# design 1

**config.mk**
```make
export PLATFORM = sky130hd
export DESIGN_NAME = cfeb_rdout_seq
export DESIGN_NICKNAME = d
export VERILOG_FILES = /design/src/rtl/cfeb_rdout_pkg.sv /design/src/rtl/cfeb_rdout_chk.sv /design/src/rtl/cfeb_rdout_seq.sv
export SDC_FILE = /design/constraint.sdc
export NUM_CORES = 1
export LEC_CHECK = 0
export CORE_ASPECT_RATIO = 1.75
export CORE_MARGIN = 2
export CORE_UTILIZATION = 53
export CTS_BUF_LIST = sky130_fd_sc_hd__clkbuf_8
export DETAILED_ROUTE_END_ITERATION = 8
export GPL_TIMING_DRIVEN = 0
export PLACE_DENSITY = 0.83
export SYNTH_ARGS = -nofsm -noshare
export SYNTH_HDL_FRONTEND = slang
export SYNTH_SLANG_ARGS = --single-unit
```
**constraint.sdc**
```tcl
create_clock -name CLK -period 2.9 [get_ports CLK]
set_clock_uncertainty 0.05 [all_clocks]
set_input_delay 0.29 -clock CLK [delete_from_list [all_inputs] [get_ports CLK]]
set_output_delay 0.29 -clock CLK [all_outputs]
set_load 0.05 [all_outputs]
```
**src/rtl/cfeb_rdout_pkg.sv**
```systemverilog
// Shared types and constants for the CFEB readout sequencer.
package cfeb_rdout_pkg;

    typedef enum logic [2:0] {
        ST_IDLE,
        ST_HDR0,
        ST_HDR1,
        ST_WAIT,
        ST_DATA,
        ST_TRL
    } state_t;

    localparam logic [3:0]  HDR_MARK = 4'hA;
    localparam logic [15:0] CRC_POLY = 16'h1021;
    localparam logic [15:0] CRC_INIT = 16'hFFFF;

    function automatic int unsigned evt_words(input int unsigned nchan, input int unsigned nsamp);
        return 2 + nsamp * nchan + 1;
    endfunction

endpackage

```
**src/rtl/cfeb_rdout_chk.sv**
```systemverilog
// Word-wide event check accumulator: CRC-16-CCITT when CFEB_RDOUT_CRC16_EN is
// defined, otherwise a plain 16-bit XOR. i_clr restarts from the seed value.
module cfeb_rdout_chk
    import cfeb_rdout_pkg::*;
(
    input  logic        i_clk,
    input  logic        i_rst,
    input  logic        i_clr,
    input  logic        i_en,
    input  logic [15:0] i_word,
    output logic [15:0] o_value
);

`ifdef CFEB_RDOUT_CRC16_EN
    localparam logic [15:0] SEED = CRC_INIT;

    function automatic logic [15:0] step(input logic [15:0] acc, input logic [15:0] word);
        logic [15:0] c;
        c = acc ^ word;
        for (int b = 0; b < 16; b++) begin
            c = c[15] ? ((c << 1) ^ CRC_POLY) : (c << 1);
        end
        return c;
    endfunction
`else
    localparam logic [15:0] SEED = 16'h0000;

    function automatic logic [15:0] step(input logic [15:0] acc, input logic [15:0] word);
        return acc ^ word;
    endfunction
`endif

    logic [15:0] r_acc;
    logic [15:0] w_base;

    // Clearing and accumulating in the same cycle folds the first word onto the seed.
    assign w_base = i_clr ? SEED : r_acc;

    always_ff @(posedge i_clk or posedge i_rst) begin
        if (i_rst) begin
            r_acc <= SEED;
        end else if (i_en) begin
            r_acc <= step(w_base, i_word);
        end else if (i_clr) begin
            r_acc <= SEED;
        end
    end

    assign o_value = r_acc;

endmodule

```
**src/rtl/cfeb_rdout_seq.sv**
```systemverilog
// CFEB readout sequencer: header, NSAMP x NCHAN samples, check trailer, with a
// queue of pending L1A starts. Trailer type selected by CFEB_RDOUT_CRC16_EN.
module cfeb_rdout_seq
    import cfeb_rdout_pkg::*;
#(
    parameter int NCHAN = 6,
    parameter int ADC_W = 13,
    parameter int NSAMP = 8,
    parameter int L1A_W = 6,
    parameter int NPEND = 3
) (
    input  logic                   CLK,
    input  logic                   RST,
    input  logic                   START,
    input  logic [L1A_W-1:0]       L1ANUM,
    input  logic [15:0]            STATUS,
    input  logic                   SMP_VLD,
    input  logic [NCHAN*ADC_W-1:0] ADC,
    output logic [15:0]            DOUT,
    output logic                   DVALID,
    output logic                   LASTWORD,
    output logic                   BUSY,
    output logic                   OVERLAP,
    output logic                   OVFL,
    output logic                   SMPERR
);

    localparam int CH_W  = (NCHAN > 1) ? $clog2(NCHAN) : 1;
    localparam int SM_W  = (NSAMP > 1) ? $clog2(NSAMP) : 1;
    localparam int CNT_W = $clog2(NPEND + 1);
    localparam logic [CH_W-1:0] LAST_CH  = CH_W'(NCHAN - 1);
    localparam logic [SM_W-1:0] LAST_SMP = SM_W'(NSAMP - 1);

    state_t                 r_state, w_state_nxt;
    logic [CH_W-1:0]        r_ch, w_ch_nxt;
    logic [SM_W-1:0]        r_smp_idx, w_smp_idx_nxt;
    logic [L1A_W-1:0]       r_l1a, w_l1a_nxt;
    logic [NCHAN*ADC_W-1:0] r_smp;
    logic [L1A_W-1:0]       r_q [NPEND];
    logic [CNT_W-1:0]       r_cnt;
    logic [15:0]            r_dout, w_dout_nxt;
    logic                   r_dvalid, w_dvalid_nxt;
    logic                   r_last, w_last_nxt;
    logic                   r_ovfl, r_smperr;
    logic                   w_busy, w_cap_win, w_cap, w_full, w_push, w_pop;
    logic                   w_chk_clr, w_chk_en;
    logic [CNT_W-1:0]       w_wr_idx;
    logic [15:0]            w_chk;

    function automatic logic [15:0] chan(input logic [NCHAN*ADC_W-1:0] bus, input int idx);
        return 16'(bus[idx*ADC_W +: ADC_W]);
    endfunction

    assign w_busy    = (r_state != ST_IDLE);
    assign w_cap_win = (r_state == ST_WAIT) ||
                       ((r_state == ST_DATA) && (r_ch == LAST_CH) && (r_smp_idx != LAST_SMP));
    assign w_cap     = SMP_VLD && w_cap_win;
    assign w_full    = (r_cnt == CNT_W'(NPEND));
    assign w_push    = START && w_busy && !w_full;
    assign w_pop     = (r_state == ST_IDLE) && !START && (r_cnt != '0);
    assign w_wr_idx  = w_pop ? (r_cnt - CNT_W'(1)) : r_cnt;

    // NOTE: every always_comb output gets its default before the case, so no latch can form.
    always_comb begin
        w_state_nxt   = r_state;
        w_ch_nxt      = r_ch;
        w_smp_idx_nxt = r_smp_idx;
        w_l1a_nxt     = r_l1a;
        w_dout_nxt    = '0;
        w_dvalid_nxt  = 1'b0;
        w_last_nxt    = 1'b0;
        w_chk_clr     = 1'b0;
        w_chk_en      = 1'b0;
        case (r_state)
            ST_IDLE: begin
                if (START || (r_cnt != '0)) begin
                    w_l1a_nxt     = START ? L1ANUM : r_q[0];
                    w_state_nxt   = ST_HDR0;
                    w_ch_nxt      = '0;
                    w_smp_idx_nxt = '0;
                    w_dout_nxt    = {HDR_MARK, 12'(w_l1a_nxt)};
                    w_dvalid_nxt  = 1'b1;
                    w_chk_clr     = 1'b1;
                    w_chk_en      = 1'b1;
                end
            end
            ST_HDR0: begin
                w_state_nxt  = ST_HDR1;
                w_dout_nxt   = STATUS;
                w_dvalid_nxt = 1'b1;
                w_chk_en     = 1'b1;
            end
            ST_HDR1: w_state_nxt = ST_WAIT;
            ST_WAIT: begin
                if (w_cap) begin
                    w_state_nxt  = ST_DATA;
                    w_ch_nxt     = '0;
                    w_dout_nxt   = chan(ADC, 0);
                    w_dvalid_nxt = 1'b1;
                    w_chk_en     = 1'b1;
                end
            end
            ST_DATA: begin
                if (r_ch != LAST_CH) begin
                    w_ch_nxt     = r_ch + CH_W'(1);
                    w_dout_nxt   = chan(r_smp, int'(r_ch) + 1);
                    w_dvalid_nxt = 1'b1;
                    w_chk_en     = 1'b1;
                end else if (r_smp_idx != LAST_SMP) begin
                    w_smp_idx_nxt = r_smp_idx + SM_W'(1);
                    w_ch_nxt      = '0;
                    if (w_cap) begin
                        w_dout_nxt   = chan(ADC, 0);
                        w_dvalid_nxt = 1'b1;
                        w_chk_en     = 1'b1;
                    end else begin
                        w_state_nxt = ST_WAIT;
                    end
                end else begin
                    // Accumulator already holds the last data word, loaded on entry to this cycle.
                    w_state_nxt  = ST_TRL;
                    w_dout_nxt   = w_chk;
                    w_dvalid_nxt = 1'b1;
                    w_last_nxt   = 1'b1;
                end
            end
            ST_TRL:  w_state_nxt = ST_IDLE;
            default: w_state_nxt = ST_IDLE;
        endcase
    end

    always_ff @(posedge CLK or posedge RST) begin
        if (RST) begin
            r_state   <= ST_IDLE;
            r_ch      <= '0;
            r_smp_idx <= '0;
            r_l1a     <= '0;
            r_dout    <= '0;
            r_dvalid  <= 1'b0;
            r_last    <= 1'b0;
            r_ovfl    <= 1'b0;
            r_smperr  <= 1'b0;
        end else begin
            r_state   <= w_state_nxt;
            r_ch      <= w_ch_nxt;
            r_smp_idx <= w_smp_idx_nxt;
            r_l1a     <= w_l1a_nxt;
            r_dout    <= w_dout_nxt;
            r_dvalid  <= w_dvalid_nxt;
            r_last    <= w_last_nxt;
            if (START && w_busy && w_full) r_ovfl <= 1'b1;
            if (SMP_VLD && w_busy && !w_cap_win) r_smperr <= 1'b1;
        end
    end

    // NOTE: the sample register is pure datapath, only read after a capture, so it carries no reset.
    always_ff @(posedge CLK) begin
        if (w_cap) r_smp <= ADC;
    end

    always_ff @(posedge CLK or posedge RST) begin
        if (RST) begin
            r_cnt <= '0;
            for (int i = 0; i < NPEND; i++) r_q[i] <= '0;
        end else begin
            if (w_pop) begin
                for (int i = 0; i < NPEND - 1; i++) r_q[i] <= r_q[i+1];
            end
            if (w_push) r_q[w_wr_idx] <= L1ANUM;
            r_cnt <= r_cnt + CNT_W'(w_push) - CNT_W'(w_pop);
        end
    end

    cfeb_rdout_chk u_chk (
        .i_clk   (CLK),
        .i_rst   (RST),
        .i_clr   (w_chk_clr),
        .i_en    (w_chk_en),
        .i_word  (w_dout_nxt),
        .o_value (w_chk)
    );

    assign DOUT     = r_dout;
    assign DVALID   = r_dvalid;
    assign LASTWORD = r_last;
    assign BUSY     = w_busy;
    assign OVERLAP  = (r_cnt != '0);
    assign OVFL     = r_ovfl;
    assign SMPERR   = r_smperr;

endmodule

```
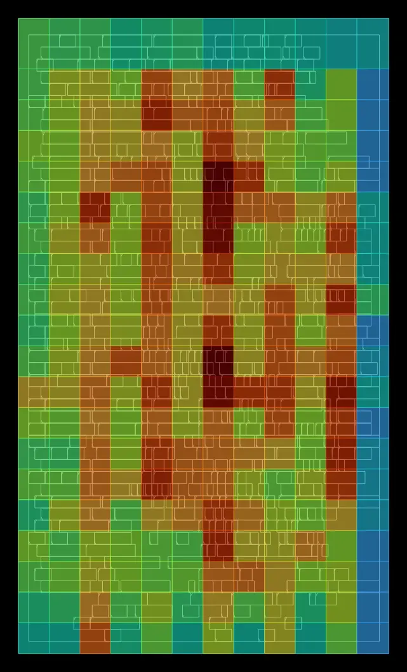
**Above:** design 1 (routing congestion map).
most crowded layer after global routing: met2
routing usage on met1: 24.1%
average wire length per cell after detail routing: 18.3 um
final core utilization: 71.7%
met3 capacity usage during global routing: 5.86%

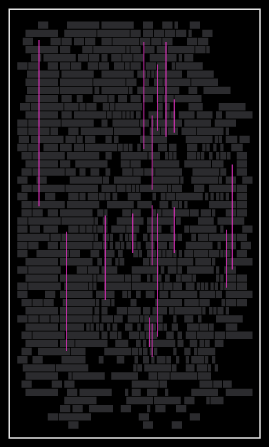
**Above:** design 1 (metal 4).
(3 px per um) Cells faint in the background.
wire length on this layer	409 um
longest straight run	55.1 um
main direction	vertical
share of all routed wire	2.9%
nets with wire on the layer	14
final WL: 13900 um
total vias in the final route: 4267

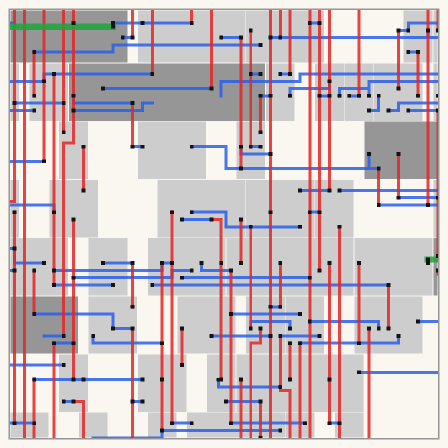
**Above:** design 1 (zoomed window).
Window x 52 to 72, y 26 to 46 um. Cells in gray, sequential cells in the stronger gray; small squares are vias.
color	layer
red	M2
green	M3
blue	M1
most frequent	nand2_1 (4), nor3_1 (3)
netlist names of flops here include	`r_q` (1), `u_chk.o_value` (1)
sequential cells in the window	2
cells with their middle in the window	31

==> results.json <==
{
  "outcome": "finished clean",
  "dr_wl_met3_um": 647,
  "logic_gate_count": 298,
  "finalHoldViolCount": 0,
  "crit_end": "u_chk.o_value[7]",
  "detail_route.iter0.violations": 314,
  "post_synth_instance_area_um2": 5800,
  "synth_stat.cells": 468,
  "grt_antenna_before_repair": 0,
  "ys_seq_share_pct": 61.7,
  "post-cts-setup-buffers": 0,
  "placeableCoreArea_um2": 10700,
  "synth-async-reset-ratio_pct": 50.0,
  "crit_path_max_incr_delay_ns": 0.43,
  "sw_frac_of_total_pct": 37.6,
  "vdd.ir_drop.worst_uv": 591,
  "die-width_um": 83.1,
  "synth_compound_gate_area_share_pct": 10.9,
  "die_height_um": 142,
  "post_cts_resize_count": 3,
  "synth.top_cells.by_count": "nand2_1 (78), dfrtp_1 (65), edfxtp_1 (65)",
  "worst-r2r-cell-count": 9,
  "power_leader": "combinational cells",
  "post_route_cells_drive_above_1_share_pct": 11.8,
  "filler_cell_count": 745,
  "layout.cells.non_filler": 756,
  "final_nets": 723,
  "max-clock-path-buffers": 2,
  "area.share.sequential_pct": 46.7,
  "placed_cells_incl_taps": 723,
  "synthDominantCellAreaShare_pct": 33.6,
  "p_sw_mw": 2.70,
  "max_cap_viol_count": 0,
  "clockNetworkPower_mw": 1.57,
  "rsz0062_at_grt": "false",
  "layout-area-overhead-vs-synth_pct": 32.1,
  "timing.final.crit_share_pct": 93.9,
  "ioPinCount": 126,
  "met2_layer_usage_reported_by_global_route_pct": 44.3,
  "gpl.final_weighted_congestion": 0.906,
  "largest_area_cell": "edfxtp_1",
  "final-nonclk-buf-share_pct": 18.7,
  "clock_sink_total": 130
}

# design 2

<file path="src/rtl/bf16_result_tx.sv">
`timescale 1ns/1ps
`default_nettype none
// +--------------------------------------------------------------------------+
// | Module   : bf16_result_tx                                                |
// | Purpose  : UART (8N1) transmitter for 16-bit bfloat16 result words.      |
// |            Defining BF16_TX_HEX_EN sends 4 ASCII hex digits + CR LF.     |
// | Revision : 1.0 - initial release                                         |
// +--------------------------------------------------------------------------+
module bf16_result_tx #(
  parameter int CLKS_PER_BIT = 868
) (
  input  logic        clk,
  input  logic        rst,
  input  logic [15:0] result_in,
  input  logic        result_valid,
  output logic        result_ready,
  output logic        tx,
  output logic        busy
);

  // Counter is kept at least 1 bit wide so CLKS_PER_BIT=1 still elaborates.
  localparam int c_BAUD_W = (CLKS_PER_BIT > 1) ? $clog2(CLKS_PER_BIT) : 1;
`ifdef BF16_TX_HEX_EN
  localparam int c_NBYTES = 6;
`else
  localparam int c_NBYTES = 2;
`endif
  localparam int c_BYTE_W = $clog2(c_NBYTES);
  localparam logic [c_BAUD_W-1:0] c_BAUD_LAST = c_BAUD_W'(CLKS_PER_BIT - 1);
  localparam logic [c_BYTE_W-1:0] c_BYTE_LAST = c_BYTE_W'(c_NBYTES - 1);

  typedef enum logic [1:0] {
    S_IDLE  = 2'd0,
    S_START = 2'd1,
    S_DATA  = 2'd2,
    S_STOP  = 2'd3
  } state_t;

  state_t                r_state;
  state_t                w_state_next;
  logic [c_BAUD_W-1:0]   r_baud;
  logic [c_BAUD_W-1:0]   w_baud_next;
  logic [2:0]            r_bit;
  logic [2:0]            w_bit_next;
  logic [2:0]            w_bit_inc;
  logic [c_BYTE_W-1:0]   r_byte;
  logic [c_BYTE_W-1:0]   w_byte_next;
  logic [15:0]           r_hold;
  logic                  r_tx;
  logic                  w_tx_next;
  logic                  w_accept;
  logic                  w_baud_last;
  logic [7:0]            w_cur_byte;

  assign busy         = (r_state != S_IDLE);
  assign result_ready = !busy;
  assign tx           = r_tx;
  assign w_accept     = result_valid && (r_state == S_IDLE);
  assign w_baud_last  = (r_baud == c_BAUD_LAST);
  assign w_bit_inc    = r_bit + 3'd1;

`ifdef BF16_TX_HEX_EN
  function automatic logic [7:0] hex_ascii(input logic [3:0] nib);
    return (nib < 4'd10) ? (8'h30 + {4'h0, nib}) : (8'h37 + {4'h0, nib});
  endfunction

  always_comb begin
    w_cur_byte = 8'h0A;
    case (r_byte)
      3'd0:    w_cur_byte = hex_ascii(r_hold[15:12]);
      3'd1:    w_cur_byte = hex_ascii(r_hold[11:8]);
      3'd2:    w_cur_byte = hex_ascii(r_hold[7:4]);
      3'd3:    w_cur_byte = hex_ascii(r_hold[3:0]);
      3'd4:    w_cur_byte = 8'h0D;
      default: w_cur_byte = 8'h0A;
    endcase
  end
`else
  always_comb begin
    w_cur_byte = (r_byte == '0) ? r_hold[15:8] : r_hold[7:0];
  end
`endif

  // Next tx level is decided alongside the state so tx comes straight from a flop.
  always_comb begin
    w_state_next = r_state;
    w_baud_next  = r_baud;
    w_bit_next   = r_bit;
    w_byte_next  = r_byte;
    w_tx_next    = r_tx;
    case (r_state)
      S_IDLE: begin
        w_baud_next = '0;
        w_bit_next  = 3'd0;
        w_byte_next = '0;
        w_tx_next   = 1'b1;
        if (w_accept) begin
          w_state_next = S_START;
          w_tx_next    = 1'b0;
        end
      end
      S_START: begin
        if (w_baud_last) begin
          w_baud_next  = '0;
          w_bit_next   = 3'd0;
          w_state_next = S_DATA;
          w_tx_next    = w_cur_byte[0];
        end else begin
          w_baud_next = r_baud + c_BAUD_W'(1);
        end
      end
      S_DATA: begin
        if (w_baud_last) begin
          w_baud_next = '0;
          if (r_bit == 3'd7) begin
            w_state_next = S_STOP;
            w_tx_next    = 1'b1;
          end else begin
            w_bit_next = w_bit_inc;
            w_tx_next  = w_cur_byte[w_bit_inc];
          end
        end else begin
          w_baud_next = r_baud + c_BAUD_W'(1);
        end
      end
      S_STOP: begin
        if (w_baud_last) begin
          w_baud_next = '0;
          if (r_byte == c_BYTE_LAST) begin
            w_state_next = S_IDLE;
            w_tx_next    = 1'b1;
          end else begin
            w_byte_next  = r_byte + c_BYTE_W'(1);
            w_state_next = S_START;
            w_tx_next    = 1'b0;
          end
        end else begin
          w_baud_next = r_baud + c_BAUD_W'(1);
        end
      end
      default: begin
        w_state_next = S_IDLE;
        w_tx_next    = 1'b1;
      end
    endcase
  end

  always_ff @(posedge clk) begin
    if (rst) begin
      r_state <= S_IDLE;
      r_baud  <= '0;
      r_bit   <= 3'd0;
      r_byte  <= '0;
      r_hold  <= 16'h0000;
      r_tx    <= 1'b1;
    end else begin
      r_state <= w_state_next;
      r_baud  <= w_baud_next;
      r_bit   <= w_bit_next;
      r_byte  <= w_byte_next;
      r_tx    <= w_tx_next;
      if (w_accept) begin
        r_hold <= result_in;
      end
    end
  end

endmodule
`default_nettype wire

</file>
<file path="config.mk">
export PLATFORM = sky130hd
export DESIGN_NAME = bf16_result_tx
export DESIGN_NICKNAME = d
export VERILOG_FILES = /design/src/rtl/bf16_result_tx.sv
export SDC_FILE = /design/constraint.sdc
export NUM_CORES = 1
export LEC_CHECK = 0
export CORE_MARGIN = 2
export CORE_UTILIZATION = 39
export CTS_CLUSTER_DIAMETER = 150
export DETAILED_ROUTE_END_ITERATION = 12
export MAX_ROUTING_LAYER = met4
export SYNTH_ARGS = -nofsm -noshare
export SYNTH_HDL_FRONTEND = slang
export SYNTH_SLANG_ARGS = --single-unit
</file>
<file path="constraint.sdc">
create_clock -name clk -period 4.1 [get_ports clk]
set_input_delay 0.41 -clock clk [delete_from_list [all_inputs] [get_ports clk]]
set_output_delay 0.41 -clock clk [all_outputs]
set_load 0.02 [all_outputs]
</file>
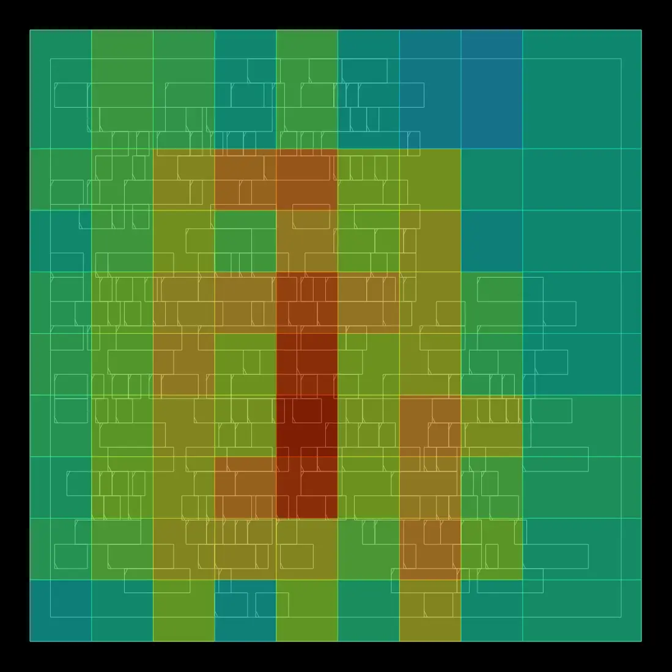
**Above:** design 2 (routing congestion map).
final core utilization: 49.3%
average wire length per cell after detail routing: 12.7 um

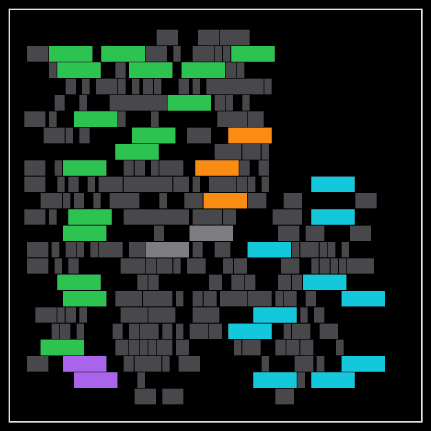
**Above:** design 2 (where the registers sit).
(6 px per um)
color	signal	placed flops
purple	`r_state`	2
green	`r_hold`	16
cyan	`r_baud`	10
orange	`r_bit`	3
flop share of the area: 33.5%
Register Area: 661 um^2

==> results.json <==
{
  "post_route_cells_drive_above_1_share_pct": 7.62,
  "timing.final.crit_share_pct": 56.3,
  "r2r_setup_slack_ns": 2.06,
  "synth.top_cells.by_count": "nand2_1 (38), dfxtp_1 (33), a21oi_1 (21)",
  "grt_antenna_before_repair": 0,
  "drc_errors_left": 0,
  "first_global_vias": 1315,
  "power_density_nw_per_um2": 531,
  "path_class_of_the_lowest_slack_min_delay_path": "register to register",
  "timing.critical_path.from": "r_state[0]",
  "post_cts_resize_count": 0,
  "post-synth-top-count-cell": "nand2_1",
  "ys_seq_share_pct": 40.7,
  "placeableCoreArea_um2": 4000,
  "outcome": "finished clean",
  "max_cap_viol_count": 0,
  "synth.yosys.chip_area_um2": 1620,
  "maxUsedRoutingLayer": "met4",
  "layout.cells.largest_class": "logic gates",
  "comb_area_share_pct": 45.1,
  "dominantRegCellSynth": "dfxtp_1",
  "detailedRoute.firstPassIterationCount": 4,
  "intPower_mw": 0.704,
  "path_delay_family": "buffers and inverters",
  "antenna-diode-count": 0,
  "final_nets": 235,
  "worst_slew_pin_slew_ns": 0.871,
  "crit_end": "busy",
  "power_combinational_mw": 0.335,
  "fmaxAchievable_mhz": 433,
  "power_leakage_nw": 0.716,
  "grt_max_degree": 26
}

# design 3

**Design 3: routed metal, one color a layer**

(3 px per um)
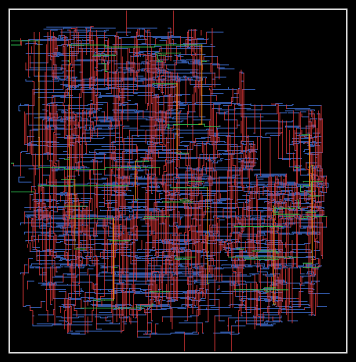
**Design 3: clock distribution**

(2 px per um)
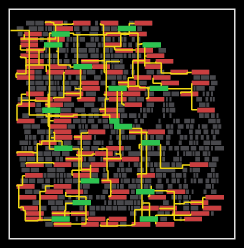
--- src/rtl/i2c_pwm_multi.sv ---
// I2C-programmable multi-channel PWM: a byte-wide register file (duty shadows + enable mask)
// behind a 7-bit I2C slave, feeding one shared prescaler/period counter and per-channel comparators.
module i2c_pwm_multi #(
   parameter logic [6:0] ADDR     = 7'h55,
   parameter int         CHANNELS = 4,
   parameter int         PRESCALE = 31
) (
   input  logic                CLK_IN,
   input  logic                RST_N,
   input  logic                SCK,
   input  logic                SDA_IN,
   output logic                SDA_OE,
   output logic [CHANNELS-1:0] PWM_OUT
);
   localparam int PW  = $clog2(CHANNELS + 1);
   localparam int PSW = (PRESCALE > 0) ? $clog2(PRESCALE + 1) : 1;
   localparam int MW  = (CHANNELS < 8) ? CHANNELS : 8;
   localparam logic [7:0]     MAX_PTR  = 8'(CHANNELS);
   localparam logic [PW-1:0]  MASK_PTR = PW'(CHANNELS);
   localparam logic [PSW-1:0] PRE_LAST = PSW'(PRESCALE);

   typedef enum logic [3:0] {
      ST_IDLE, ST_ADDR, ST_ACK_A, ST_PTR, ST_ACK_P, ST_WDATA, ST_ACK_W, ST_RDATA, ST_MACK
   } state_t;

   logic r_sck_meta, r_sck_sync, r_sck_prev;
   logic r_sda_meta, r_sda_sync, r_sda_prev;
   state_t        r_state;
   logic [7:0]    r_shift;
   logic [3:0]    r_cnt;
   logic [PW-1:0] r_ptr;
   logic          r_rw;
   logic          r_nack;
   logic          r_oe;

   logic [PSW-1:0]      r_pre;
   logic [7:0]          r_count;
   logic [7:0]          r_shadow [CHANNELS];
   logic [7:0]          r_active [CHANNELS];
   logic [MW-1:0]       r_mask;
   logic [CHANNELS-1:0] r_pwm;

   logic w_sck_rise, w_sck_fall, w_start, w_stop;
   logic w_wr_en, w_tick, w_wrap;
   logic [PW-1:0]       w_ptr_inc;
   logic [7:0]          w_rd_byte;
   logic [7:0]          w_count_next;
   logic [7:0]          w_shadow_next [CHANNELS];
   logic [7:0]          w_active_next [CHANNELS];
   logic [MW-1:0]       w_mask_next;
   logic [CHANNELS-1:0] w_pwm_next;

   // Synchronisers reset to the idle-bus level so releasing reset never fakes an edge.
   always_ff @(posedge CLK_IN or negedge RST_N) begin
      if (!RST_N) begin
         r_sck_meta <= 1'b1; r_sck_sync <= 1'b1; r_sck_prev <= 1'b1;
         r_sda_meta <= 1'b1; r_sda_sync <= 1'b1; r_sda_prev <= 1'b1;
      end else begin
         r_sck_meta <= SCK;    r_sck_sync <= r_sck_meta; r_sck_prev <= r_sck_sync;
         r_sda_meta <= SDA_IN; r_sda_sync <= r_sda_meta; r_sda_prev <= r_sda_sync;
      end
   end

   assign w_sck_rise = r_sck_sync & ~r_sck_prev;
   assign w_sck_fall = ~r_sck_sync & r_sck_prev;
   assign w_start    = r_sck_sync & r_sck_prev & r_sda_prev & ~r_sda_sync;
   assign w_stop     = r_sck_sync & r_sck_prev & ~r_sda_prev & r_sda_sync;
   assign w_wr_en    = (r_state == ST_WDATA) && w_sck_fall && (r_cnt == 4'd8);
   assign w_ptr_inc  = (r_ptr == MASK_PTR) ? '0 : r_ptr + 1'b1;

   always_comb begin
      w_rd_byte = 8'h00;
      for (int n = 0; n < CHANNELS; n++)
         if (r_ptr == PW'(n)) w_rd_byte = r_shadow[n];
      if (r_ptr == MASK_PTR) w_rd_byte = 8'(r_mask);
   end

   always_ff @(posedge CLK_IN or negedge RST_N) begin
      if (!RST_N) begin
         r_state <= ST_IDLE;
         r_shift <= '0;
         r_cnt   <= '0;
         r_ptr   <= '0;
         r_rw    <= 1'b0;
         r_nack  <= 1'b1;
         r_oe    <= 1'b0;
      end else if (w_stop) begin
         r_state <= ST_IDLE;
         r_oe    <= 1'b0;
      end else if (w_start) begin
         r_state <= ST_ADDR;
         r_cnt   <= '0;
         r_oe    <= 1'b0;
      end else begin
         case (r_state)
            ST_ADDR, ST_PTR, ST_WDATA: begin
               if (w_sck_rise) begin
                  r_shift <= {r_shift[6:0], r_sda_sync};
                  r_cnt   <= r_cnt + 4'd1;
               end else if (w_sck_fall && r_cnt == 4'd8) begin
                  r_cnt <= '0;
                  if (r_state == ST_ADDR) begin
                     if (r_shift[7:1] == ADDR) begin
                        r_state <= ST_ACK_A;
                        r_rw    <= r_shift[0];
                        r_oe    <= 1'b1;
                     end else begin
                        r_state <= ST_IDLE;
                     end
                  end else if (r_state == ST_PTR) begin
                     if (r_shift <= MAX_PTR) begin
                        r_ptr   <= PW'(r_shift);
                        r_state <= ST_ACK_P;
                        r_oe    <= 1'b1;
                     end else begin
                        r_state <= ST_IDLE;
                     end
                  end else begin
                     r_ptr   <= w_ptr_inc;
                     r_state <= ST_ACK_W;
                     r_oe    <= 1'b1;
                  end
               end
            end
            ST_ACK_A: begin
               if (w_sck_fall) begin
                  if (r_rw) begin
                     r_state <= ST_RDATA;
                     r_shift <= {w_rd_byte[6:0], 1'b0};
                     r_oe    <= ~w_rd_byte[7];
                     r_cnt   <= 4'd1;
                  end else begin
                     r_state <= ST_PTR;
                     r_oe    <= 1'b0;
                     r_cnt   <= '0;
                  end
               end
            end
            ST_ACK_P, ST_ACK_W: begin
               if (w_sck_fall) begin
                  r_state <= ST_WDATA;
                  r_oe    <= 1'b0;
                  r_cnt   <= '0;
               end
            end
            ST_RDATA: begin
               if (w_sck_fall) begin
                  if (r_cnt == 4'd8) begin
                     r_state <= ST_MACK;
                     r_oe    <= 1'b0;
                     r_ptr   <= w_ptr_inc;
                  end else begin
                     r_oe    <= ~r_shift[7];
                     r_shift <= {r_shift[6:0], 1'b0};
                     r_cnt   <= r_cnt + 4'd1;
                  end
               end
            end
            ST_MACK: begin
               if (w_sck_rise) begin
                  r_nack <= r_sda_sync;
               end else if (w_sck_fall) begin
                  if (!r_nack) begin
                     r_state <= ST_RDATA;
                     r_shift <= {w_rd_byte[6:0], 1'b0};
                     r_oe    <= ~w_rd_byte[7];
                     r_cnt   <= 4'd1;
                  end else begin
                     r_state <= ST_IDLE;
                  end
               end
            end
            default: r_state <= ST_IDLE;
         endcase
      end
   end

   assign w_tick       = (r_pre == PRE_LAST);
   assign w_wrap       = w_tick && (r_count == 8'hFF);
   assign w_count_next = w_tick ? r_count + 8'd1 : r_count;
   assign w_mask_next  = (w_wr_en && r_ptr == MASK_PTR) ? r_shift[MW-1:0] : r_mask;

   // A write landing on the wrap edge is forwarded so it commits in that same wrap.
   // The mask is one byte wide: channels 8..15 share enables with channels 0..7.
   generate
      for (genvar gi = 0; gi < CHANNELS; gi++) begin : g_chan
         assign w_shadow_next[gi] = (w_wr_en && r_ptr == PW'(gi)) ? r_shift : r_shadow[gi];
         assign w_active_next[gi] = w_wrap ? w_shadow_next[gi] : r_active[gi];
         assign w_pwm_next[gi]    = w_mask_next[gi % MW] & (w_count_next < w_active_next[gi]);
      end
   endgenerate

   always_ff @(posedge CLK_IN or negedge RST_N) begin
      if (!RST_N) begin
         r_pre   <= '0;
         r_count <= '0;
         r_mask  <= '0;
         r_pwm   <= '0;
         for (int n = 0; n < CHANNELS; n++) begin
            r_shadow[n] <= '0;
            r_active[n] <= '0;
         end
      end else begin
         r_pre    <= w_tick ? '0 : r_pre + 1'b1;
         r_count  <= w_count_next;
         r_mask   <= w_mask_next;
         r_pwm    <= w_pwm_next;
         r_shadow <= w_shadow_next;
         r_active <= w_active_next;
      end
   end

   assign SDA_OE  = r_oe;
   assign PWM_OUT = r_pwm;

endmodule

--- config.mk ---
export PLATFORM = sky130hd
export DESIGN_NAME = i2c_pwm_multi
export DESIGN_NICKNAME = d
export VERILOG_FILES = /design/src/rtl/i2c_pwm_multi.sv
export SDC_FILE = /design/constraint.sdc
export NUM_CORES = 1
export LEC_CHECK = 0
export CORE_AREA = 3 3 109 111
export CTS_CLUSTER_DIAMETER = 100
export CTS_CLUSTER_SIZE = 30
export DETAILED_ROUTE_END_ITERATION = 10
export DIE_AREA = 0 0 112 114
export PLACE_DENSITY = 0.78
export SLEW_MARGIN = 20
export SYNTH_ARGS = -nofsm -noshare
export SYNTH_HDL_FRONTEND = slang
export SYNTH_SLANG_ARGS = --single-unit
--- constraint.sdc ---
create_clock -name CLK_IN -period 3.9 [get_ports CLK_IN]
set_clock_uncertainty 0.2 [all_clocks]
set_input_delay 0.39 -clock CLK_IN [delete_from_list [all_inputs] [get_ports CLK_IN]]
set_output_delay 0.39 -clock CLK_IN [all_outputs]
set_load 0.05 [all_outputs]
==> results.json <==
{
  "outcome": "finished clean",
  "layout-area-overhead-vs-synth_pct": 10.7,
  "yosys.area_share.simple_pct": 14.1,
  "tritoncts": "done",
  "final_max_slew_viol_count": 0,
  "power_density_nw_per_um2": 358,
  "pre_cts_ws_ns": 0.491,
  "logic_gate_count": 438,
  "synth-async-reset-ratio_pct": 100,
  "area_share_clock_buf_inv_pct": 6.59,
  "worstPathRequired_ns": 4.12,
  "first_global_vias": 4937,
  "totalNegativeSetupSlack_ns": 0,
  "maxUsedRoutingLayer": "met4",
  "ys_seq_share_pct": 42.9,
  "synthesis.nets": 656,
  "clock_sink_total": 113
}
Notes on 'routed metal, one color a layer' of design 3 above:
color	layer	wire length
blue	M1	6950 um
green	M3	489 um
orange	M4	328 um
red	M2	8070 um
final WL: 15800 um
total vias in the final route: 4870
total routing resource utilization after global routing: 26.4%

Notes on 'clock distribution' of design 3 above:
[green] clock-net drivers | count: 17
[yellow] clock wires | length: 1510 um
[red] flip-flops | count: 113
routed clock nets	18
power dissipated in the clock network: 1.29 mW
Clk Latency, worst-skew pair: 0.53 ns
share of power burned in the clock network: 49.3%


# design 4

**Design 4: zoomed window**

Window x 100 to 120, y 27 to 47 um. Cells in gray, sequential cells in the stronger gray; small squares are vias.
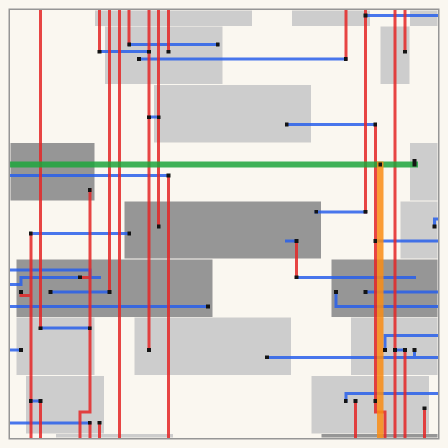
**Design 4: routing congestion map**

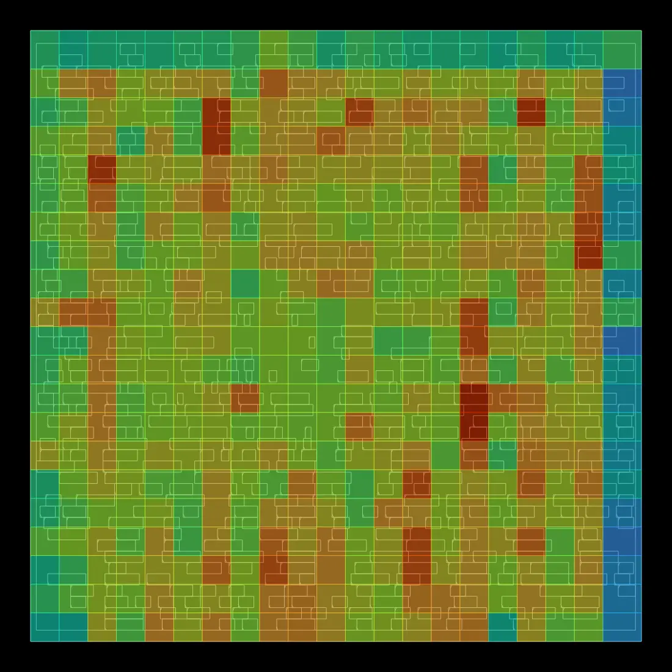
<file path="config.mk">
export PLATFORM = sky130hd
export DESIGN_NAME = systolic_drain
export DESIGN_NICKNAME = d
export VERILOG_FILES = /design/src/rtl/systolic_drain.sv
export SDC_FILE = /design/constraint.sdc
export NUM_CORES = 1
export LEC_CHECK = 0
export CELL_PAD_IN_SITES_DETAIL_PLACEMENT = 2
export CELL_PAD_IN_SITES_GLOBAL_PLACEMENT = 2
export CORE_UTILIZATION = 34
export CTS_CLUSTER_DIAMETER = 60
export DETAILED_ROUTE_END_ITERATION = 7
export GPL_TIMING_DRIVEN = 0
export PLACE_DENSITY_LB_ADDON = 0.1
export SYNTH_ARGS = -nofsm -noshare
export SYNTH_HDL_FRONTEND = slang
export SYNTH_SLANG_ARGS = --single-unit
</file>
<file path="constraint.sdc">
create_clock -name clk -period 3.4 [get_ports clk]
set_clock_uncertainty 0.05 [all_clocks]
set_input_delay 0.51 -clock clk [delete_from_list [all_inputs] [get_ports clk]]
set_output_delay 0.51 -clock clk [all_outputs]
set_load 0.005 [all_outputs]
</file>
<file path="src/rtl/systolic_drain.sv">
// systolic_drain: result collector for the FP-INT MAC systolic array.
// Snapshots all N*N accumulator/exponent results on the rising edge of the
// array's done level, then streams them out row-major over valid/ready.
// The snapshot lets the array start its next job while results drain.
module systolic_drain #(
  parameter int ACC_WIDTH = 32,
  parameter int EXP_WIDTH = 5,
  parameter int N         = 2,
  localparam int IW       = (N > 1) ? $clog2(N) : 1
) (
  input  logic                       clk,
  input  logic                       rst,
  input  logic                       done,
  input  logic [N*N*ACC_WIDTH-1:0]   acc_in,
  input  logic [N*N*EXP_WIDTH-1:0]   exp_in,
  input  logic                       flush,
  output logic                       out_valid,
  input  logic                       out_ready,
  output logic [ACC_WIDTH-1:0]       out_acc,
  output logic [EXP_WIDTH-1:0]       out_exp,
  output logic [IW-1:0]              out_row,
  output logic [IW-1:0]              out_col,
  output logic                       out_last,
  output logic                       busy,
  output logic                       drain_done,
  output logic                       overrun
);

  // Flat snapshot index width; the beat position is tracked as (row, col)
  // counters so no divider is needed for arbitrary N.
  localparam int SW = (N * N > 1) ? $clog2(N * N) : 1;

  typedef enum logic {
    IDLE  = 1'b0,
    DRAIN = 1'b1
  } state_t;

  state_t               state;
  logic                 done_q;
  logic [IW-1:0]        row;
  logic [IW-1:0]        col;
  logic                 drain_done_q;
  logic                 overrun_q;
  logic [ACC_WIDTH-1:0] snap_acc [N*N];
  logic [EXP_WIDTH-1:0] snap_exp [N*N];

  logic                 done_edge;
  logic                 capture;
  logic                 transfer;
  logic                 row_end;
  logic                 col_end;
  logic                 last_beat;
  logic [SW-1:0]        sel;

  assign done_edge = done & ~done_q;
  assign capture   = (state == IDLE) & done_edge & ~flush;
  assign transfer  = (state == DRAIN) & out_ready;
  assign col_end   = (col == IW'(N - 1));
  assign row_end   = (row == IW'(N - 1));
  assign last_beat = row_end & col_end;
  assign sel       = SW'(row) * SW'(N) + SW'(col);

  // Delayed copy of done for rising-edge detection; clears to 0 so a done
  // that is already high when reset releases still looks like an edge.
  always_ff @(posedge clk or negedge rst) begin
    if (!rst) begin
      done_q <= 1'b0;
    end else begin
      done_q <= done;
    end
  end

  // Control FSM: beat counters, drain-complete pulse and sticky overrun.
  // flush outranks everything; edges seen while draining are dropped.
  always_ff @(posedge clk or negedge rst) begin
    if (!rst) begin
      state        <= IDLE;
      row          <= '0;
      col          <= '0;
      drain_done_q <= 1'b0;
      overrun_q    <= 1'b0;
    end else if (flush) begin
      state        <= IDLE;
      row          <= '0;
      col          <= '0;
      drain_done_q <= 1'b0;
      overrun_q    <= 1'b0;
    end else begin
      drain_done_q <= 1'b0;
      case (state)
        IDLE: begin
          if (done_edge) begin
            state <= DRAIN;
            row   <= '0;
            col   <= '0;
          end
        end
        DRAIN: begin
          if (done_edge) begin
            overrun_q <= 1'b1;
          end
          if (transfer) begin
            if (last_beat) begin
              state        <= IDLE;
              row          <= '0;
              col          <= '0;
              drain_done_q <= 1'b1;
            end else if (col_end) begin
              col <= '0;
              row <= row + IW'(1);
            end else begin
              col <= col + IW'(1);
            end
          end
        end
        default: begin
          state <= IDLE;
          row   <= '0;
          col   <= '0;
        end
      endcase
    end
  end

  // Snapshot registers: loaded only when a new drain is accepted, so the
  // array is free to change its outputs from the following cycle on.
  always_ff @(posedge clk or negedge rst) begin
    if (!rst) begin
      for (int k = 0; k < N * N; k++) begin
        snap_acc[k] <= '0;
        snap_exp[k] <= '0;
      end
    end else if (capture) begin
      for (int k = 0; k < N * N; k++) begin
        snap_acc[k] <= acc_in[k*ACC_WIDTH +: ACC_WIDTH];
        snap_exp[k] <= exp_in[k*EXP_WIDTH +: EXP_WIDTH];
      end
    end
  end

  // Outputs come straight from registers, so they are stable while the
  // downstream stalls and all read zero during reset.
  assign out_valid  = (state == DRAIN);
  assign busy       = (state == DRAIN);
  assign out_acc    = snap_acc[sel];
  assign out_exp    = snap_exp[sel];
  assign out_row    = row;
  assign out_col    = col;
  assign out_last   = (state == DRAIN) & last_beat;
  assign drain_done = drain_done_q;
  assign overrun    = overrun_q;

endmodule

</file>
==> results.json <==
{
  "outcome": "finished clean",
  "dieArea_um2": 21700,
  "synth_cell_type_count": 25,
  "final_antenna_net_count": 0,
  "drc_errors_left": 0,
  "synth-async-reset-ratio_pct": 100,
  "timing.final.crit_share_pct": 87.8,
  "fmaxAchievable_mhz": 335,
  "crit_path_max_incr_delay_ns": 0.55,
  "detailedRoute.firstPassIterationCount": 4,
  "arrival_ns": 2.43,
  "fp_rows": 52,
  "timing.final.ws_setup_ns": 0.414,
  "setup_viol_count_final": 0,
  "worst_path_most_repeated_cell": "buf_2",
  "synthAdderAreaFrac_pct": 0,
  "r2r-start": "busy",
  "synthesis.instances": 384,
  "gpl.final_weighted_congestion": 0.742,
  "intPower_mw": 4.43,
  "layout.area.seq_um2": 3850,
  "flops": 154,
  "numCtsBuffers": 17
}
## Picture notes: 'zoomed window' of design 4
color	layer
orange	M4
blue	M1
red	M2
green	M3
sequential cells in the window	3
netlist names of flops here include	`snap_acc` (3)
cells with their middle in the window	11
most frequent	mux2_4 (3), dfrtp_1 (3)

## Picture notes: 'routing congestion map' of design 4
most crowded layer after global routing: met2
met2 layer usage reported by global route: 34.0%
final core utilization: 49.6%
met3 capacity usage during global routing: 5.75%


# design 5

**Design 5: routing congestion map**

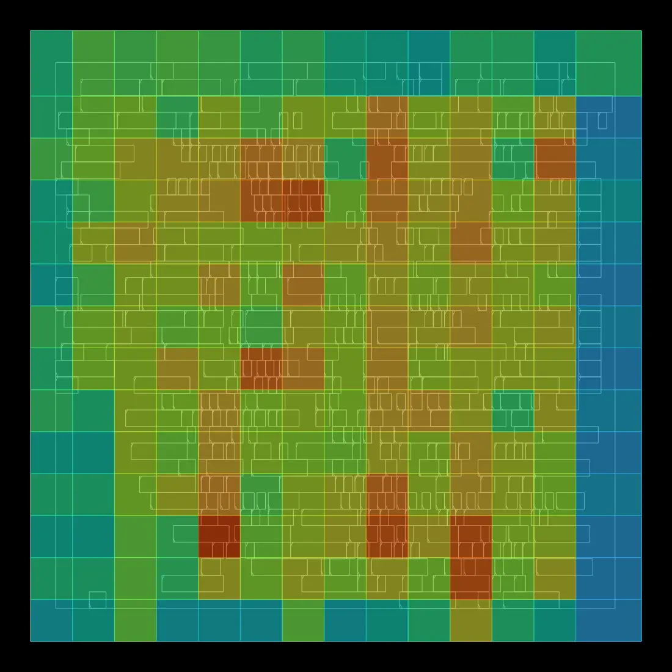
**Design 5: zoomed window**

Window x 65 to 85, y 15 to 35 um. Cells in gray, sequential cells in the stronger gray; small squares are vias.
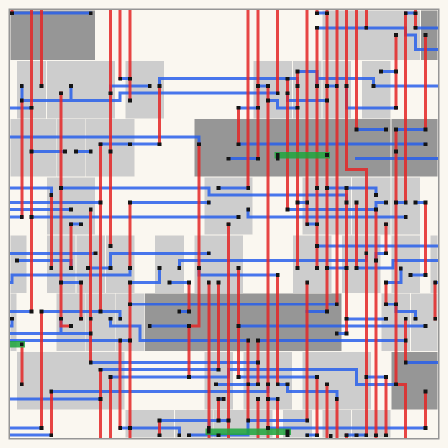
## src/rtl/seg7_scan_decoder_if.sv

```systemverilog
// ---------------------------------------------------------------------------
// seg7_scan_decoder_if
// Bundles the scanned display bus and the decoded results of the
// seven-segment scan decoder.
//   master : drives the display bus and err_clear, observes the results
//   slave  : the decoder; samples the bus, drives the results
// Signals:
//   segmento_input  [6:0]            segments {g,f,e,d,c,b,a}, active-low
//   digit_en_input  [NUM_DIGITS-1:0] digit enables, active-low, digit 0 = LSB
//   err_clear                        one-cycle pulse clearing sticky flags
//   bcd_output      [4*NUM_DIGITS-1:0] recovered digits, digit i at [4i+3:4i]
//   digit_blank     [NUM_DIGITS-1:0] digit last captured as blank
//   frame_valid                      one-cycle pulse per completed frame
//   pattern_err / multi_en_err / stall_flag   sticky error flags
// ---------------------------------------------------------------------------
interface seg7_scan_decoder_if #(
  parameter int NUM_DIGITS = 4
);
  logic [6:0]              segmento_input;
  logic [NUM_DIGITS-1:0]   digit_en_input;
  logic                    err_clear;
  logic [4*NUM_DIGITS-1:0] bcd_output;
  logic [NUM_DIGITS-1:0]   digit_blank;
  logic                    frame_valid;
  logic                    pattern_err;
  logic                    multi_en_err;
  logic                    stall_flag;

  modport master (
    output segmento_input, digit_en_input, err_clear,
    input  bcd_output, digit_blank, frame_valid,
           pattern_err, multi_en_err, stall_flag
  );

  modport slave (
    input  segmento_input, digit_en_input, err_clear,
    output bcd_output, digit_blank, frame_valid,
           pattern_err, multi_en_err, stall_flag
  );
endinterface

```

## src/rtl/seg7_scan_decoder.sv

```systemverilog
// ---------------------------------------------------------------------------
// seg7_scan_decoder
// Receives a multiplexed, scanned seven-segment display bus and recovers the
// BCD digit shown on each position. The bus is synchronized, filtered for
// STABLE_CYCLES identical samples, then captured once per stable word.
// Ports:
//   clk    rising-edge system clock
//   reset  asynchronous active-low reset
//   bus    seg7_scan_decoder_if.slave (display bus in, decoded results out)
// Parameters:
//   NUM_DIGITS      number of scanned digits
//   STABLE_CYCLES   identical synchronized samples required (1..255)
//   TIMEOUT_CYCLES  capture-free cycles before stall_flag (1..2^20-1)
// ---------------------------------------------------------------------------
module seg7_scan_decoder #(
  parameter int NUM_DIGITS     = 4,
  parameter int STABLE_CYCLES  = 4,
  parameter int TIMEOUT_CYCLES = 65535
) (
  input  logic                clk,
  input  logic                reset,
  seg7_scan_decoder_if.slave  bus
);

  localparam int              W       = 7 + NUM_DIGITS;
  localparam logic [7:0]      STB_M1  = 8'(STABLE_CYCLES - 1);
  localparam logic [19:0]     TMO     = 20'(TIMEOUT_CYCLES);
  localparam logic [19:0]     TMO_M1  = 20'(TIMEOUT_CYCLES - 1);
  localparam logic [NUM_DIGITS-1:0] EN_ONE  = NUM_DIGITS'(1);
  localparam logic [NUM_DIGITS-1:0] EN_ZERO = {NUM_DIGITS{1'b0}};
  localparam logic [NUM_DIGITS-1:0] EN_ALL  = {NUM_DIGITS{1'b1}};

  typedef enum logic [1:0] {
    IDLE   = 2'd0,
    SETTLE = 2'd1,
    HOLD   = 2'd2
  } state_t;

  // Inverse of the active-low BCD drive table; blank -> F, anything else -> E.
  function automatic logic [3:0] decode_seg(input logic [6:0] seg);
    logic [3:0] val;
    case (seg)
      7'b1000000: val = 4'h0;
      7'b1111001: val = 4'h1;
      7'b0100100: val = 4'h2;
      7'b0110000: val = 4'h3;
      7'b0011001: val = 4'h4;
      7'b0010010: val = 4'h5;
      7'b0000010: val = 4'h6;
      7'b1111000: val = 4'h7;
      7'b0000000: val = 4'h8;
      7'b0010000: val = 4'h9;
      7'b1111111: val = 4'hF;
      default:    val = 4'hE;
    endcase
    return val;
  endfunction

  logic [W-1:0]            sync1_q, sync2_q, prev_q;
  logic [7:0]              cnt_q, cnt_d;
  logic [19:0]             tcnt_q, tcnt_d;
  state_t                  state_q;
  logic [NUM_DIGITS-1:0]   mask_q, mask_d;
  logic [4*NUM_DIGITS-1:0] bcd_q;
  logic [NUM_DIGITS-1:0]   blank_q;
  logic                    fv_q, fv_d;
  logic                    perr_q, perr_d;
  logic                    merr_q, merr_d;
  logic                    stall_q, stall_d;

  logic [6:0]              seg_s;
  logic [NUM_DIGITS-1:0]   en_low_s;
  logic                    changed_s, any_low_s, one_hot_s;
  logic                    capture_pt_s, do_capture_s, multi_hit_s;
  logic [3:0]              dec_val_s;
  logic                    is_blank_s;
  logic [NUM_DIGITS-1:0]   mask_or_s;

  // Two-flop synchronizer plus previous-sample register; all-ones is "dark".
  always_ff @(posedge clk or negedge reset) begin
    if (!reset) begin
      sync1_q <= {W{1'b1}};
      sync2_q <= {W{1'b1}};
      prev_q  <= {W{1'b1}};
      cnt_q   <= 8'd0;
      tcnt_q  <= 20'd0;
    end else begin
      sync1_q <= {bus.segmento_input, bus.digit_en_input};
      sync2_q <= sync1_q;
      prev_q  <= sync2_q;
      cnt_q   <= cnt_d;
      tcnt_q  <= tcnt_d;
    end
  end

  // Stability/timeout counters, capture qualification and next flag values.
  always_comb begin
    seg_s        = sync2_q[W-1:NUM_DIGITS];
    en_low_s     = ~sync2_q[NUM_DIGITS-1:0];
    changed_s    = (sync2_q != prev_q);
    any_low_s    = (en_low_s != EN_ZERO);
    one_hot_s    = any_low_s && ((en_low_s & (en_low_s - EN_ONE)) == EN_ZERO);
    // cnt restarts on every change, so entering SETTLE always starts at 0.
    capture_pt_s = (state_q == SETTLE) && any_low_s && !changed_s && (cnt_q >= STB_M1);
    do_capture_s = capture_pt_s && one_hot_s;
    multi_hit_s  = capture_pt_s && !one_hot_s;
    dec_val_s    = decode_seg(seg_s);
    is_blank_s   = (seg_s == 7'b1111111);

    if (changed_s) begin
      cnt_d = 8'd0;
    end else if (cnt_q == 8'hFF) begin
      cnt_d = cnt_q;
    end else begin
      cnt_d = cnt_q + 8'd1;
    end

    // stall is raised only on the edge the count reaches the limit, so a
    // clear while saturated sticks until the next capture-free run.
    if (do_capture_s) begin
      tcnt_d = 20'd0;
    end else if (tcnt_q == TMO) begin
      tcnt_d = tcnt_q;
    end else begin
      tcnt_d = tcnt_q + 20'd1;
    end

    if (do_capture_s) begin
      mask_or_s = mask_q | en_low_s;
    end else begin
      mask_or_s = mask_q;
    end
    if (mask_or_s == EN_ALL) begin
      mask_d = EN_ZERO;
      fv_d   = 1'b1;
    end else begin
      mask_d = mask_or_s;
      fv_d   = 1'b0;
    end

    // Set has priority over err_clear.
    perr_d  = (do_capture_s && (dec_val_s == 4'hE)) || (perr_q && !bus.err_clear);
    merr_d  = multi_hit_s || (merr_q && !bus.err_clear);
    stall_d = (!do_capture_s && (tcnt_q == TMO_M1)) || (stall_q && !bus.err_clear);
  end

  // Scan FSM with its registered capture results and flags.
  always_ff @(posedge clk or negedge reset) begin
    if (!reset) begin
      state_q <= IDLE;
      mask_q  <= EN_ZERO;
      bcd_q   <= {NUM_DIGITS{4'hF}};
      blank_q <= EN_ALL;
      fv_q    <= 1'b0;
      perr_q  <= 1'b0;
      merr_q  <= 1'b0;
      stall_q <= 1'b0;
    end else begin
      case (state_q)
        IDLE: begin
          if (any_low_s) state_q <= SETTLE;
          else           state_q <= IDLE;
        end
        SETTLE: begin
          if (!any_low_s)        state_q <= IDLE;
          else if (capture_pt_s) state_q <= HOLD;
          else                   state_q <= SETTLE;
        end
        HOLD: begin
          if (!any_low_s)     state_q <= IDLE;
          else if (changed_s) state_q <= SETTLE;
          else                state_q <= HOLD;
        end
        default: state_q <= IDLE;
      endcase

      if (do_capture_s) begin
        for (int i = 0; i < NUM_DIGITS; i++) begin
          if (en_low_s[i]) begin
            bcd_q[4*i +: 4] <= dec_val_s;
            blank_q[i]      <= is_blank_s;
          end
        end
      end

      mask_q  <= mask_d;
      fv_q    <= fv_d;
      perr_q  <= perr_d;
      merr_q  <= merr_d;
      stall_q <= stall_d;
    end
  end

  assign bus.bcd_output   = bcd_q;
  assign bus.digit_blank  = blank_q;
  assign bus.frame_valid  = fv_q;
  assign bus.pattern_err  = perr_q;
  assign bus.multi_en_err = merr_q;
  assign bus.stall_flag   = stall_q;

endmodule

```

## src/flat_wrapper.sv

```systemverilog
// flat-port wrapper written by rule: the top's interface ports become plain ports
module seg7_scan_decoder_flat 
#(
  parameter int NUM_DIGITS     = 4,
  parameter int STABLE_CYCLES  = 4,
  parameter int TIMEOUT_CYCLES = 65535
)
  (clk, reset, bus_segmento_input, bus_digit_en_input, bus_err_clear, bus_bcd_output, bus_digit_blank, bus_frame_valid, bus_pattern_err, bus_multi_en_err, bus_stall_flag);
  seg7_scan_decoder_if #(.NUM_DIGITS(NUM_DIGITS)) bus_i ();
  input  logic clk;
  input  logic reset;
  input wire logic [$bits(bus_i.segmento_input)-1:0] bus_segmento_input;
  input wire logic [$bits(bus_i.digit_en_input)-1:0] bus_digit_en_input;
  input wire logic [$bits(bus_i.err_clear)-1:0] bus_err_clear;
  output wire logic [$bits(bus_i.bcd_output)-1:0] bus_bcd_output;
  output wire logic [$bits(bus_i.digit_blank)-1:0] bus_digit_blank;
  output wire logic [$bits(bus_i.frame_valid)-1:0] bus_frame_valid;
  output wire logic [$bits(bus_i.pattern_err)-1:0] bus_pattern_err;
  output wire logic [$bits(bus_i.multi_en_err)-1:0] bus_multi_en_err;
  output wire logic [$bits(bus_i.stall_flag)-1:0] bus_stall_flag;
  assign bus_i.segmento_input = bus_segmento_input;
  assign bus_i.digit_en_input = bus_digit_en_input;
  assign bus_i.err_clear = bus_err_clear;
  assign bus_bcd_output = bus_i.bcd_output;
  assign bus_digit_blank = bus_i.digit_blank;
  assign bus_frame_valid = bus_i.frame_valid;
  assign bus_pattern_err = bus_i.pattern_err;
  assign bus_multi_en_err = bus_i.multi_en_err;
  assign bus_stall_flag = bus_i.stall_flag;
  seg7_scan_decoder #(.NUM_DIGITS(NUM_DIGITS), .STABLE_CYCLES(STABLE_CYCLES), .TIMEOUT_CYCLES(TIMEOUT_CYCLES)) u_core (.clk(clk), .reset(reset), .bus(bus_i));
endmodule
```

## config.mk

```make
export PLATFORM = sky130hd
export DESIGN_NAME = seg7_scan_decoder_flat
export DESIGN_NICKNAME = d
export VERILOG_FILES = /design/src/rtl/seg7_scan_decoder_if.sv /design/src/rtl/seg7_scan_decoder.sv /design/src/flat_wrapper.sv
export SDC_FILE = /design/constraint.sdc
export NUM_CORES = 1
export LEC_CHECK = 0
export ABC_AREA = 1
export CAP_MARGIN = 30
export CORE_MARGIN = 4
export CORE_UTILIZATION = 48
export DETAILED_ROUTE_END_ITERATION = 6
export PLACE_DENSITY = 0.69
export SLEW_MARGIN = 20
export SYNTH_ARGS = -nofsm -noshare
export SYNTH_HDL_FRONTEND = slang
export SYNTH_SLANG_ARGS = --single-unit
```

## constraint.sdc

```tcl
create_clock -name clk -period 3.4 [get_ports clk]
set_input_delay 0.85 -clock clk [delete_from_list [all_inputs] [get_ports clk]]
set_output_delay 0.85 -clock clk [all_outputs]
set_load 0.01 [all_outputs]
```

==> results.json <==
{
  "placed_cells_incl_taps": 574,
  "r2r_setup_slack_ns": 1.27,
  "synthesis.instances": 431,
  "gpl.final_weighted_congestion": 0.858,
  "crit_path_max_incr_delay_ns": 0.55,
  "synthAdderAreaFrac_pct": 0.914,
  "num-nonclk-inverters": 65,
  "design_area_um2": 4830,
  "comb_area_share_pct": 31.4,
  "area.share.sequential_pct": 48.5,
  "layout.cells.non_filler": 591,
  "arrival_ns": 1.46,
  "met2_layer_usage_reported_by_global_route_pct": 25.2,
  "post-synth-top-count-cell": "nand2_1",
  "timing_worst_setup_path_type": "register to output port",
  "synth-async-reset-ratio_pct": 100,
  "power_combinational_mw": 0.0866,
  "setup_viol_count_final": 0,
  "log.warning_count": 27,
  "worstPathBufferInverterCount": 1,
  "path_class_of_the_lowest_slack_min_delay_path": "input pin to asynchronous set/reset pin",
  "outcome": "finished clean",
  "numCtsBuffers": 9
}
Notes on 'routing congestion map' of design 5 above:
average wire length per cell after detail routing: 13.1 um
most crowded layer after global routing: met2
final core utilization: 58.5%
met3 capacity usage during global routing: 3.04%

Notes on 'zoomed window' of design 5 above:
color	layer
blue	M1
red	M2
green	M3
cells with their middle in the window	36
most frequent	nor2_1 (7), inv_1 (6), nand2_1 (4)
sequential cells in the window	2
netlist names of flops here include	`u_core.tcnt_q` (2)


# design 6

**config.mk**
```make
export PLATFORM = sky130hd
export DESIGN_NAME = trig_engine
export DESIGN_NICKNAME = d
export VERILOG_FILES = /design/src/rtl/trig_pkg.sv /design/src/rtl/trig_chan.sv /design/src/rtl/trig_engine.sv
export SDC_FILE = /design/constraint.sdc
export NUM_CORES = 1
export LEC_CHECK = 0
export ABC_AREA = 1
export CAP_MARGIN = 5
export CORE_MARGIN = 2
export CORE_UTILIZATION = 45
export CTS_CLUSTER_SIZE = 24
export DETAILED_ROUTE_END_ITERATION = 12
export HOLD_SLACK_MARGIN = 0.1
export PLACE_DENSITY_LB_ADDON = 0.3
export SETUP_SLACK_MARGIN = 0.2
export SLEW_MARGIN = 10
export SYNTH_ARGS = -nofsm -noshare
export SYNTH_HDL_FRONTEND = slang
export SYNTH_HIERARCHICAL = 1
export SYNTH_SLANG_ARGS = --single-unit
```
**constraint.sdc**
```tcl
create_clock -name Mclk -period 2.6 [get_ports Mclk]
set_input_delay 0.26 -clock Mclk [delete_from_list [all_inputs] [get_ports Mclk]]
set_output_delay 0.26 -clock Mclk [all_outputs]
set_load 0.01 [all_outputs]
```
**src/rtl/trig_pkg.sv**
```systemverilog
// trig_pkg: condition codes, FSM state encoding and measurement width shared by trig_engine
package trig_pkg;

    localparam int MW = 16;

    localparam logic [1:0] ST_IDLE  = 2'd0;
    localparam logic [1:0] ST_HOLD  = 2'd1;
    localparam logic [1:0] ST_ARMED = 2'd2;
    localparam logic [1:0] ST_TRIG  = 2'd3;

    typedef enum logic [1:0] {
        IDLE  = ST_IDLE,
        HOLD  = ST_HOLD,
        ARMED = ST_ARMED,
        TRIG  = ST_TRIG
    } state_t;

    typedef enum logic [2:0] {
        C_FALL       = 3'd0,
        C_RISE       = 3'd1,
        C_LOW        = 3'd2,
        C_HIGH       = 3'd3,
        C_SHORT_LOW  = 3'd4,
        C_LONG_LOW   = 3'd5,
        C_SHORT_HIGH = 3'd6,
        C_LONG_HIGH  = 3'd7
    } cond_t;

endpackage

```
**src/rtl/trig_chan.sv**
```systemverilog
// trig_chan: one channel's flag (hysteresis for analog), edge strobes, saturating width
// counter and short/long pulse classification; TRIG_MEAS_EN adds edge/time accumulators.
module trig_chan
    import trig_pkg::*;
#(
    parameter int DW     = 8,
    parameter int TW     = 16,
    parameter int HYST   = 12,
    parameter bit ANALOG = 1'b1
) (
    input  logic          Mclk,
    input  logic          Reset,
`ifdef TRIG_MEAS_EN
    input  logic          i_arm,
    output logic [MW-1:0] o_edge,
    output logic [MW-1:0] o_tl,
    output logic [MW-1:0] o_th,
`endif
    input  logic [DW-1:0] i_din,
    input  logic [DW-1:0] i_vth,
    input  logic [TW-1:0] i_tth,
    output logic [7:0]    o_ev
);

    logic [DW:0]   w_hi_raw;
    logic [DW-1:0] w_hi;
    logic [DW-1:0] w_lo;
    logic          w_nflag;
    logic          w_chg;
    logic [TW-1:0] w_inc;
    logic          r_flag;
    logic          r_rise;
    logic          r_fall;
    logic          r_long;
    logic [TW-1:0] r_cnt;

    // Thresholds clamp to the sample range, so a clamped level can never be crossed
    assign w_hi_raw = {1'b0, i_vth} + (DW+1)'(HYST);
    assign w_hi     = w_hi_raw[DW] ? '1 : w_hi_raw[DW-1:0];
    assign w_lo     = (i_vth < DW'(HYST)) ? '0 : i_vth - DW'(HYST);
    assign w_nflag  = !ANALOG ? i_din[0] :
                      (i_din > w_hi) ? 1'b1 :
                      (i_din < w_lo) ? 1'b0 : r_flag;
    assign w_chg    = w_nflag ^ r_flag;
    // Width including the current cycle; sticks at all-ones instead of wrapping
    assign w_inc    = &r_cnt ? r_cnt : r_cnt + TW'(1);

    // Flag, strobes, classification and width counter all update on the edge the flag changes
    always_ff @(posedge Mclk or posedge Reset) begin
        if (Reset) begin
            r_flag <= 1'b0;
            r_rise <= 1'b0;
            r_fall <= 1'b0;
            r_long <= 1'b0;
            r_cnt  <= '0;
        end else begin
            r_flag <= w_nflag;
            r_rise <= w_chg & w_nflag;
            r_fall <= w_chg & ~w_nflag;
            r_long <= w_inc >= i_tth;
            r_cnt  <= w_chg ? '0 : w_inc;
        end
    end

    assign o_ev[C_FALL]       = r_fall;
    assign o_ev[C_RISE]       = r_rise;
    assign o_ev[C_LOW]        = ~r_flag;
    assign o_ev[C_HIGH]       = r_flag;
    assign o_ev[C_SHORT_LOW]  = r_rise & ~r_long;
    assign o_ev[C_LONG_LOW]   = r_rise & r_long;
    assign o_ev[C_SHORT_HIGH] = r_fall & ~r_long;
    assign o_ev[C_LONG_HIGH]  = r_fall & r_long;

`ifdef TRIG_MEAS_EN
    logic [MW-1:0] r_edge;
    logic [MW-1:0] r_tl;
    logic [MW-1:0] r_th;

    // Wrapping accumulators; the ending pulse width is added on the edge that ends it
    always_ff @(posedge Mclk or posedge Reset) begin
        if (Reset) begin
            r_edge <= '0;
            r_tl   <= '0;
            r_th   <= '0;
        end else if (i_arm) begin
            r_edge <= '0;
            r_tl   <= '0;
            r_th   <= '0;
        end else begin
            r_edge <= r_edge + MW'(w_chg);
            if (w_chg && w_nflag) r_tl <= r_tl + MW'(w_inc);
            if (w_chg && !w_nflag) r_th <= r_th + MW'(w_inc);
        end
    end

    assign o_edge = r_edge;
    assign o_tl   = r_tl;
    assign o_th   = r_th;
`endif

endmodule

```
**src/rtl/trig_engine.sv**
```systemverilog
// trig_engine: multi-channel trigger qualifier with Arm/holdoff/trigger state machine.
// Define TRIG_MEAS_EN to enable per-channel edge count and low/high time accumulators.
module trig_engine
    import trig_pkg::*;
#(
    parameter int N_ACH = 2,
    parameter int N_DCH = 2,
    parameter int DW    = 8,
    parameter int TW    = 16,
    parameter int HYST  = 12
) (
    input  logic                          Mclk,
    input  logic                          Reset,
    input  logic [7:0]                    Trig_Mode,
    input  logic [DW-1:0]                 Vthreshold,
    input  logic [TW-1:0]                 Tthreshold,
    input  logic [TW-1:0]                 Holdoff,
    input  logic [N_ACH*DW+N_DCH-1:0]     Din,
    input  logic                          Sampled,
    input  logic                          Arm,
    output logic                          Start,
    output logic                          Busy,
    output logic [(N_ACH+N_DCH)*MW-1:0]   Meas_Edge,
    output logic [(N_ACH+N_DCH)*MW-1:0]   Meas_TL,
    output logic [(N_ACH+N_DCH)*MW-1:0]   Meas_TH
);

    localparam int NCH = N_ACH + N_DCH;

    logic [7:0]    w_ev [NCH];
    cond_t         w_code;
    logic          w_cond;
    state_t        r_state;
    logic [TW-1:0] r_hcnt;

    genvar c;
    for (c = 0; c < NCH; c = c + 1) begin : g_ch
        logic [DW-1:0] w_din;
        if (c < N_ACH) begin : g_a
            assign w_din = Din[c*DW +: DW];
        end else begin : g_d
            assign w_din = DW'(Din[N_ACH*DW + c - N_ACH]);
        end
        trig_chan #(
            .DW     (DW),
            .TW     (TW),
            .HYST   (HYST),
            .ANALOG (c < N_ACH)
        ) u_chan (
            .Mclk   (Mclk),
            .Reset  (Reset),
`ifdef TRIG_MEAS_EN
            .i_arm  (Arm),
            .o_edge (Meas_Edge[c*MW +: MW]),
            .o_tl   (Meas_TL[c*MW +: MW]),
            .o_th   (Meas_TH[c*MW +: MW]),
`endif
            .i_din  (w_din),
            .i_vth  (Vthreshold),
            .i_tth  (Tthreshold),
            .o_ev   (w_ev[c])
        );
    end

`ifndef TRIG_MEAS_EN
    assign Meas_Edge = '0;
    assign Meas_TL   = '0;
    assign Meas_TH   = '0;
`endif

    assign w_code = cond_t'(Trig_Mode[2:0]);

    // Selected channel's condition; an index past the last channel is auto mode (always true)
    always_comb begin
        w_cond = 1'b1;
        for (int i = 0; i < NCH; i++)
            if (Trig_Mode[7:3] == 5'(i)) w_cond = w_ev[i][w_code];
    end

    // Arm restarts holdoff from any state and wins over a coincident trigger
    always_ff @(posedge Mclk or posedge Reset) begin
        if (Reset) begin
            r_state <= IDLE;
            r_hcnt  <= '0;
        end else if (Arm) begin
            r_state <= HOLD;
            r_hcnt  <= '0;
        end else if (r_state == HOLD) begin
            if (r_hcnt == Holdoff) r_state <= ARMED;
            r_hcnt <= r_hcnt + TW'(1);
        end else if (r_state == ARMED && w_cond && Sampled) begin
            r_state <= TRIG;
        end
    end

    assign Start = r_state == TRIG;
    assign Busy  = r_state == HOLD || r_state == ARMED;

endmodule

```
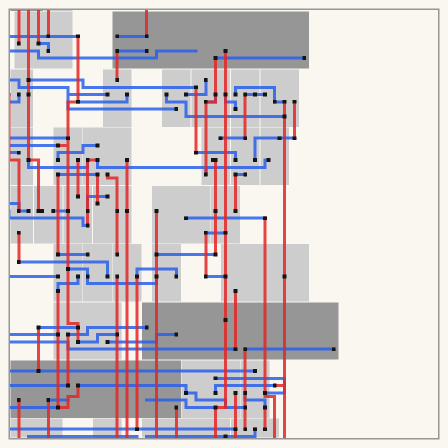
**Above:** design 6 (zoomed window).
Window x 107 to 127, y 29 to 49 um. Cells in gray, sequential cells in the stronger gray; small squares are vias.
color	layer
red	M2
blue	M1
cells with their middle in the window	30
most frequent	nand2_1 (8), nor2_1 (6)
netlist names of flops here include	`g_ch.u_chan/r_cnt` (3)
sequential cells in the window	3

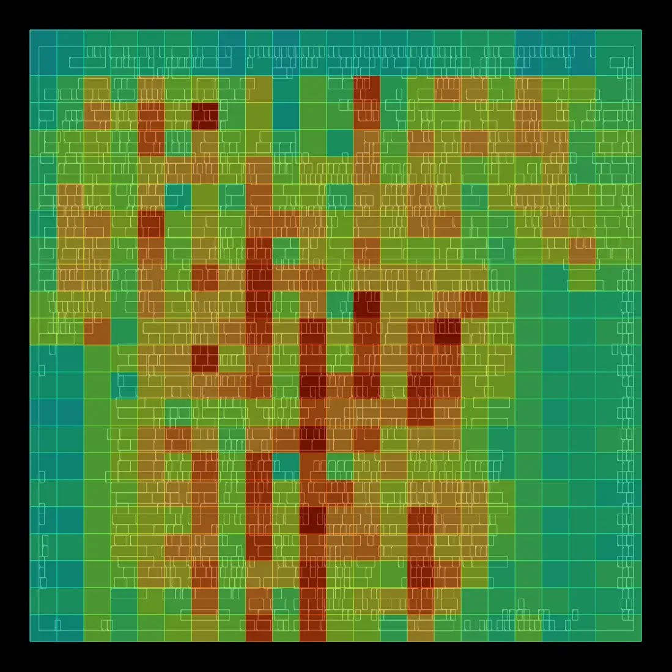
**Above:** design 6 (routing congestion map).
total routing resource utilization after global routing: 18.1%
final core utilization: 53.1%
met3 capacity usage during global routing: 2.24%
routing usage on met1: 22.7%
average wire length per cell after detail routing: 11.8 um

==> results.json <==
{
  "outcome": "finished clean",
  "final_nets": 1790,
  "path_delay_family": "simple AND/OR/NAND/NOR gates",
  "timing.final.crit_share_pct": 93.0,
  "synth_stat.cells": 1482,
  "post_route_cells_drive_above_1_share_pct": 15.6,
  "grt_antenna_before_repair": 0,
  "muxShareOfSynthArea_pct": 0,
  "r2r-start": "g_ch[0].u_chan/r_cnt[0]",
  "rr_endpoint": "g_ch[0].u_chan/r_long",
  "num-nonclk-inverters": 235,
  "seqPwrFrac_pct": 35.3,
  "flops": 98,
  "clock_tree_root_buffer_cell": "clkbuf_16",
  "hold_sp": "Din[16]",
  "biggestRegsByFlops": "g_ch.u_chan/r_cnt (64), r_hcnt (16)",
  "placed_cells_incl_taps": 1877,
  "pre_cts_ws_ns": -0.625,
  "post_synth_instance_area_um2": 10500,
  "tritoncts": "done",
  "placed_area_um2": 11100,
  "die_height_um": 157,
  "max_cap_viol_count": 0,
  "detailedRoute.firstPassIterationCount": 5,
  "drt-total-wl_um": 22800,
  "final-nonclk-buf-share_pct": 11.6,
  "mostFrequentLayoutCell": "nand2_1",
  "min_to": "g_ch[2].u_chan/r_flag",
  "grt_busiest_layer": "met2",
  "design_area_um2": 12100,
  "logic_gate_count": 1121,
  "timing.final.ws_setup_ns": 0.183,
  "tightest_slew_margin_relative_to_the_limit_pct": 45.8,
  "yosys.area_share.simple_pct": 25.1,
  "crit_path_max_incr_delay_ns": 0.42,
  "crit_chain": "ha_2, nand2_2, nor2_4, nand3_4, nor2_4, buf_4, inv_6, nand2_1, ha_1, a21oi_1, o21ai_0, a21oi_2, nand3_2",
  "n_tap_cell": 313,
  "timing_worst_setup_path_type": "register to register",
  "crit_cells": 13,
  "setup_viol_count_final": 0,
  "layout.area.seq_um2": 2450,
  "nonClockBufferCount": 143,
  "finalHoldViolCount": 0,
  "dr_wl_met3_um": 894,
  "die-width_um": 157
}

# design 7

File: config.mk
export PLATFORM = sky130hd
export DESIGN_NAME = bcd4_to_bin
export DESIGN_NICKNAME = d
export VERILOG_FILES = /design/src/rtl/bcd_pkg.sv /design/src/rtl/bcd_digit_corr.sv /design/src/rtl/bcd4_to_bin.sv
export SDC_FILE = /design/constraint.sdc
export NUM_CORES = 1
export LEC_CHECK = 0
export CORE_MARGIN = 2
export CORE_UTILIZATION = 53
export CTS_CLUSTER_DIAMETER = 30
export DETAILED_ROUTE_END_ITERATION = 7
export PLACE_DENSITY = 0.79
export SETUP_SLACK_MARGIN = 0.5
export SLEW_MARGIN = 10
export SYNTH_ARGS = -nofsm -noshare
export SYNTH_HDL_FRONTEND = slang
export SYNTH_SLANG_ARGS = --single-unit
File: constraint.sdc
create_clock -name clk -period 1.5 [get_ports clk]
set_input_delay 0.225 -clock clk [delete_from_list [all_inputs] [get_ports clk]]
set_output_delay 0.225 -clock clk [all_outputs]
set_load 0.05 [all_outputs]
File: src/rtl/bcd_pkg.sv
// Shared constants and state encoding for the 4-digit BCD to binary converter.
package bcd_pkg;

  localparam int unsigned BCD_W      = 4;
  localparam int unsigned BCD_DIGITS = 4;

  localparam logic [BCD_W-1:0] BCD_MAX         = 4'd9;
  localparam logic [BCD_W-1:0] BCD_CORR_THRESH = 4'd8;
  localparam logic [BCD_W-1:0] BCD_CORR        = 4'd3;

  typedef enum logic [0:0] {
    ST_IDLE,
    ST_SHIFT
  } state_e;

  function automatic logic bcd_digit_bad(input logic [BCD_W-1:0] digit);
    return digit > BCD_MAX;
  endfunction

endpackage

File: src/rtl/bcd_digit_corr.sv
// Reverse double-dabble digit correction: subtract 3 from a BCD digit field that is >= 8.
module bcd_digit_corr
  import bcd_pkg::*;
(
  input  logic [BCD_W-1:0] digit_i,
  output logic [BCD_W-1:0] digit_o
);

  assign digit_o = (digit_i >= BCD_CORR_THRESH) ? digit_i - BCD_CORR : digit_i;

endmodule

File: src/rtl/bcd4_to_bin.sv
// Sequential 4-digit BCD to binary converter (reverse double-dabble), start/ready handshake.
// Define BCD4_TO_BIN_CHECK_EN to reject digits > 9 at start with the err flag.
module bcd4_to_bin
  import bcd_pkg::*;
#(
  parameter int unsigned VALUE_W = 14
) (
  input  logic               clk,
  input  logic               rst,
  input  logic [BCD_W-1:0]   A,
  input  logic [BCD_W-1:0]   B,
  input  logic [BCD_W-1:0]   C,
  input  logic [BCD_W-1:0]   D,
  input  logic               start,
  output logic               ready,
  output logic [VALUE_W-1:0] value,
  output logic               err
);

  localparam int unsigned CNT_W  = $clog2(VALUE_W + 1);
  localparam int unsigned DIG_W  = BCD_W * BCD_DIGITS;
  localparam int unsigned WORK_W = DIG_W + VALUE_W;
  localparam logic [CNT_W-1:0] LAST_CNT = CNT_W'(VALUE_W - 1);

  state_e             state_q, state_d;
  logic [CNT_W-1:0]   count_q, count_d;
  logic [WORK_W-1:0]  work_q, work_d;
  logic [VALUE_W-1:0] value_q, value_d;
  logic               err_q, err_d;

  logic [WORK_W-1:0]  shifted;
  logic [DIG_W-1:0]   corr_digits;
  logic               digits_bad;

`ifdef BCD4_TO_BIN_CHECK_EN
  assign digits_bad = bcd_digit_bad(A) | bcd_digit_bad(B) | bcd_digit_bad(C) | bcd_digit_bad(D);
`else
  // Without the check err can never be set, so it is constant 0.
  assign digits_bad = 1'b0;
`endif

  assign shifted = work_q >> 1;

  for (genvar i = 0; i < BCD_DIGITS; i++) begin : g_corr
    bcd_digit_corr u_corr (
      .digit_i(shifted[VALUE_W + i*BCD_W +: BCD_W]),
      .digit_o(corr_digits[i*BCD_W +: BCD_W])
    );
  end

  always_comb begin
    state_d = state_q;
    count_d = count_q;
    work_d  = work_q;
    value_d = value_q;
    err_d   = err_q;
    unique case (state_q)
      ST_IDLE: begin
        if (start) begin
          if (digits_bad) begin
            err_d   = 1'b1;
            value_d = '0;
          end else begin
            work_d  = {A, B, C, D, {VALUE_W{1'b0}}};
            count_d = '0;
            err_d   = 1'b0;
            state_d = ST_SHIFT;
          end
        end
      end
      ST_SHIFT: begin
        // Binary bits enter from the top of the low field; after VALUE_W shifts it is complete.
        work_d  = {corr_digits, shifted[VALUE_W-1:0]};
        count_d = count_q + CNT_W'(1);
        if (count_q == LAST_CNT) begin
          value_d = work_d[VALUE_W-1:0];
          state_d = ST_IDLE;
        end
      end
      default: state_d = ST_IDLE;
    endcase
  end

  always_ff @(posedge clk or negedge rst) begin
    if (!rst) begin
      state_q <= ST_IDLE;
      count_q <= '0;
      work_q  <= '0;
      value_q <= '0;
      err_q   <= 1'b0;
    end else begin
      state_q <= state_d;
      count_q <= count_d;
      work_q  <= work_d;
      value_q <= value_d;
      err_q   <= err_d;
    end
  end

  assign ready = (state_q == ST_IDLE);
  assign value = value_q;
  assign err   = err_q;

endmodule

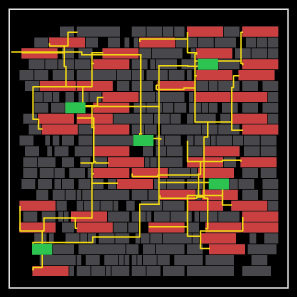
**Above:** design 7 (clock distribution).
(4 px per um)
[yellow] clock wires | length: 611 um
[red] flip-flops | count: 48
[green] clock-net drivers | count: 5
flops lie	all over the die
routed clock nets	6
Clk Latency, worst-skew pair: 0.33 ns
power dissipated in the clock network: 0.965 mW
share of power burned in the clock network: 11.7%
Layout Skew: 0.0149 ns

==> results.json <==
{
  "outcome": "finished clean",
  "num-nonclk-inverters": 9,
  "synth_flop_count": 48,
  "fp_rows": 23,
  "timing.final.crit_share_pct": 89.2,
  "area_share_clock_buf_inv_pct": 3.07,
  "post-cts-setup-buffers": 24,
  "ys_seq_share_pct": 53.1,
  "synth.logic.top_family": "multiplexers",
  "overflow": 0,
  "synth_compound_gate_area_share_pct": 11.3,
  "fmaxAchievable_mhz": 747,
  "met2_layer_usage_reported_by_global_route_pct": 42.5,
  "post_synth_instance_area_um2": 2260,
  "comb_area_share_pct": 33.9,
  "overall_power_of_the_completed_layout_mw": 8.25,
  "clock_tree_root_buffer_cell": "clkbuf_8",
  "timing_worst_setup_path_type": "register to register",
  "post-synth-top-count-cell": "dfrtp_1",
  "rsz0062_at_grt": "true",
  "sw_frac_of_total_pct": 41.9,
  "cts_hold_repair.buffers": 1,
  "muxShareOfSynthArea_pct": 14.2,
  "power_leader": "combinational cells",
  "synthAdderAreaFrac_pct": 4.42,
  "vias": 1912,
  "area.share.sequential_pct": 33.1,
  "grt_first_pass_wirelength_um": 9400,
  "log.warning_count": 36,
  "worstPathRequired_ns": 1.72,
  "layout.area.seq_um2": 1200,
  "cts.htree.levels": 2,
  "drt-total-wl_um": 6740,
  "max-clock-path-buffers": 2,
  "rr_endpoint": "value[1]",
  "mostFrequentLayoutCell": "dfrtp_1",
  "clk_pin_slew_worst_paths_ns": 0.10,
  "dr_wl_met3_um": 320,
  "comb_area_um2": 1230
}
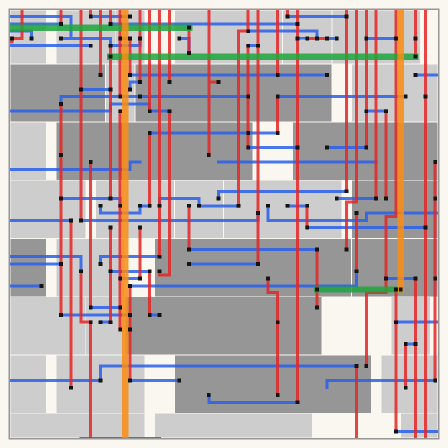
**Above:** design 7 (zoomed window).
Window x 42 to 62, y 7 to 27 um. Cells in gray, sequential cells in the stronger gray; small squares are vias.
color	layer
blue	M1
red	M2
orange	M4
green	M3
most frequent	dfrtp_1 (6), nand2_1 (3), nand2_2 (3)
netlist names of flops here include	`work_q` (4), `value` (2)
sequential cells in the window	6
cells with their middle in the window	22


# design 8

**Design 8: metal 4**

(2 px per um) Cells faint in the background.
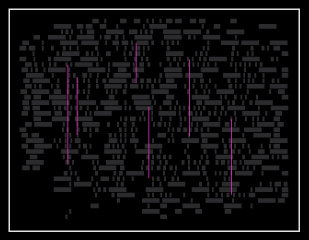
**Design 8: zoomed window**

Window x 98 to 118, y 18 to 38 um. Cells in gray, sequential cells in the stronger gray; small squares are vias.
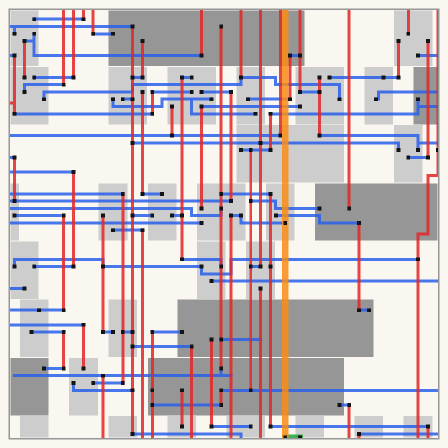
**Design 8: routed metal, one color a layer**

(2 px per um)
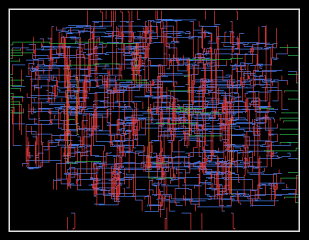
`config.mk`:
```
export PLATFORM = sky130hd
export DESIGN_NAME = decim_seq_multi
export DESIGN_NICKNAME = d
export VERILOG_FILES = /design/src/rtl/decim_seq_multi_pkg.sv /design/src/rtl/decim_seq_multi_dabble_step.sv /design/src/rtl/decim_seq_multi.sv
export SDC_FILE = /design/constraint.sdc
export NUM_CORES = 1
export LEC_CHECK = 0
export ABC_AREA = 1
export CAP_MARGIN = 20
export CELL_PAD_IN_SITES_DETAIL_PLACEMENT = 1
export CELL_PAD_IN_SITES_GLOBAL_PLACEMENT = 2
export CORE_ASPECT_RATIO = 0.75
export CORE_MARGIN = 4
export CORE_UTILIZATION = 36
export CTS_CLUSTER_SIZE = 10
export DETAILED_ROUTE_END_ITERATION = 16
export PLACE_DENSITY = 0.88
export SLEW_MARGIN = 20
export SYNTH_ARGS = -nofsm -noshare
export SYNTH_HDL_FRONTEND = slang
export SYNTH_SLANG_ARGS = --single-unit
```
`constraint.sdc`:
```
create_clock -name clk -period 6.2 [get_ports clk]
set_clock_uncertainty 0.1 [all_clocks]
set_input_delay 0.93 -clock clk [delete_from_list [all_inputs] [get_ports clk]]
set_output_delay 0.93 -clock clk [all_outputs]
set_load 0.05 [all_outputs]
```
`src/rtl/decim_seq_multi_pkg.sv`:
```
// Shared types and constants for the sequential decimalizer.
// Holds BCD digit type, FSM states, field widths and powers of ten.
package decim_seq_multi_pkg;

  localparam int DECIM_MAX_DIGITS = 5;

  // Display field lengths; each selects DIGITS for one converter instance.
  localparam int OPT_FIELD_DIGITS   = 2;
  localparam int GUESS_FIELD_DIGITS = 2;
  localparam int SCORE_FIELD_DIGITS = 4;

  typedef logic [3:0] bcd_digit_t;

  typedef enum logic [2:0] {
    S_IDLE,
    S_LOAD,
    S_SHIFT,
    S_STORE,
    S_DONE
  } decim_state_t;

  function automatic logic [16:0] powers_of_10(input int unsigned i);
    logic [16:0] r;
    case (i)
      0:       r = 17'd1;
      1:       r = 17'd10;
      2:       r = 17'd100;
      3:       r = 17'd1000;
      4:       r = 17'd10000;
      default: r = 17'd0;
    endcase
    return r;
  endfunction

endpackage

```
`src/rtl/decim_seq_multi_dabble_step.sv`:
```
// One double-dabble step: add 3 to digits >= 5, then shift in a bit.
// Ports: i_acc/i_bit in, o_acc shifted accumulator, o_carry bit out of top digit.
module decim_dabble_step
  import decim_seq_multi_pkg::*;
#(
  parameter int DIGITS = 2
) (
  input  logic [DIGITS*4-1:0] i_acc,
  input  logic                i_bit,
  output logic [DIGITS*4-1:0] o_acc,
  output logic                o_carry
);

  logic [DIGITS*4-1:0] w_adj;
  bcd_digit_t          w_dig;

  // Per-digit adjust; no carry propagates between digits.
  always_comb begin
    w_adj = i_acc;
    w_dig = '0;
    for (int d = 0; d < DIGITS; d++) begin
      w_dig = i_acc[d*4 +: 4];
      if (w_dig >= 4'd5) begin
        w_adj[d*4 +: 4] = w_dig + 4'd3;
      end
    end
  end

  assign {o_carry, o_acc} = {w_adj, i_bit};

endmodule

```
`src/rtl/decim_seq_multi.sv`:
```
// Sequential multi-channel binary to BCD converter (double dabble).
// Ports: clk, reset, start, values_in -> busy, done, digits_out, overflow, blank.
module decim_seq_multi
  import decim_seq_multi_pkg::*;
#(
  parameter int W_IN     = 8,
  parameter int DIGITS   = OPT_FIELD_DIGITS,
  parameter int CHANNELS = 3
) (
  input  logic                         clk,
  input  logic                         reset,
  input  logic                         start,
  input  logic [CHANNELS*W_IN-1:0]     values_in,
  output logic                         busy,
  output logic                         done,
  output logic [CHANNELS*DIGITS*4-1:0] digits_out,
  output logic [CHANNELS-1:0]          overflow,
  output logic [CHANNELS*DIGITS-1:0]   blank
);

  localparam int AW = DIGITS * 4;
  localparam int NW = (W_IN > 1) ? $clog2(W_IN) : 1;
  localparam int CW = (CHANNELS > 1) ? $clog2(CHANNELS) : 1;
  localparam logic [NW-1:0] N_TOP  = NW'(W_IN - 1);
  localparam logic [CW-1:0] CH_TOP = CW'(CHANNELS - 1);
  localparam logic [AW-1:0] NINES  = {DIGITS{4'd9}};

  decim_state_t r_state;
  decim_state_t w_next;

  logic [CHANNELS*W_IN-1:0] r_vals;
  logic [W_IN-1:0]          r_sr;
  logic [AW-1:0]            r_acc;
  logic [AW-1:0]            w_acc_nx;
  logic                     r_sticky;
  logic                     w_carry;
  logic [NW-1:0]            r_n;
  logic [CW-1:0]            r_ch;
  logic                     w_last;
  logic [CHANNELS*AW-1:0]   r_shadow;
  logic [CHANNELS*AW-1:0]   w_shadow_nx;
  logic [CHANNELS-1:0]      r_shov;
  logic [CHANNELS-1:0]      w_shov_nx;
  logic [CHANNELS*DIGITS-1:0] w_blank_nx;
  logic                     w_hi_zero;

  decim_dabble_step #(
    .DIGITS (DIGITS)
  ) u_step (
    .i_acc   (r_acc),
    .i_bit   (r_sr[W_IN-1]),
    .o_acc   (w_acc_nx),
    .o_carry (w_carry)
  );

  assign w_last = (r_ch == CH_TOP);

  always_ff @(posedge clk or posedge reset) begin
    if (reset) begin
      r_state <= S_IDLE;
    end else begin
      r_state <= w_next;
    end
  end

  always_comb begin
    w_next = r_state;
    busy   = 1'b0;
    done   = 1'b0;
    unique case (r_state)
      S_IDLE: begin
        if (start) w_next = S_LOAD;
      end
      S_LOAD: begin
        busy   = 1'b1;
        w_next = S_SHIFT;
      end
      S_SHIFT: begin
        busy = 1'b1;
        if (r_n == '0) w_next = S_STORE;
      end
      S_STORE: begin
        busy   = 1'b1;
        w_next = w_last ? S_DONE : S_LOAD;
      end
      S_DONE: begin
        done   = 1'b1;
        w_next = S_IDLE;
      end
      default: w_next = S_IDLE;
    endcase
  end

  // Shadow buffer with the current channel's result merged in.
  always_comb begin
    w_shadow_nx = r_shadow;
    w_shov_nx   = r_shov;
    w_shadow_nx[r_ch*AW +: AW] = r_sticky ? NINES : r_acc;
    w_shov_nx[r_ch]            = r_sticky;
  end

  // Leading-zero mask: scan from the top digit down to digit 1.
  always_comb begin
    w_blank_nx = '0;
    w_hi_zero  = 1'b1;
    for (int c = 0; c < CHANNELS; c++) begin
      w_hi_zero = 1'b1;
      for (int d = DIGITS - 1; d > 0; d--) begin
        w_hi_zero = w_hi_zero &&
          (w_shadow_nx[(c*DIGITS+d)*4 +: 4] == 4'd0);
        w_blank_nx[c*DIGITS+d] = w_hi_zero && !w_shov_nx[c];
      end
    end
  end

  always_ff @(posedge clk or posedge reset) begin
    if (reset) begin
      r_vals     <= '0;
      r_sr       <= '0;
      r_acc      <= '0;
      r_sticky   <= 1'b0;
      r_n        <= '0;
      r_ch       <= '0;
      r_shadow   <= '0;
      r_shov     <= '0;
      digits_out <= '0;
      overflow   <= '0;
      blank      <= '0;
    end else begin
      case (r_state)
        S_IDLE: begin
          if (start) begin
            r_vals <= values_in;
            r_ch   <= '0;
          end
        end
        S_LOAD: begin
          r_acc    <= '0;
          r_sticky <= 1'b0;
          r_sr     <= r_vals[r_ch*W_IN +: W_IN];
          r_n      <= N_TOP;
        end
        S_SHIFT: begin
          r_acc <= w_acc_nx;
          r_sr  <= r_sr << 1;
          if (w_carry) r_sticky <= 1'b1;
          if (r_n != '0) r_n <= r_n - 1'b1;
        end
        S_STORE: begin
          r_shadow <= w_shadow_nx;
          r_shov   <= w_shov_nx;
          // Outputs load on entry to DONE so they are valid
          // during the done pulse, all channels at once.
          if (w_last) begin
            digits_out <= w_shadow_nx;
            overflow   <= w_shov_nx;
            blank      <= w_blank_nx;
          end else begin
            r_ch <= r_ch + 1'b1;
          end
        end
        default: ;
      endcase
    end
  end

endmodule

```
==> results.json <==
{
  "tritoncts": "done",
  "maxUsedRoutingLayer": "met4",
  "enable_flop_cells": 0,
  "outcome": "finished clean",
  "grt_antenna_before_repair": 0,
  "design_area_um2": 5970,
  "synthAdderAreaFrac_pct": 2.75,
  "comb_area_um2": 1970,
  "filler_cell_count": 1651,
  "detailedRoute.firstPassIterationCount": 4,
  "timing.final.ws_setup_ns": 3.12,
  "layout.cells.largest_class": "sequential cells",
  "dr_wl_met3_um": 484,
  "comb_area_share_pct": 33.0,
  "r2r-start": "r_ch[0]",
  "drc_errors_left": 0,
  "muxShareOfSynthArea_pct": 2.25,
  "timing.critical_path.from": "r_state[0]",
  "area_share_clock_buf_inv_pct": 4.82,
  "critPathLaunchType": "register",
  "final.clkbuf_count": 10,
  "vdd.ir_drop.worst_uv": 165,
  "clockNetworkPower_mw": 0.562,
  "topCellsByArea": "dfrtp_1 (52%), nand2_1 (15%), o21ai_0 (4.8%)",
  "synth.logic.top_family": "simple AND/OR/NAND/NOR gates",
  "power.combinational.fraction_pct": 40.5,
  "layout-area-overhead-vs-synth_pct": 19.0,
  "power_density_nw_per_um2": 446,
  "fp-utilization_pct": 36.7,
  "place.detailed.hpwl_um": 9190,
  "synth_stat.cells": 613,
  "yosys.area_share.xor_xnor_pct": 0.175,
  "intPower_mw": 1.53,
  "worst-r2r-cell-count": 9,
  "die_height_um": 110,
  "min_to": "digits_out[9]",
  "clock_tree_root_buffer_cell": "clkbuf_16",
  "final_max_slew_viol_count": 0,
  "clock_sink_total": 105,
  "max_cap_viol_count": 0
}
Notes on 'metal 4' of design 8 above:
share of all routed wire	1.6%
longest straight run	49.0 um
nets with wire on the layer	5
wire length on this layer	208 um
total vias in the final route: 4109
final WL: 12800 um

Notes on 'zoomed window' of design 8 above:
color	layer
blue	M1
orange	M4
green	M3
red	M2
cells with their middle in the window	24
most frequent	nand2_1 (8)
netlist names of flops here include	`r_shadow` (3), `digits_out` (1)
sequential cells in the window	4

Notes on 'routed metal, one color a layer' of design 8 above:
color	layer	wire length
orange	M4	208 um
blue	M1	6060 um
green	M3	484 um
red	M2	6040 um
total routing resource utilization after global routing: 17.0%
average wire length per cell after detail routing: 15.2 um


# design 9

`src/rtl/core_pkg.sv`:
```
// Types and constants shared by the core pipeline stages.
package core_pkg;
    localparam int XLEN = 32;
    localparam logic [31:0] NOP = 32'h0000_0013;

    typedef enum logic [1:0] {IDLE, REQ, DROP} fetch_state_e;
endpackage

```
`src/rtl/fetch_buf.sv`:
```
// Two-entry FIFO of {pc, inst} between instruction fetch and decode.
module fetch_buf
    import core_pkg::*;
#(
    parameter int ADDR_W = XLEN,
    parameter int DATA_W = XLEN
) (
    input  logic              clk,
    input  logic              rst,
    input  logic              push,
    input  logic [ADDR_W-1:0] push_pc,
    input  logic [DATA_W-1:0] push_inst,
    input  logic              pop,
    input  logic              flush,
    output logic              valid,
    output logic [ADDR_W-1:0] head_pc,
    output logic [DATA_W-1:0] head_inst,
    output logic [1:0]        count
);
    logic [ADDR_W-1:0] pc_q   [2];
    logic [DATA_W-1:0] inst_q [2];
    logic              wr_ptr, rd_ptr;
    logic [1:0]        cnt;
    logic              do_pop;

    assign do_pop    = pop && (cnt != 2'd0);
    assign valid     = (cnt != 2'd0);
    assign head_pc   = pc_q[rd_ptr];
    assign head_inst = inst_q[rd_ptr];
    assign count     = cnt;

    always_ff @(posedge clk) begin
        if (rst) begin
            for (int i = 0; i < 2; i++) begin
                pc_q[i]   <= '0;
                inst_q[i] <= '0;
            end
            wr_ptr <= 1'b0;
            rd_ptr <= 1'b0;
            cnt    <= 2'd0;
        end else if (flush) begin
            wr_ptr <= 1'b0;
            rd_ptr <= 1'b0;
            cnt    <= 2'd0;
        end else begin
            if (push) begin
                pc_q[wr_ptr]   <= push_pc;
                inst_q[wr_ptr] <= push_inst;
                wr_ptr         <= ~wr_ptr;
            end
            if (do_pop)
                rd_ptr <= ~rd_ptr;
            cnt <= cnt + {1'b0, push} - {1'b0, do_pop};
        end
    end
endmodule

```
`src/rtl/if_fetch.sv`:
```
// Instruction fetch: one outstanding imem read, results queued for decode,
// flush-aware (a request that cannot be withdrawn is drained and dropped).
module if_fetch
    import core_pkg::*;
#(
    parameter int ADDR_W = XLEN,
    parameter int DATA_W = XLEN
) (
    input  logic              i_CLK,
    input  logic              i_RST,
    input  logic              i_EN,
    input  logic [ADDR_W-1:0] i_pc,
    input  logic              i_flush,
    output logic              o_pc_en,
    output logic              o_imem_req,
    output logic [ADDR_W-1:0] o_imem_addr,
    input  logic              i_imem_ack,
    input  logic [DATA_W-1:0] i_imem_rdata,
    output logic              o_inst_valid,
    output logic [DATA_W-1:0] o_inst,
    output logic [ADDR_W-1:0] o_inst_pc,
    input  logic              i_inst_ready
);
    fetch_state_e      state, state_nxt;
    logic              req_q;
    logic [ADDR_W-1:0] req_pc;
    logic              pend_q, pend_nxt;
    logic              issue, push, pc_en;
    logic [1:0]        count;

    always_comb begin
        state_nxt = state;
        issue     = 1'b0;
        push      = 1'b0;
        case (state)
            IDLE: if (i_EN && !i_flush && count < 2'd2 && !pend_q) begin
                issue     = 1'b1;
                state_nxt = REQ;
            end
            REQ: begin
                if (i_imem_ack) begin
                    push      = !i_flush;
                    state_nxt = IDLE;
                end else if (i_flush) begin
                    state_nxt = DROP;
                end
            end
            DROP: if (i_imem_ack) state_nxt = IDLE;
            default: state_nxt = IDLE;
        endcase

        // A word accepted while disabled still owes the PC its advance pulse;
        // a flush makes that owed advance moot.
        pc_en    = !i_RST && !i_flush && i_EN && (push || pend_q);
        pend_nxt = pend_q;
        if (i_flush)
            pend_nxt = 1'b0;
        else if (push && !i_EN)
            pend_nxt = 1'b1;
        else if (pc_en)
            pend_nxt = 1'b0;
    end

    always_ff @(posedge i_CLK) begin
        if (i_RST) begin
            state  <= IDLE;
            req_q  <= 1'b0;
            req_pc <= '0;
            pend_q <= 1'b0;
        end else begin
            state  <= state_nxt;
            pend_q <= pend_nxt;
            if (issue) begin
                req_q  <= 1'b1;
                req_pc <= i_pc;
            end else if (i_imem_ack) begin
                req_q  <= 1'b0;
            end
        end
    end

    assign o_pc_en     = pc_en;
    assign o_imem_req  = req_q;
    assign o_imem_addr = req_pc;

    fetch_buf #(.ADDR_W(ADDR_W), .DATA_W(DATA_W)) u_buf (
        .clk       (i_CLK),
        .rst       (i_RST),
        .push      (push),
        .push_pc   (req_pc),
        .push_inst (i_imem_rdata),
        .pop       (i_inst_ready),
        .flush     (i_flush),
        .valid     (o_inst_valid),
        .head_pc   (o_inst_pc),
        .head_inst (o_inst),
        .count     (count)
    );
endmodule

```
`config.mk`:
```
export PLATFORM = sky130hd
export DESIGN_NAME = if_fetch
export DESIGN_NICKNAME = d
export VERILOG_FILES = /design/src/rtl/core_pkg.sv /design/src/rtl/fetch_buf.sv /design/src/rtl/if_fetch.sv
export SDC_FILE = /design/constraint.sdc
export NUM_CORES = 1
export LEC_CHECK = 0
export CAP_MARGIN = 40
export CORE_ASPECT_RATIO = 1.5
export CORE_MARGIN = 2
export CORE_UTILIZATION = 51
export CTS_CLUSTER_DIAMETER = 150
export DETAILED_ROUTE_END_ITERATION = 6
export PLACE_DENSITY_LB_ADDON = 0.05
export SLEW_MARGIN = 10
export SYNTH_ARGS = -nofsm -noshare
export SYNTH_HDL_FRONTEND = slang
export SYNTH_HIERARCHICAL = 1
export SYNTH_SLANG_ARGS = --single-unit
```
`constraint.sdc`:
```
create_clock -name i_CLK -period 3.8 [get_ports i_CLK]
set_input_delay 0.38 -clock i_CLK [delete_from_list [all_inputs] [get_ports i_CLK]]
set_output_delay 0.38 -clock i_CLK [all_outputs]
set_load 0.05 [all_outputs]
```
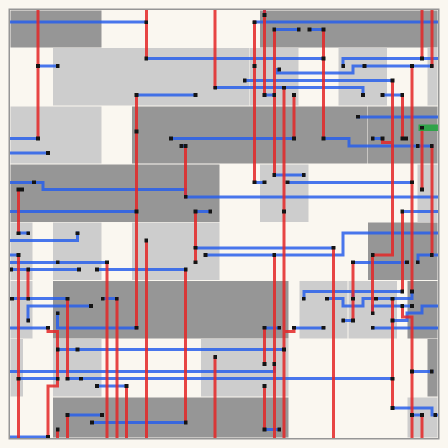
**Above:** design 9 (zoomed window).
Window x 67 to 87, y 28 to 48 um. Cells in gray, sequential cells in the stronger gray; small squares are vias.
color	layer
blue	M1
red	M2
green	M3
sequential cells in the window	5
most frequent	and3_1 (8), edfxtp_1 (5), mux2_2 (2)
cells with their middle in the window	16
netlist names of flops here include	`u_buf/inst_q` (5)

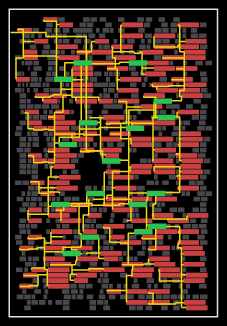
**Above:** design 9 (clock distribution).
(2 px per um)
[yellow] clock wires | length: 1850 um
[green] clock-net drivers | count: 17
[red] flip-flops | count: 169
flops lie	all over the die
routed clock nets	18
Layout Skew: 0.0110 ns
Clk Latency, worst-skew pair: 0.42 ns
power dissipated in the clock network: 1.65 mW

==> results.json <==
{
  "outcome": "finished clean",
  "post_cts_resize_count": 0,
  "cell_with_the_largest_stage_delay_on_the_worst_path": "clkdlybuf4s50_1",
  "detail_route.iter0.violations": 202,
  "fp-utilization_pct": 52.0,
  "power.combinational.fraction_pct": 11.9,
  "power_leader": "registers",
  "setup_viol_count_final": 0,
  "fmaxAchievable_mhz": 365,
  "crit_path_end_kind": "output port",
  "grt_first_pass_wirelength_um": 24500,
  "crit_end": "o_inst_pc[6]",
  "clock_sink_total": 169,
  "overall_power_of_the_completed_layout_mw": 4.23,
  "crit_path_max_incr_delay_ns": 0.71,
  "sw_frac_of_total_pct": 25.1,
  "final_antenna_net_count": 0,
  "die_height_um": 153,
  "pwr.group.sequential_mw": 2.08,
  "final-nonclk-buf-share_pct": 18.2,
  "final.clkbuf_count": 18,
  "comb_area_um2": 2550,
  "yosys.area_share.simple_pct": 17.9,
  "p_sw_mw": 1.06,
  "grt_max_degree": 103,
  "pre_cts_ws_ns": 1.03,
  "grt_antenna_before_repair": 0,
  "gpl.final_weighted_congestion": 0.728,
  "ys_seq_share_pct": 61.8,
  "filler_cell_count": 1068
}

# design 10

**Design 10: routed metal, one color a layer**

(3 px per um)
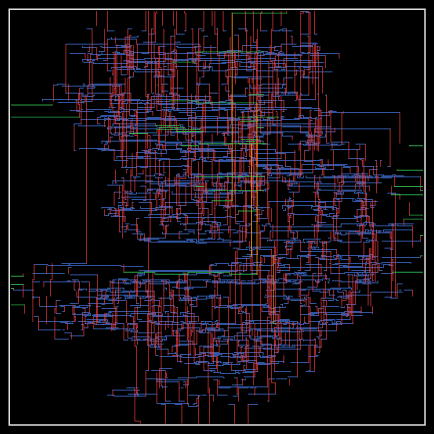
**Design 10: clock distribution**

(2 px per um)
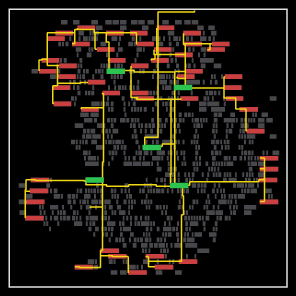
**Design 10: zoomed window**

Window x 94 to 114, y 25 to 45 um. Cells in gray, sequential cells in the stronger gray; small squares are vias.
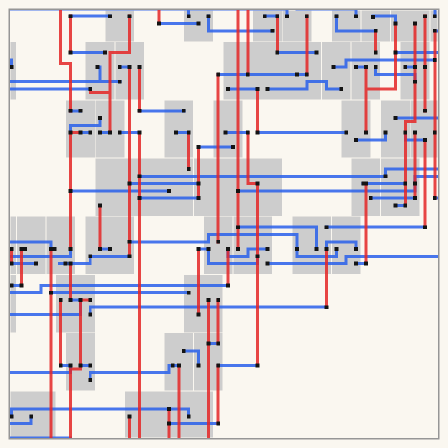
===== config.mk =====
export PLATFORM = sky130hd
export DESIGN_NAME = operand_entry_fsm_flat
export DESIGN_NICKNAME = d
export VERILOG_FILES = /design/src/rtl/operand_entry_fsm_pkg.sv /design/src/rtl/operand_entry_fsm_if.sv /design/src/rtl/operand_entry_fsm_key_edge_detect.sv /design/src/rtl/operand_entry_fsm.sv /design/src/flat_wrapper.sv
export SDC_FILE = /design/constraint.sdc
export NUM_CORES = 1
export LEC_CHECK = 0
export ABC_AREA = 1
export ABC_CLOCK_PERIOD_IN_PS = 23800
export CORE_MARGIN = 3
export CORE_UTILIZATION = 30
export DETAILED_ROUTE_END_ITERATION = 6
export GPL_ROUTABILITY_DRIVEN = 0
export GPL_TIMING_DRIVEN = 0
export PLACE_DENSITY = 0.57
export SYNTH_ARGS = -nofsm -noshare
export SYNTH_HDL_FRONTEND = slang
export SYNTH_SLANG_ARGS = --single-unit

===== constraint.sdc =====
create_clock -name clk -period 23.8 [get_ports clk]
set_input_delay 3.57 -clock clk [delete_from_list [all_inputs] [get_ports clk]]
set_output_delay 3.57 -clock clk [all_outputs]
set_load 0.03 [all_outputs]

===== src/rtl/operand_entry_fsm_pkg.sv =====
// Shared definitions for the operand entry path.
//   KEY_CLEAR / KEY_ENTER : function key codes
//   entry_state_t         : operand entry FSM states
//   analyse_keys()        : one-hot / multi-press check plus 4-bit encode
package input_pkg;

    localparam logic [3:0] KEY_DIGIT_MAX = 4'd9;
    localparam logic [3:0] KEY_CLEAR     = 4'd10;
    localparam logic [3:0] KEY_ENTER     = 4'd11;

    typedef enum logic [1:0] {
        ENTER_A = 2'd0,
        ENTER_B = 2'd1,
        HOLD    = 2'd2
    } entry_state_t;

    typedef struct packed {
        logic       single;
        logic       multi;
        logic [3:0] code;
    } key_info_t;

    function automatic key_info_t analyse_keys(input logic [15:0] vec);
        key_info_t  info;
        logic [4:0] cnt;
        info = '0;
        cnt  = '0;
        for (int i = 0; i < 16; i++) begin
            if (vec[i]) begin
                cnt       = cnt + 5'd1;
                info.code = 4'(i);
            end
        end
        info.single = (cnt == 5'd1);
        info.multi  = (cnt > 5'd1);
        return info;
    endfunction

endpackage


===== src/rtl/operand_entry_fsm_if.sv =====
// Operand handshake towards the sequential multiplier core.
//   operand_a/operand_b : captured operands
//   op_valid            : operands valid
//   mult_ready          : core accepts operands
// master = operand entry block, slave = multiplier core.
interface operand_entry_fsm_if #(parameter int N = 8);
    logic [N-1:0] operand_a;
    logic [N-1:0] operand_b;
    logic         op_valid;
    logic         mult_ready;

    modport master (output operand_a, output operand_b, output op_valid, input mult_ready);
    modport slave  (input operand_a, input operand_b, input op_valid, output mult_ready);
endinterface


===== src/rtl/operand_entry_fsm_key_edge_detect.sv =====
// New-press detector for the debounced key vector.
//   clk, reset : clock, async active-low reset
//   keys       : debounced key levels
//   single     : exactly one key went high this cycle
//   multi      : more than one key went high this cycle
//   code       : index of the pressed key (valid with single)
module key_edge_detect
    import input_pkg::*;
#(
    parameter int NKEYS = 16
) (
    input  logic             clk,
    input  logic             reset,
    input  logic [NKEYS-1:0] keys,
    output logic             single,
    output logic             multi,
    output logic [3:0]       code
);

    logic [NKEYS-1:0] prev;
    logic [NKEYS-1:0] rise;
    key_info_t        info;

    // Reset to all ones so that keys held through reset never look like new presses.
    always_ff @(posedge clk or negedge reset) begin
        if (!reset) prev <= '1;
        else        prev <= keys;
    end

    assign rise   = keys & ~prev;
    assign info   = analyse_keys(rise);
    assign single = info.single;
    assign multi  = info.multi;
    assign code   = info.code;

endmodule


===== src/rtl/operand_entry_fsm.sv =====
// Operand entry controller: assembles decimal operands A and B from key
// presses and hands them to the multiplier core.
//   clk, reset  : clock, async active-low reset
//   botones_db  : debounced key levels
//   mult_bus    : operand_a/operand_b/op_valid out, mult_ready in
//   display_val : operand currently being typed (operand_b while holding)
//   phase       : 0 entering A, 1 entering B, 2 holding for core
//   key_error   : one-cycle pulse when an input is rejected
//
// state   | meaning
// ENTER_A | digits go to acc_a
// ENTER_B | digits go to acc_b
// HOLD    | operands offered, waiting for mult_ready
module operand_entry_fsm
    import input_pkg::*;
#(
    parameter int N     = 8,
    parameter int NKEYS = 16
) (
    input  logic                  clk,
    input  logic                  reset,
    input  logic [NKEYS-1:0]      botones_db,
    operand_entry_fsm_if.master   mult_bus,
    output logic [N-1:0]          display_val,
    output logic [1:0]            phase,
    output logic                  key_error
);

    localparam int W = N + 4;

    entry_state_t state, state_nxt;
    logic [N-1:0] acc_a, acc_a_nxt, acc_b, acc_b_nxt;
    logic [N-1:0] opa, opa_nxt, opb, opb_nxt;
    logic         valid, valid_nxt, err_nxt;
    logic         single, multi;
    logic [3:0]   code;
    logic [N-1:0] acc_cur, acc_upd;
    logic [W-1:0] digit_sum;
    logic         overflow;

    key_edge_detect #(.NKEYS(NKEYS)) u_edge (
        .clk    (clk),
        .reset  (reset),
        .keys   (botones_db),
        .single (single),
        .multi  (multi),
        .code   (code)
    );

    assign acc_cur   = (state == ENTER_B) ? acc_b : acc_a;
    // N+4 bits hold (2^N-1)*10+9 without wrapping.
    assign digit_sum = {4'b0000, acc_cur} * W'(10) + W'(code);
    assign overflow  = |digit_sum[W-1:N];

    always_ff @(posedge clk or negedge reset) begin
        if (!reset) begin
            state     <= ENTER_A;
            acc_a     <= '0;
            acc_b     <= '0;
            opa       <= '0;
            opb       <= '0;
            valid     <= 1'b0;
            key_error <= 1'b0;
        end else begin
            state     <= state_nxt;
            acc_a     <= acc_a_nxt;
            acc_b     <= acc_b_nxt;
            opa       <= opa_nxt;
            opb       <= opb_nxt;
            valid     <= valid_nxt;
            key_error <= err_nxt;
        end
    end

    always_comb begin
        state_nxt = state;
        acc_a_nxt = acc_a;
        acc_b_nxt = acc_b;
        opa_nxt   = opa;
        opb_nxt   = opb;
        valid_nxt = valid;
        err_nxt   = 1'b0;
        acc_upd   = acc_cur;

        if (multi) begin
            err_nxt = 1'b1;
        end else if (single) begin
            if (state == HOLD) begin
                err_nxt = 1'b1;
            end else if (code <= KEY_DIGIT_MAX) begin
                if (overflow) err_nxt = 1'b1;
                else          acc_upd = digit_sum[N-1:0];
            end else if (code == KEY_CLEAR) begin
                acc_upd = '0;
            end else if (code == KEY_ENTER) begin
                if (state == ENTER_A) begin
                    opa_nxt   = acc_a;
                    acc_b_nxt = '0;
                    state_nxt = ENTER_B;
                end else begin
                    opb_nxt   = acc_b;
                    valid_nxt = 1'b1;
                    state_nxt = HOLD;
                end
            end else begin
                err_nxt = 1'b1;
            end
        end

        if (state == ENTER_A && !(single && code == KEY_ENTER)) acc_a_nxt = acc_upd;
        if (state == ENTER_B && !(single && code == KEY_ENTER)) acc_b_nxt = acc_upd;

        if (state == HOLD && valid && mult_bus.mult_ready) begin
            valid_nxt = 1'b0;
            acc_a_nxt = '0;
            state_nxt = ENTER_A;
        end
    end

    always_comb begin
        case (state)
            ENTER_A: display_val = acc_a;
            ENTER_B: display_val = acc_b;
            default: display_val = opb;
        endcase
    end

    assign phase              = state;
    assign mult_bus.operand_a = opa;
    assign mult_bus.operand_b = opb;
    assign mult_bus.op_valid  = valid;

endmodule

===== src/flat_wrapper.sv =====
// flat-port wrapper written by rule: the top's interface ports become plain ports
module operand_entry_fsm_flat import input_pkg::*;
#(
    parameter int N     = 8,
    parameter int NKEYS = 16
)
  (clk, reset, botones_db, display_val, phase, key_error, mult_bus_operand_a, mult_bus_operand_b, mult_bus_op_valid, mult_bus_mult_ready);
  operand_entry_fsm_if #(.N(N)) mult_bus_i ();
  input  logic clk;
  input  logic reset;
  input  logic [NKEYS-1:0] botones_db;
  output logic [N-1:0] display_val;
  output logic [1:0] phase;
  output logic key_error;
  output wire logic [$bits(mult_bus_i.operand_a)-1:0] mult_bus_operand_a;
  output wire logic [$bits(mult_bus_i.operand_b)-1:0] mult_bus_operand_b;
  output wire logic [$bits(mult_bus_i.op_valid)-1:0] mult_bus_op_valid;
  input wire logic [$bits(mult_bus_i.mult_ready)-1:0] mult_bus_mult_ready;
  assign mult_bus_operand_a = mult_bus_i.operand_a;
  assign mult_bus_operand_b = mult_bus_i.operand_b;
  assign mult_bus_op_valid = mult_bus_i.op_valid;
  assign mult_bus_i.mult_ready = mult_bus_mult_ready;
  operand_entry_fsm #(.N(N), .NKEYS(NKEYS)) u_core (.clk(clk), .reset(reset), .botones_db(botones_db), .mult_bus(mult_bus_i), .display_val(display_val), .phase(phase), .key_error(key_error));
endmodule

==> results.json <==
{
  "critPathLaunchType": "input pin",
  "outcome": "finished clean",
  "detail_route.iter0.violations": 245,
  "final_antenna_net_count": 0,
  "max_flop_register": "u_core.u_edge.prev",
  "synth_flop_count": 52,
  "synthAdderAreaFrac_pct": 7.46,
  "fp-utilization_pct": 31.1,
  "timing.final.ws_setup_ns": 12.14,
  "synthesis.instances": 827,
  "rsz0062_at_grt": "false",
  "min_to": "u_core.mult_bus.operand_a[7]",
  "numCtsBuffers": 5,
  "pwr.group.sequential_mw": 0.120,
  "mostFrequentLayoutCell": "nand2_1",
  "final_cell_mix": "nand2_1 (255), inv_1 (136), nand3_1 (107), nor2_1 (58), clkdlybuf4s50_1 (45)",
  "synth_cell_type_count": 43,
  "first_global_vias": 4764,
  "crit_end": "u_core.acc_a[4]",
  "layout.area.seq_um2": 1320,
  "clock_tree_root_buffer_cell": "clkbuf_16"
}
About 'routed metal, one color a layer' of design 10:
color	layer	wire length
orange	M4	180 um
blue	M1	6550 um
red	M2	5730 um
green	M3	394 um
final WL: 12900 um
total routing resource utilization after global routing: 13.5%
average wire length per cell after detail routing: 11.7 um
total vias in the final route: 5064

About 'clock distribution' of design 10:
[yellow] clock wires | length: 994 um
[green] clock-net drivers | count: 5
[red] flip-flops | count: 52
routed clock nets	6
flops lie	all over the die
share of power burned in the clock network: 15.3%
Clk Latency, worst-skew pair: 0.31 ns
power dissipated in the clock network: 0.0774 mW

About 'zoomed window' of design 10:
color	layer
blue	M1
red	M2
sequential cells in the window	0
most frequent	nand2_1 (13), inv_1 (10), nand3_1 (6)
cells with their middle in the window	38


# design 11

## src/rtl/branch_resolve_unit.sv

```systemverilog
// branch_resolve_unit: keeps fetch-stage predictions in an in-order FIFO, checks the
// oldest one against the outcome from execute, and issues predictor/BTB updates plus a
// redirect on mispredict. Optional statistics counters are built when BRU_STATS_EN is defined.
//
// Ports:
//   clk, rst                          single clock, synchronous active-high reset
//   pred_valid/pred_ready/pred_*      fetch-side push of {pc, hit, taken, target}
//   res_valid/res_cond/res_taken/res_target   execute-side resolution of the oldest record
//   flush                             external squash, clears all records
//   update_predictor, update_btb      one-cycle training pulses (registered)
//   actually_taken, resolved_pc, resolved_pc_target   resolved data (held between pulses)
//   redirect_valid, redirect_pc       one-cycle mispredict redirect (registered)
//   empty, underflow_err              FIFO status and sticky resolve-on-empty error
//   stat_resolved, stat_mispred       saturating counters (only with BRU_STATS_EN)
//
// Latency: a resolve in cycle N produces outputs in cycle N+1. A push in cycle N is
// resolvable in cycle N+1. pred_ready/empty come only from registered pointers.
module branch_resolve_unit #(
  parameter int unsigned DATA_WIDTH = 32,
  parameter int unsigned DEPTH      = 4
) (
  input  logic                  clk,
  input  logic                  rst,
  input  logic                  pred_valid,
  output logic                  pred_ready,
  input  logic [DATA_WIDTH-1:0] pred_pc,
  input  logic                  pred_hit,
  input  logic                  pred_taken,
  input  logic [DATA_WIDTH-1:0] pred_target,
  input  logic                  res_valid,
  input  logic                  res_cond,
  input  logic                  res_taken,
  input  logic [DATA_WIDTH-1:0] res_target,
  input  logic                  flush,
  output logic                  update_predictor,
  output logic                  update_btb,
  output logic                  actually_taken,
  output logic [DATA_WIDTH-1:0] resolved_pc,
  output logic [DATA_WIDTH-1:0] resolved_pc_target,
  output logic                  redirect_valid,
  output logic [DATA_WIDTH-1:0] redirect_pc,
  output logic                  empty,
`ifdef BRU_STATS_EN
  output logic [31:0]           stat_resolved,
  output logic [31:0]           stat_mispred,
`endif
  output logic                  underflow_err
);

  localparam int unsigned AW = $clog2(DEPTH);
  localparam logic [AW:0] PTR_ONE = (AW+1)'(1);
  localparam logic [DATA_WIDTH-1:0] PC_STEP = DATA_WIDTH'(4);

  typedef struct packed {
    logic [DATA_WIDTH-1:0] pc;
    logic                  hit;
    logic                  taken;
    logic [DATA_WIDTH-1:0] target;
  } rec_t;

  rec_t mem_q [DEPTH];

  // Pointers carry one extra wrap bit so full and empty can be told apart.
  logic [AW:0] wptr_q, wptr_d;
  logic [AW:0] rptr_q, rptr_d;

  logic                  full;
  rec_t                  head;
  logic                  resolve_fire;
  logic                  mispredict;
  logic                  wipe;
  logic                  push_fire;
  logic [DATA_WIDTH-1:0] predicted_next;
  logic [DATA_WIDTH-1:0] actual_next;

  logic                  upd_pred_q;
  logic                  upd_btb_q;
  logic                  act_taken_q;
  logic [DATA_WIDTH-1:0] res_pc_q;
  logic [DATA_WIDTH-1:0] res_tgt_q;
  logic                  redir_vld_q;
  logic [DATA_WIDTH-1:0] redir_pc_q;
  logic                  uflow_q;

  assign empty      = (wptr_q == rptr_q);
  assign full       = (wptr_q[AW] != rptr_q[AW]) && (wptr_q[AW-1:0] == rptr_q[AW-1:0]);
  assign pred_ready = !full;
  assign head       = mem_q[rptr_q[AW-1:0]];

  always_comb begin
    resolve_fire   = res_valid && !empty;
    predicted_next = (head.hit && head.taken) ? head.target : head.pc + PC_STEP;
    actual_next    = res_taken ? res_target : head.pc + PC_STEP;
    mispredict     = resolve_fire && (predicted_next != actual_next);
    // Anything fetched alongside a mispredict or flush is on the wrong path.
    wipe           = flush || mispredict;
    push_fire      = pred_valid && !full && !wipe;

    wptr_d = wptr_q;
    rptr_d = rptr_q;
    if (wipe) begin
      wptr_d = '0;
      rptr_d = '0;
    end else begin
      if (push_fire)    wptr_d = wptr_q + PTR_ONE;
      if (resolve_fire) rptr_d = rptr_q + PTR_ONE;
    end
  end

  // Storage needs no reset: entries are only read between valid pointers.
  always_ff @(posedge clk) begin
    if (push_fire) begin
      mem_q[wptr_q[AW-1:0]] <= '{pc: pred_pc, hit: pred_hit, taken: pred_taken,
                                 target: pred_target};
    end
  end

  always_ff @(posedge clk) begin
    if (rst) begin
      wptr_q      <= '0;
      rptr_q      <= '0;
      upd_pred_q  <= 1'b0;
      upd_btb_q   <= 1'b0;
      act_taken_q <= 1'b0;
      res_pc_q    <= '0;
      res_tgt_q   <= '0;
      redir_vld_q <= 1'b0;
      redir_pc_q  <= '0;
      uflow_q     <= 1'b0;
    end else begin
      wptr_q      <= wptr_d;
      rptr_q      <= rptr_d;
      upd_pred_q  <= resolve_fire && res_cond;
      upd_btb_q   <= resolve_fire && res_taken;
      // A flush squashes the redirect but the resolved instruction still trains.
      redir_vld_q <= mispredict && !flush;
      if (resolve_fire) begin
        act_taken_q <= res_taken;
        res_pc_q    <= head.pc;
        res_tgt_q   <= res_target;
      end
      if (mispredict && !flush) begin
        redir_pc_q <= actual_next;
      end
      if (res_valid && empty) begin
        uflow_q <= 1'b1;
      end
    end
  end

  assign update_predictor   = upd_pred_q;
  assign update_btb         = upd_btb_q;
  assign actually_taken     = act_taken_q;
  assign resolved_pc        = res_pc_q;
  assign resolved_pc_target = res_tgt_q;
  assign redirect_valid     = redir_vld_q;
  assign redirect_pc        = redir_pc_q;
  assign underflow_err      = uflow_q;

`ifdef BRU_STATS_EN
  logic [31:0] stat_res_q;
  logic [31:0] stat_mis_q;

  always_ff @(posedge clk) begin
    if (rst) begin
      stat_res_q <= '0;
      stat_mis_q <= '0;
    end else begin
      if (resolve_fire && (stat_res_q != '1)) begin
        stat_res_q <= stat_res_q + 32'd1;
      end
      if (mispredict && !flush && (stat_mis_q != '1)) begin
        stat_mis_q <= stat_mis_q + 32'd1;
      end
    end
  end

  assign stat_resolved = stat_res_q;
  assign stat_mispred  = stat_mis_q;
`endif

endmodule

```

## config.mk

```make
export PLATFORM = sky130hd
export DESIGN_NAME = branch_resolve_unit
export DESIGN_NICKNAME = d
export VERILOG_FILES = /design/src/rtl/branch_resolve_unit.sv
export SDC_FILE = /design/constraint.sdc
export NUM_CORES = 1
export LEC_CHECK = 0
export ABC_AREA = 1
export CORE_MARGIN = 3
export CORE_UTILIZATION = 51
export CTS_CLUSTER_SIZE = 30
export DETAILED_ROUTE_END_ITERATION = 12
export PLACE_DENSITY_LB_ADDON = 0.12
export SETUP_SLACK_MARGIN = 0.5
export SYNTH_ARGS = -nofsm -noshare
export SYNTH_HDL_FRONTEND = slang
export SYNTH_SLANG_ARGS = --single-unit
```

## constraint.sdc

```tcl
create_clock -name clk -period 6.18 [get_ports clk]
set_input_delay 0.618 -clock clk [delete_from_list [all_inputs] [get_ports clk]]
set_output_delay 0.618 -clock clk [all_outputs]
set_load 0.05 [all_outputs]
```

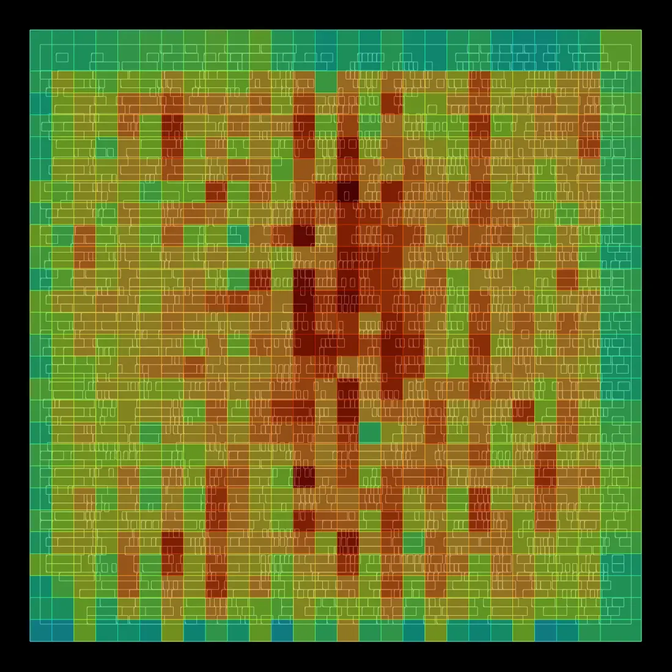
**Above:** design 11 (routing congestion map).
most crowded layer after global routing: met2
met3 capacity usage during global routing: 6.07%
met2 layer usage reported by global route: 44.9%

==> results.json <==
{
  "outcome": "finished clean",
  "utilization_pct": 63.1,
  "p_sw_mw": 1.67,
  "cp_max_fo": 61,
  "vias": 15100,
  "synth.logic.top_family": "simple AND/OR/NAND/NOR gates",
  "yosys.area_share.simple_pct": 30.8,
  "logic_gate_count": 1510,
  "grt_max_degree": 94,
  "power.combinational.fraction_pct": 16.7,
  "final_nets": 2349,
  "ys_warn_count": 0,
  "place.detailed.hpwl_um": 38100,
  "final_cell_mix": "nand2_1 (811), edfxtp_1 (264), nand3_1 (216), clkdlybuf4s50_1 (207), nor2_1 (147)",
  "overall_power_of_the_completed_layout_mw": 6.00,
  "timing.final.ws_setup_ns": 0.896,
  "clock_sink_total": 373,
  "drt-vias-per-instance": 5.56,
  "synthesis.nets": 2172,
  "fin_crit_ns": 5.28,
  "design_area_um2": 21400,
  "ys_seq_share_pct": 57.1,
  "crit_path_end_kind": "register",
  "final_max_slew_viol_count": 0,
  "sw_frac_of_total_pct": 27.9,
  "gpl.final_weighted_congestion": 1.03,
  "globalRouteTotalUtil_pct": 28.7,
  "dominantRegCellSynth": "edfxtp_1",
  "muxShareOfSynthArea_pct": 0,
  "rsz0062_at_grt": "false",
  "worst_slew_pin_slew_ns": 0.873,
  "avgRoutedWirePerCell_um": 19.9,
  "detailedRoute.firstPassIterationCount": 7,
  "gr-usage-met1_pct": 40.2,
  "max_cap_viol_count": 0,
  "worst_hold_slack_ns": 0.457,
  "num-nonclk-inverters": 70
}
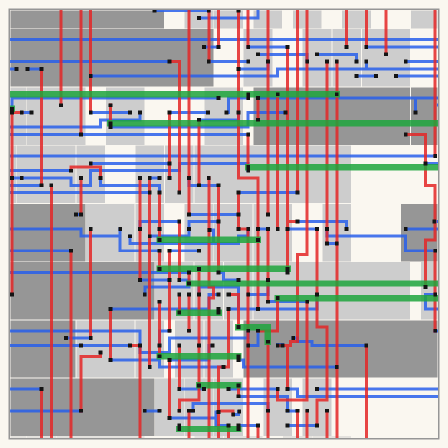
**Above:** design 11 (zoomed window).
Window x 134 to 154, y 38 to 58 um. Cells in gray, sequential cells in the stronger gray; small squares are vias.
color	layer
blue	M1
green	M3
red	M2
netlist names of flops here include	`mem_q` (4), `resolved_pc` (1)
cells with their middle in the window	36
most frequent	nand2_1 (17), nand3_1 (4), edfxtp_1 (4)
sequential cells in the window	5


# design 12

**Design 12: routing congestion map**

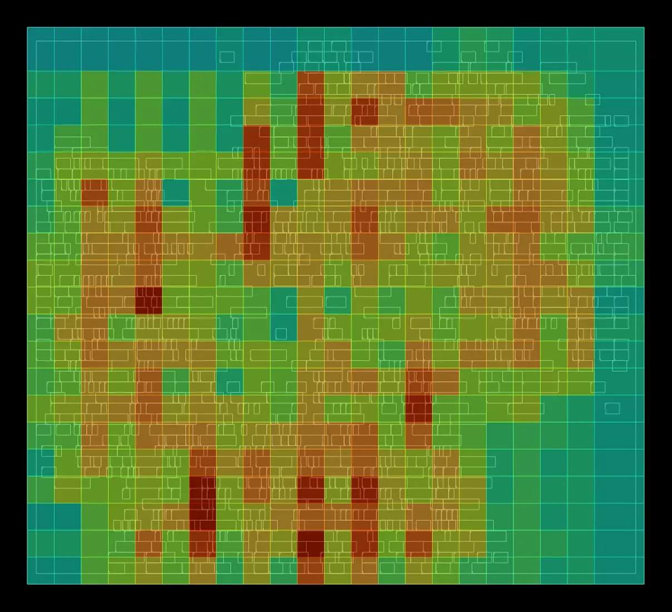
**Design 12: zoomed window**

Window x 108 to 128, y 26 to 46 um. Cells in gray, sequential cells in the stronger gray; small squares are vias.
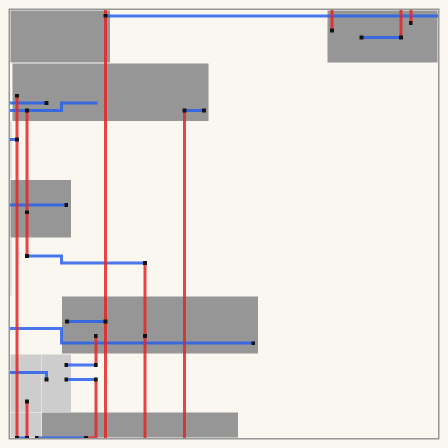
**src/rtl/mem_data_ctrl.sv**
```systemverilog
// Byte-serial load/store responder: one MEM-stage request becomes little-endian
// accesses on an 8-bit synchronous-read RAM; loads return an extended 32-bit word.
module mem_data_ctrl #(
  parameter int ADDR_WIDTH = 32
) (
  input  logic                  clk,
  input  logic                  rst,
  input  logic                  req_valid,
  input  logic                  req_we,
  input  logic [1:0]            req_size,
  input  logic                  req_signed,
  input  logic [ADDR_WIDTH-1:0] req_addr,
  input  logic [31:0]           req_wdata,
  input  logic                  flush,
  output logic                  busy,
  output logic                  mmem_finished,
  output logic [31:0]           mmem_data,
  output logic [ADDR_WIDTH-1:0] mem_a,
  output logic [7:0]            mem_dout,
  output logic                  mem_wr,
  input  logic [7:0]            mem_din
);

  typedef enum logic [2:0] {IDLE, WRITE, READ, DRAIN, DONE} state_t;

  state_t                state_reg;
  logic [1:0]            size_reg;
  logic                  signed_reg;
  logic [ADDR_WIDTH-1:0] addr_reg;
  logic [31:0]           wdata_reg;
  logic [31:0]           rdata_reg;
  logic [2:0]            idx_reg;   // index of the next byte to put on the bus

  logic                  accept;
  logic [2:0]            n_bytes;
  logic [1:0]            cap_idx;
  logic [ADDR_WIDTH-1:0] next_a;
  logic [7:0]            next_dout;
  logic [31:0]           last_word;
  logic [31:0]           ext_word;

  always_comb begin
    accept = req_valid && !flush && (state_reg == IDLE || state_reg == DONE);
    unique case (size_reg)
      2'b00:   n_bytes = 3'd1;
      2'b01:   n_bytes = 3'd2;
      default: n_bytes = 3'd4;
    endcase
    // RAM data lags its address by one cycle, so captures trail the issue index
    cap_idx   = (state_reg == DRAIN) ? idx_reg[1:0] - 2'd1 : idx_reg[1:0] - 2'd2;
    next_a    = addr_reg + ADDR_WIDTH'(idx_reg);
    next_dout = wdata_reg[{idx_reg[1:0], 3'b000} +: 8];
    last_word = rdata_reg;
    last_word[{cap_idx, 3'b000} +: 8] = mem_din;
    unique case (size_reg)
      2'b00:   ext_word = {{24{signed_reg & last_word[7]}}, last_word[7:0]};
      2'b01:   ext_word = {{16{signed_reg & last_word[15]}}, last_word[15:0]};
      default: ext_word = last_word;
    endcase
  end

  always_ff @(posedge clk or negedge rst) begin
    if (!rst) begin
      state_reg     <= IDLE;
      size_reg      <= 2'b00;
      signed_reg    <= 1'b0;
      addr_reg      <= '0;
      wdata_reg     <= 32'h0;
      rdata_reg     <= 32'h0;
      idx_reg       <= 3'd0;
      busy          <= 1'b0;
      mmem_finished <= 1'b0;
      mmem_data     <= 32'h0;
      mem_a         <= '0;
      mem_dout      <= 8'h00;
      mem_wr        <= 1'b0;
    end else begin
      mmem_finished <= 1'b0;
      busy          <= 1'b0;
      mem_wr        <= 1'b0;
      mem_a         <= '0;
      mem_dout      <= 8'h00;
      if (accept) begin
        size_reg   <= req_size;
        signed_reg <= req_signed;
        addr_reg   <= req_addr;
        wdata_reg  <= req_wdata;
        idx_reg    <= 3'd1;
        busy       <= 1'b1;
        mem_a      <= req_addr;
        mem_wr     <= req_we;
        mem_dout   <= req_we ? req_wdata[7:0] : 8'h00;
        state_reg  <= req_we ? WRITE : READ;
      end else begin
        unique case (state_reg)
          // flush is deliberately not honoured here: bytes already written stay written
          WRITE: begin
            if (idx_reg == n_bytes) begin
              state_reg     <= DONE;
              mmem_finished <= 1'b1;
            end else begin
              busy     <= 1'b1;
              mem_wr   <= 1'b1;
              mem_a    <= next_a;
              mem_dout <= next_dout;
              idx_reg  <= idx_reg + 3'd1;
            end
          end
          READ: begin
            if (flush) begin
              state_reg <= IDLE;
            end else begin
              busy <= 1'b1;
              if (idx_reg >= 3'd2) rdata_reg[{cap_idx, 3'b000} +: 8] <= mem_din;
              if (idx_reg == n_bytes) begin
                state_reg <= DRAIN;
              end else begin
                mem_a   <= next_a;
                idx_reg <= idx_reg + 3'd1;
              end
            end
          end
          DRAIN: begin
            if (flush) begin
              state_reg <= IDLE;
            end else begin
              rdata_reg     <= last_word;
              mmem_data     <= ext_word;
              mmem_finished <= 1'b1;
              state_reg     <= DONE;
            end
          end
          default: state_reg <= IDLE;
        endcase
      end
    end
  end

endmodule
```
**config.mk**
```make
export PLATFORM = sky130hd
export DESIGN_NAME = mem_data_ctrl
export DESIGN_NICKNAME = d
export VERILOG_FILES = /design/src/rtl/mem_data_ctrl.sv
export SDC_FILE = /design/constraint.sdc
export NUM_CORES = 1
export LEC_CHECK = 0
export CORE_ASPECT_RATIO = 0.9
export CORE_MARGIN = 2
export CORE_UTILIZATION = 39
export CTS_BUF_LIST = sky130_fd_sc_hd__clkbuf_4 sky130_fd_sc_hd__clkbuf_8
export CTS_CLUSTER_SIZE = 30
export DETAILED_ROUTE_END_ITERATION = 8
export PLACE_DENSITY = 0.72
export REMOVE_ABC_BUFFERS = 1
export SKIP_CTS_REPAIR_TIMING = 1
export SLEW_MARGIN = 5
export SYNTH_ARGS = -nofsm -noshare
export SYNTH_HDL_FRONTEND = slang
export SYNTH_SLANG_ARGS = --single-unit
export TNS_END_PERCENT = 50
```
**constraint.sdc**
```tcl
create_clock -name clk -period 8.62 [get_ports clk]
set_input_delay 1.724 -clock clk [delete_from_list [all_inputs] [get_ports clk]]
set_output_delay 1.724 -clock clk [all_outputs]
set_load 0.005 [all_outputs]
```
==> results.json <==
{
  "r2r_setup_slack_ns": 4.91,
  "p_sw_mw": 1.16,
  "gpl.final_weighted_congestion": 0.821,
  "intPower_mw": 2.12,
  "seqPwrFrac_pct": 43.7,
  "power_leakage_nw": 4.63,
  "tritoncts": "done",
  "rsz0062_at_grt": "false",
  "met2RoutedLength_um": 9250,
  "crit_cells": 7,
  "synth.yosys.chip_area_um2": 8280,
  "outcome": "finished clean",
  "placed_cells_incl_taps": 1252,
  "rr_endpoint": "mmem_data[31]",
  "mostFrequentLayoutCell": "nand2_1",
  "crit_chain": "clkdlybuf4s50_1, nor2_1, and2_2, buf_4, nand2_1, o31a_1, a22oi_1",
  "final.clkbuf_count": 19,
  "setup_viol_count_final": 0,
  "topCellsByArea": "dfrtp_1 (54%), nand2_1 (11%), o21ai_0 (3.3%)",
  "final-nonclk-buf-share_pct": 15.2,
  "post_synth_instance_area_um2": 8280,
  "place.detailed.hpwl_um": 13900,
  "enable_flop_cells": 0,
  "timing.final.ws_setup_ns": 4.89,
  "clk_pin_slew_worst_paths_ns": 0.10,
  "synthesis.instances": 854
}
## Picture notes: 'routing congestion map' of design 12
most crowded layer after global routing: met2
final core utilization: 50.2%
met3 capacity usage during global routing: 4.32%
total routing resource utilization after global routing: 18.8%
routing usage on met1: 26.6%

## Picture notes: 'zoomed window' of design 12
color	layer
blue	M1
red	M2
cells with their middle in the window	5
netlist names of flops here include	`mem_a` (2)
sequential cells in the window	4
most frequent	dfrtp_1 (4), nand2_1 (1)


# design 13

==> src/rtl/eth_frame_log_arbiter_if.sv <==
// Stream bundle between the frame-detector extract units and the log arbiter.
// master = the arbiter side (drives the log stream and upstream readies).
interface eth_frame_log_arbiter_if #(
    parameter int C_NUM_SOURCES    = 2,
    parameter int C_AXIS_LOG_WIDTH = 64
);
    localparam int TDEST_W = (C_NUM_SOURCES > 1) ? $clog2(C_NUM_SOURCES) : 1;

    logic [120*C_NUM_SOURCES-1:0]              s_axis_ctl_tdata;
    logic [C_NUM_SOURCES-1:0]                  s_axis_ctl_tvalid;
    logic [C_NUM_SOURCES-1:0]                  s_axis_ctl_tready;
    logic [C_AXIS_LOG_WIDTH*C_NUM_SOURCES-1:0] s_axis_frame_tdata;
    logic [C_NUM_SOURCES-1:0]                  s_axis_frame_tvalid;
    logic [C_NUM_SOURCES-1:0]                  s_axis_frame_tready;
    logic [C_AXIS_LOG_WIDTH-1:0]               m_axis_tdata;
    logic [TDEST_W-1:0]                        m_axis_tdest;
    logic                                      m_axis_tlast;
    logic                                      m_axis_tvalid;
    logic                                      m_axis_tready;

    modport master (
        input  s_axis_ctl_tdata, s_axis_ctl_tvalid,
        output s_axis_ctl_tready,
        input  s_axis_frame_tdata, s_axis_frame_tvalid,
        output s_axis_frame_tready,
        output m_axis_tdata, m_axis_tdest, m_axis_tlast, m_axis_tvalid,
        input  m_axis_tready
    );

    modport slave (
        output s_axis_ctl_tdata, s_axis_ctl_tvalid,
        input  s_axis_ctl_tready,
        output s_axis_frame_tdata, s_axis_frame_tvalid,
        input  s_axis_frame_tready,
        input  m_axis_tdata, m_axis_tdest, m_axis_tlast, m_axis_tvalid,
        output m_axis_tready
    );
endinterface

==> src/rtl/eth_frame_log_arbiter.sv <==
// Round-robin merge of per-detector control records and frame words into one
// log stream; records with no matched script are drained and counted.
module eth_frame_log_arbiter #(
    parameter int C_NUM_SOURCES    = 2,
    parameter int C_NUM_SCRIPTS    = 4,
    parameter int C_AXIS_LOG_WIDTH = 64
) (
    input  logic                   clk,
    input  logic                   rst,
    input  logic                   enable,
    eth_frame_log_arbiter_if.master bus,
    output logic [31:0]            dropped_count
);
    localparam int unsigned NSRC    = C_NUM_SOURCES;
    localparam int          W       = C_AXIS_LOG_WIDTH;
    localparam int          B       = W / 8;
    localparam int          LOG2B   = $clog2(B);
    localparam int          H       = 128 / W;
    localparam int          HIDX_W  = (H > 1) ? $clog2(H) : 1;
    localparam int          TDEST_W = (C_NUM_SOURCES > 1) ? $clog2(C_NUM_SOURCES) : 1;

    typedef enum logic [1:0] {ST_IDLE, ST_HEADER, ST_DATA, ST_DRAIN} state_t;

    state_t             state;
    logic [TDEST_W-1:0] rr_ptr;
    logic [TDEST_W-1:0] grant;
    logic [127:0]       hdr_reg;
    logic [15:0]        remaining;
    logic [HIDX_W-1:0]  hidx;

    logic               found;
    logic [TDEST_W-1:0] sel;
    logic [119:0]       ctl_sel;
    logic [16:0]        size17;
    logic [15:0]        d_sel;
    logic               matched_nz;
    logic               grant_now;

    logic [NSRC-1:0]    ctl_tready;
    logic [NSRC-1:0]    frame_tready;
    logic [W-1:0]       m_data;
    logic [TDEST_W-1:0] m_dest;
    logic               m_last;
    logic               m_valid;

    function automatic logic [TDEST_W-1:0] wrap_next(input logic [TDEST_W-1:0] g);
        if (int'(g) >= C_NUM_SOURCES - 1)
            return '0;
        return g + TDEST_W'(1);
    endfunction

    // First valid source at or after rr_ptr, wrapping.
    always_comb begin
        int unsigned        idx;
        logic [TDEST_W-1:0] cand;
        found = 1'b0;
        sel   = '0;
        idx   = 0;
        cand  = '0;
        for (int unsigned i = 0; i < NSRC; i++) begin
            idx = 32'(rr_ptr) + i;
            if (idx >= NSRC)
                idx = idx - NSRC;
            cand = TDEST_W'(idx);
            if (!found && bus.s_axis_ctl_tvalid[cand]) begin
                found = 1'b1;
                sel   = cand;
            end
        end
    end

    // 17-bit sum keeps SIZE = 0xFFFF from wrapping before the shift.
    assign ctl_sel    = bus.s_axis_ctl_tdata[int'(sel)*120 +: 120];
    assign size17     = {1'b0, ctl_sel[111:96]} + 17'(B - 1);
    assign d_sel      = 16'(size17 >> LOG2B);
    assign matched_nz = |ctl_sel[C_NUM_SCRIPTS+111:112];
    assign grant_now  = (state == ST_IDLE) && enable && found && !rst;

    always_comb begin
        ctl_tready   = '0;
        frame_tready = '0;
        m_data       = '0;
        m_dest       = '0;
        m_last       = 1'b0;
        m_valid      = 1'b0;
        case (state)
            ST_IDLE: begin
                if (grant_now)
                    ctl_tready[sel] = 1'b1;
            end
            ST_HEADER: begin
                m_valid = 1'b1;
                m_data  = hdr_reg[int'(hidx)*W +: W];
                m_dest  = grant;
                m_last  = (hidx == HIDX_W'(H - 1)) && (remaining == 16'd0);
            end
            ST_DATA: begin
                m_valid             = bus.s_axis_frame_tvalid[grant];
                m_data              = bus.s_axis_frame_tdata[int'(grant)*W +: W];
                m_dest              = grant;
                m_last              = (remaining == 16'd1);
                frame_tready[grant] = bus.m_axis_tready;
            end
            ST_DRAIN: begin
                frame_tready[grant] = 1'b1;
            end
            default: ;
        endcase
    end

    assign bus.s_axis_ctl_tready   = ctl_tready;
    assign bus.s_axis_frame_tready = frame_tready;
    assign bus.m_axis_tdata        = m_data;
    assign bus.m_axis_tdest        = m_dest;
    assign bus.m_axis_tlast        = m_last;
    assign bus.m_axis_tvalid       = m_valid;

    always_ff @(posedge clk or posedge rst) begin
        if (rst) begin
            state         <= ST_IDLE;
            rr_ptr        <= '0;
            grant         <= '0;
            hdr_reg       <= '0;
            remaining     <= '0;
            hidx          <= '0;
            dropped_count <= '0;
        end else begin
            case (state)
                ST_IDLE: begin
                    if (enable && found) begin
                        grant     <= sel;
                        hdr_reg   <= {8'h00, ctl_sel};
                        remaining <= d_sel;
                        hidx      <= '0;
                        if (matched_nz) begin
                            state <= ST_HEADER;
                        end else if (d_sel != 16'd0) begin
                            state <= ST_DRAIN;
                        end else begin
                            dropped_count <= dropped_count + 32'd1;
                            rr_ptr        <= wrap_next(sel);
                        end
                    end
                end
                ST_HEADER: begin
                    if (bus.m_axis_tready) begin
                        if (hidx == HIDX_W'(H - 1)) begin
                            hidx <= '0;
                            if (remaining == 16'd0) begin
                                state  <= ST_IDLE;
                                rr_ptr <= wrap_next(grant);
                            end else begin
                                state <= ST_DATA;
                            end
                        end else begin
                            hidx <= hidx + HIDX_W'(1);
                        end
                    end
                end
                ST_DATA: begin
                    if (bus.s_axis_frame_tvalid[grant] && bus.m_axis_tready) begin
                        remaining <= remaining - 16'd1;
                        if (remaining == 16'd1) begin
                            state  <= ST_IDLE;
                            rr_ptr <= wrap_next(grant);
                        end
                    end
                end
                ST_DRAIN: begin
                    if (bus.s_axis_frame_tvalid[grant]) begin
                        remaining <= remaining - 16'd1;
                        if (remaining == 16'd1) begin
                            state         <= ST_IDLE;
                            rr_ptr        <= wrap_next(grant);
                            dropped_count <= dropped_count + 32'd1;
                        end
                    end
                end
                default: state <= ST_IDLE;
            endcase
        end
    end
endmodule

==> src/flat_wrapper.sv <==
// flat-port wrapper written by rule: the top's interface ports become plain ports
module eth_frame_log_arbiter_flat 
#(
    parameter int C_NUM_SOURCES    = 2,
    parameter int C_NUM_SCRIPTS    = 4,
    parameter int C_AXIS_LOG_WIDTH = 64
)
  (clk, rst, enable, dropped_count, bus_s_axis_ctl_tdata, bus_s_axis_ctl_tvalid, bus_s_axis_ctl_tready, bus_s_axis_frame_tdata, bus_s_axis_frame_tvalid, bus_s_axis_frame_tready, bus_m_axis_tdata, bus_m_axis_tdest, bus_m_axis_tlast, bus_m_axis_tvalid, bus_m_axis_tready);
  eth_frame_log_arbiter_if #(.C_NUM_SOURCES(C_NUM_SOURCES), .C_AXIS_LOG_WIDTH(C_AXIS_LOG_WIDTH)) bus_i ();
  input  logic clk;
  input  logic rst;
  input  logic enable;
  output logic [31:0] dropped_count;
  input wire logic [$bits(bus_i.s_axis_ctl_tdata)-1:0] bus_s_axis_ctl_tdata;
  input wire logic [$bits(bus_i.s_axis_ctl_tvalid)-1:0] bus_s_axis_ctl_tvalid;
  output wire logic [$bits(bus_i.s_axis_ctl_tready)-1:0] bus_s_axis_ctl_tready;
  input wire logic [$bits(bus_i.s_axis_frame_tdata)-1:0] bus_s_axis_frame_tdata;
  input wire logic [$bits(bus_i.s_axis_frame_tvalid)-1:0] bus_s_axis_frame_tvalid;
  output wire logic [$bits(bus_i.s_axis_frame_tready)-1:0] bus_s_axis_frame_tready;
  output wire logic [$bits(bus_i.m_axis_tdata)-1:0] bus_m_axis_tdata;
  output wire logic [$bits(bus_i.m_axis_tdest)-1:0] bus_m_axis_tdest;
  output wire logic [$bits(bus_i.m_axis_tlast)-1:0] bus_m_axis_tlast;
  output wire logic [$bits(bus_i.m_axis_tvalid)-1:0] bus_m_axis_tvalid;
  input wire logic [$bits(bus_i.m_axis_tready)-1:0] bus_m_axis_tready;
  assign bus_i.s_axis_ctl_tdata = bus_s_axis_ctl_tdata;
  assign bus_i.s_axis_ctl_tvalid = bus_s_axis_ctl_tvalid;
  assign bus_s_axis_ctl_tready = bus_i.s_axis_ctl_tready;
  assign bus_i.s_axis_frame_tdata = bus_s_axis_frame_tdata;
  assign bus_i.s_axis_frame_tvalid = bus_s_axis_frame_tvalid;
  assign bus_s_axis_frame_tready = bus_i.s_axis_frame_tready;
  assign bus_m_axis_tdata = bus_i.m_axis_tdata;
  assign bus_m_axis_tdest = bus_i.m_axis_tdest;
  assign bus_m_axis_tlast = bus_i.m_axis_tlast;
  assign bus_m_axis_tvalid = bus_i.m_axis_tvalid;
  assign bus_i.m_axis_tready = bus_m_axis_tready;
  eth_frame_log_arbiter #(.C_NUM_SOURCES(C_NUM_SOURCES), .C_NUM_SCRIPTS(C_NUM_SCRIPTS), .C_AXIS_LOG_WIDTH(C_AXIS_LOG_WIDTH)) u_core (.clk(clk), .rst(rst), .enable(enable), .bus(bus_i), .dropped_count(dropped_count));
endmodule
==> config.mk <==
export PLATFORM = sky130hd
export DESIGN_NAME = eth_frame_log_arbiter_flat
export DESIGN_NICKNAME = d
export VERILOG_FILES = /design/src/rtl/eth_frame_log_arbiter_if.sv /design/src/rtl/eth_frame_log_arbiter.sv /design/src/flat_wrapper.sv
export SDC_FILE = /design/constraint.sdc
export NUM_CORES = 1
export LEC_CHECK = 0
export ABC_AREA = 1
export CAP_MARGIN = 5
export CELL_PAD_IN_SITES_DETAIL_PLACEMENT = 0
export CELL_PAD_IN_SITES_GLOBAL_PLACEMENT = 1
export CORE_MARGIN = 2
export CORE_UTILIZATION = 26
export DETAILED_ROUTE_END_ITERATION = 6
export PLACE_DENSITY = 0.77
export RECOVER_POWER = 100
export SLEW_MARGIN = 40
export SYNTH_ARGS = -nofsm -noshare
export SYNTH_HDL_FRONTEND = slang
export SYNTH_SLANG_ARGS = --single-unit
export TNS_END_PERCENT = 20
==> constraint.sdc <==
create_clock -name clk -period 5.3 [get_ports clk]
set_input_delay 0.795 -clock clk [delete_from_list [all_inputs] [get_ports clk]]
set_output_delay 0.795 -clock clk [all_outputs]
set_load 0.01 [all_outputs]
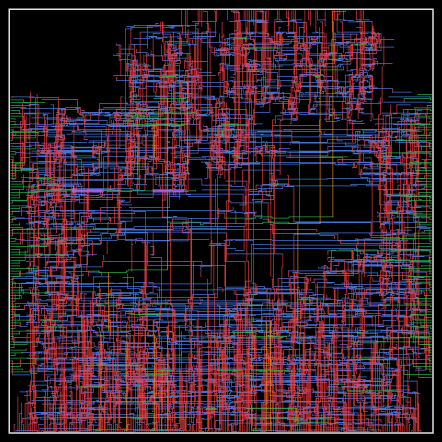
**Above:** design 13 (routed metal, one color a layer).
(2 px per um)
color	layer	wire length
purple	M5	27.6 um
blue	M1	24.4 mm
green	M3	3100 um
red	M2	25.7 mm
orange	M4	862 um
average wire length per cell after detail routing: 20.2 um
total vias in the final route: 13.3k
total routing resource utilization after global routing: 24.2%
final WL: 54100 um

==> results.json <==
{
  "violations": "capacitance limit, slew limit",
  "final-nonclk-buf-share_pct": 29.3,
  "outcome": "finished with violations",
  "final_max_slew_viol_count": 296,
  "layout.cells.largest_class": "logic gates",
  "worstPathRequired_ns": 5.67,
  "tightest_slew_margin_relative_to_the_limit_pct": -54.5,
  "max_cap_viol_count": 5,
  "drc_errors_left": 0,
  "mostFrequentLayoutCell": "nand2_1",
  "pre_cts_ws_ns": 0.771,
  "clock_skew_ns": 0.0115,
  "timing.final.ws_setup_ns": 0.799,
  "synth.top_cells.by_count": "nand2_1 (441), o21ai_0 (311), nor2_1 (298)",
  "timing.hold.worst_path_depth": 2,
  "layout.area.seq_um2": 4330,
  "syn_area_per_cell_um2": 6.56,
  "design_area_um2": 17100,
  "synthAdderAreaFrac_pct": 0.897,
  "arrival_ns": 4.87,
  "r2r-start": "u_core.state[0]",
  "critPathLaunchType": "input pin"
}

# design 14

**Design 14: zoomed window**

Window x 39 to 59, y 10 to 30 um. Cells in gray, sequential cells in the stronger gray; small squares are vias.
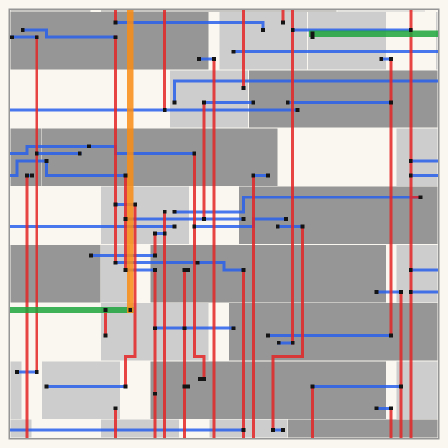
`src/rtl/pipeline_buffer.sv`:
```
// pipeline_buffer: elastic valid/ready buffer (DEPTH entries of WIDTH bits) between two pipeline stages.
// Optional macro PIPELINE_BUFFER_BYPASS_EN: an empty buffer forwards valid_in/data_in combinationally.
module pipeline_buffer #(
  parameter  int WIDTH = 32,
  parameter  int DEPTH = 2,
  localparam int CW    = $clog2(DEPTH + 1),
  localparam int PW    = (DEPTH > 1) ? $clog2(DEPTH) : 1
) (
  input  logic             clk,
  input  logic             reset,
  input  logic             flush,
  input  logic             valid_in,
  output logic             ready_out,
  input  logic [WIDTH-1:0] data_in,
  output logic             valid_out,
  input  logic             ready_in,
  output logic [WIDTH-1:0] data_out,
  output logic [CW-1:0]    count
);
  localparam logic [CW-1:0] FULL = CW'(DEPTH);
  localparam logic [PW-1:0] LAST = PW'(DEPTH - 1);

  logic [WIDTH-1:0] r_mem [DEPTH];
  logic [PW-1:0]    r_wr_ptr, r_rd_ptr;
  logic [CW-1:0]    r_count;
  logic             w_empty, w_push, w_pop;

  // DEPTH need not be a power of two, so wrap on an explicit compare
  function automatic logic [PW-1:0] f_next(input logic [PW-1:0] p);
    return (p == LAST) ? '0 : p + 1'b1;
  endfunction

  assign w_empty   = (r_count == '0);
  assign ready_out = (r_count != FULL);
  assign count     = r_count;

`ifdef PIPELINE_BUFFER_BYPASS_EN
  logic w_byp_take;
  // an empty buffer hands the input straight through; consumed entries are never stored
  assign w_byp_take = w_empty & valid_in & ready_in;
  assign valid_out  = w_empty ? (valid_in & ~flush) : 1'b1;
  assign data_out   = w_empty ? data_in : r_mem[r_rd_ptr];
  assign w_push     = valid_in & ready_out & ~w_byp_take;
  assign w_pop      = ~w_empty & ready_in;
`else
  assign valid_out  = ~w_empty;
  assign data_out   = r_mem[r_rd_ptr];
  assign w_push     = valid_in & ready_out;
  assign w_pop      = valid_out & ready_in;
`endif

  // storage is not reset; occupancy alone decides what is valid
  always_ff @(posedge clk) begin
    if (w_push && !flush) r_mem[r_wr_ptr] <= data_in;
  end

  always_ff @(posedge clk or posedge reset) begin
    if (reset) begin
      r_wr_ptr <= '0;
      r_rd_ptr <= '0;
      r_count  <= '0;
    end else if (flush) begin
      r_wr_ptr <= '0;
      r_rd_ptr <= '0;
      r_count  <= '0;
    end else begin
      if (w_push) r_wr_ptr <= f_next(r_wr_ptr);
      if (w_pop)  r_rd_ptr <= f_next(r_rd_ptr);
      case ({w_push, w_pop})
        2'b10:   r_count <= r_count + 1'b1;
        2'b01:   r_count <= r_count - 1'b1;
        default: r_count <= r_count;
      endcase
    end
  end
endmodule

```
`config.mk`:
```
export PLATFORM = sky130hd
export DESIGN_NAME = pipeline_buffer
export DESIGN_NICKNAME = d
export VERILOG_FILES = /design/src/rtl/pipeline_buffer.sv
export SDC_FILE = /design/constraint.sdc
export NUM_CORES = 1
export LEC_CHECK = 0
export ABC_CLOCK_PERIOD_IN_PS = 5910
export CORE_ASPECT_RATIO = 1.25
export CORE_UTILIZATION = 50
export DETAILED_ROUTE_END_ITERATION = 8
export GPL_TIMING_DRIVEN = 0
export PLACE_DENSITY_LB_ADDON = 0.25
export REMOVE_ABC_BUFFERS = 1
export SLEW_MARGIN = 25
export SYNTH_ARGS = -nofsm -noshare
export SYNTH_HDL_FRONTEND = slang
export SYNTH_SLANG_ARGS = --single-unit
```
`constraint.sdc`:
```
create_clock -name clk -period 5.91 [get_ports clk]
set_input_delay 1.182 -clock clk [delete_from_list [all_inputs] [get_ports clk]]
set_output_delay 1.182 -clock clk [all_outputs]
set_load 0.05 [all_outputs]
```
==> results.json <==
{
  "gpl.final_weighted_congestion": 0.670,
  "timing_worst_setup_path_type": "register to output port",
  "crit_path_end_kind": "output port",
  "p_sw_mw": 0.286,
  "synth-async-reset-ratio_pct": 5.88,
  "final-nonclk-buf-share_pct": 21.7,
  "seqPwrFrac_pct": 50.8,
  "min_to": "r_wr_ptr",
  "yosys.area_share.simple_pct": 2.46,
  "globalRouteTotalUtil_pct": 19.9,
  "clock_latency_ns": 0.34,
  "power_combinational_mw": 0.187,
  "final_max_slew_viol_count": 0,
  "final_nets": 249,
  "ys_warn_count": 0,
  "rsz0062_at_grt": "false",
  "crit_chain": "mux2_2, clkdlybuf4s50_1",
  "critPathLaunchType": "register",
  "outcome": "finished clean",
  "power_density_nw_per_um2": 310,
  "largest_register_ffs": 64
}
Notes on 'zoomed window' of design 14 above:
color	layer
blue	M1
red	M2
orange	M4
green	M3
sequential cells in the window	7
cells with their middle in the window	15
most frequent	edfxtp_1 (7), clkdlybuf4s50_1 (4), mux2_2 (2)
netlist names of flops here include	`r_mem` (7)


# design 15

**Design 15: routing congestion map**

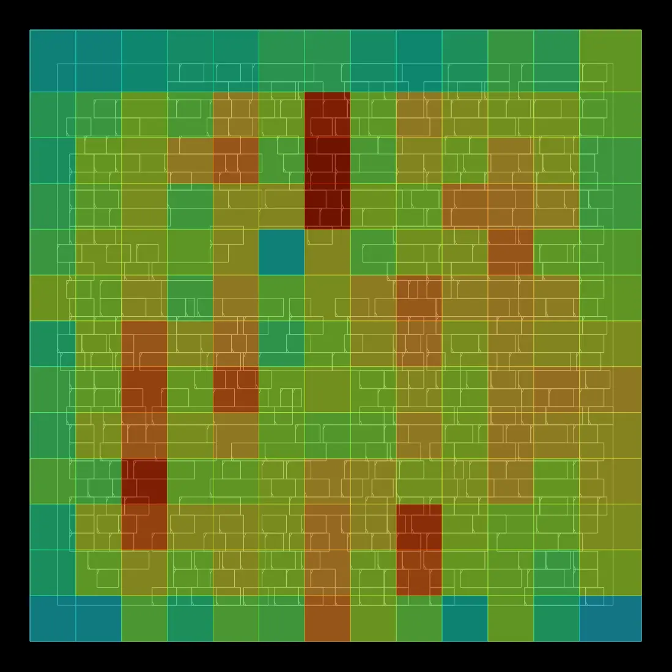
**Design 15: routed metal, one color a layer**

(4 px per um)
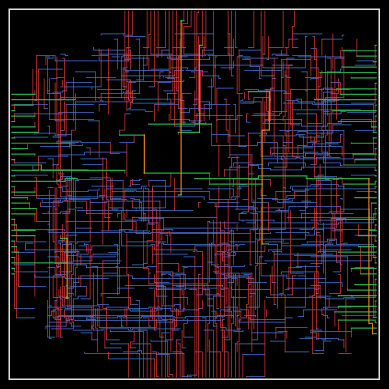
`src/rtl/mem_arb_pkg.sv`:
```
// Shared types and defaults for the unified instruction/data memory arbiter.
package mem_arb_pkg;

    localparam int DEFAULT_WORD_SIZE  = 16;
    localparam int DEFAULT_STARVE_MAX = 4;
    localparam int DEFAULT_CNT_W      = 16;

    typedef enum logic [1:0] {
        IDLE = 2'd0,
        BUSY = 2'd1,
        RESP = 2'd2
    } state_t;

    typedef enum logic {
        OWN_I = 1'b0,
        OWN_D = 1'b1
    } owner_t;

endpackage

```
`src/rtl/mem_arb_perf_cnt.sv`:
```
// Wait-cycle and grant counters for the memory arbiter; free-running, wrap on overflow.
module mem_arb_perf_cnt #(
    parameter int CNT_W = 16
) (
    input  logic             clk,
    input  logic             reset,
    input  logic             i_stall,
    input  logic             d_stall,
    input  logic             grant,
    output logic [CNT_W-1:0] perf_i_wait,
    output logic [CNT_W-1:0] perf_d_wait,
    output logic [CNT_W-1:0] perf_grants
);

    always_ff @(posedge clk or posedge reset) begin
        if (reset) begin
            perf_i_wait <= '0;
            perf_d_wait <= '0;
            perf_grants <= '0;
        end else begin
            if (i_stall) perf_i_wait <= perf_i_wait + 1'b1;
            if (d_stall) perf_d_wait <= perf_d_wait + 1'b1;
            if (grant)   perf_grants <= perf_grants + 1'b1;
        end
    end

endmodule

```
`src/rtl/unified_mem_arbiter.sv`:
```
// Single-port memory arbiter between instruction fetch and data (LD/SWD) ports.
// Optional performance counters are built when ARB_PERF_CNT_EN is defined.
module unified_mem_arbiter
    import mem_arb_pkg::*;
#(
    parameter int  WORD_SIZE  = DEFAULT_WORD_SIZE,
    parameter int  STARVE_MAX = DEFAULT_STARVE_MAX,
    parameter int  CNT_W      = DEFAULT_CNT_W,
    localparam int SW         = $clog2(STARVE_MAX + 1)
) (
    input  logic                 clk,
    input  logic                 reset,
    input  logic                 i_req,
    input  logic [WORD_SIZE-1:0] i_addr,
    output logic [WORD_SIZE-1:0] i_rdata,
    output logic                 i_done,
    output logic                 i_stall,
    input  logic                 d_req,
    input  logic                 d_we,
    input  logic [WORD_SIZE-1:0] d_addr,
    input  logic [WORD_SIZE-1:0] d_wdata,
    output logic [WORD_SIZE-1:0] d_rdata,
    output logic                 d_done,
    output logic                 d_stall,
    output logic                 mem_req,
    output logic                 mem_we,
    output logic [WORD_SIZE-1:0] mem_addr,
    output logic [WORD_SIZE-1:0] mem_wdata,
    input  logic [WORD_SIZE-1:0] mem_rdata,
    input  logic                 mem_ack,
    output logic                 busy,
`ifdef ARB_PERF_CNT_EN
    output logic [CNT_W-1:0]     perf_i_wait,
    output logic [CNT_W-1:0]     perf_d_wait,
    output logic [CNT_W-1:0]     perf_grants,
`endif
    output state_t               state_dbg,
    output logic [SW-1:0]        starve_dbg
);

    // Handshake: a requester raises req (level) with stable addr/we/wdata and
    // holds it until its one-cycle done pulse; the memory side sees mem_req
    // held with stable we/addr/wdata until it answers with a one-cycle mem_ack.

    state_t        state, state_nxt;
    owner_t        owner;
    logic [SW-1:0] starve_cnt;
    logic          grant, grant_d;

    always_comb begin
        state_nxt = state;
        grant     = 1'b0;
        grant_d   = 1'b0;
        case (state)
            IDLE: begin
                if (i_req || d_req) begin
                    grant     = 1'b1;
                    // D belongs to the older instruction, unless fetch has waited too long
                    grant_d   = d_req && !(i_req && starve_cnt == SW'(STARVE_MAX));
                    state_nxt = BUSY;
                end
            end
            BUSY:    if (mem_ack) state_nxt = RESP;
            RESP:    state_nxt = IDLE;
            default: state_nxt = IDLE;
        endcase
    end

    always_ff @(posedge clk or posedge reset) begin
        if (reset) begin
            state      <= IDLE;
            owner      <= OWN_I;
            starve_cnt <= '0;
            mem_we     <= 1'b0;
            mem_addr   <= '0;
            mem_wdata  <= '0;
            i_rdata    <= '0;
            d_rdata    <= '0;
        end else begin
            state <= state_nxt;
            if (grant) begin
                owner     <= grant_d ? OWN_D : OWN_I;
                mem_we    <= grant_d & d_we;
                mem_addr  <= grant_d ? d_addr : i_addr;
                mem_wdata <= grant_d ? d_wdata : '0;
                if (grant_d && i_req) begin
                    if (starve_cnt != SW'(STARVE_MAX)) starve_cnt <= starve_cnt + 1'b1;
                end else begin
                    starve_cnt <= '0;
                end
            end
            if (state == BUSY && mem_ack && !mem_we) begin
                if (owner == OWN_I) i_rdata <= mem_rdata;
                else                d_rdata <= mem_rdata;
            end
        end
    end

    assign mem_req    = (state == BUSY);
    assign busy       = (state != IDLE);
    assign i_done     = (state == RESP) && (owner == OWN_I);
    assign d_done     = (state == RESP) && (owner == OWN_D);
    assign i_stall    = i_req & ~i_done;
    assign d_stall    = d_req & ~d_done;
    assign state_dbg  = state;
    assign starve_dbg = starve_cnt;

`ifdef ARB_PERF_CNT_EN
    mem_arb_perf_cnt #(.CNT_W(CNT_W)) u_perf (
        .clk         (clk),
        .reset       (reset),
        .i_stall     (i_stall),
        .d_stall     (d_stall),
        .grant       (grant),
        .perf_i_wait (perf_i_wait),
        .perf_d_wait (perf_d_wait),
        .perf_grants (perf_grants)
    );
`else
    localparam int unused_cnt_w = CNT_W;
`endif

endmodule

```
`config.mk`:
```
export PLATFORM = sky130hd
export DESIGN_NAME = unified_mem_arbiter
export DESIGN_NICKNAME = d
export VERILOG_FILES = /design/src/rtl/mem_arb_pkg.sv /design/src/rtl/mem_arb_perf_cnt.sv /design/src/rtl/unified_mem_arbiter.sv
export SDC_FILE = /design/constraint.sdc
export NUM_CORES = 1
export LEC_CHECK = 0
export CAP_MARGIN = 25
export CORE_MARGIN = 4
export CORE_UTILIZATION = 44
export DETAILED_ROUTE_END_ITERATION = 8
export PLACE_DENSITY = 0.85
export SLEW_MARGIN = 10
export SYNTH_ARGS = -nofsm -noshare
export SYNTH_HDL_FRONTEND = slang
export SYNTH_SLANG_ARGS = --single-unit
export TNS_END_PERCENT = 1
```
`constraint.sdc`:
```
create_clock -name clk -period 6 [get_ports clk]
set_input_delay 1.2 -clock clk [delete_from_list [all_inputs] [get_ports clk]]
set_output_delay 1.2 -clock clk [all_outputs]
set_load 0.01 [all_outputs]
```
==> results.json <==
{
  "dominantRegCellSynth": "dfrtp_1",
  "layout.area.seq_um2": 1780,
  "comb_area_um2": 1190,
  "outcome": "finished clean",
  "largest_area_cell": "dfrtp_1",
  "synthDominantCellAreaShare_pct": 57.1,
  "post_synth_instance_area_um2": 3110,
  "antenna-diode-count": 0,
  "tritoncts": "done",
  "timing.final.crit_share_pct": 67.9,
  "post-synth-top-count-cell": "dfrtp_1",
  "layout.cells.non_filler": 459,
  "timing.critical_path.from": "d_req",
  "sw_frac_of_total_pct": 32.1,
  "overall_power_of_the_completed_layout_mw": 2.48,
  "met2RoutedLength_um": 3970,
  "power_leader": "combinational cells",
  "worstPathBufferInverterCount": 2,
  "pwr.group.sequential_mw": 0.863,
  "syn_area_per_cell_um2": 14.4,
  "detail_route.iter0.violations": 85,
  "final_cell_mix": "clkdlybuf4s50_1 (145), dfrtp_1 (71), mux2_2 (22), a22o_1 (17)",
  "ioPinCount": 146,
  "synth_cell_type_count": 33,
  "enable_flop_cells": 0,
  "vdd.ir_drop.worst_uv": 219,
  "area_share_clock_buf_inv_pct": 4.64
}
Notes on 'routing congestion map' of design 15 above:
routing usage on met1: 25.8%
average wire length per cell after detail routing: 18.2 um
most crowded layer after global routing: met2

Notes on 'routed metal, one color a layer' of design 15 above:
color	layer	wire length
green	M3	542 um
red	M2	3970 um
blue	M1	3650 um
orange	M4	169 um
total vias in the final route: 2411
final WL: 8330 um
total routing resource utilization after global routing: 20.0%


# design 16

**Design 16: metal 4**

(2 px per um) Cells faint in the background.
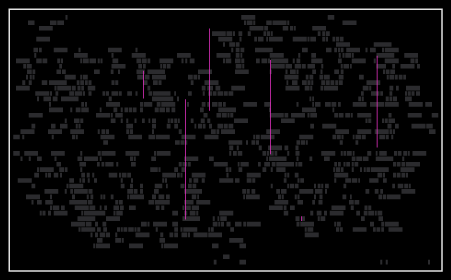
**Design 16: routed metal, one color a layer**

(2 px per um)
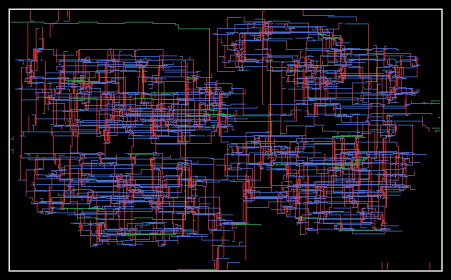
`src/rtl/key_conditioner.sv`:
```
// key_conditioner: per-key 2-FF sync, debounce, press/release pulses.
// Define KEY_LONGPRESS_EN to build the long-press / auto-repeat pulse.
module key_conditioner #(
    parameter int NKEYS           = 4,
    parameter bit ACTIVE_LOW      = 1'b1,
    parameter int DEBOUNCE_CYCLES = 1_000_000,
    parameter int HOLD_CYCLES     = 50_000_000,
    parameter int REPEAT_CYCLES   = 5_000_000
) (
    input  logic             clk,
    input  logic             reset,
    input  logic [NKEYS-1:0] key_raw,
    output logic [NKEYS-1:0] key_level,
    output logic [NKEYS-1:0] press_pulse,
    output logic [NKEYS-1:0] release_pulse,
    output logic [NKEYS-1:0] key_long
);

    localparam int MDH = (DEBOUNCE_CYCLES > HOLD_CYCLES) ?
                         DEBOUNCE_CYCLES : HOLD_CYCLES;
    localparam int MX  = (MDH > REPEAT_CYCLES) ? MDH : REPEAT_CYCLES;
    localparam int CW  = $clog2(MX + 1);

    localparam logic [CW-1:0] DM1 = CW'(DEBOUNCE_CYCLES - 1);

    typedef enum logic [1:0] {
        IDLE,
        PRESS_WAIT,
        PRESSED,
        RELEASE_WAIT
    } state_t;

    logic [NKEYS-1:0] pol;
    logic [NKEYS-1:0] sync1_q;
    logic [NKEYS-1:0] sync2_q;

    assign pol = ACTIVE_LOW ? ~key_raw : key_raw;

    // Two-flop synchroniser on the pressed-polarity key level
    always_ff @(posedge clk) begin
        if (!reset) begin
            sync1_q <= '0;
            sync2_q <= '0;
        end else begin
            sync1_q <= pol;
            sync2_q <= sync1_q;
        end
    end

    for (genvar g = 0; g < NKEYS; g++) begin : g_key
        state_t        state_q;
        logic [CW-1:0] cnt_q;
        logic          level_q;
        logic          press_q;
        logic          rel_q;
        logic          s;

        assign s = sync2_q[g];

        // Debounce FSM: a change is accepted after D+1 agreeing samples
        always_ff @(posedge clk) begin
            if (!reset) begin
                state_q <= IDLE;
                cnt_q   <= '0;
                level_q <= 1'b0;
                press_q <= 1'b0;
                rel_q   <= 1'b0;
            end else begin
                press_q <= 1'b0;
                rel_q   <= 1'b0;
                unique case (state_q)
                    IDLE: begin
                        if (s) begin
                            state_q <= PRESS_WAIT;
                            cnt_q   <= '0;
                        end
                    end
                    PRESS_WAIT: begin
                        if (!s) begin
                            state_q <= IDLE;
                        end else if (cnt_q == DM1) begin
                            state_q <= PRESSED;
                            level_q <= 1'b1;
                            press_q <= 1'b1;
                        end else begin
                            cnt_q <= cnt_q + 1'b1;
                        end
                    end
                    PRESSED: begin
                        if (!s) begin
                            state_q <= RELEASE_WAIT;
                            cnt_q   <= '0;
                        end
                    end
                    RELEASE_WAIT: begin
                        if (s) begin
                            state_q <= PRESSED;
                        end else if (cnt_q == DM1) begin
                            state_q <= IDLE;
                            level_q <= 1'b0;
                            rel_q   <= 1'b1;
                        end else begin
                            cnt_q <= cnt_q + 1'b1;
                        end
                    end
                    default: state_q <= IDLE;
                endcase
            end
        end

        assign key_level[g]     = level_q;
        assign press_pulse[g]   = press_q;
        assign release_pulse[g] = rel_q;

`ifdef KEY_LONGPRESS_EN
        localparam logic [CW-1:0] HM1 = CW'(HOLD_CYCLES - 1);
        localparam logic [CW-1:0] RM1 = CW'(REPEAT_CYCLES - 1);

        logic [CW-1:0] hold_q;
        logic          rep_q;
        logic          long_q;

        // Hold timer: first pulse after H, then every R; frozen while releasing
        always_ff @(posedge clk) begin
            if (!reset) begin
                hold_q <= '0;
                rep_q  <= 1'b0;
                long_q <= 1'b0;
            end else begin
                long_q <= 1'b0;
                unique case (state_q)
                    PRESSED: begin
                        if ((!rep_q && hold_q == HM1) ||
                            (rep_q && hold_q == RM1)) begin
                            long_q <= 1'b1;
                            hold_q <= '0;
                            rep_q  <= 1'b1;
                        end else begin
                            hold_q <= hold_q + 1'b1;
                        end
                    end
                    RELEASE_WAIT: begin
                        hold_q <= hold_q;
                    end
                    default: begin
                        hold_q <= '0;
                        rep_q  <= 1'b0;
                    end
                endcase
            end
        end

        assign key_long[g] = long_q;
`else
        assign key_long[g] = 1'b0;
`endif
    end

endmodule
```
`config.mk`:
```
export PLATFORM = sky130hd
export DESIGN_NAME = key_conditioner
export DESIGN_NICKNAME = d
export VERILOG_FILES = /design/src/rtl/key_conditioner.sv
export SDC_FILE = /design/constraint.sdc
export NUM_CORES = 1
export LEC_CHECK = 0
export CORE_ASPECT_RATIO = 0.6
export CORE_UTILIZATION = 25
export DETAILED_ROUTE_END_ITERATION = 6
export GPL_ROUTABILITY_DRIVEN = 1
export PLACE_DENSITY = 0.36
export SLEW_MARGIN = 20
export SYNTH_ARGS = -nofsm -noshare
export SYNTH_HDL_FRONTEND = slang
export SYNTH_SLANG_ARGS = --single-unit
```
`constraint.sdc`:
```
create_clock -name clk -period 6.75 [get_ports clk]
set_input_delay 0.675 -clock clk [delete_from_list [all_inputs] [get_ports clk]]
set_output_delay 0.675 -clock clk [all_outputs]
set_load 0.05 [all_outputs]
```
==> results.json <==
{
  "outcome": "finished clean",
  "logic_gate_count": 644,
  "seqPwrFrac_pct": 44.3,
  "use_met3_pct": 3.47,
  "gpl.final_weighted_congestion": 0.755,
  "clock_skew_ns": 0.00865,
  "timing.final.ws_setup_ns": 4.04,
  "drt-vias-per-instance": 4.90,
  "critPathLaunchType": "register",
  "yosys.area_share.xor_xnor_pct": 4.35,
  "numCtsBuffers": 17,
  "yosys.area_share.simple_pct": 33.0,
  "synthesis.instances": 858,
  "cts.htree.levels": 4,
  "final_nets": 851,
  "power_leakage_nw": 2.34,
  "sw_frac_of_total_pct": 22.4,
  "clockPowerShare_pct": 51.7,
  "grt_max_degree": 64,
  "clock_latency_ns": 0.43,
  "muxShareOfSynthArea_pct": 2.63,
  "overall_power_of_the_completed_layout_mw": 1.78,
  "pre_cts_ws_ns": 4.05,
  "enable_flop_cells": 0,
  "filler_cell_count": 2855,
  "synth.yosys.chip_area_um2": 6840,
  "timing.critical_path.from": "g_key[2].cnt_q[0]",
  "tritoncts": "done",
  "pwr.group.sequential_mw": 0.789,
  "hold_sp": "sync1_q[1]",
  "worst_slew_pin_slew_ns": 1.03,
  "final_cell_mix": "dfxtp_1 (132), nor2_1 (95), nand2_1 (86), nand3_1 (51), a21oi_1 (49)",
  "grt_antenna_before_repair": 0,
  "dieArea_um2": 28100
}
## Picture notes: 'metal 4' of design 16
wire length on this layer	209 um
share of all routed wire	1.1%
main direction	vertical
nets with wire on the layer	3
final WL: 18500 um
total vias in the final route: 5947

## Picture notes: 'routed metal, one color a layer' of design 16
color	layer	wire length
green	M3	621 um
blue	M1	11000 um
red	M2	6710 um
orange	M4	209 um
average wire length per cell after detail routing: 15.3 um
total routing resource utilization after global routing: 13.9%


# design 17

[src/rtl/gate_sweep_pkg.sv]
// Shared constants and types for the AND-gate sweep controller.
package gate_sweep_pkg;

    // Sweep geometry: 16 vectors of 4 bits, error count must reach 16.
    localparam int NUM_VEC = 16;
    localparam int VEC_W   = 4;
    localparam int ERR_W   = 5;

    // Width of the settle wait counter (covers SETTLE up to 15).
    localparam int SET_W   = 4;

    // FSM state encoding, kept as plain constants for legacy tools.
    typedef logic [2:0] state_t;
    localparam state_t ST_IDLE   = 3'd0;
    localparam state_t ST_DRIVE  = 3'd1;
    localparam state_t ST_SETTLE = 3'd2;
    localparam state_t ST_CHECK  = 3'd3;
    localparam state_t ST_DONE   = 3'd4;

    // The three responses of the gate under test, grouped for comparison.
    typedef struct packed {
        logic e;
        logic f;
        logic g;
    } gate_resp_t;

endpackage

[src/rtl/gate_expect.sv]
// Reference model of the 4-input AND gate: expected responses for a vector.
module gate_expect
    import gate_sweep_pkg::*;
(
    input  logic [VEC_W-1:0] vec,
    output logic             exp_e,
    output logic             exp_f,
    output logic             exp_g
);

    // Partial ANDs on each input pair, and the full AND of all four bits.
    always_comb begin
        exp_e = vec[3] & vec[2];
        exp_f = vec[1] & vec[0];
        exp_g = &vec;
    end

endmodule

[src/rtl/gate_sweep_ctrl.sv]
// Sweeps all 16 input vectors through a 4-input AND gate, waits SETTLE
// cycles per vector, compares the three responses and logs the errors.
module gate_sweep_ctrl
    import gate_sweep_pkg::*;
#(
    parameter int SETTLE = 2
) (
    input  logic             clk,
    input  logic             rst_n,
    input  logic             start,
    output logic             ina,
    output logic             inb,
    output logic             inc,
    output logic             ind,
    input  logic             oute,
    input  logic             outf,
    input  logic             outg,
    output logic             busy,
    output logic             done,
    output logic [ERR_W-1:0] err_cnt,
    output logic             first_err_vld,
    output logic [VEC_W-1:0] first_err_vec,
    output logic             pass
);

    localparam logic [SET_W-1:0] SETTLE_INIT = SET_W'(SETTLE);
    localparam logic [VEC_W-1:0] LAST_VEC    = VEC_W'(NUM_VEC - 1);

    state_t           state;
    state_t           nstate;
    logic [VEC_W-1:0] vec;
    logic [SET_W-1:0] wait_cnt;
    logic [VEC_W-1:0] stim;
    logic             exp_e;
    logic             exp_f;
    logic             exp_g;
    gate_resp_t       obs_resp;
    gate_resp_t       exp_resp;
    logic             mismatch;

    // Error counter increment that never overflows past a full sweep.
    function automatic logic [ERR_W-1:0] sat_inc(input logic [ERR_W-1:0] cnt);
        if (cnt >= ERR_W'(NUM_VEC)) begin
            return cnt;
        end
        return cnt + ERR_W'(1);
    endfunction

    gate_expect u_expect (
        .vec   (vec),
        .exp_e (exp_e),
        .exp_f (exp_f),
        .exp_g (exp_g)
    );

    assign ina = stim[3];
    assign inb = stim[2];
    assign inc = stim[1];
    assign ind = stim[0];

    // One mismatch flag per vector, however many of the three bits differ.
    always_comb begin
        obs_resp = '{e: oute, f: outf, g: outg};
        exp_resp = '{e: exp_e, f: exp_f, g: exp_g};
        mismatch = (obs_resp != exp_resp);
    end

    // Next-state logic of the sweep FSM.
    always_comb begin
        nstate = state;
        case (state)
            ST_IDLE:   if (start) nstate = ST_DRIVE;
            ST_DRIVE:  nstate = ST_SETTLE;
            ST_SETTLE: if (wait_cnt <= SET_W'(1)) nstate = ST_CHECK;
            ST_CHECK:  nstate = (vec == LAST_VEC) ? ST_DONE : ST_DRIVE;
            ST_DONE:   nstate = ST_IDLE;
            default:   nstate = ST_IDLE;
        endcase
    end

    // State, counters, stimulus and result registers. The stimulus is loaded
    // on entry to DRIVE so the vector is already on the gate during DRIVE and
    // stays there through SETTLE and CHECK. done and pass are loaded by the
    // edge that closes the DONE cycle, so the pulse lands in the IDLE cycle.
    always_ff @(posedge clk or negedge rst_n) begin
        if (!rst_n) begin
            state         <= ST_IDLE;
            vec           <= '0;
            wait_cnt      <= '0;
            stim          <= '0;
            busy          <= 1'b0;
            done          <= 1'b0;
            err_cnt       <= '0;
            first_err_vld <= 1'b0;
            first_err_vec <= '0;
            pass          <= 1'b0;
        end else begin
            state <= nstate;
            busy  <= (nstate != ST_IDLE);
            done  <= (state == ST_DONE);
            case (state)
                ST_IDLE: begin
                    if (start) begin
                        vec           <= '0;
                        stim          <= '0;
                        err_cnt       <= '0;
                        first_err_vld <= 1'b0;
                        first_err_vec <= '0;
                        pass          <= 1'b0;
                    end
                end
                ST_DRIVE: begin
                    wait_cnt <= SETTLE_INIT;
                end
                ST_SETTLE: begin
                    if (wait_cnt != '0) begin
                        wait_cnt <= wait_cnt - SET_W'(1);
                    end
                end
                ST_CHECK: begin
                    if (mismatch) begin
                        err_cnt <= sat_inc(err_cnt);
                        if (!first_err_vld) begin
                            first_err_vld <= 1'b1;
                            first_err_vec <= vec;
                        end
                    end
                    if (vec == LAST_VEC) begin
                        stim <= '0;
                    end else begin
                        vec  <= vec + VEC_W'(1);
                        stim <= vec + VEC_W'(1);
                    end
                end
                ST_DONE: begin
                    pass <= (err_cnt == '0);
                    stim <= '0;
                end
                default: begin
                    stim <= '0;
                end
            endcase
        end
    end

endmodule

[config.mk]
export PLATFORM = sky130hd
export DESIGN_NAME = gate_sweep_ctrl
export DESIGN_NICKNAME = d
export VERILOG_FILES = /design/src/rtl/gate_sweep_pkg.sv /design/src/rtl/gate_expect.sv /design/src/rtl/gate_sweep_ctrl.sv
export SDC_FILE = /design/constraint.sdc
export NUM_CORES = 1
export LEC_CHECK = 0
export CORE_AREA = 3 3 75 77
export CTS_BUF_LIST = sky130_fd_sc_hd__clkbuf_16
export DETAILED_ROUTE_END_ITERATION = 10
export DIE_AREA = 0 0 78 80
export REMOVE_ABC_BUFFERS = 1
export SETUP_SLACK_MARGIN = 0.2
export SKIP_LAST_GASP = 1
export SLEW_MARGIN = 5
export SYNTH_ARGS = -nofsm -noshare
export SYNTH_HDL_FRONTEND = slang
export SYNTH_SLANG_ARGS = --single-unit
[constraint.sdc]
create_clock -name clk -period 4 [get_ports clk]
set_input_delay 1.2 -clock clk [delete_from_list [all_inputs] [get_ports clk]]
set_output_delay 1.2 -clock clk [all_outputs]
set_load 0.005 [all_outputs]
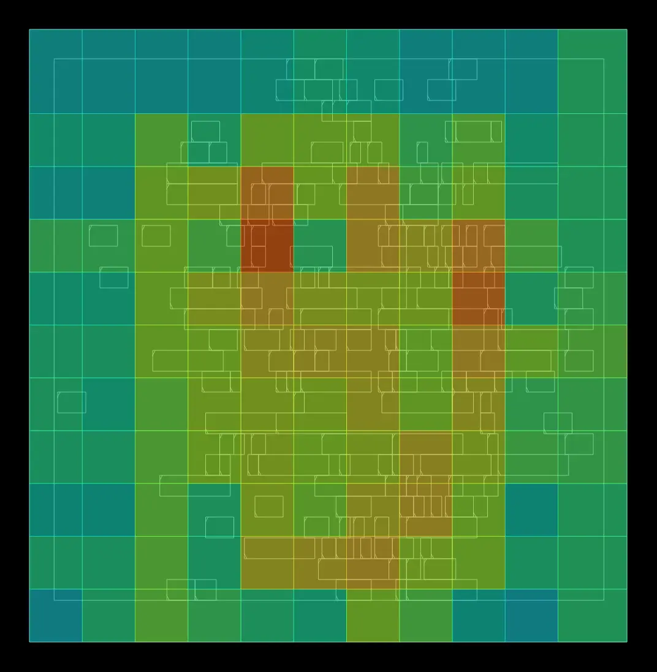
**Above:** design 17 (routing congestion map).
total routing resource utilization after global routing: 11.1%
final core utilization: 37.2%
routing usage on met1: 15.3%

==> results.json <==
{
  "outcome": "finished clean",
  "place.detailed.hpwl_um": 2340,
  "fp_rows": 26,
  "clockPowerShare_pct": 20.3,
  "die-width_um": 78,
  "post-cts-setup-buffers": 0,
  "ys_warn_count": 0,
  "placed_cells_incl_taps": 245,
  "placed_area_um2": 1810,
  "intPower_mw": 0.714,
  "critPathLaunchType": "input pin",
  "detailedRoute.firstPassIterationCount": 4,
  "synth.yosys.chip_area_um2": 1530,
  "fp-utilization_pct": 30.1,
  "area_share_clock_buf_inv_pct": 4.18,
  "design_area_um2": 1890,
  "filler_cell_count": 544,
  "ys_seq_share_pct": 45.8,
  "vias": 1253,
  "worst_hold_slack_ns": 0.493,
  "hold_sp": "stim[0]",
  "setup_viol_count_final": 0,
  "cell_with_the_largest_stage_delay_on_the_worst_path": "or4b_1",
  "log.warning_count": 27,
  "largest_area_cell": "dfrtp_1",
  "comb_area_um2": 761,
  "r2r-start": "vec[0]",
  "layout.cells.largest_class": "logic gates",
  "maxUsedRoutingLayer": "met4",
  "totalNegativeSetupSlack_ns": 0,
  "power_leakage_nw": 0.794,
  "rsz0062_at_grt": "false"
}

# design 18

**Design 18: clock distribution**

(2 px per um)
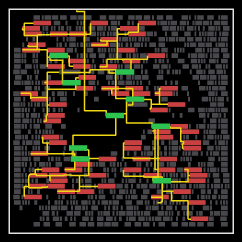
**Design 18: zoomed window**

Window x 73 to 93, y 18 to 38 um. Cells in gray, sequential cells in the stronger gray; small squares are vias.
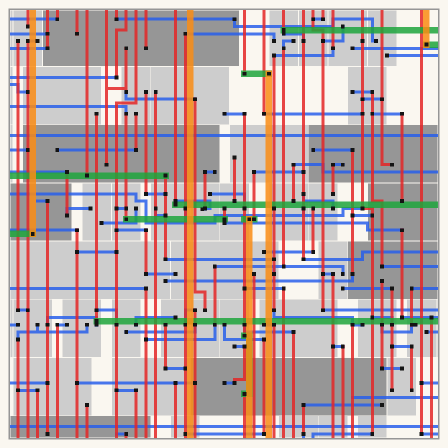
**Design 18: routing congestion map**

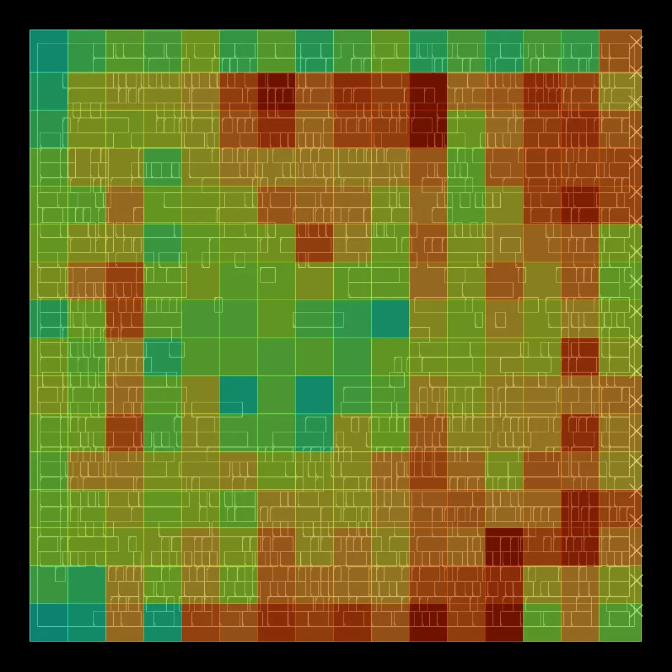
[config.mk]
export PLATFORM = sky130hd
export DESIGN_NAME = sram_bus_arbiter
export DESIGN_NICKNAME = d
export VERILOG_FILES = /design/src/rtl/sram_bus_arbiter.sv
export SDC_FILE = /design/constraint.sdc
export NUM_CORES = 1
export LEC_CHECK = 0
export ABC_AREA = 1
export CORE_UTILIZATION = 37
export DETAILED_ROUTE_END_ITERATION = 7
export PLACE_DENSITY = 0.87
export SETUP_SLACK_MARGIN = 0.2
export SYNTH_ARGS = -nofsm -noshare
export SYNTH_HDL_FRONTEND = slang
export SYNTH_SLANG_ARGS = --single-unit
[constraint.sdc]
create_clock -name clk -period 5.25 [get_ports clk]
set_clock_uncertainty 0.05 [all_clocks]
set_input_delay 1.05 -clock clk [delete_from_list [all_inputs] [get_ports clk]]
set_output_delay 1.05 -clock clk [all_outputs]
set_load 0.02 [all_outputs]
[src/rtl/sram_bus_arbiter.sv]
// Shares one SRAM-like bus between the fetch port and the load/store port, one transaction outstanding.
// Optional macro ARB_RR_EN selects round-robin arbitration; default is fixed priority (data over inst).
module sram_bus_arbiter #(
    parameter int          ADDR_W    = 32,
    parameter int          DATA_W    = 32,
    parameter logic [1:0]  INST_SIZE = 2'b10
) (
    input  logic                clk,
    input  logic                rst,
    input  logic                inst_req,
    input  logic [ADDR_W-1:0]   inst_addr,
    output logic                inst_addr_ok,
    output logic                inst_data_ok,
    output logic [DATA_W-1:0]   inst_rdata,
    input  logic                data_req,
    input  logic                data_wr,
    input  logic [1:0]          data_size,
    input  logic [DATA_W/8-1:0] data_wstrb,
    input  logic [ADDR_W-1:0]   data_addr,
    input  logic [DATA_W-1:0]   data_wdata,
    output logic                data_addr_ok,
    output logic                data_data_ok,
    output logic [DATA_W-1:0]   data_rdata,
    output logic                bus_req,
    output logic                bus_wr,
    output logic [1:0]          bus_size,
    output logic [DATA_W/8-1:0] bus_wstrb,
    output logic [ADDR_W-1:0]   bus_addr,
    output logic [DATA_W-1:0]   bus_wdata,
    input  logic                bus_addr_ok,
    input  logic                bus_data_ok,
    input  logic [DATA_W-1:0]   bus_rdata,
    output logic                busy
);

    typedef enum logic [1:0] {IDLE, ADDR, WAIT} state_t;

    state_t              state_q, state_d;
    logic                owner_inst_q, owner_inst_d;
    logic                wr_q, wr_d;
    logic [1:0]          size_q, size_d;
    logic [DATA_W/8-1:0] wstrb_q, wstrb_d;
    logic [ADDR_W-1:0]   addr_q, addr_d;
    logic [DATA_W-1:0]   wdata_q, wdata_d;
    logic                grant_inst, grant_data;
    logic                data_wins_tie;
    logic                resp;

`ifdef ARB_RR_EN
    logic last_inst_q, last_inst_d;
    assign data_wins_tie = last_inst_q;
`else
    assign data_wins_tie = 1'b1;
`endif

    always_comb begin
        state_d      = state_q;
        owner_inst_d = owner_inst_q;
        wr_d         = wr_q;
        size_d       = size_q;
        wstrb_d      = wstrb_q;
        addr_d       = addr_q;
        wdata_d      = wdata_q;
        grant_inst   = 1'b0;
        grant_data   = 1'b0;
`ifdef ARB_RR_EN
        last_inst_d  = last_inst_q;
`endif
        case (state_q)
            IDLE: begin
                // rst gating keeps addr_ok low while reset is held, since it is combinational on req
                if (!rst) begin
                    grant_data = data_req && (!inst_req || data_wins_tie);
                    grant_inst = inst_req && !grant_data;
                end
                if (grant_data) begin
                    state_d      = ADDR;
                    owner_inst_d = 1'b0;
                    wr_d         = data_wr;
                    size_d       = data_size;
                    wstrb_d      = data_wstrb;
                    addr_d       = data_addr;
                    wdata_d      = data_wdata;
                end else if (grant_inst) begin
                    state_d      = ADDR;
                    owner_inst_d = 1'b1;
                    wr_d         = 1'b0;
                    size_d       = INST_SIZE;
                    wstrb_d      = '0;
                    addr_d       = inst_addr;
                    wdata_d      = '0;
                end
`ifdef ARB_RR_EN
                if (grant_data || grant_inst) last_inst_d = grant_inst;
`endif
            end
            ADDR:    if (bus_addr_ok) state_d = WAIT;
            WAIT:    if (bus_data_ok) state_d = IDLE;
            default: state_d = IDLE;
        endcase
    end

    always_ff @(posedge clk or posedge rst) begin
        if (rst) begin
            state_q      <= IDLE;
            owner_inst_q <= 1'b0;
            wr_q         <= 1'b0;
            size_q       <= 2'b00;
            wstrb_q      <= '0;
            addr_q       <= '0;
            wdata_q      <= '0;
`ifdef ARB_RR_EN
            last_inst_q  <= 1'b1;
`endif
        end else begin
            state_q      <= state_d;
            owner_inst_q <= owner_inst_d;
            wr_q         <= wr_d;
            size_q       <= size_d;
            wstrb_q      <= wstrb_d;
            addr_q       <= addr_d;
            wdata_q      <= wdata_d;
`ifdef ARB_RR_EN
            last_inst_q  <= last_inst_d;
`endif
        end
    end

    // Bus side is purely registered; response side is a same-cycle pass-through.
    assign resp         = (state_q == WAIT) && bus_data_ok;
    assign inst_addr_ok = grant_inst;
    assign data_addr_ok = grant_data;
    assign inst_data_ok = resp && owner_inst_q;
    assign data_data_ok = resp && !owner_inst_q;
    assign inst_rdata   = inst_data_ok ? bus_rdata : '0;
    assign data_rdata   = data_data_ok ? bus_rdata : '0;
    assign bus_req      = (state_q == ADDR);
    assign bus_wr       = bus_req && wr_q;
    assign bus_size     = bus_req ? size_q  : 2'b00;
    assign bus_wstrb    = bus_req ? wstrb_q : '0;
    assign bus_addr     = bus_req ? addr_q  : '0;
    assign bus_wdata    = bus_req ? wdata_q : '0;
    assign busy         = (state_q != IDLE);

endmodule

==> results.json <==
{
  "comb_area_um2": 1900,
  "topCellsByArea": "dfrtp_1 (42%), nand2_1 (18%), nor2_1 (12%)",
  "placed_area_um2": 7240,
  "worst_hold_slack_ns": 0.445,
  "muxShareOfSynthArea_pct": 0,
  "grt_max_degree": 72,
  "power.combinational.fraction_pct": 47.2,
  "path_delay_family": "buffers and inverters",
  "timing.final.ws_setup_ns": 1.43,
  "die-width_um": 111,
  "post-cts-setup-buffers": 0,
  "overall_power_of_the_completed_layout_mw": 3.11,
  "dieArea_um2": 12400,
  "power_density_nw_per_um2": 412,
  "outcome": "finished with violations",
  "grt_antenna_before_repair": 0,
  "finalHoldViolCount": 0,
  "post_synth_instance_area_um2": 4410,
  "yosys.area_share.simple_pct": 42.7,
  "power_combinational_mw": 1.47,
  "log.warning_count": 26,
  "yosys.area_share.xor_xnor_pct": 0,
  "ys_seq_share_pct": 42.0,
  "drc_errors_left": 40,
  "enable_flop_cells": 0,
  "final_antenna_net_count": 0,
  "num-nonclk-inverters": 114,
  "fmaxAchievable_mhz": 262,
  "numCtsBuffers": 9,
  "violations": "DRC",
  "largest_area_cell": "dfrtp_1",
  "seqPwrFrac_pct": 32.2,
  "area_share_clock_buf_inv_pct": 4.13,
  "synthesis.nets": 836,
  "p_sw_mw": 1.21,
  "synth.yosys.chip_area_um2": 4410,
  "layout-area-overhead-vs-synth_pct": 71.1
}
About 'clock distribution' of design 18:
[red] flip-flops | count: 74
[yellow] clock wires | length: 908 um
[green] clock-net drivers | count: 9
routed clock nets	10
flops lie	all over the die
Clk Latency, worst-skew pair: 0.33 ns
power dissipated in the clock network: 0.640 mW
share of power burned in the clock network: 20.6%

About 'zoomed window' of design 18:
color	layer
green	M3
blue	M1
orange	M4
red	M2
sequential cells in the window	4
cells with their middle in the window	37
most frequent	nand2_1 (12), clkdlybuf4s50_1 (7), nand3_1 (6)
netlist names of flops here include	`addr_q` (4)

About 'routing congestion map' of design 18:
final core utilization: 65.5%
met2 layer usage reported by global route: 47.0%
routing usage on met1: 26.8%
total routing resource utilization after global routing: 25.2%


# design 19

===== config.mk =====
export PLATFORM = sky130hd
export DESIGN_NAME = mem_arbiter
export DESIGN_NICKNAME = d
export VERILOG_FILES = /design/src/rtl/cpu_pkg.sv /design/src/rtl/boot_loader_seq.sv /design/src/rtl/mem_arbiter.sv
export SDC_FILE = /design/constraint.sdc
export NUM_CORES = 1
export LEC_CHECK = 0
export CORE_MARGIN = 4
export CORE_UTILIZATION = 36
export CTS_BUF_LIST = sky130_fd_sc_hd__clkbuf_8 sky130_fd_sc_hd__clkbuf_16
export CTS_CLUSTER_DIAMETER = 150
export CTS_CLUSTER_SIZE = 30
export DETAILED_ROUTE_END_ITERATION = 6
export MAX_ROUTING_LAYER = met4
export PLACE_DENSITY_LB_ADDON = 0.1
export SLEW_MARGIN = 10
export SYNTH_ARGS = -nofsm -noshare
export SYNTH_HDL_FRONTEND = slang
export SYNTH_SLANG_ARGS = --single-unit

===== constraint.sdc =====
create_clock -name clock -period 2.7 [get_ports clock]
set_clock_uncertainty 0.2 [all_clocks]
set_input_delay 0.27 -clock clock [delete_from_list [all_inputs] [get_ports clock]]
set_output_delay 0.27 -clock clock [all_outputs]
set_load 0.005 [all_outputs]

===== src/rtl/cpu_pkg.sv =====
// Shared encodings for the memory arbiter: FSM states, starvation limit, requester ids.
package cpu_pkg;

  typedef enum logic {
    ST_BOOT = 1'b0,
    ST_RUN  = 1'b1
  } state_e;

  typedef enum logic [1:0] {
    REQ_NONE = 2'd0,
    REQ_IF   = 2'd1,
    REQ_DM   = 2'd2
  } req_id_e;

  localparam int unsigned STARVE_LIM = 8;
  localparam int unsigned STARVE_W   = 4;

endpackage


===== src/rtl/boot_loader_seq.sv =====
// Boot write sequencer: produces one memory write per BIOS word at increasing addresses
// and signals when boot must end (end marker or BOOT_MAX words written).
module boot_loader_seq #(
  parameter int unsigned BOOT_MAX = 256,
  parameter int unsigned CNT_W    = $clog2(BOOT_MAX) + 1
) (
  input  logic             clock,
  input  logic             reset_n,
  input  logic             boot_i,
  input  logic             bios_valid_i,
  input  logic             bios_done_i,
  output logic             wr_o,
  output logic [CNT_W-1:0] addr_o,
  output logic             exit_o
);

  logic [CNT_W-1:0] cnt_q, cnt_d;
  logic             full;
  logic             last_wr;

  assign full    = (cnt_q >= CNT_W'(BOOT_MAX));
  assign wr_o    = boot_i && bios_valid_i && !full;
  assign last_wr = wr_o && (cnt_q == CNT_W'(BOOT_MAX - 1));
  assign exit_o  = boot_i && (bios_done_i || last_wr || full);
  assign addr_o  = cnt_q;

  // Saturating: the counter never wraps back onto already-loaded words.
  always_comb begin
    cnt_d = cnt_q;
    if (wr_o) cnt_d = cnt_q + CNT_W'(1);
  end

  always_ff @(posedge clock or negedge reset_n) begin
    if (!reset_n) cnt_q <= '0;
    else          cnt_q <= cnt_d;
  end

endmodule


===== src/rtl/mem_arbiter.sv =====
// Shared single-port memory arbiter: BIOS load in BOOT, then fixed-priority
// MEM-over-fetch arbitration with a starvation override and registered read return.
module mem_arbiter
  import cpu_pkg::*;
#(
  parameter int unsigned ADDR_W   = 32,
  parameter int unsigned DATA_W   = 32,
  parameter int unsigned BOOT_MAX = 256
) (
  input  logic              clock,
  input  logic              reset_n,
  input  logic              bios_valid,
  input  logic [DATA_W-1:0] bios_data,
  input  logic              bios_done,
  input  logic              if_req,
  input  logic [ADDR_W-1:0] if_addr,
  output logic              if_gnt,
  output logic              if_rvalid,
  output logic [DATA_W-1:0] if_rdata,
  input  logic              dm_req,
  input  logic              dm_we,
  input  logic [ADDR_W-1:0] dm_addr,
  input  logic [DATA_W-1:0] dm_wdata,
  output logic              dm_gnt,
  output logic              dm_rvalid,
  output logic [DATA_W-1:0] dm_rdata,
  output logic              mem_cs,
  output logic              mem_we,
  output logic              mem_oe,
  output logic [ADDR_W-1:0] mem_addr,
  output logic [DATA_W-1:0] mem_wdata,
  input  logic [DATA_W-1:0] mem_rdata,
  output logic              boot_active,
  output logic              pc_enable
);

  localparam int unsigned CNT_W = $clog2(BOOT_MAX) + 1;

  state_e              state_q, state_d;
  req_id_e             gnt_id;
  logic [STARVE_W-1:0] starve_q, starve_d;
  logic                boot_en, boot_wr, boot_exit;
  logic [CNT_W-1:0]    boot_addr;
  logic                if_rvalid_q, dm_rvalid_q;
  logic [DATA_W-1:0]   if_rdata_q, dm_rdata_q;

  // Qualified with reset_n so the memory stays idle while reset is held.
  assign boot_en = (state_q == ST_BOOT) && reset_n;

  boot_loader_seq #(.BOOT_MAX(BOOT_MAX), .CNT_W(CNT_W)) u_boot (
    .clock        (clock),
    .reset_n      (reset_n),
    .boot_i       (boot_en),
    .bios_valid_i (bios_valid),
    .bios_done_i  (bios_done),
    .wr_o         (boot_wr),
    .addr_o       (boot_addr),
    .exit_o       (boot_exit)
  );

  always_comb begin
    state_d  = state_q;
    gnt_id   = REQ_NONE;
    starve_d = starve_q;
    if (state_q == ST_BOOT) begin
      if (boot_exit) state_d = ST_RUN;
    end else begin
      if (if_req && (!dm_req || starve_q >= STARVE_W'(STARVE_LIM))) gnt_id = REQ_IF;
      else if (dm_req)                                             gnt_id = REQ_DM;
      // Counts only consecutive denied fetches; any grant or idle fetch clears it.
      if (!if_req || gnt_id == REQ_IF)             starve_d = '0;
      else if (starve_q < STARVE_W'(STARVE_LIM))   starve_d = starve_q + STARVE_W'(1);
    end
  end

  assign if_gnt      = (gnt_id == REQ_IF);
  assign dm_gnt      = (gnt_id == REQ_DM);
  assign pc_enable   = if_gnt;
  assign boot_active = (state_q == ST_BOOT);

  always_comb begin
    mem_cs    = 1'b1;
    mem_we    = 1'b0;
    mem_oe    = 1'b0;
    mem_addr  = '0;
    mem_wdata = '0;
    if (boot_wr) begin
      mem_cs    = 1'b0;
      mem_we    = 1'b1;
      mem_addr  = ADDR_W'(boot_addr);
      mem_wdata = bios_data;
    end else if (gnt_id == REQ_IF) begin
      mem_cs   = 1'b0;
      mem_oe   = 1'b1;
      mem_addr = if_addr;
    end else if (gnt_id == REQ_DM) begin
      mem_cs    = 1'b0;
      mem_we    = dm_we;
      mem_oe    = !dm_we;
      mem_addr  = dm_addr;
      mem_wdata = dm_wdata;
    end
  end

  always_ff @(posedge clock or negedge reset_n) begin
    if (!reset_n) begin
      state_q     <= ST_BOOT;
      starve_q    <= '0;
      if_rvalid_q <= 1'b0;
      dm_rvalid_q <= 1'b0;
      if_rdata_q  <= '0;
      dm_rdata_q  <= '0;
    end else begin
      state_q     <= state_d;
      starve_q    <= starve_d;
      if_rvalid_q <= if_gnt;
      dm_rvalid_q <= dm_gnt && !dm_we;
      if (if_gnt)            if_rdata_q <= mem_rdata;
      if (dm_gnt && !dm_we)  dm_rdata_q <= mem_rdata;
    end
  end

  assign if_rvalid = if_rvalid_q;
  assign if_rdata  = if_rdata_q;
  assign dm_rvalid = dm_rvalid_q;
  assign dm_rdata  = dm_rdata_q;

endmodule

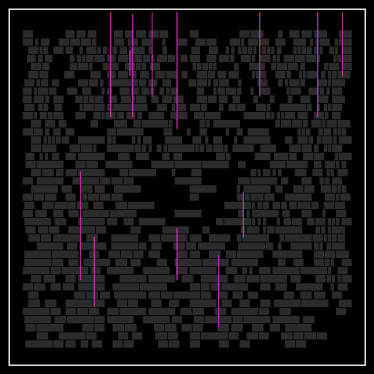
**Above:** design 19 (metal 4).
(3 px per um) Cells faint in the background.
longest straight run	38.8 um
share of all routed wire	2.1%
final WL: 16500 um
total vias in the final route: 4522

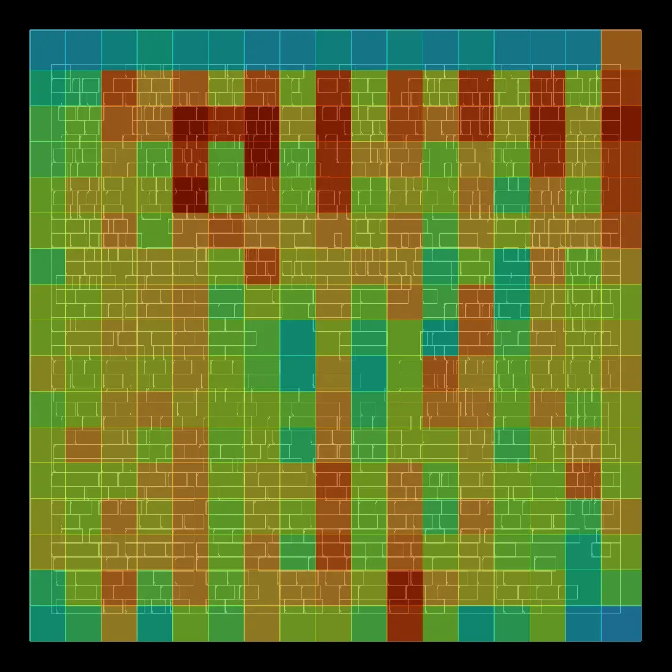
**Above:** design 19 (routing congestion map).
final core utilization: 70.0%
met3 capacity usage during global routing: 6.35%

==> results.json <==
{
  "timing.hold.worst_path_depth": 4,
  "crit_cells": 8,
  "log.warning_count": 35,
  "logic_gate_count": 320,
  "globalRouteTotalUtil_pct": 23.5,
  "enable_flop_cells": 0,
  "overflow": 0,
  "outcome": "finished clean",
  "synth_compound_gate_area_share_pct": 5.93,
  "mostFrequentLayoutCell": "clkdlybuf4s50_1",
  "synth.yosys.chip_area_um2": 4370,
  "drt-vias-per-instance": 4.95,
  "topCellsByArea": "dfrtp_1 (46%), mux2_2 (16%), nand2_1 (9.0%)",
  "synth-async-reset-ratio_pct": 100,
  "area_share_clock_buf_inv_pct": 3.71,
  "max-clock-path-buffers": 2,
  "comb_area_share_pct": 27.2,
  "clock_sink_total": 80,
  "hold_sp": "dm_req",
  "p_sw_mw": 0.973,
  "detailedRoute.firstPassIterationCount": 4,
  "min_to": "starve_q[3]",
  "synth.logic.top_family": "simple AND/OR/NAND/NOR gates",
  "synth.top_cells.by_count": "nand2_1 (105), dfrtp_1 (80), mux2_2 (62)",
  "antenna-diode-count": 0,
  "met2RoutedLength_um": 8710,
  "vdd.ir_drop.worst_uv": 453,
  "crit_path_end_kind": "output port",
  "synthDominantCellAreaShare_pct": 45.8,
  "final.clkbuf_count": 9,
  "nonClockBufferCount": 344,
  "power_combinational_mw": 1.20,
  "cell_with_the_largest_stage_delay_on_the_worst_path": "dfrtp_1",
  "final-nonclk-buf-share_pct": 41.9,
  "dr_wl_met3_um": 1130,
  "final_nets": 941,
  "layout.cells.non_filler": 913,
  "wirelength_met1_um": 6300,
  "largest_area_cell": "dfrtp_1",
  "worstPathBufferInverterCount": 4,
  "totalNegativeSetupSlack_ns": 0,
  "muxShareOfSynthArea_pct": 16.5,
  "clock_latency_ns": 0.33,
  "yosys.area_share.simple_pct": 22.2
}

# design 20

**Design 20: routing congestion map**

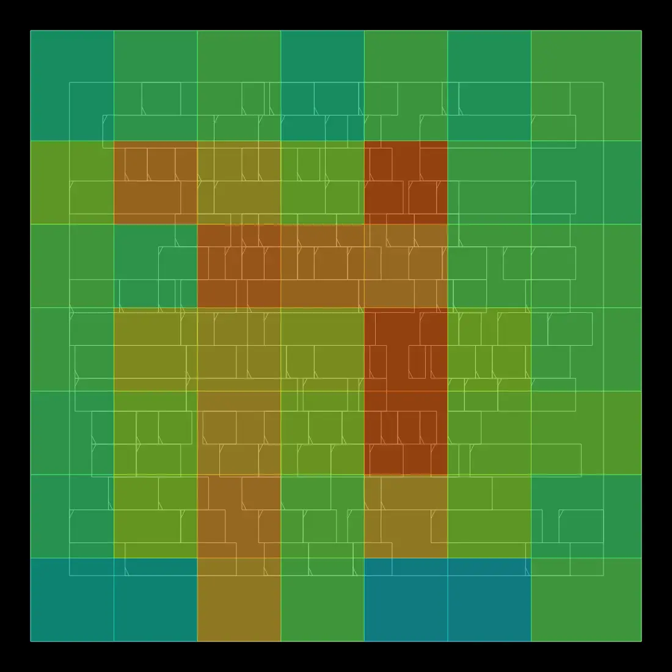
**Design 20: zoomed window**

Window x 28 to 48, y 3 to 23 um. Cells in gray, sequential cells in the stronger gray; small squares are vias.
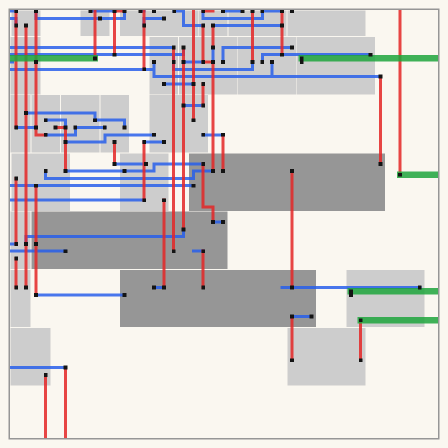
### config.mk
export PLATFORM = sky130hd
export DESIGN_NAME = cnt3_seq_ctrl_flat
export DESIGN_NICKNAME = d
export VERILOG_FILES = /design/src/rtl/cnt3_pkg.sv /design/src/rtl/cnt3_seq_ctrl_if.sv /design/src/rtl/cnt3_prescaler.sv /design/src/rtl/cnt3_seq_ctrl.sv /design/src/flat_wrapper.sv
export SDC_FILE = /design/constraint.sdc
export NUM_CORES = 1
export LEC_CHECK = 0
export CORE_MARGIN = 3
export CORE_UTILIZATION = 50
export DETAILED_ROUTE_END_ITERATION = 12
export HOLD_SLACK_MARGIN = 0.1
export PLACE_DENSITY_LB_ADDON = 0.1
export SYNTH_ARGS = -nofsm -noshare
export SYNTH_HDL_FRONTEND = slang
export SYNTH_SLANG_ARGS = --single-unit
### constraint.sdc
create_clock -name clk -period 2.79 [get_ports clk]
set_input_delay 0.558 -clock clk [delete_from_list [all_inputs] [get_ports clk]]
set_output_delay 0.558 -clock clk [all_outputs]
set_load 0.02 [all_outputs]
### src/rtl/cnt3_pkg.sv
// Shared types and constants for the base-3 counter sequencer.
// Digit width/limit and controller state encoding.
package cnt3_pkg;

  localparam int         DIGIT_W   = 2;
  localparam logic [1:0] DIGIT_MAX = 2'd2;

  typedef enum logic [1:0] {
    S_IDLE   = 2'd0,
    S_RUN    = 2'd1,
    S_PAUSE  = 2'd2,
    S_REWIND = 2'd3
  } state_e;

  function automatic logic dig_bad(
    input logic [DIGIT_W-1:0] d
  );
    return d > DIGIT_MAX;
  endfunction

endpackage

### src/rtl/cnt3_seq_ctrl_if.sv
// Command/status and counter-feedback bundle of the sequencer.
// master drives commands and counter digits; slave is the controller.
interface cnt3_seq_ctrl_if
  import cnt3_pkg::*;
#(
  parameter int PRE_W = 4
);
  logic               start;
  logic               stop;
  logic               rewind;
  logic               one_shot;
  logic [PRE_W-1:0]   period;
  logic [DIGIT_W-1:0] target_hi;
  logic [DIGIT_W-1:0] target_lo;
  logic [DIGIT_W-1:0] cnt_hi;
  logic [DIGIT_W-1:0] cnt_lo;
  logic               up;
  logic               busy;
  logic               done;
  logic               err;
  logic [1:0]         state_o;

  modport master (
    output start, stop, rewind, one_shot,
    output period, target_hi, target_lo,
    output cnt_hi, cnt_lo,
    input  up, busy, done, err, state_o
  );

  modport slave (
    input  start, stop, rewind, one_shot,
    input  period, target_hi, target_lo,
    input  cnt_hi, cnt_lo,
    output up, busy, done, err, state_o
  );

endinterface

### src/rtl/cnt3_prescaler.sv
// Loadable down-counter setting the step rate.
// Reloads on zero while enabled; holds its value when disabled.
module cnt3_prescaler #(
  parameter int W = 4
) (
  input  logic         clk,
  input  logic         n_rst,
  input  logic         i_load,
  input  logic         i_en,
  input  logic [W-1:0] i_val,
  output logic         o_zero
);

  logic [W-1:0] r_cnt;

  assign o_zero = (r_cnt == '0);

  always_ff @(posedge clk or negedge n_rst) begin
    if (!n_rst) begin
      r_cnt <= '0;
    end else if (i_load) begin
      r_cnt <= i_val;
    end else if (i_en) begin
      r_cnt <= o_zero ? i_val : r_cnt - 1'b1;
    end
  end

endmodule

### src/rtl/cnt3_seq_ctrl.sv
// Sequencer driving the base-3 counter's up strobe.
// Runs to a latched target, pauses, and rewinds via wrap-around.
module cnt3_seq_ctrl
  import cnt3_pkg::*;
#(
  parameter int PRE_W = 4
) (
  input  logic           clk,
  input  logic           n_rst,
  cnt3_seq_ctrl_if.slave bus
);

  state_e r_state;
  state_e w_next;

  logic [PRE_W-1:0]   r_per_q;
  logic [DIGIT_W-1:0] r_thi_q;
  logic [DIGIT_W-1:0] r_tlo_q;
  logic               r_one_q;
  logic               r_stepped;
  logic               r_done;
  logic               r_err;

  logic               w_up;
  logic               w_err_d;
  logic               w_bad;
  logic               w_go;
  logic               w_match;
  logic               w_cnt_zero;
  logic               w_psc_zero;
  logic [PRE_W-1:0]   w_per_in;
  logic [PRE_W-1:0]   w_psc_val;

  function automatic logic [PRE_W-1:0] max1(
    input logic [PRE_W-1:0] p
  );
    return (p == '0) ? PRE_W'(1) : p;
  endfunction

  assign w_cnt_zero = (bus.cnt_hi == '0)
                   && (bus.cnt_lo == '0);
  assign w_bad = dig_bad(bus.target_hi)
              || dig_bad(bus.target_lo);
  assign w_go = (r_state == S_IDLE)
             && bus.start && !w_bad;
  assign w_per_in  = max1(bus.period);
  assign w_psc_val = w_go ? w_per_in : r_per_q;

  // Only a count reached by a step while running can match.
  assign w_match = (r_state == S_RUN) && r_stepped
                && (bus.cnt_hi == r_thi_q)
                && (bus.cnt_lo == r_tlo_q);

  cnt3_prescaler #(
    .W (PRE_W)
  ) u_psc (
    .clk    (clk),
    .n_rst  (n_rst),
    .i_load (w_go),
    .i_en   (r_state == S_RUN),
    .i_val  (w_psc_val),
    .o_zero (w_psc_zero)
  );

  always_comb begin
    w_up = 1'b0;
    unique case (1'b1)
      (r_state == S_RUN):    w_up = w_psc_zero;
      (r_state == S_REWIND): w_up = !w_cnt_zero;
      default:               w_up = 1'b0;
    endcase
  end

  always_comb begin
    w_next  = r_state;
    w_err_d = 1'b0;
    case (r_state)
      S_IDLE: begin
        if (bus.start) begin
          if (w_bad) w_err_d = 1'b1;
          else       w_next  = S_RUN;
        end else if (bus.rewind) begin
          w_next = S_REWIND;
        end
      end
      S_RUN: begin
        if (bus.stop)                w_next = S_PAUSE;
        else if (w_match && r_one_q) w_next = S_IDLE;
      end
      S_PAUSE: begin
        if (bus.stop)        w_next = S_IDLE;
        else if (bus.rewind) w_next = S_REWIND;
        else if (bus.start)  w_next = S_RUN;
      end
      S_REWIND: begin
        if (w_cnt_zero) w_next = S_IDLE;
      end
      default: w_next = S_IDLE;
    endcase
  end

  always_ff @(posedge clk or negedge n_rst) begin
    if (!n_rst) begin
      r_state   <= S_IDLE;
      r_stepped <= 1'b0;
      r_done    <= 1'b0;
      r_err     <= 1'b0;
    end else begin
      r_state   <= w_next;
      r_stepped <= w_up;
      r_done    <= w_match;
      r_err     <= w_err_d;
    end
  end

  always_ff @(posedge clk or negedge n_rst) begin
    if (!n_rst) begin
      r_per_q <= '0;
      r_thi_q <= '0;
      r_tlo_q <= '0;
      r_one_q <= 1'b0;
    end else if (w_go) begin
      r_per_q <= w_per_in;
      r_thi_q <= bus.target_hi;
      r_tlo_q <= bus.target_lo;
      r_one_q <= bus.one_shot;
    end
  end

  assign bus.up      = w_up;
  assign bus.busy    = (r_state != S_IDLE);
  assign bus.done    = r_done;
  assign bus.err     = r_err;
  assign bus.state_o = r_state;

endmodule

### src/flat_wrapper.sv
// flat-port wrapper written by rule: the top's interface ports become plain ports
module cnt3_seq_ctrl_flat import cnt3_pkg::*;
#(
  parameter int PRE_W = 4
)
  (clk, n_rst, bus_start, bus_stop, bus_rewind, bus_one_shot, bus_period, bus_target_hi, bus_target_lo, bus_cnt_hi, bus_cnt_lo, bus_up, bus_busy, bus_done, bus_err, bus_state_o);
  cnt3_seq_ctrl_if #(.PRE_W(PRE_W)) bus_i ();
  input  logic clk;
  input  logic n_rst;
  input wire logic [$bits(bus_i.start)-1:0] bus_start;
  input wire logic [$bits(bus_i.stop)-1:0] bus_stop;
  input wire logic [$bits(bus_i.rewind)-1:0] bus_rewind;
  input wire logic [$bits(bus_i.one_shot)-1:0] bus_one_shot;
  input wire logic [$bits(bus_i.period)-1:0] bus_period;
  input wire logic [$bits(bus_i.target_hi)-1:0] bus_target_hi;
  input wire logic [$bits(bus_i.target_lo)-1:0] bus_target_lo;
  input wire logic [$bits(bus_i.cnt_hi)-1:0] bus_cnt_hi;
  input wire logic [$bits(bus_i.cnt_lo)-1:0] bus_cnt_lo;
  output wire logic [$bits(bus_i.up)-1:0] bus_up;
  output wire logic [$bits(bus_i.busy)-1:0] bus_busy;
  output wire logic [$bits(bus_i.done)-1:0] bus_done;
  output wire logic [$bits(bus_i.err)-1:0] bus_err;
  output wire logic [$bits(bus_i.state_o)-1:0] bus_state_o;
  assign bus_i.start = bus_start;
  assign bus_i.stop = bus_stop;
  assign bus_i.rewind = bus_rewind;
  assign bus_i.one_shot = bus_one_shot;
  assign bus_i.period = bus_period;
  assign bus_i.target_hi = bus_target_hi;
  assign bus_i.target_lo = bus_target_lo;
  assign bus_i.cnt_hi = bus_cnt_hi;
  assign bus_i.cnt_lo = bus_cnt_lo;
  assign bus_up = bus_i.up;
  assign bus_busy = bus_i.busy;
  assign bus_done = bus_i.done;
  assign bus_err = bus_i.err;
  assign bus_state_o = bus_i.state_o;
  cnt3_seq_ctrl #(.PRE_W(PRE_W)) u_core (.clk(clk), .n_rst(n_rst), .bus(bus_i));
endmodule
==> results.json <==
{
  "outcome": "finished clean",
  "detailedRoute.firstPassIterationCount": 4,
  "layout-area-overhead-vs-synth_pct": 31.8,
  "fmaxAchievable_mhz": 384,
  "io_buffers": 23,
  "fp_rows": 15,
  "biggestRegsByFlops": "u_core.r_per_q (4), u_core.u_psc.r_cnt (4)",
  "synthesis.nets": 117,
  "final_max_slew_viol_count": 0,
  "logic_gate_count": 69,
  "tritoncts": "done",
  "synth.logic.top_family": "simple AND/OR/NAND/NOR gates",
  "max_cap_viol_count": 0,
  "synthDominantCellAreaShare_pct": 45.5,
  "final_nets": 148,
  "mostFrequentLayoutCell": "clkdlybuf4s50_1"
}
## Picture notes: 'routing congestion map' of design 20
final core utilization: 72.5%
total routing resource utilization after global routing: 18.9%
met3 capacity usage during global routing: 5.04%
average wire length per cell after detail routing: 13.8 um

## Picture notes: 'zoomed window' of design 20
color	layer
green	M3
red	M2
blue	M1
most frequent	nand2_1 (3), clkdlybuf4s50_1 (3), dfrtp_1 (3)
sequential cells in the window	3
cells with their middle in the window	18


# design 21

**Design 21: clock distribution**

(3 px per um)
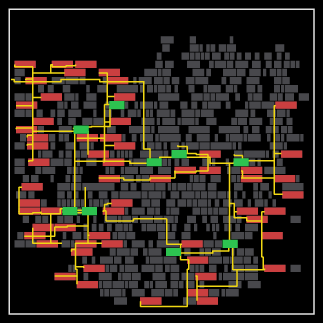
**Design 21: metal 4**

(4 px per um) Cells faint in the background.
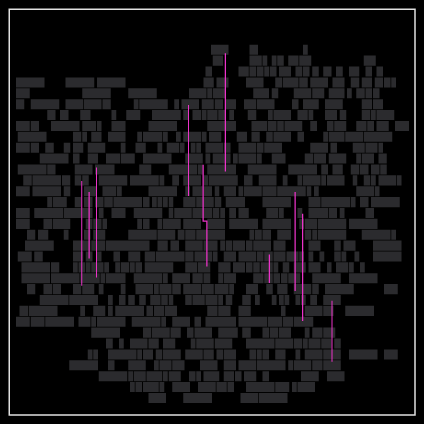
[config.mk]
export PLATFORM = sky130hd
export DESIGN_NAME = counter_nonoverlap_clkgen
export DESIGN_NICKNAME = d
export VERILOG_FILES = /design/src/rtl/counter_nonoverlap_clkgen.sv
export SDC_FILE = /design/constraint.sdc
export NUM_CORES = 1
export LEC_CHECK = 0
export CORE_UTILIZATION = 50
export CTS_BUF_LIST = sky130_fd_sc_hd__clkbuf_8
export DETAILED_ROUTE_END_ITERATION = 6
export PLACE_DENSITY = 0.77
export SKIP_LAST_GASP = 1
export SLEW_MARGIN = 20
export SYNTH_ARGS = -nofsm -noshare
export SYNTH_HDL_FRONTEND = slang
export SYNTH_SLANG_ARGS = --single-unit
[constraint.sdc]
create_clock -name user_clock_i -period 6.6 [get_ports user_clock_i]
set_clock_uncertainty 0.2 [all_clocks]
set_input_delay 0.99 -clock user_clock_i [delete_from_list [all_inputs] [get_ports user_clock_i]]
set_output_delay 0.99 -clock user_clock_i [all_outputs]
set_load 0.01 [all_outputs]
[src/rtl/counter_nonoverlap_clkgen.sv]
// counter_nonoverlap_clkgen: counter-based MOD/MODN/MODL modulator clock generator on USER_CLOCK
// Ports:
//   user_clock_i    sole clock, all logic on its rising edge
//   reset_i         synchronous active-high reset
//   freq_sel_i      asynchronous frequency select, 0-5 pick HALF_n, 6/7 idle
//   phase_sel_i     asynchronous MODL phase select, PHASE_STEP cycles per LSB
//   clk_out_mod_o   phase A
//   clk_out_modn_o  phase B, non-overlapping complement of A
//   clk_out_modl_o  phase-shifted 50 % clock
//   period_sync_o   one-cycle pulse at each period start
module counter_nonoverlap_clkgen #(
    parameter int DEADTIME   = 4,
    parameter int PHASE_STEP = 4,
    parameter int HALF_0     = 500,
    parameter int HALF_1     = 250,
    parameter int HALF_2     = 100,
    parameter int HALF_3     = 50,
    parameter int HALF_4     = 25,
    parameter int HALF_5     = 13
) (
    input  logic       user_clock_i,
    input  logic       reset_i,
    input  logic [2:0] freq_sel_i,
    input  logic [4:0] phase_sel_i,
    output logic       clk_out_mod_o,
    output logic       clk_out_modn_o,
    output logic       clk_out_modl_o,
    output logic       period_sync_o
);
    typedef enum logic {IDLE, RUN} state_t;

    localparam logic [9:0] DT = 10'(DEADTIME);

    state_t      state_q;
    logic [2:0]  fs_meta_q, fs_q;
    logic [4:0]  ps_meta_q, ps_q;
    logic [9:0]  cnt_q, h_q, dt_q, ph_q;
    logic        mod_q, modn_q, modl_q, sync_q;
    logic [9:0]  h_d, dt_d, ph_d;
    logic [10:0] two_h_d, two_h, sum, sum_mod;
    logic [15:0] ph_raw;
    logic        valid, wrap, mod_d, modn_d, modl_d, sync_d;

    always_comb begin
        h_d     = fs_q == 3'd0 ? 10'(HALF_0) :
                  fs_q == 3'd1 ? 10'(HALF_1) :
                  fs_q == 3'd2 ? 10'(HALF_2) :
                  fs_q == 3'd3 ? 10'(HALF_3) :
                  fs_q == 3'd4 ? 10'(HALF_4) : 10'(HALF_5);
        two_h_d = {h_d, 1'b0};
        dt_d    = DT >= h_d ? h_d - 10'd1 : DT;
        // full-width product so large PHASE_SEL values clamp instead of wrapping
        ph_raw  = 16'(ps_q) * 16'(PHASE_STEP);
        ph_d    = ph_raw >= 16'(two_h_d) ? 10'(two_h_d - 11'd1) : ph_raw[9:0];
        valid   = fs_q <= 3'd5;
        two_h   = {h_q, 1'b0};
        wrap    = {1'b0, cnt_q} == two_h - 11'd1;
        // cnt + 2H - ph stays below 2048; one conditional subtract folds it into 0..2H-1
        sum     = {1'b0, cnt_q} + two_h - {1'b0, ph_q};
        sum_mod = sum >= two_h ? sum - two_h : sum;
        mod_d   = cnt_q >= dt_q && cnt_q < h_q;
        modn_d  = {1'b0, cnt_q} >= {1'b0, h_q} + {1'b0, dt_q};
        modl_d  = sum_mod < {1'b0, h_q};
        sync_d  = cnt_q == 10'd0;
    end

    always_ff @(posedge user_clock_i) begin
        if (reset_i) begin
            // idle code, so a cleared synchroniser cannot start a period by itself
            fs_meta_q <= 3'd7;
            fs_q      <= 3'd7;
            ps_meta_q <= 5'd0;
            ps_q      <= 5'd0;
            state_q   <= IDLE;
            cnt_q     <= 10'd0;
            h_q       <= 10'd0;
            dt_q      <= 10'd0;
            ph_q      <= 10'd0;
            mod_q     <= 1'b0;
            modn_q    <= 1'b0;
            modl_q    <= 1'b0;
            sync_q    <= 1'b0;
        end else begin
            fs_meta_q <= freq_sel_i;
            fs_q      <= fs_meta_q;
            ps_meta_q <= phase_sel_i;
            ps_q      <= ps_meta_q;
            mod_q     <= state_q == RUN && mod_d;
            modn_q    <= state_q == RUN && modn_d;
            modl_q    <= state_q == RUN && modl_d;
            sync_q    <= state_q == RUN && sync_d;
            if (state_q == IDLE || wrap) begin
                // settings only change here, at a period boundary
                cnt_q <= 10'd0;
                if (valid) begin
                    state_q <= RUN;
                    h_q     <= h_d;
                    dt_q    <= dt_d;
                    ph_q    <= ph_d;
                end else begin
                    state_q <= IDLE;
                end
            end else begin
                cnt_q <= cnt_q + 10'd1;
            end
        end
    end

    assign clk_out_mod_o  = mod_q;
    assign clk_out_modn_o = modn_q;
    assign clk_out_modl_o = modl_q;
    assign period_sync_o  = sync_q;
endmodule
==> results.json <==
{
  "worstPathBufferInverterCount": 2,
  "yosys.area_share.simple_pct": 17.6,
  "first_global_vias": 4081,
  "dominantRegCellSynth": "dfxtp_1",
  "intPower_mw": 0.874,
  "numCtsBuffers": 9,
  "outcome": "finished clean",
  "cp_max_fo": 11,
  "syn_area_per_cell_um2": 8.65,
  "gr-usage-met1_pct": 29.4,
  "totalNegativeSetupSlack_ns": 0,
  "synth.logic.top_family": "adder cells",
  "met2RoutedLength_um": 5460,
  "setup_viol_count_final": 0,
  "finalHoldViolCount": 0,
  "ys_seq_share_pct": 24.5,
  "synth_stat.cells": 567,
  "timing.critical_path.from": "h_q[0]",
  "synthDominantCellAreaShare_pct": 24.5,
  "io_buffers": 13,
  "grt_antenna_before_repair": 0,
  "max-clock-path-buffers": 2,
  "p_sw_mw": 0.539,
  "power_leakage_nw": 2.27,
  "power_leader": "combinational cells",
  "synthesis.instances": 567,
  "timing.hold.worst_path_depth": 1,
  "worst-r2r-cell-count": 24,
  "antenna-diode-count": 0,
  "final_cell_mix": "ha_1 (74), inv_1 (62), dfxtp_1 (60), nor2_1 (41), a21oi_1 (34)",
  "hold_sp": "fs_meta_q[2]",
  "layout.cells.largest_class": "logic gates",
  "enable_flop_cells": 0,
  "placed_cells_incl_taps": 693,
  "largest_area_cell": "dfxtp_1",
  "final_max_slew_viol_count": 0,
  "maxUsedRoutingLayer": "met4",
  "area_share_clock_buf_inv_pct": 3.86,
  "synth_cell_type_count": 62,
  "logic_gate_count": 427,
  "timing.final.ws_setup_ns": 0.511,
  "placeableCoreArea_um2": 9370,
  "max_cap_viol_count": 0,
  "biggestRegsByFlops": "cnt_q (10), dt_q (10), ph_q (10)"
}
Notes on 'clock distribution' of design 21 above:
[green] clock-net drivers | count: 9
[yellow] clock wires | length: 850 um
[red] flip-flops | count: 60
flops lie	all over the die
share of power burned in the clock network: 24.8%
power dissipated in the clock network: 0.351 mW

Notes on 'metal 4' of design 21 above:
share of all routed wire	1.9%
nets with wire on the layer	9
main direction	vertical
wire length on this layer	220 um
longest straight run	29.2 um
total vias in the final route: 4037
final WL: 11300 um



==> notes/layouts.md <==
Pictures saved along the way, in no particular order.

Clock distribution.
shot_01.png
(3 px per um)
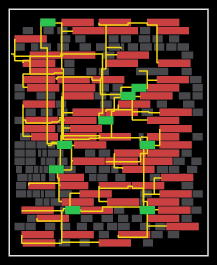
shot_02.png
(3 px per um)
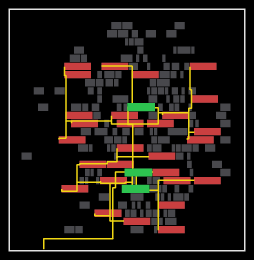
shot_03.png
(3 px per um)
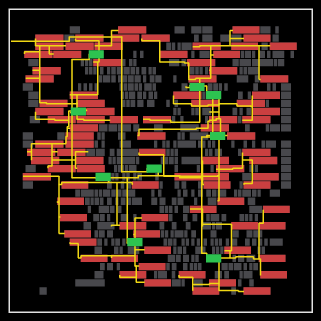
shot_04.png
(2 px per um)
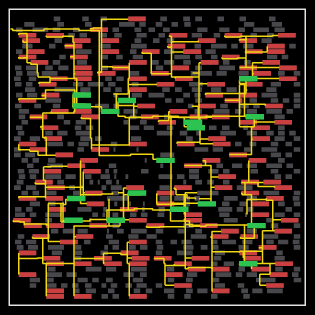
shot_05.png
(6 px per um)
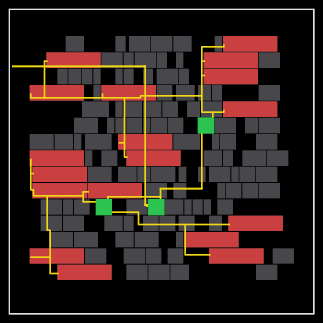
shot_06.png
(4 px per um)
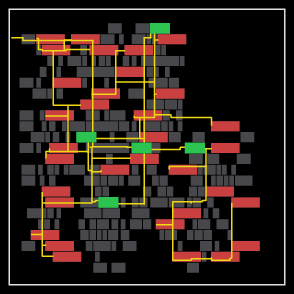
| from | picture |
|---|---|
| design 17 | shot_02.png |
| design 14 | shot_01.png |
| design 4 | shot_04.png |
| design 2 | shot_06.png |
| design 5 | shot_03.png |
| design 20 | shot_05.png |
Of these, largest die: shot_04.png
Of these, most sequential cells: shot_04.png


==> screenshots <==
Clock distribution.
Plate I
(2 px per um)
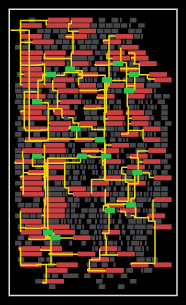
Plate II
(2 px per um)
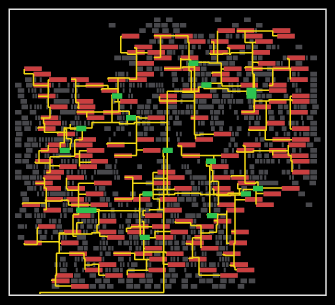
Plate III
(2 px per um)
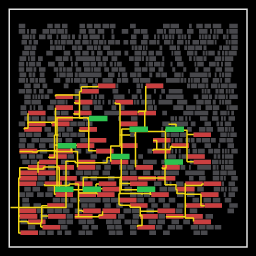
Plate IV
(3 px per um)
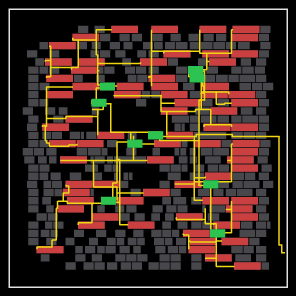
Plate V
(1.5 px per um)
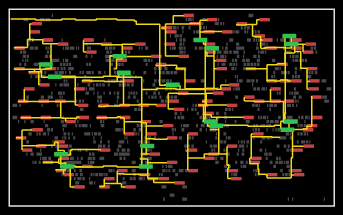
Plate VI
(1.5 px per um)
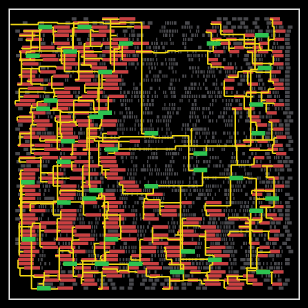
Plate III is design 19.
Plate I is design 1.
Plate VI is design 11.
Plate IV is design 15.
Plate II is design 12.
Plate V is design 16.

Key to Plate I:
[yellow] clock wires | length: 1470 um
[green] clock-net drivers | count: 17
[red] flip-flops | count: 130
flops lie	all over the die
routed clock nets	18

No activity file was given, so power comes from the tool's default toggle rates.
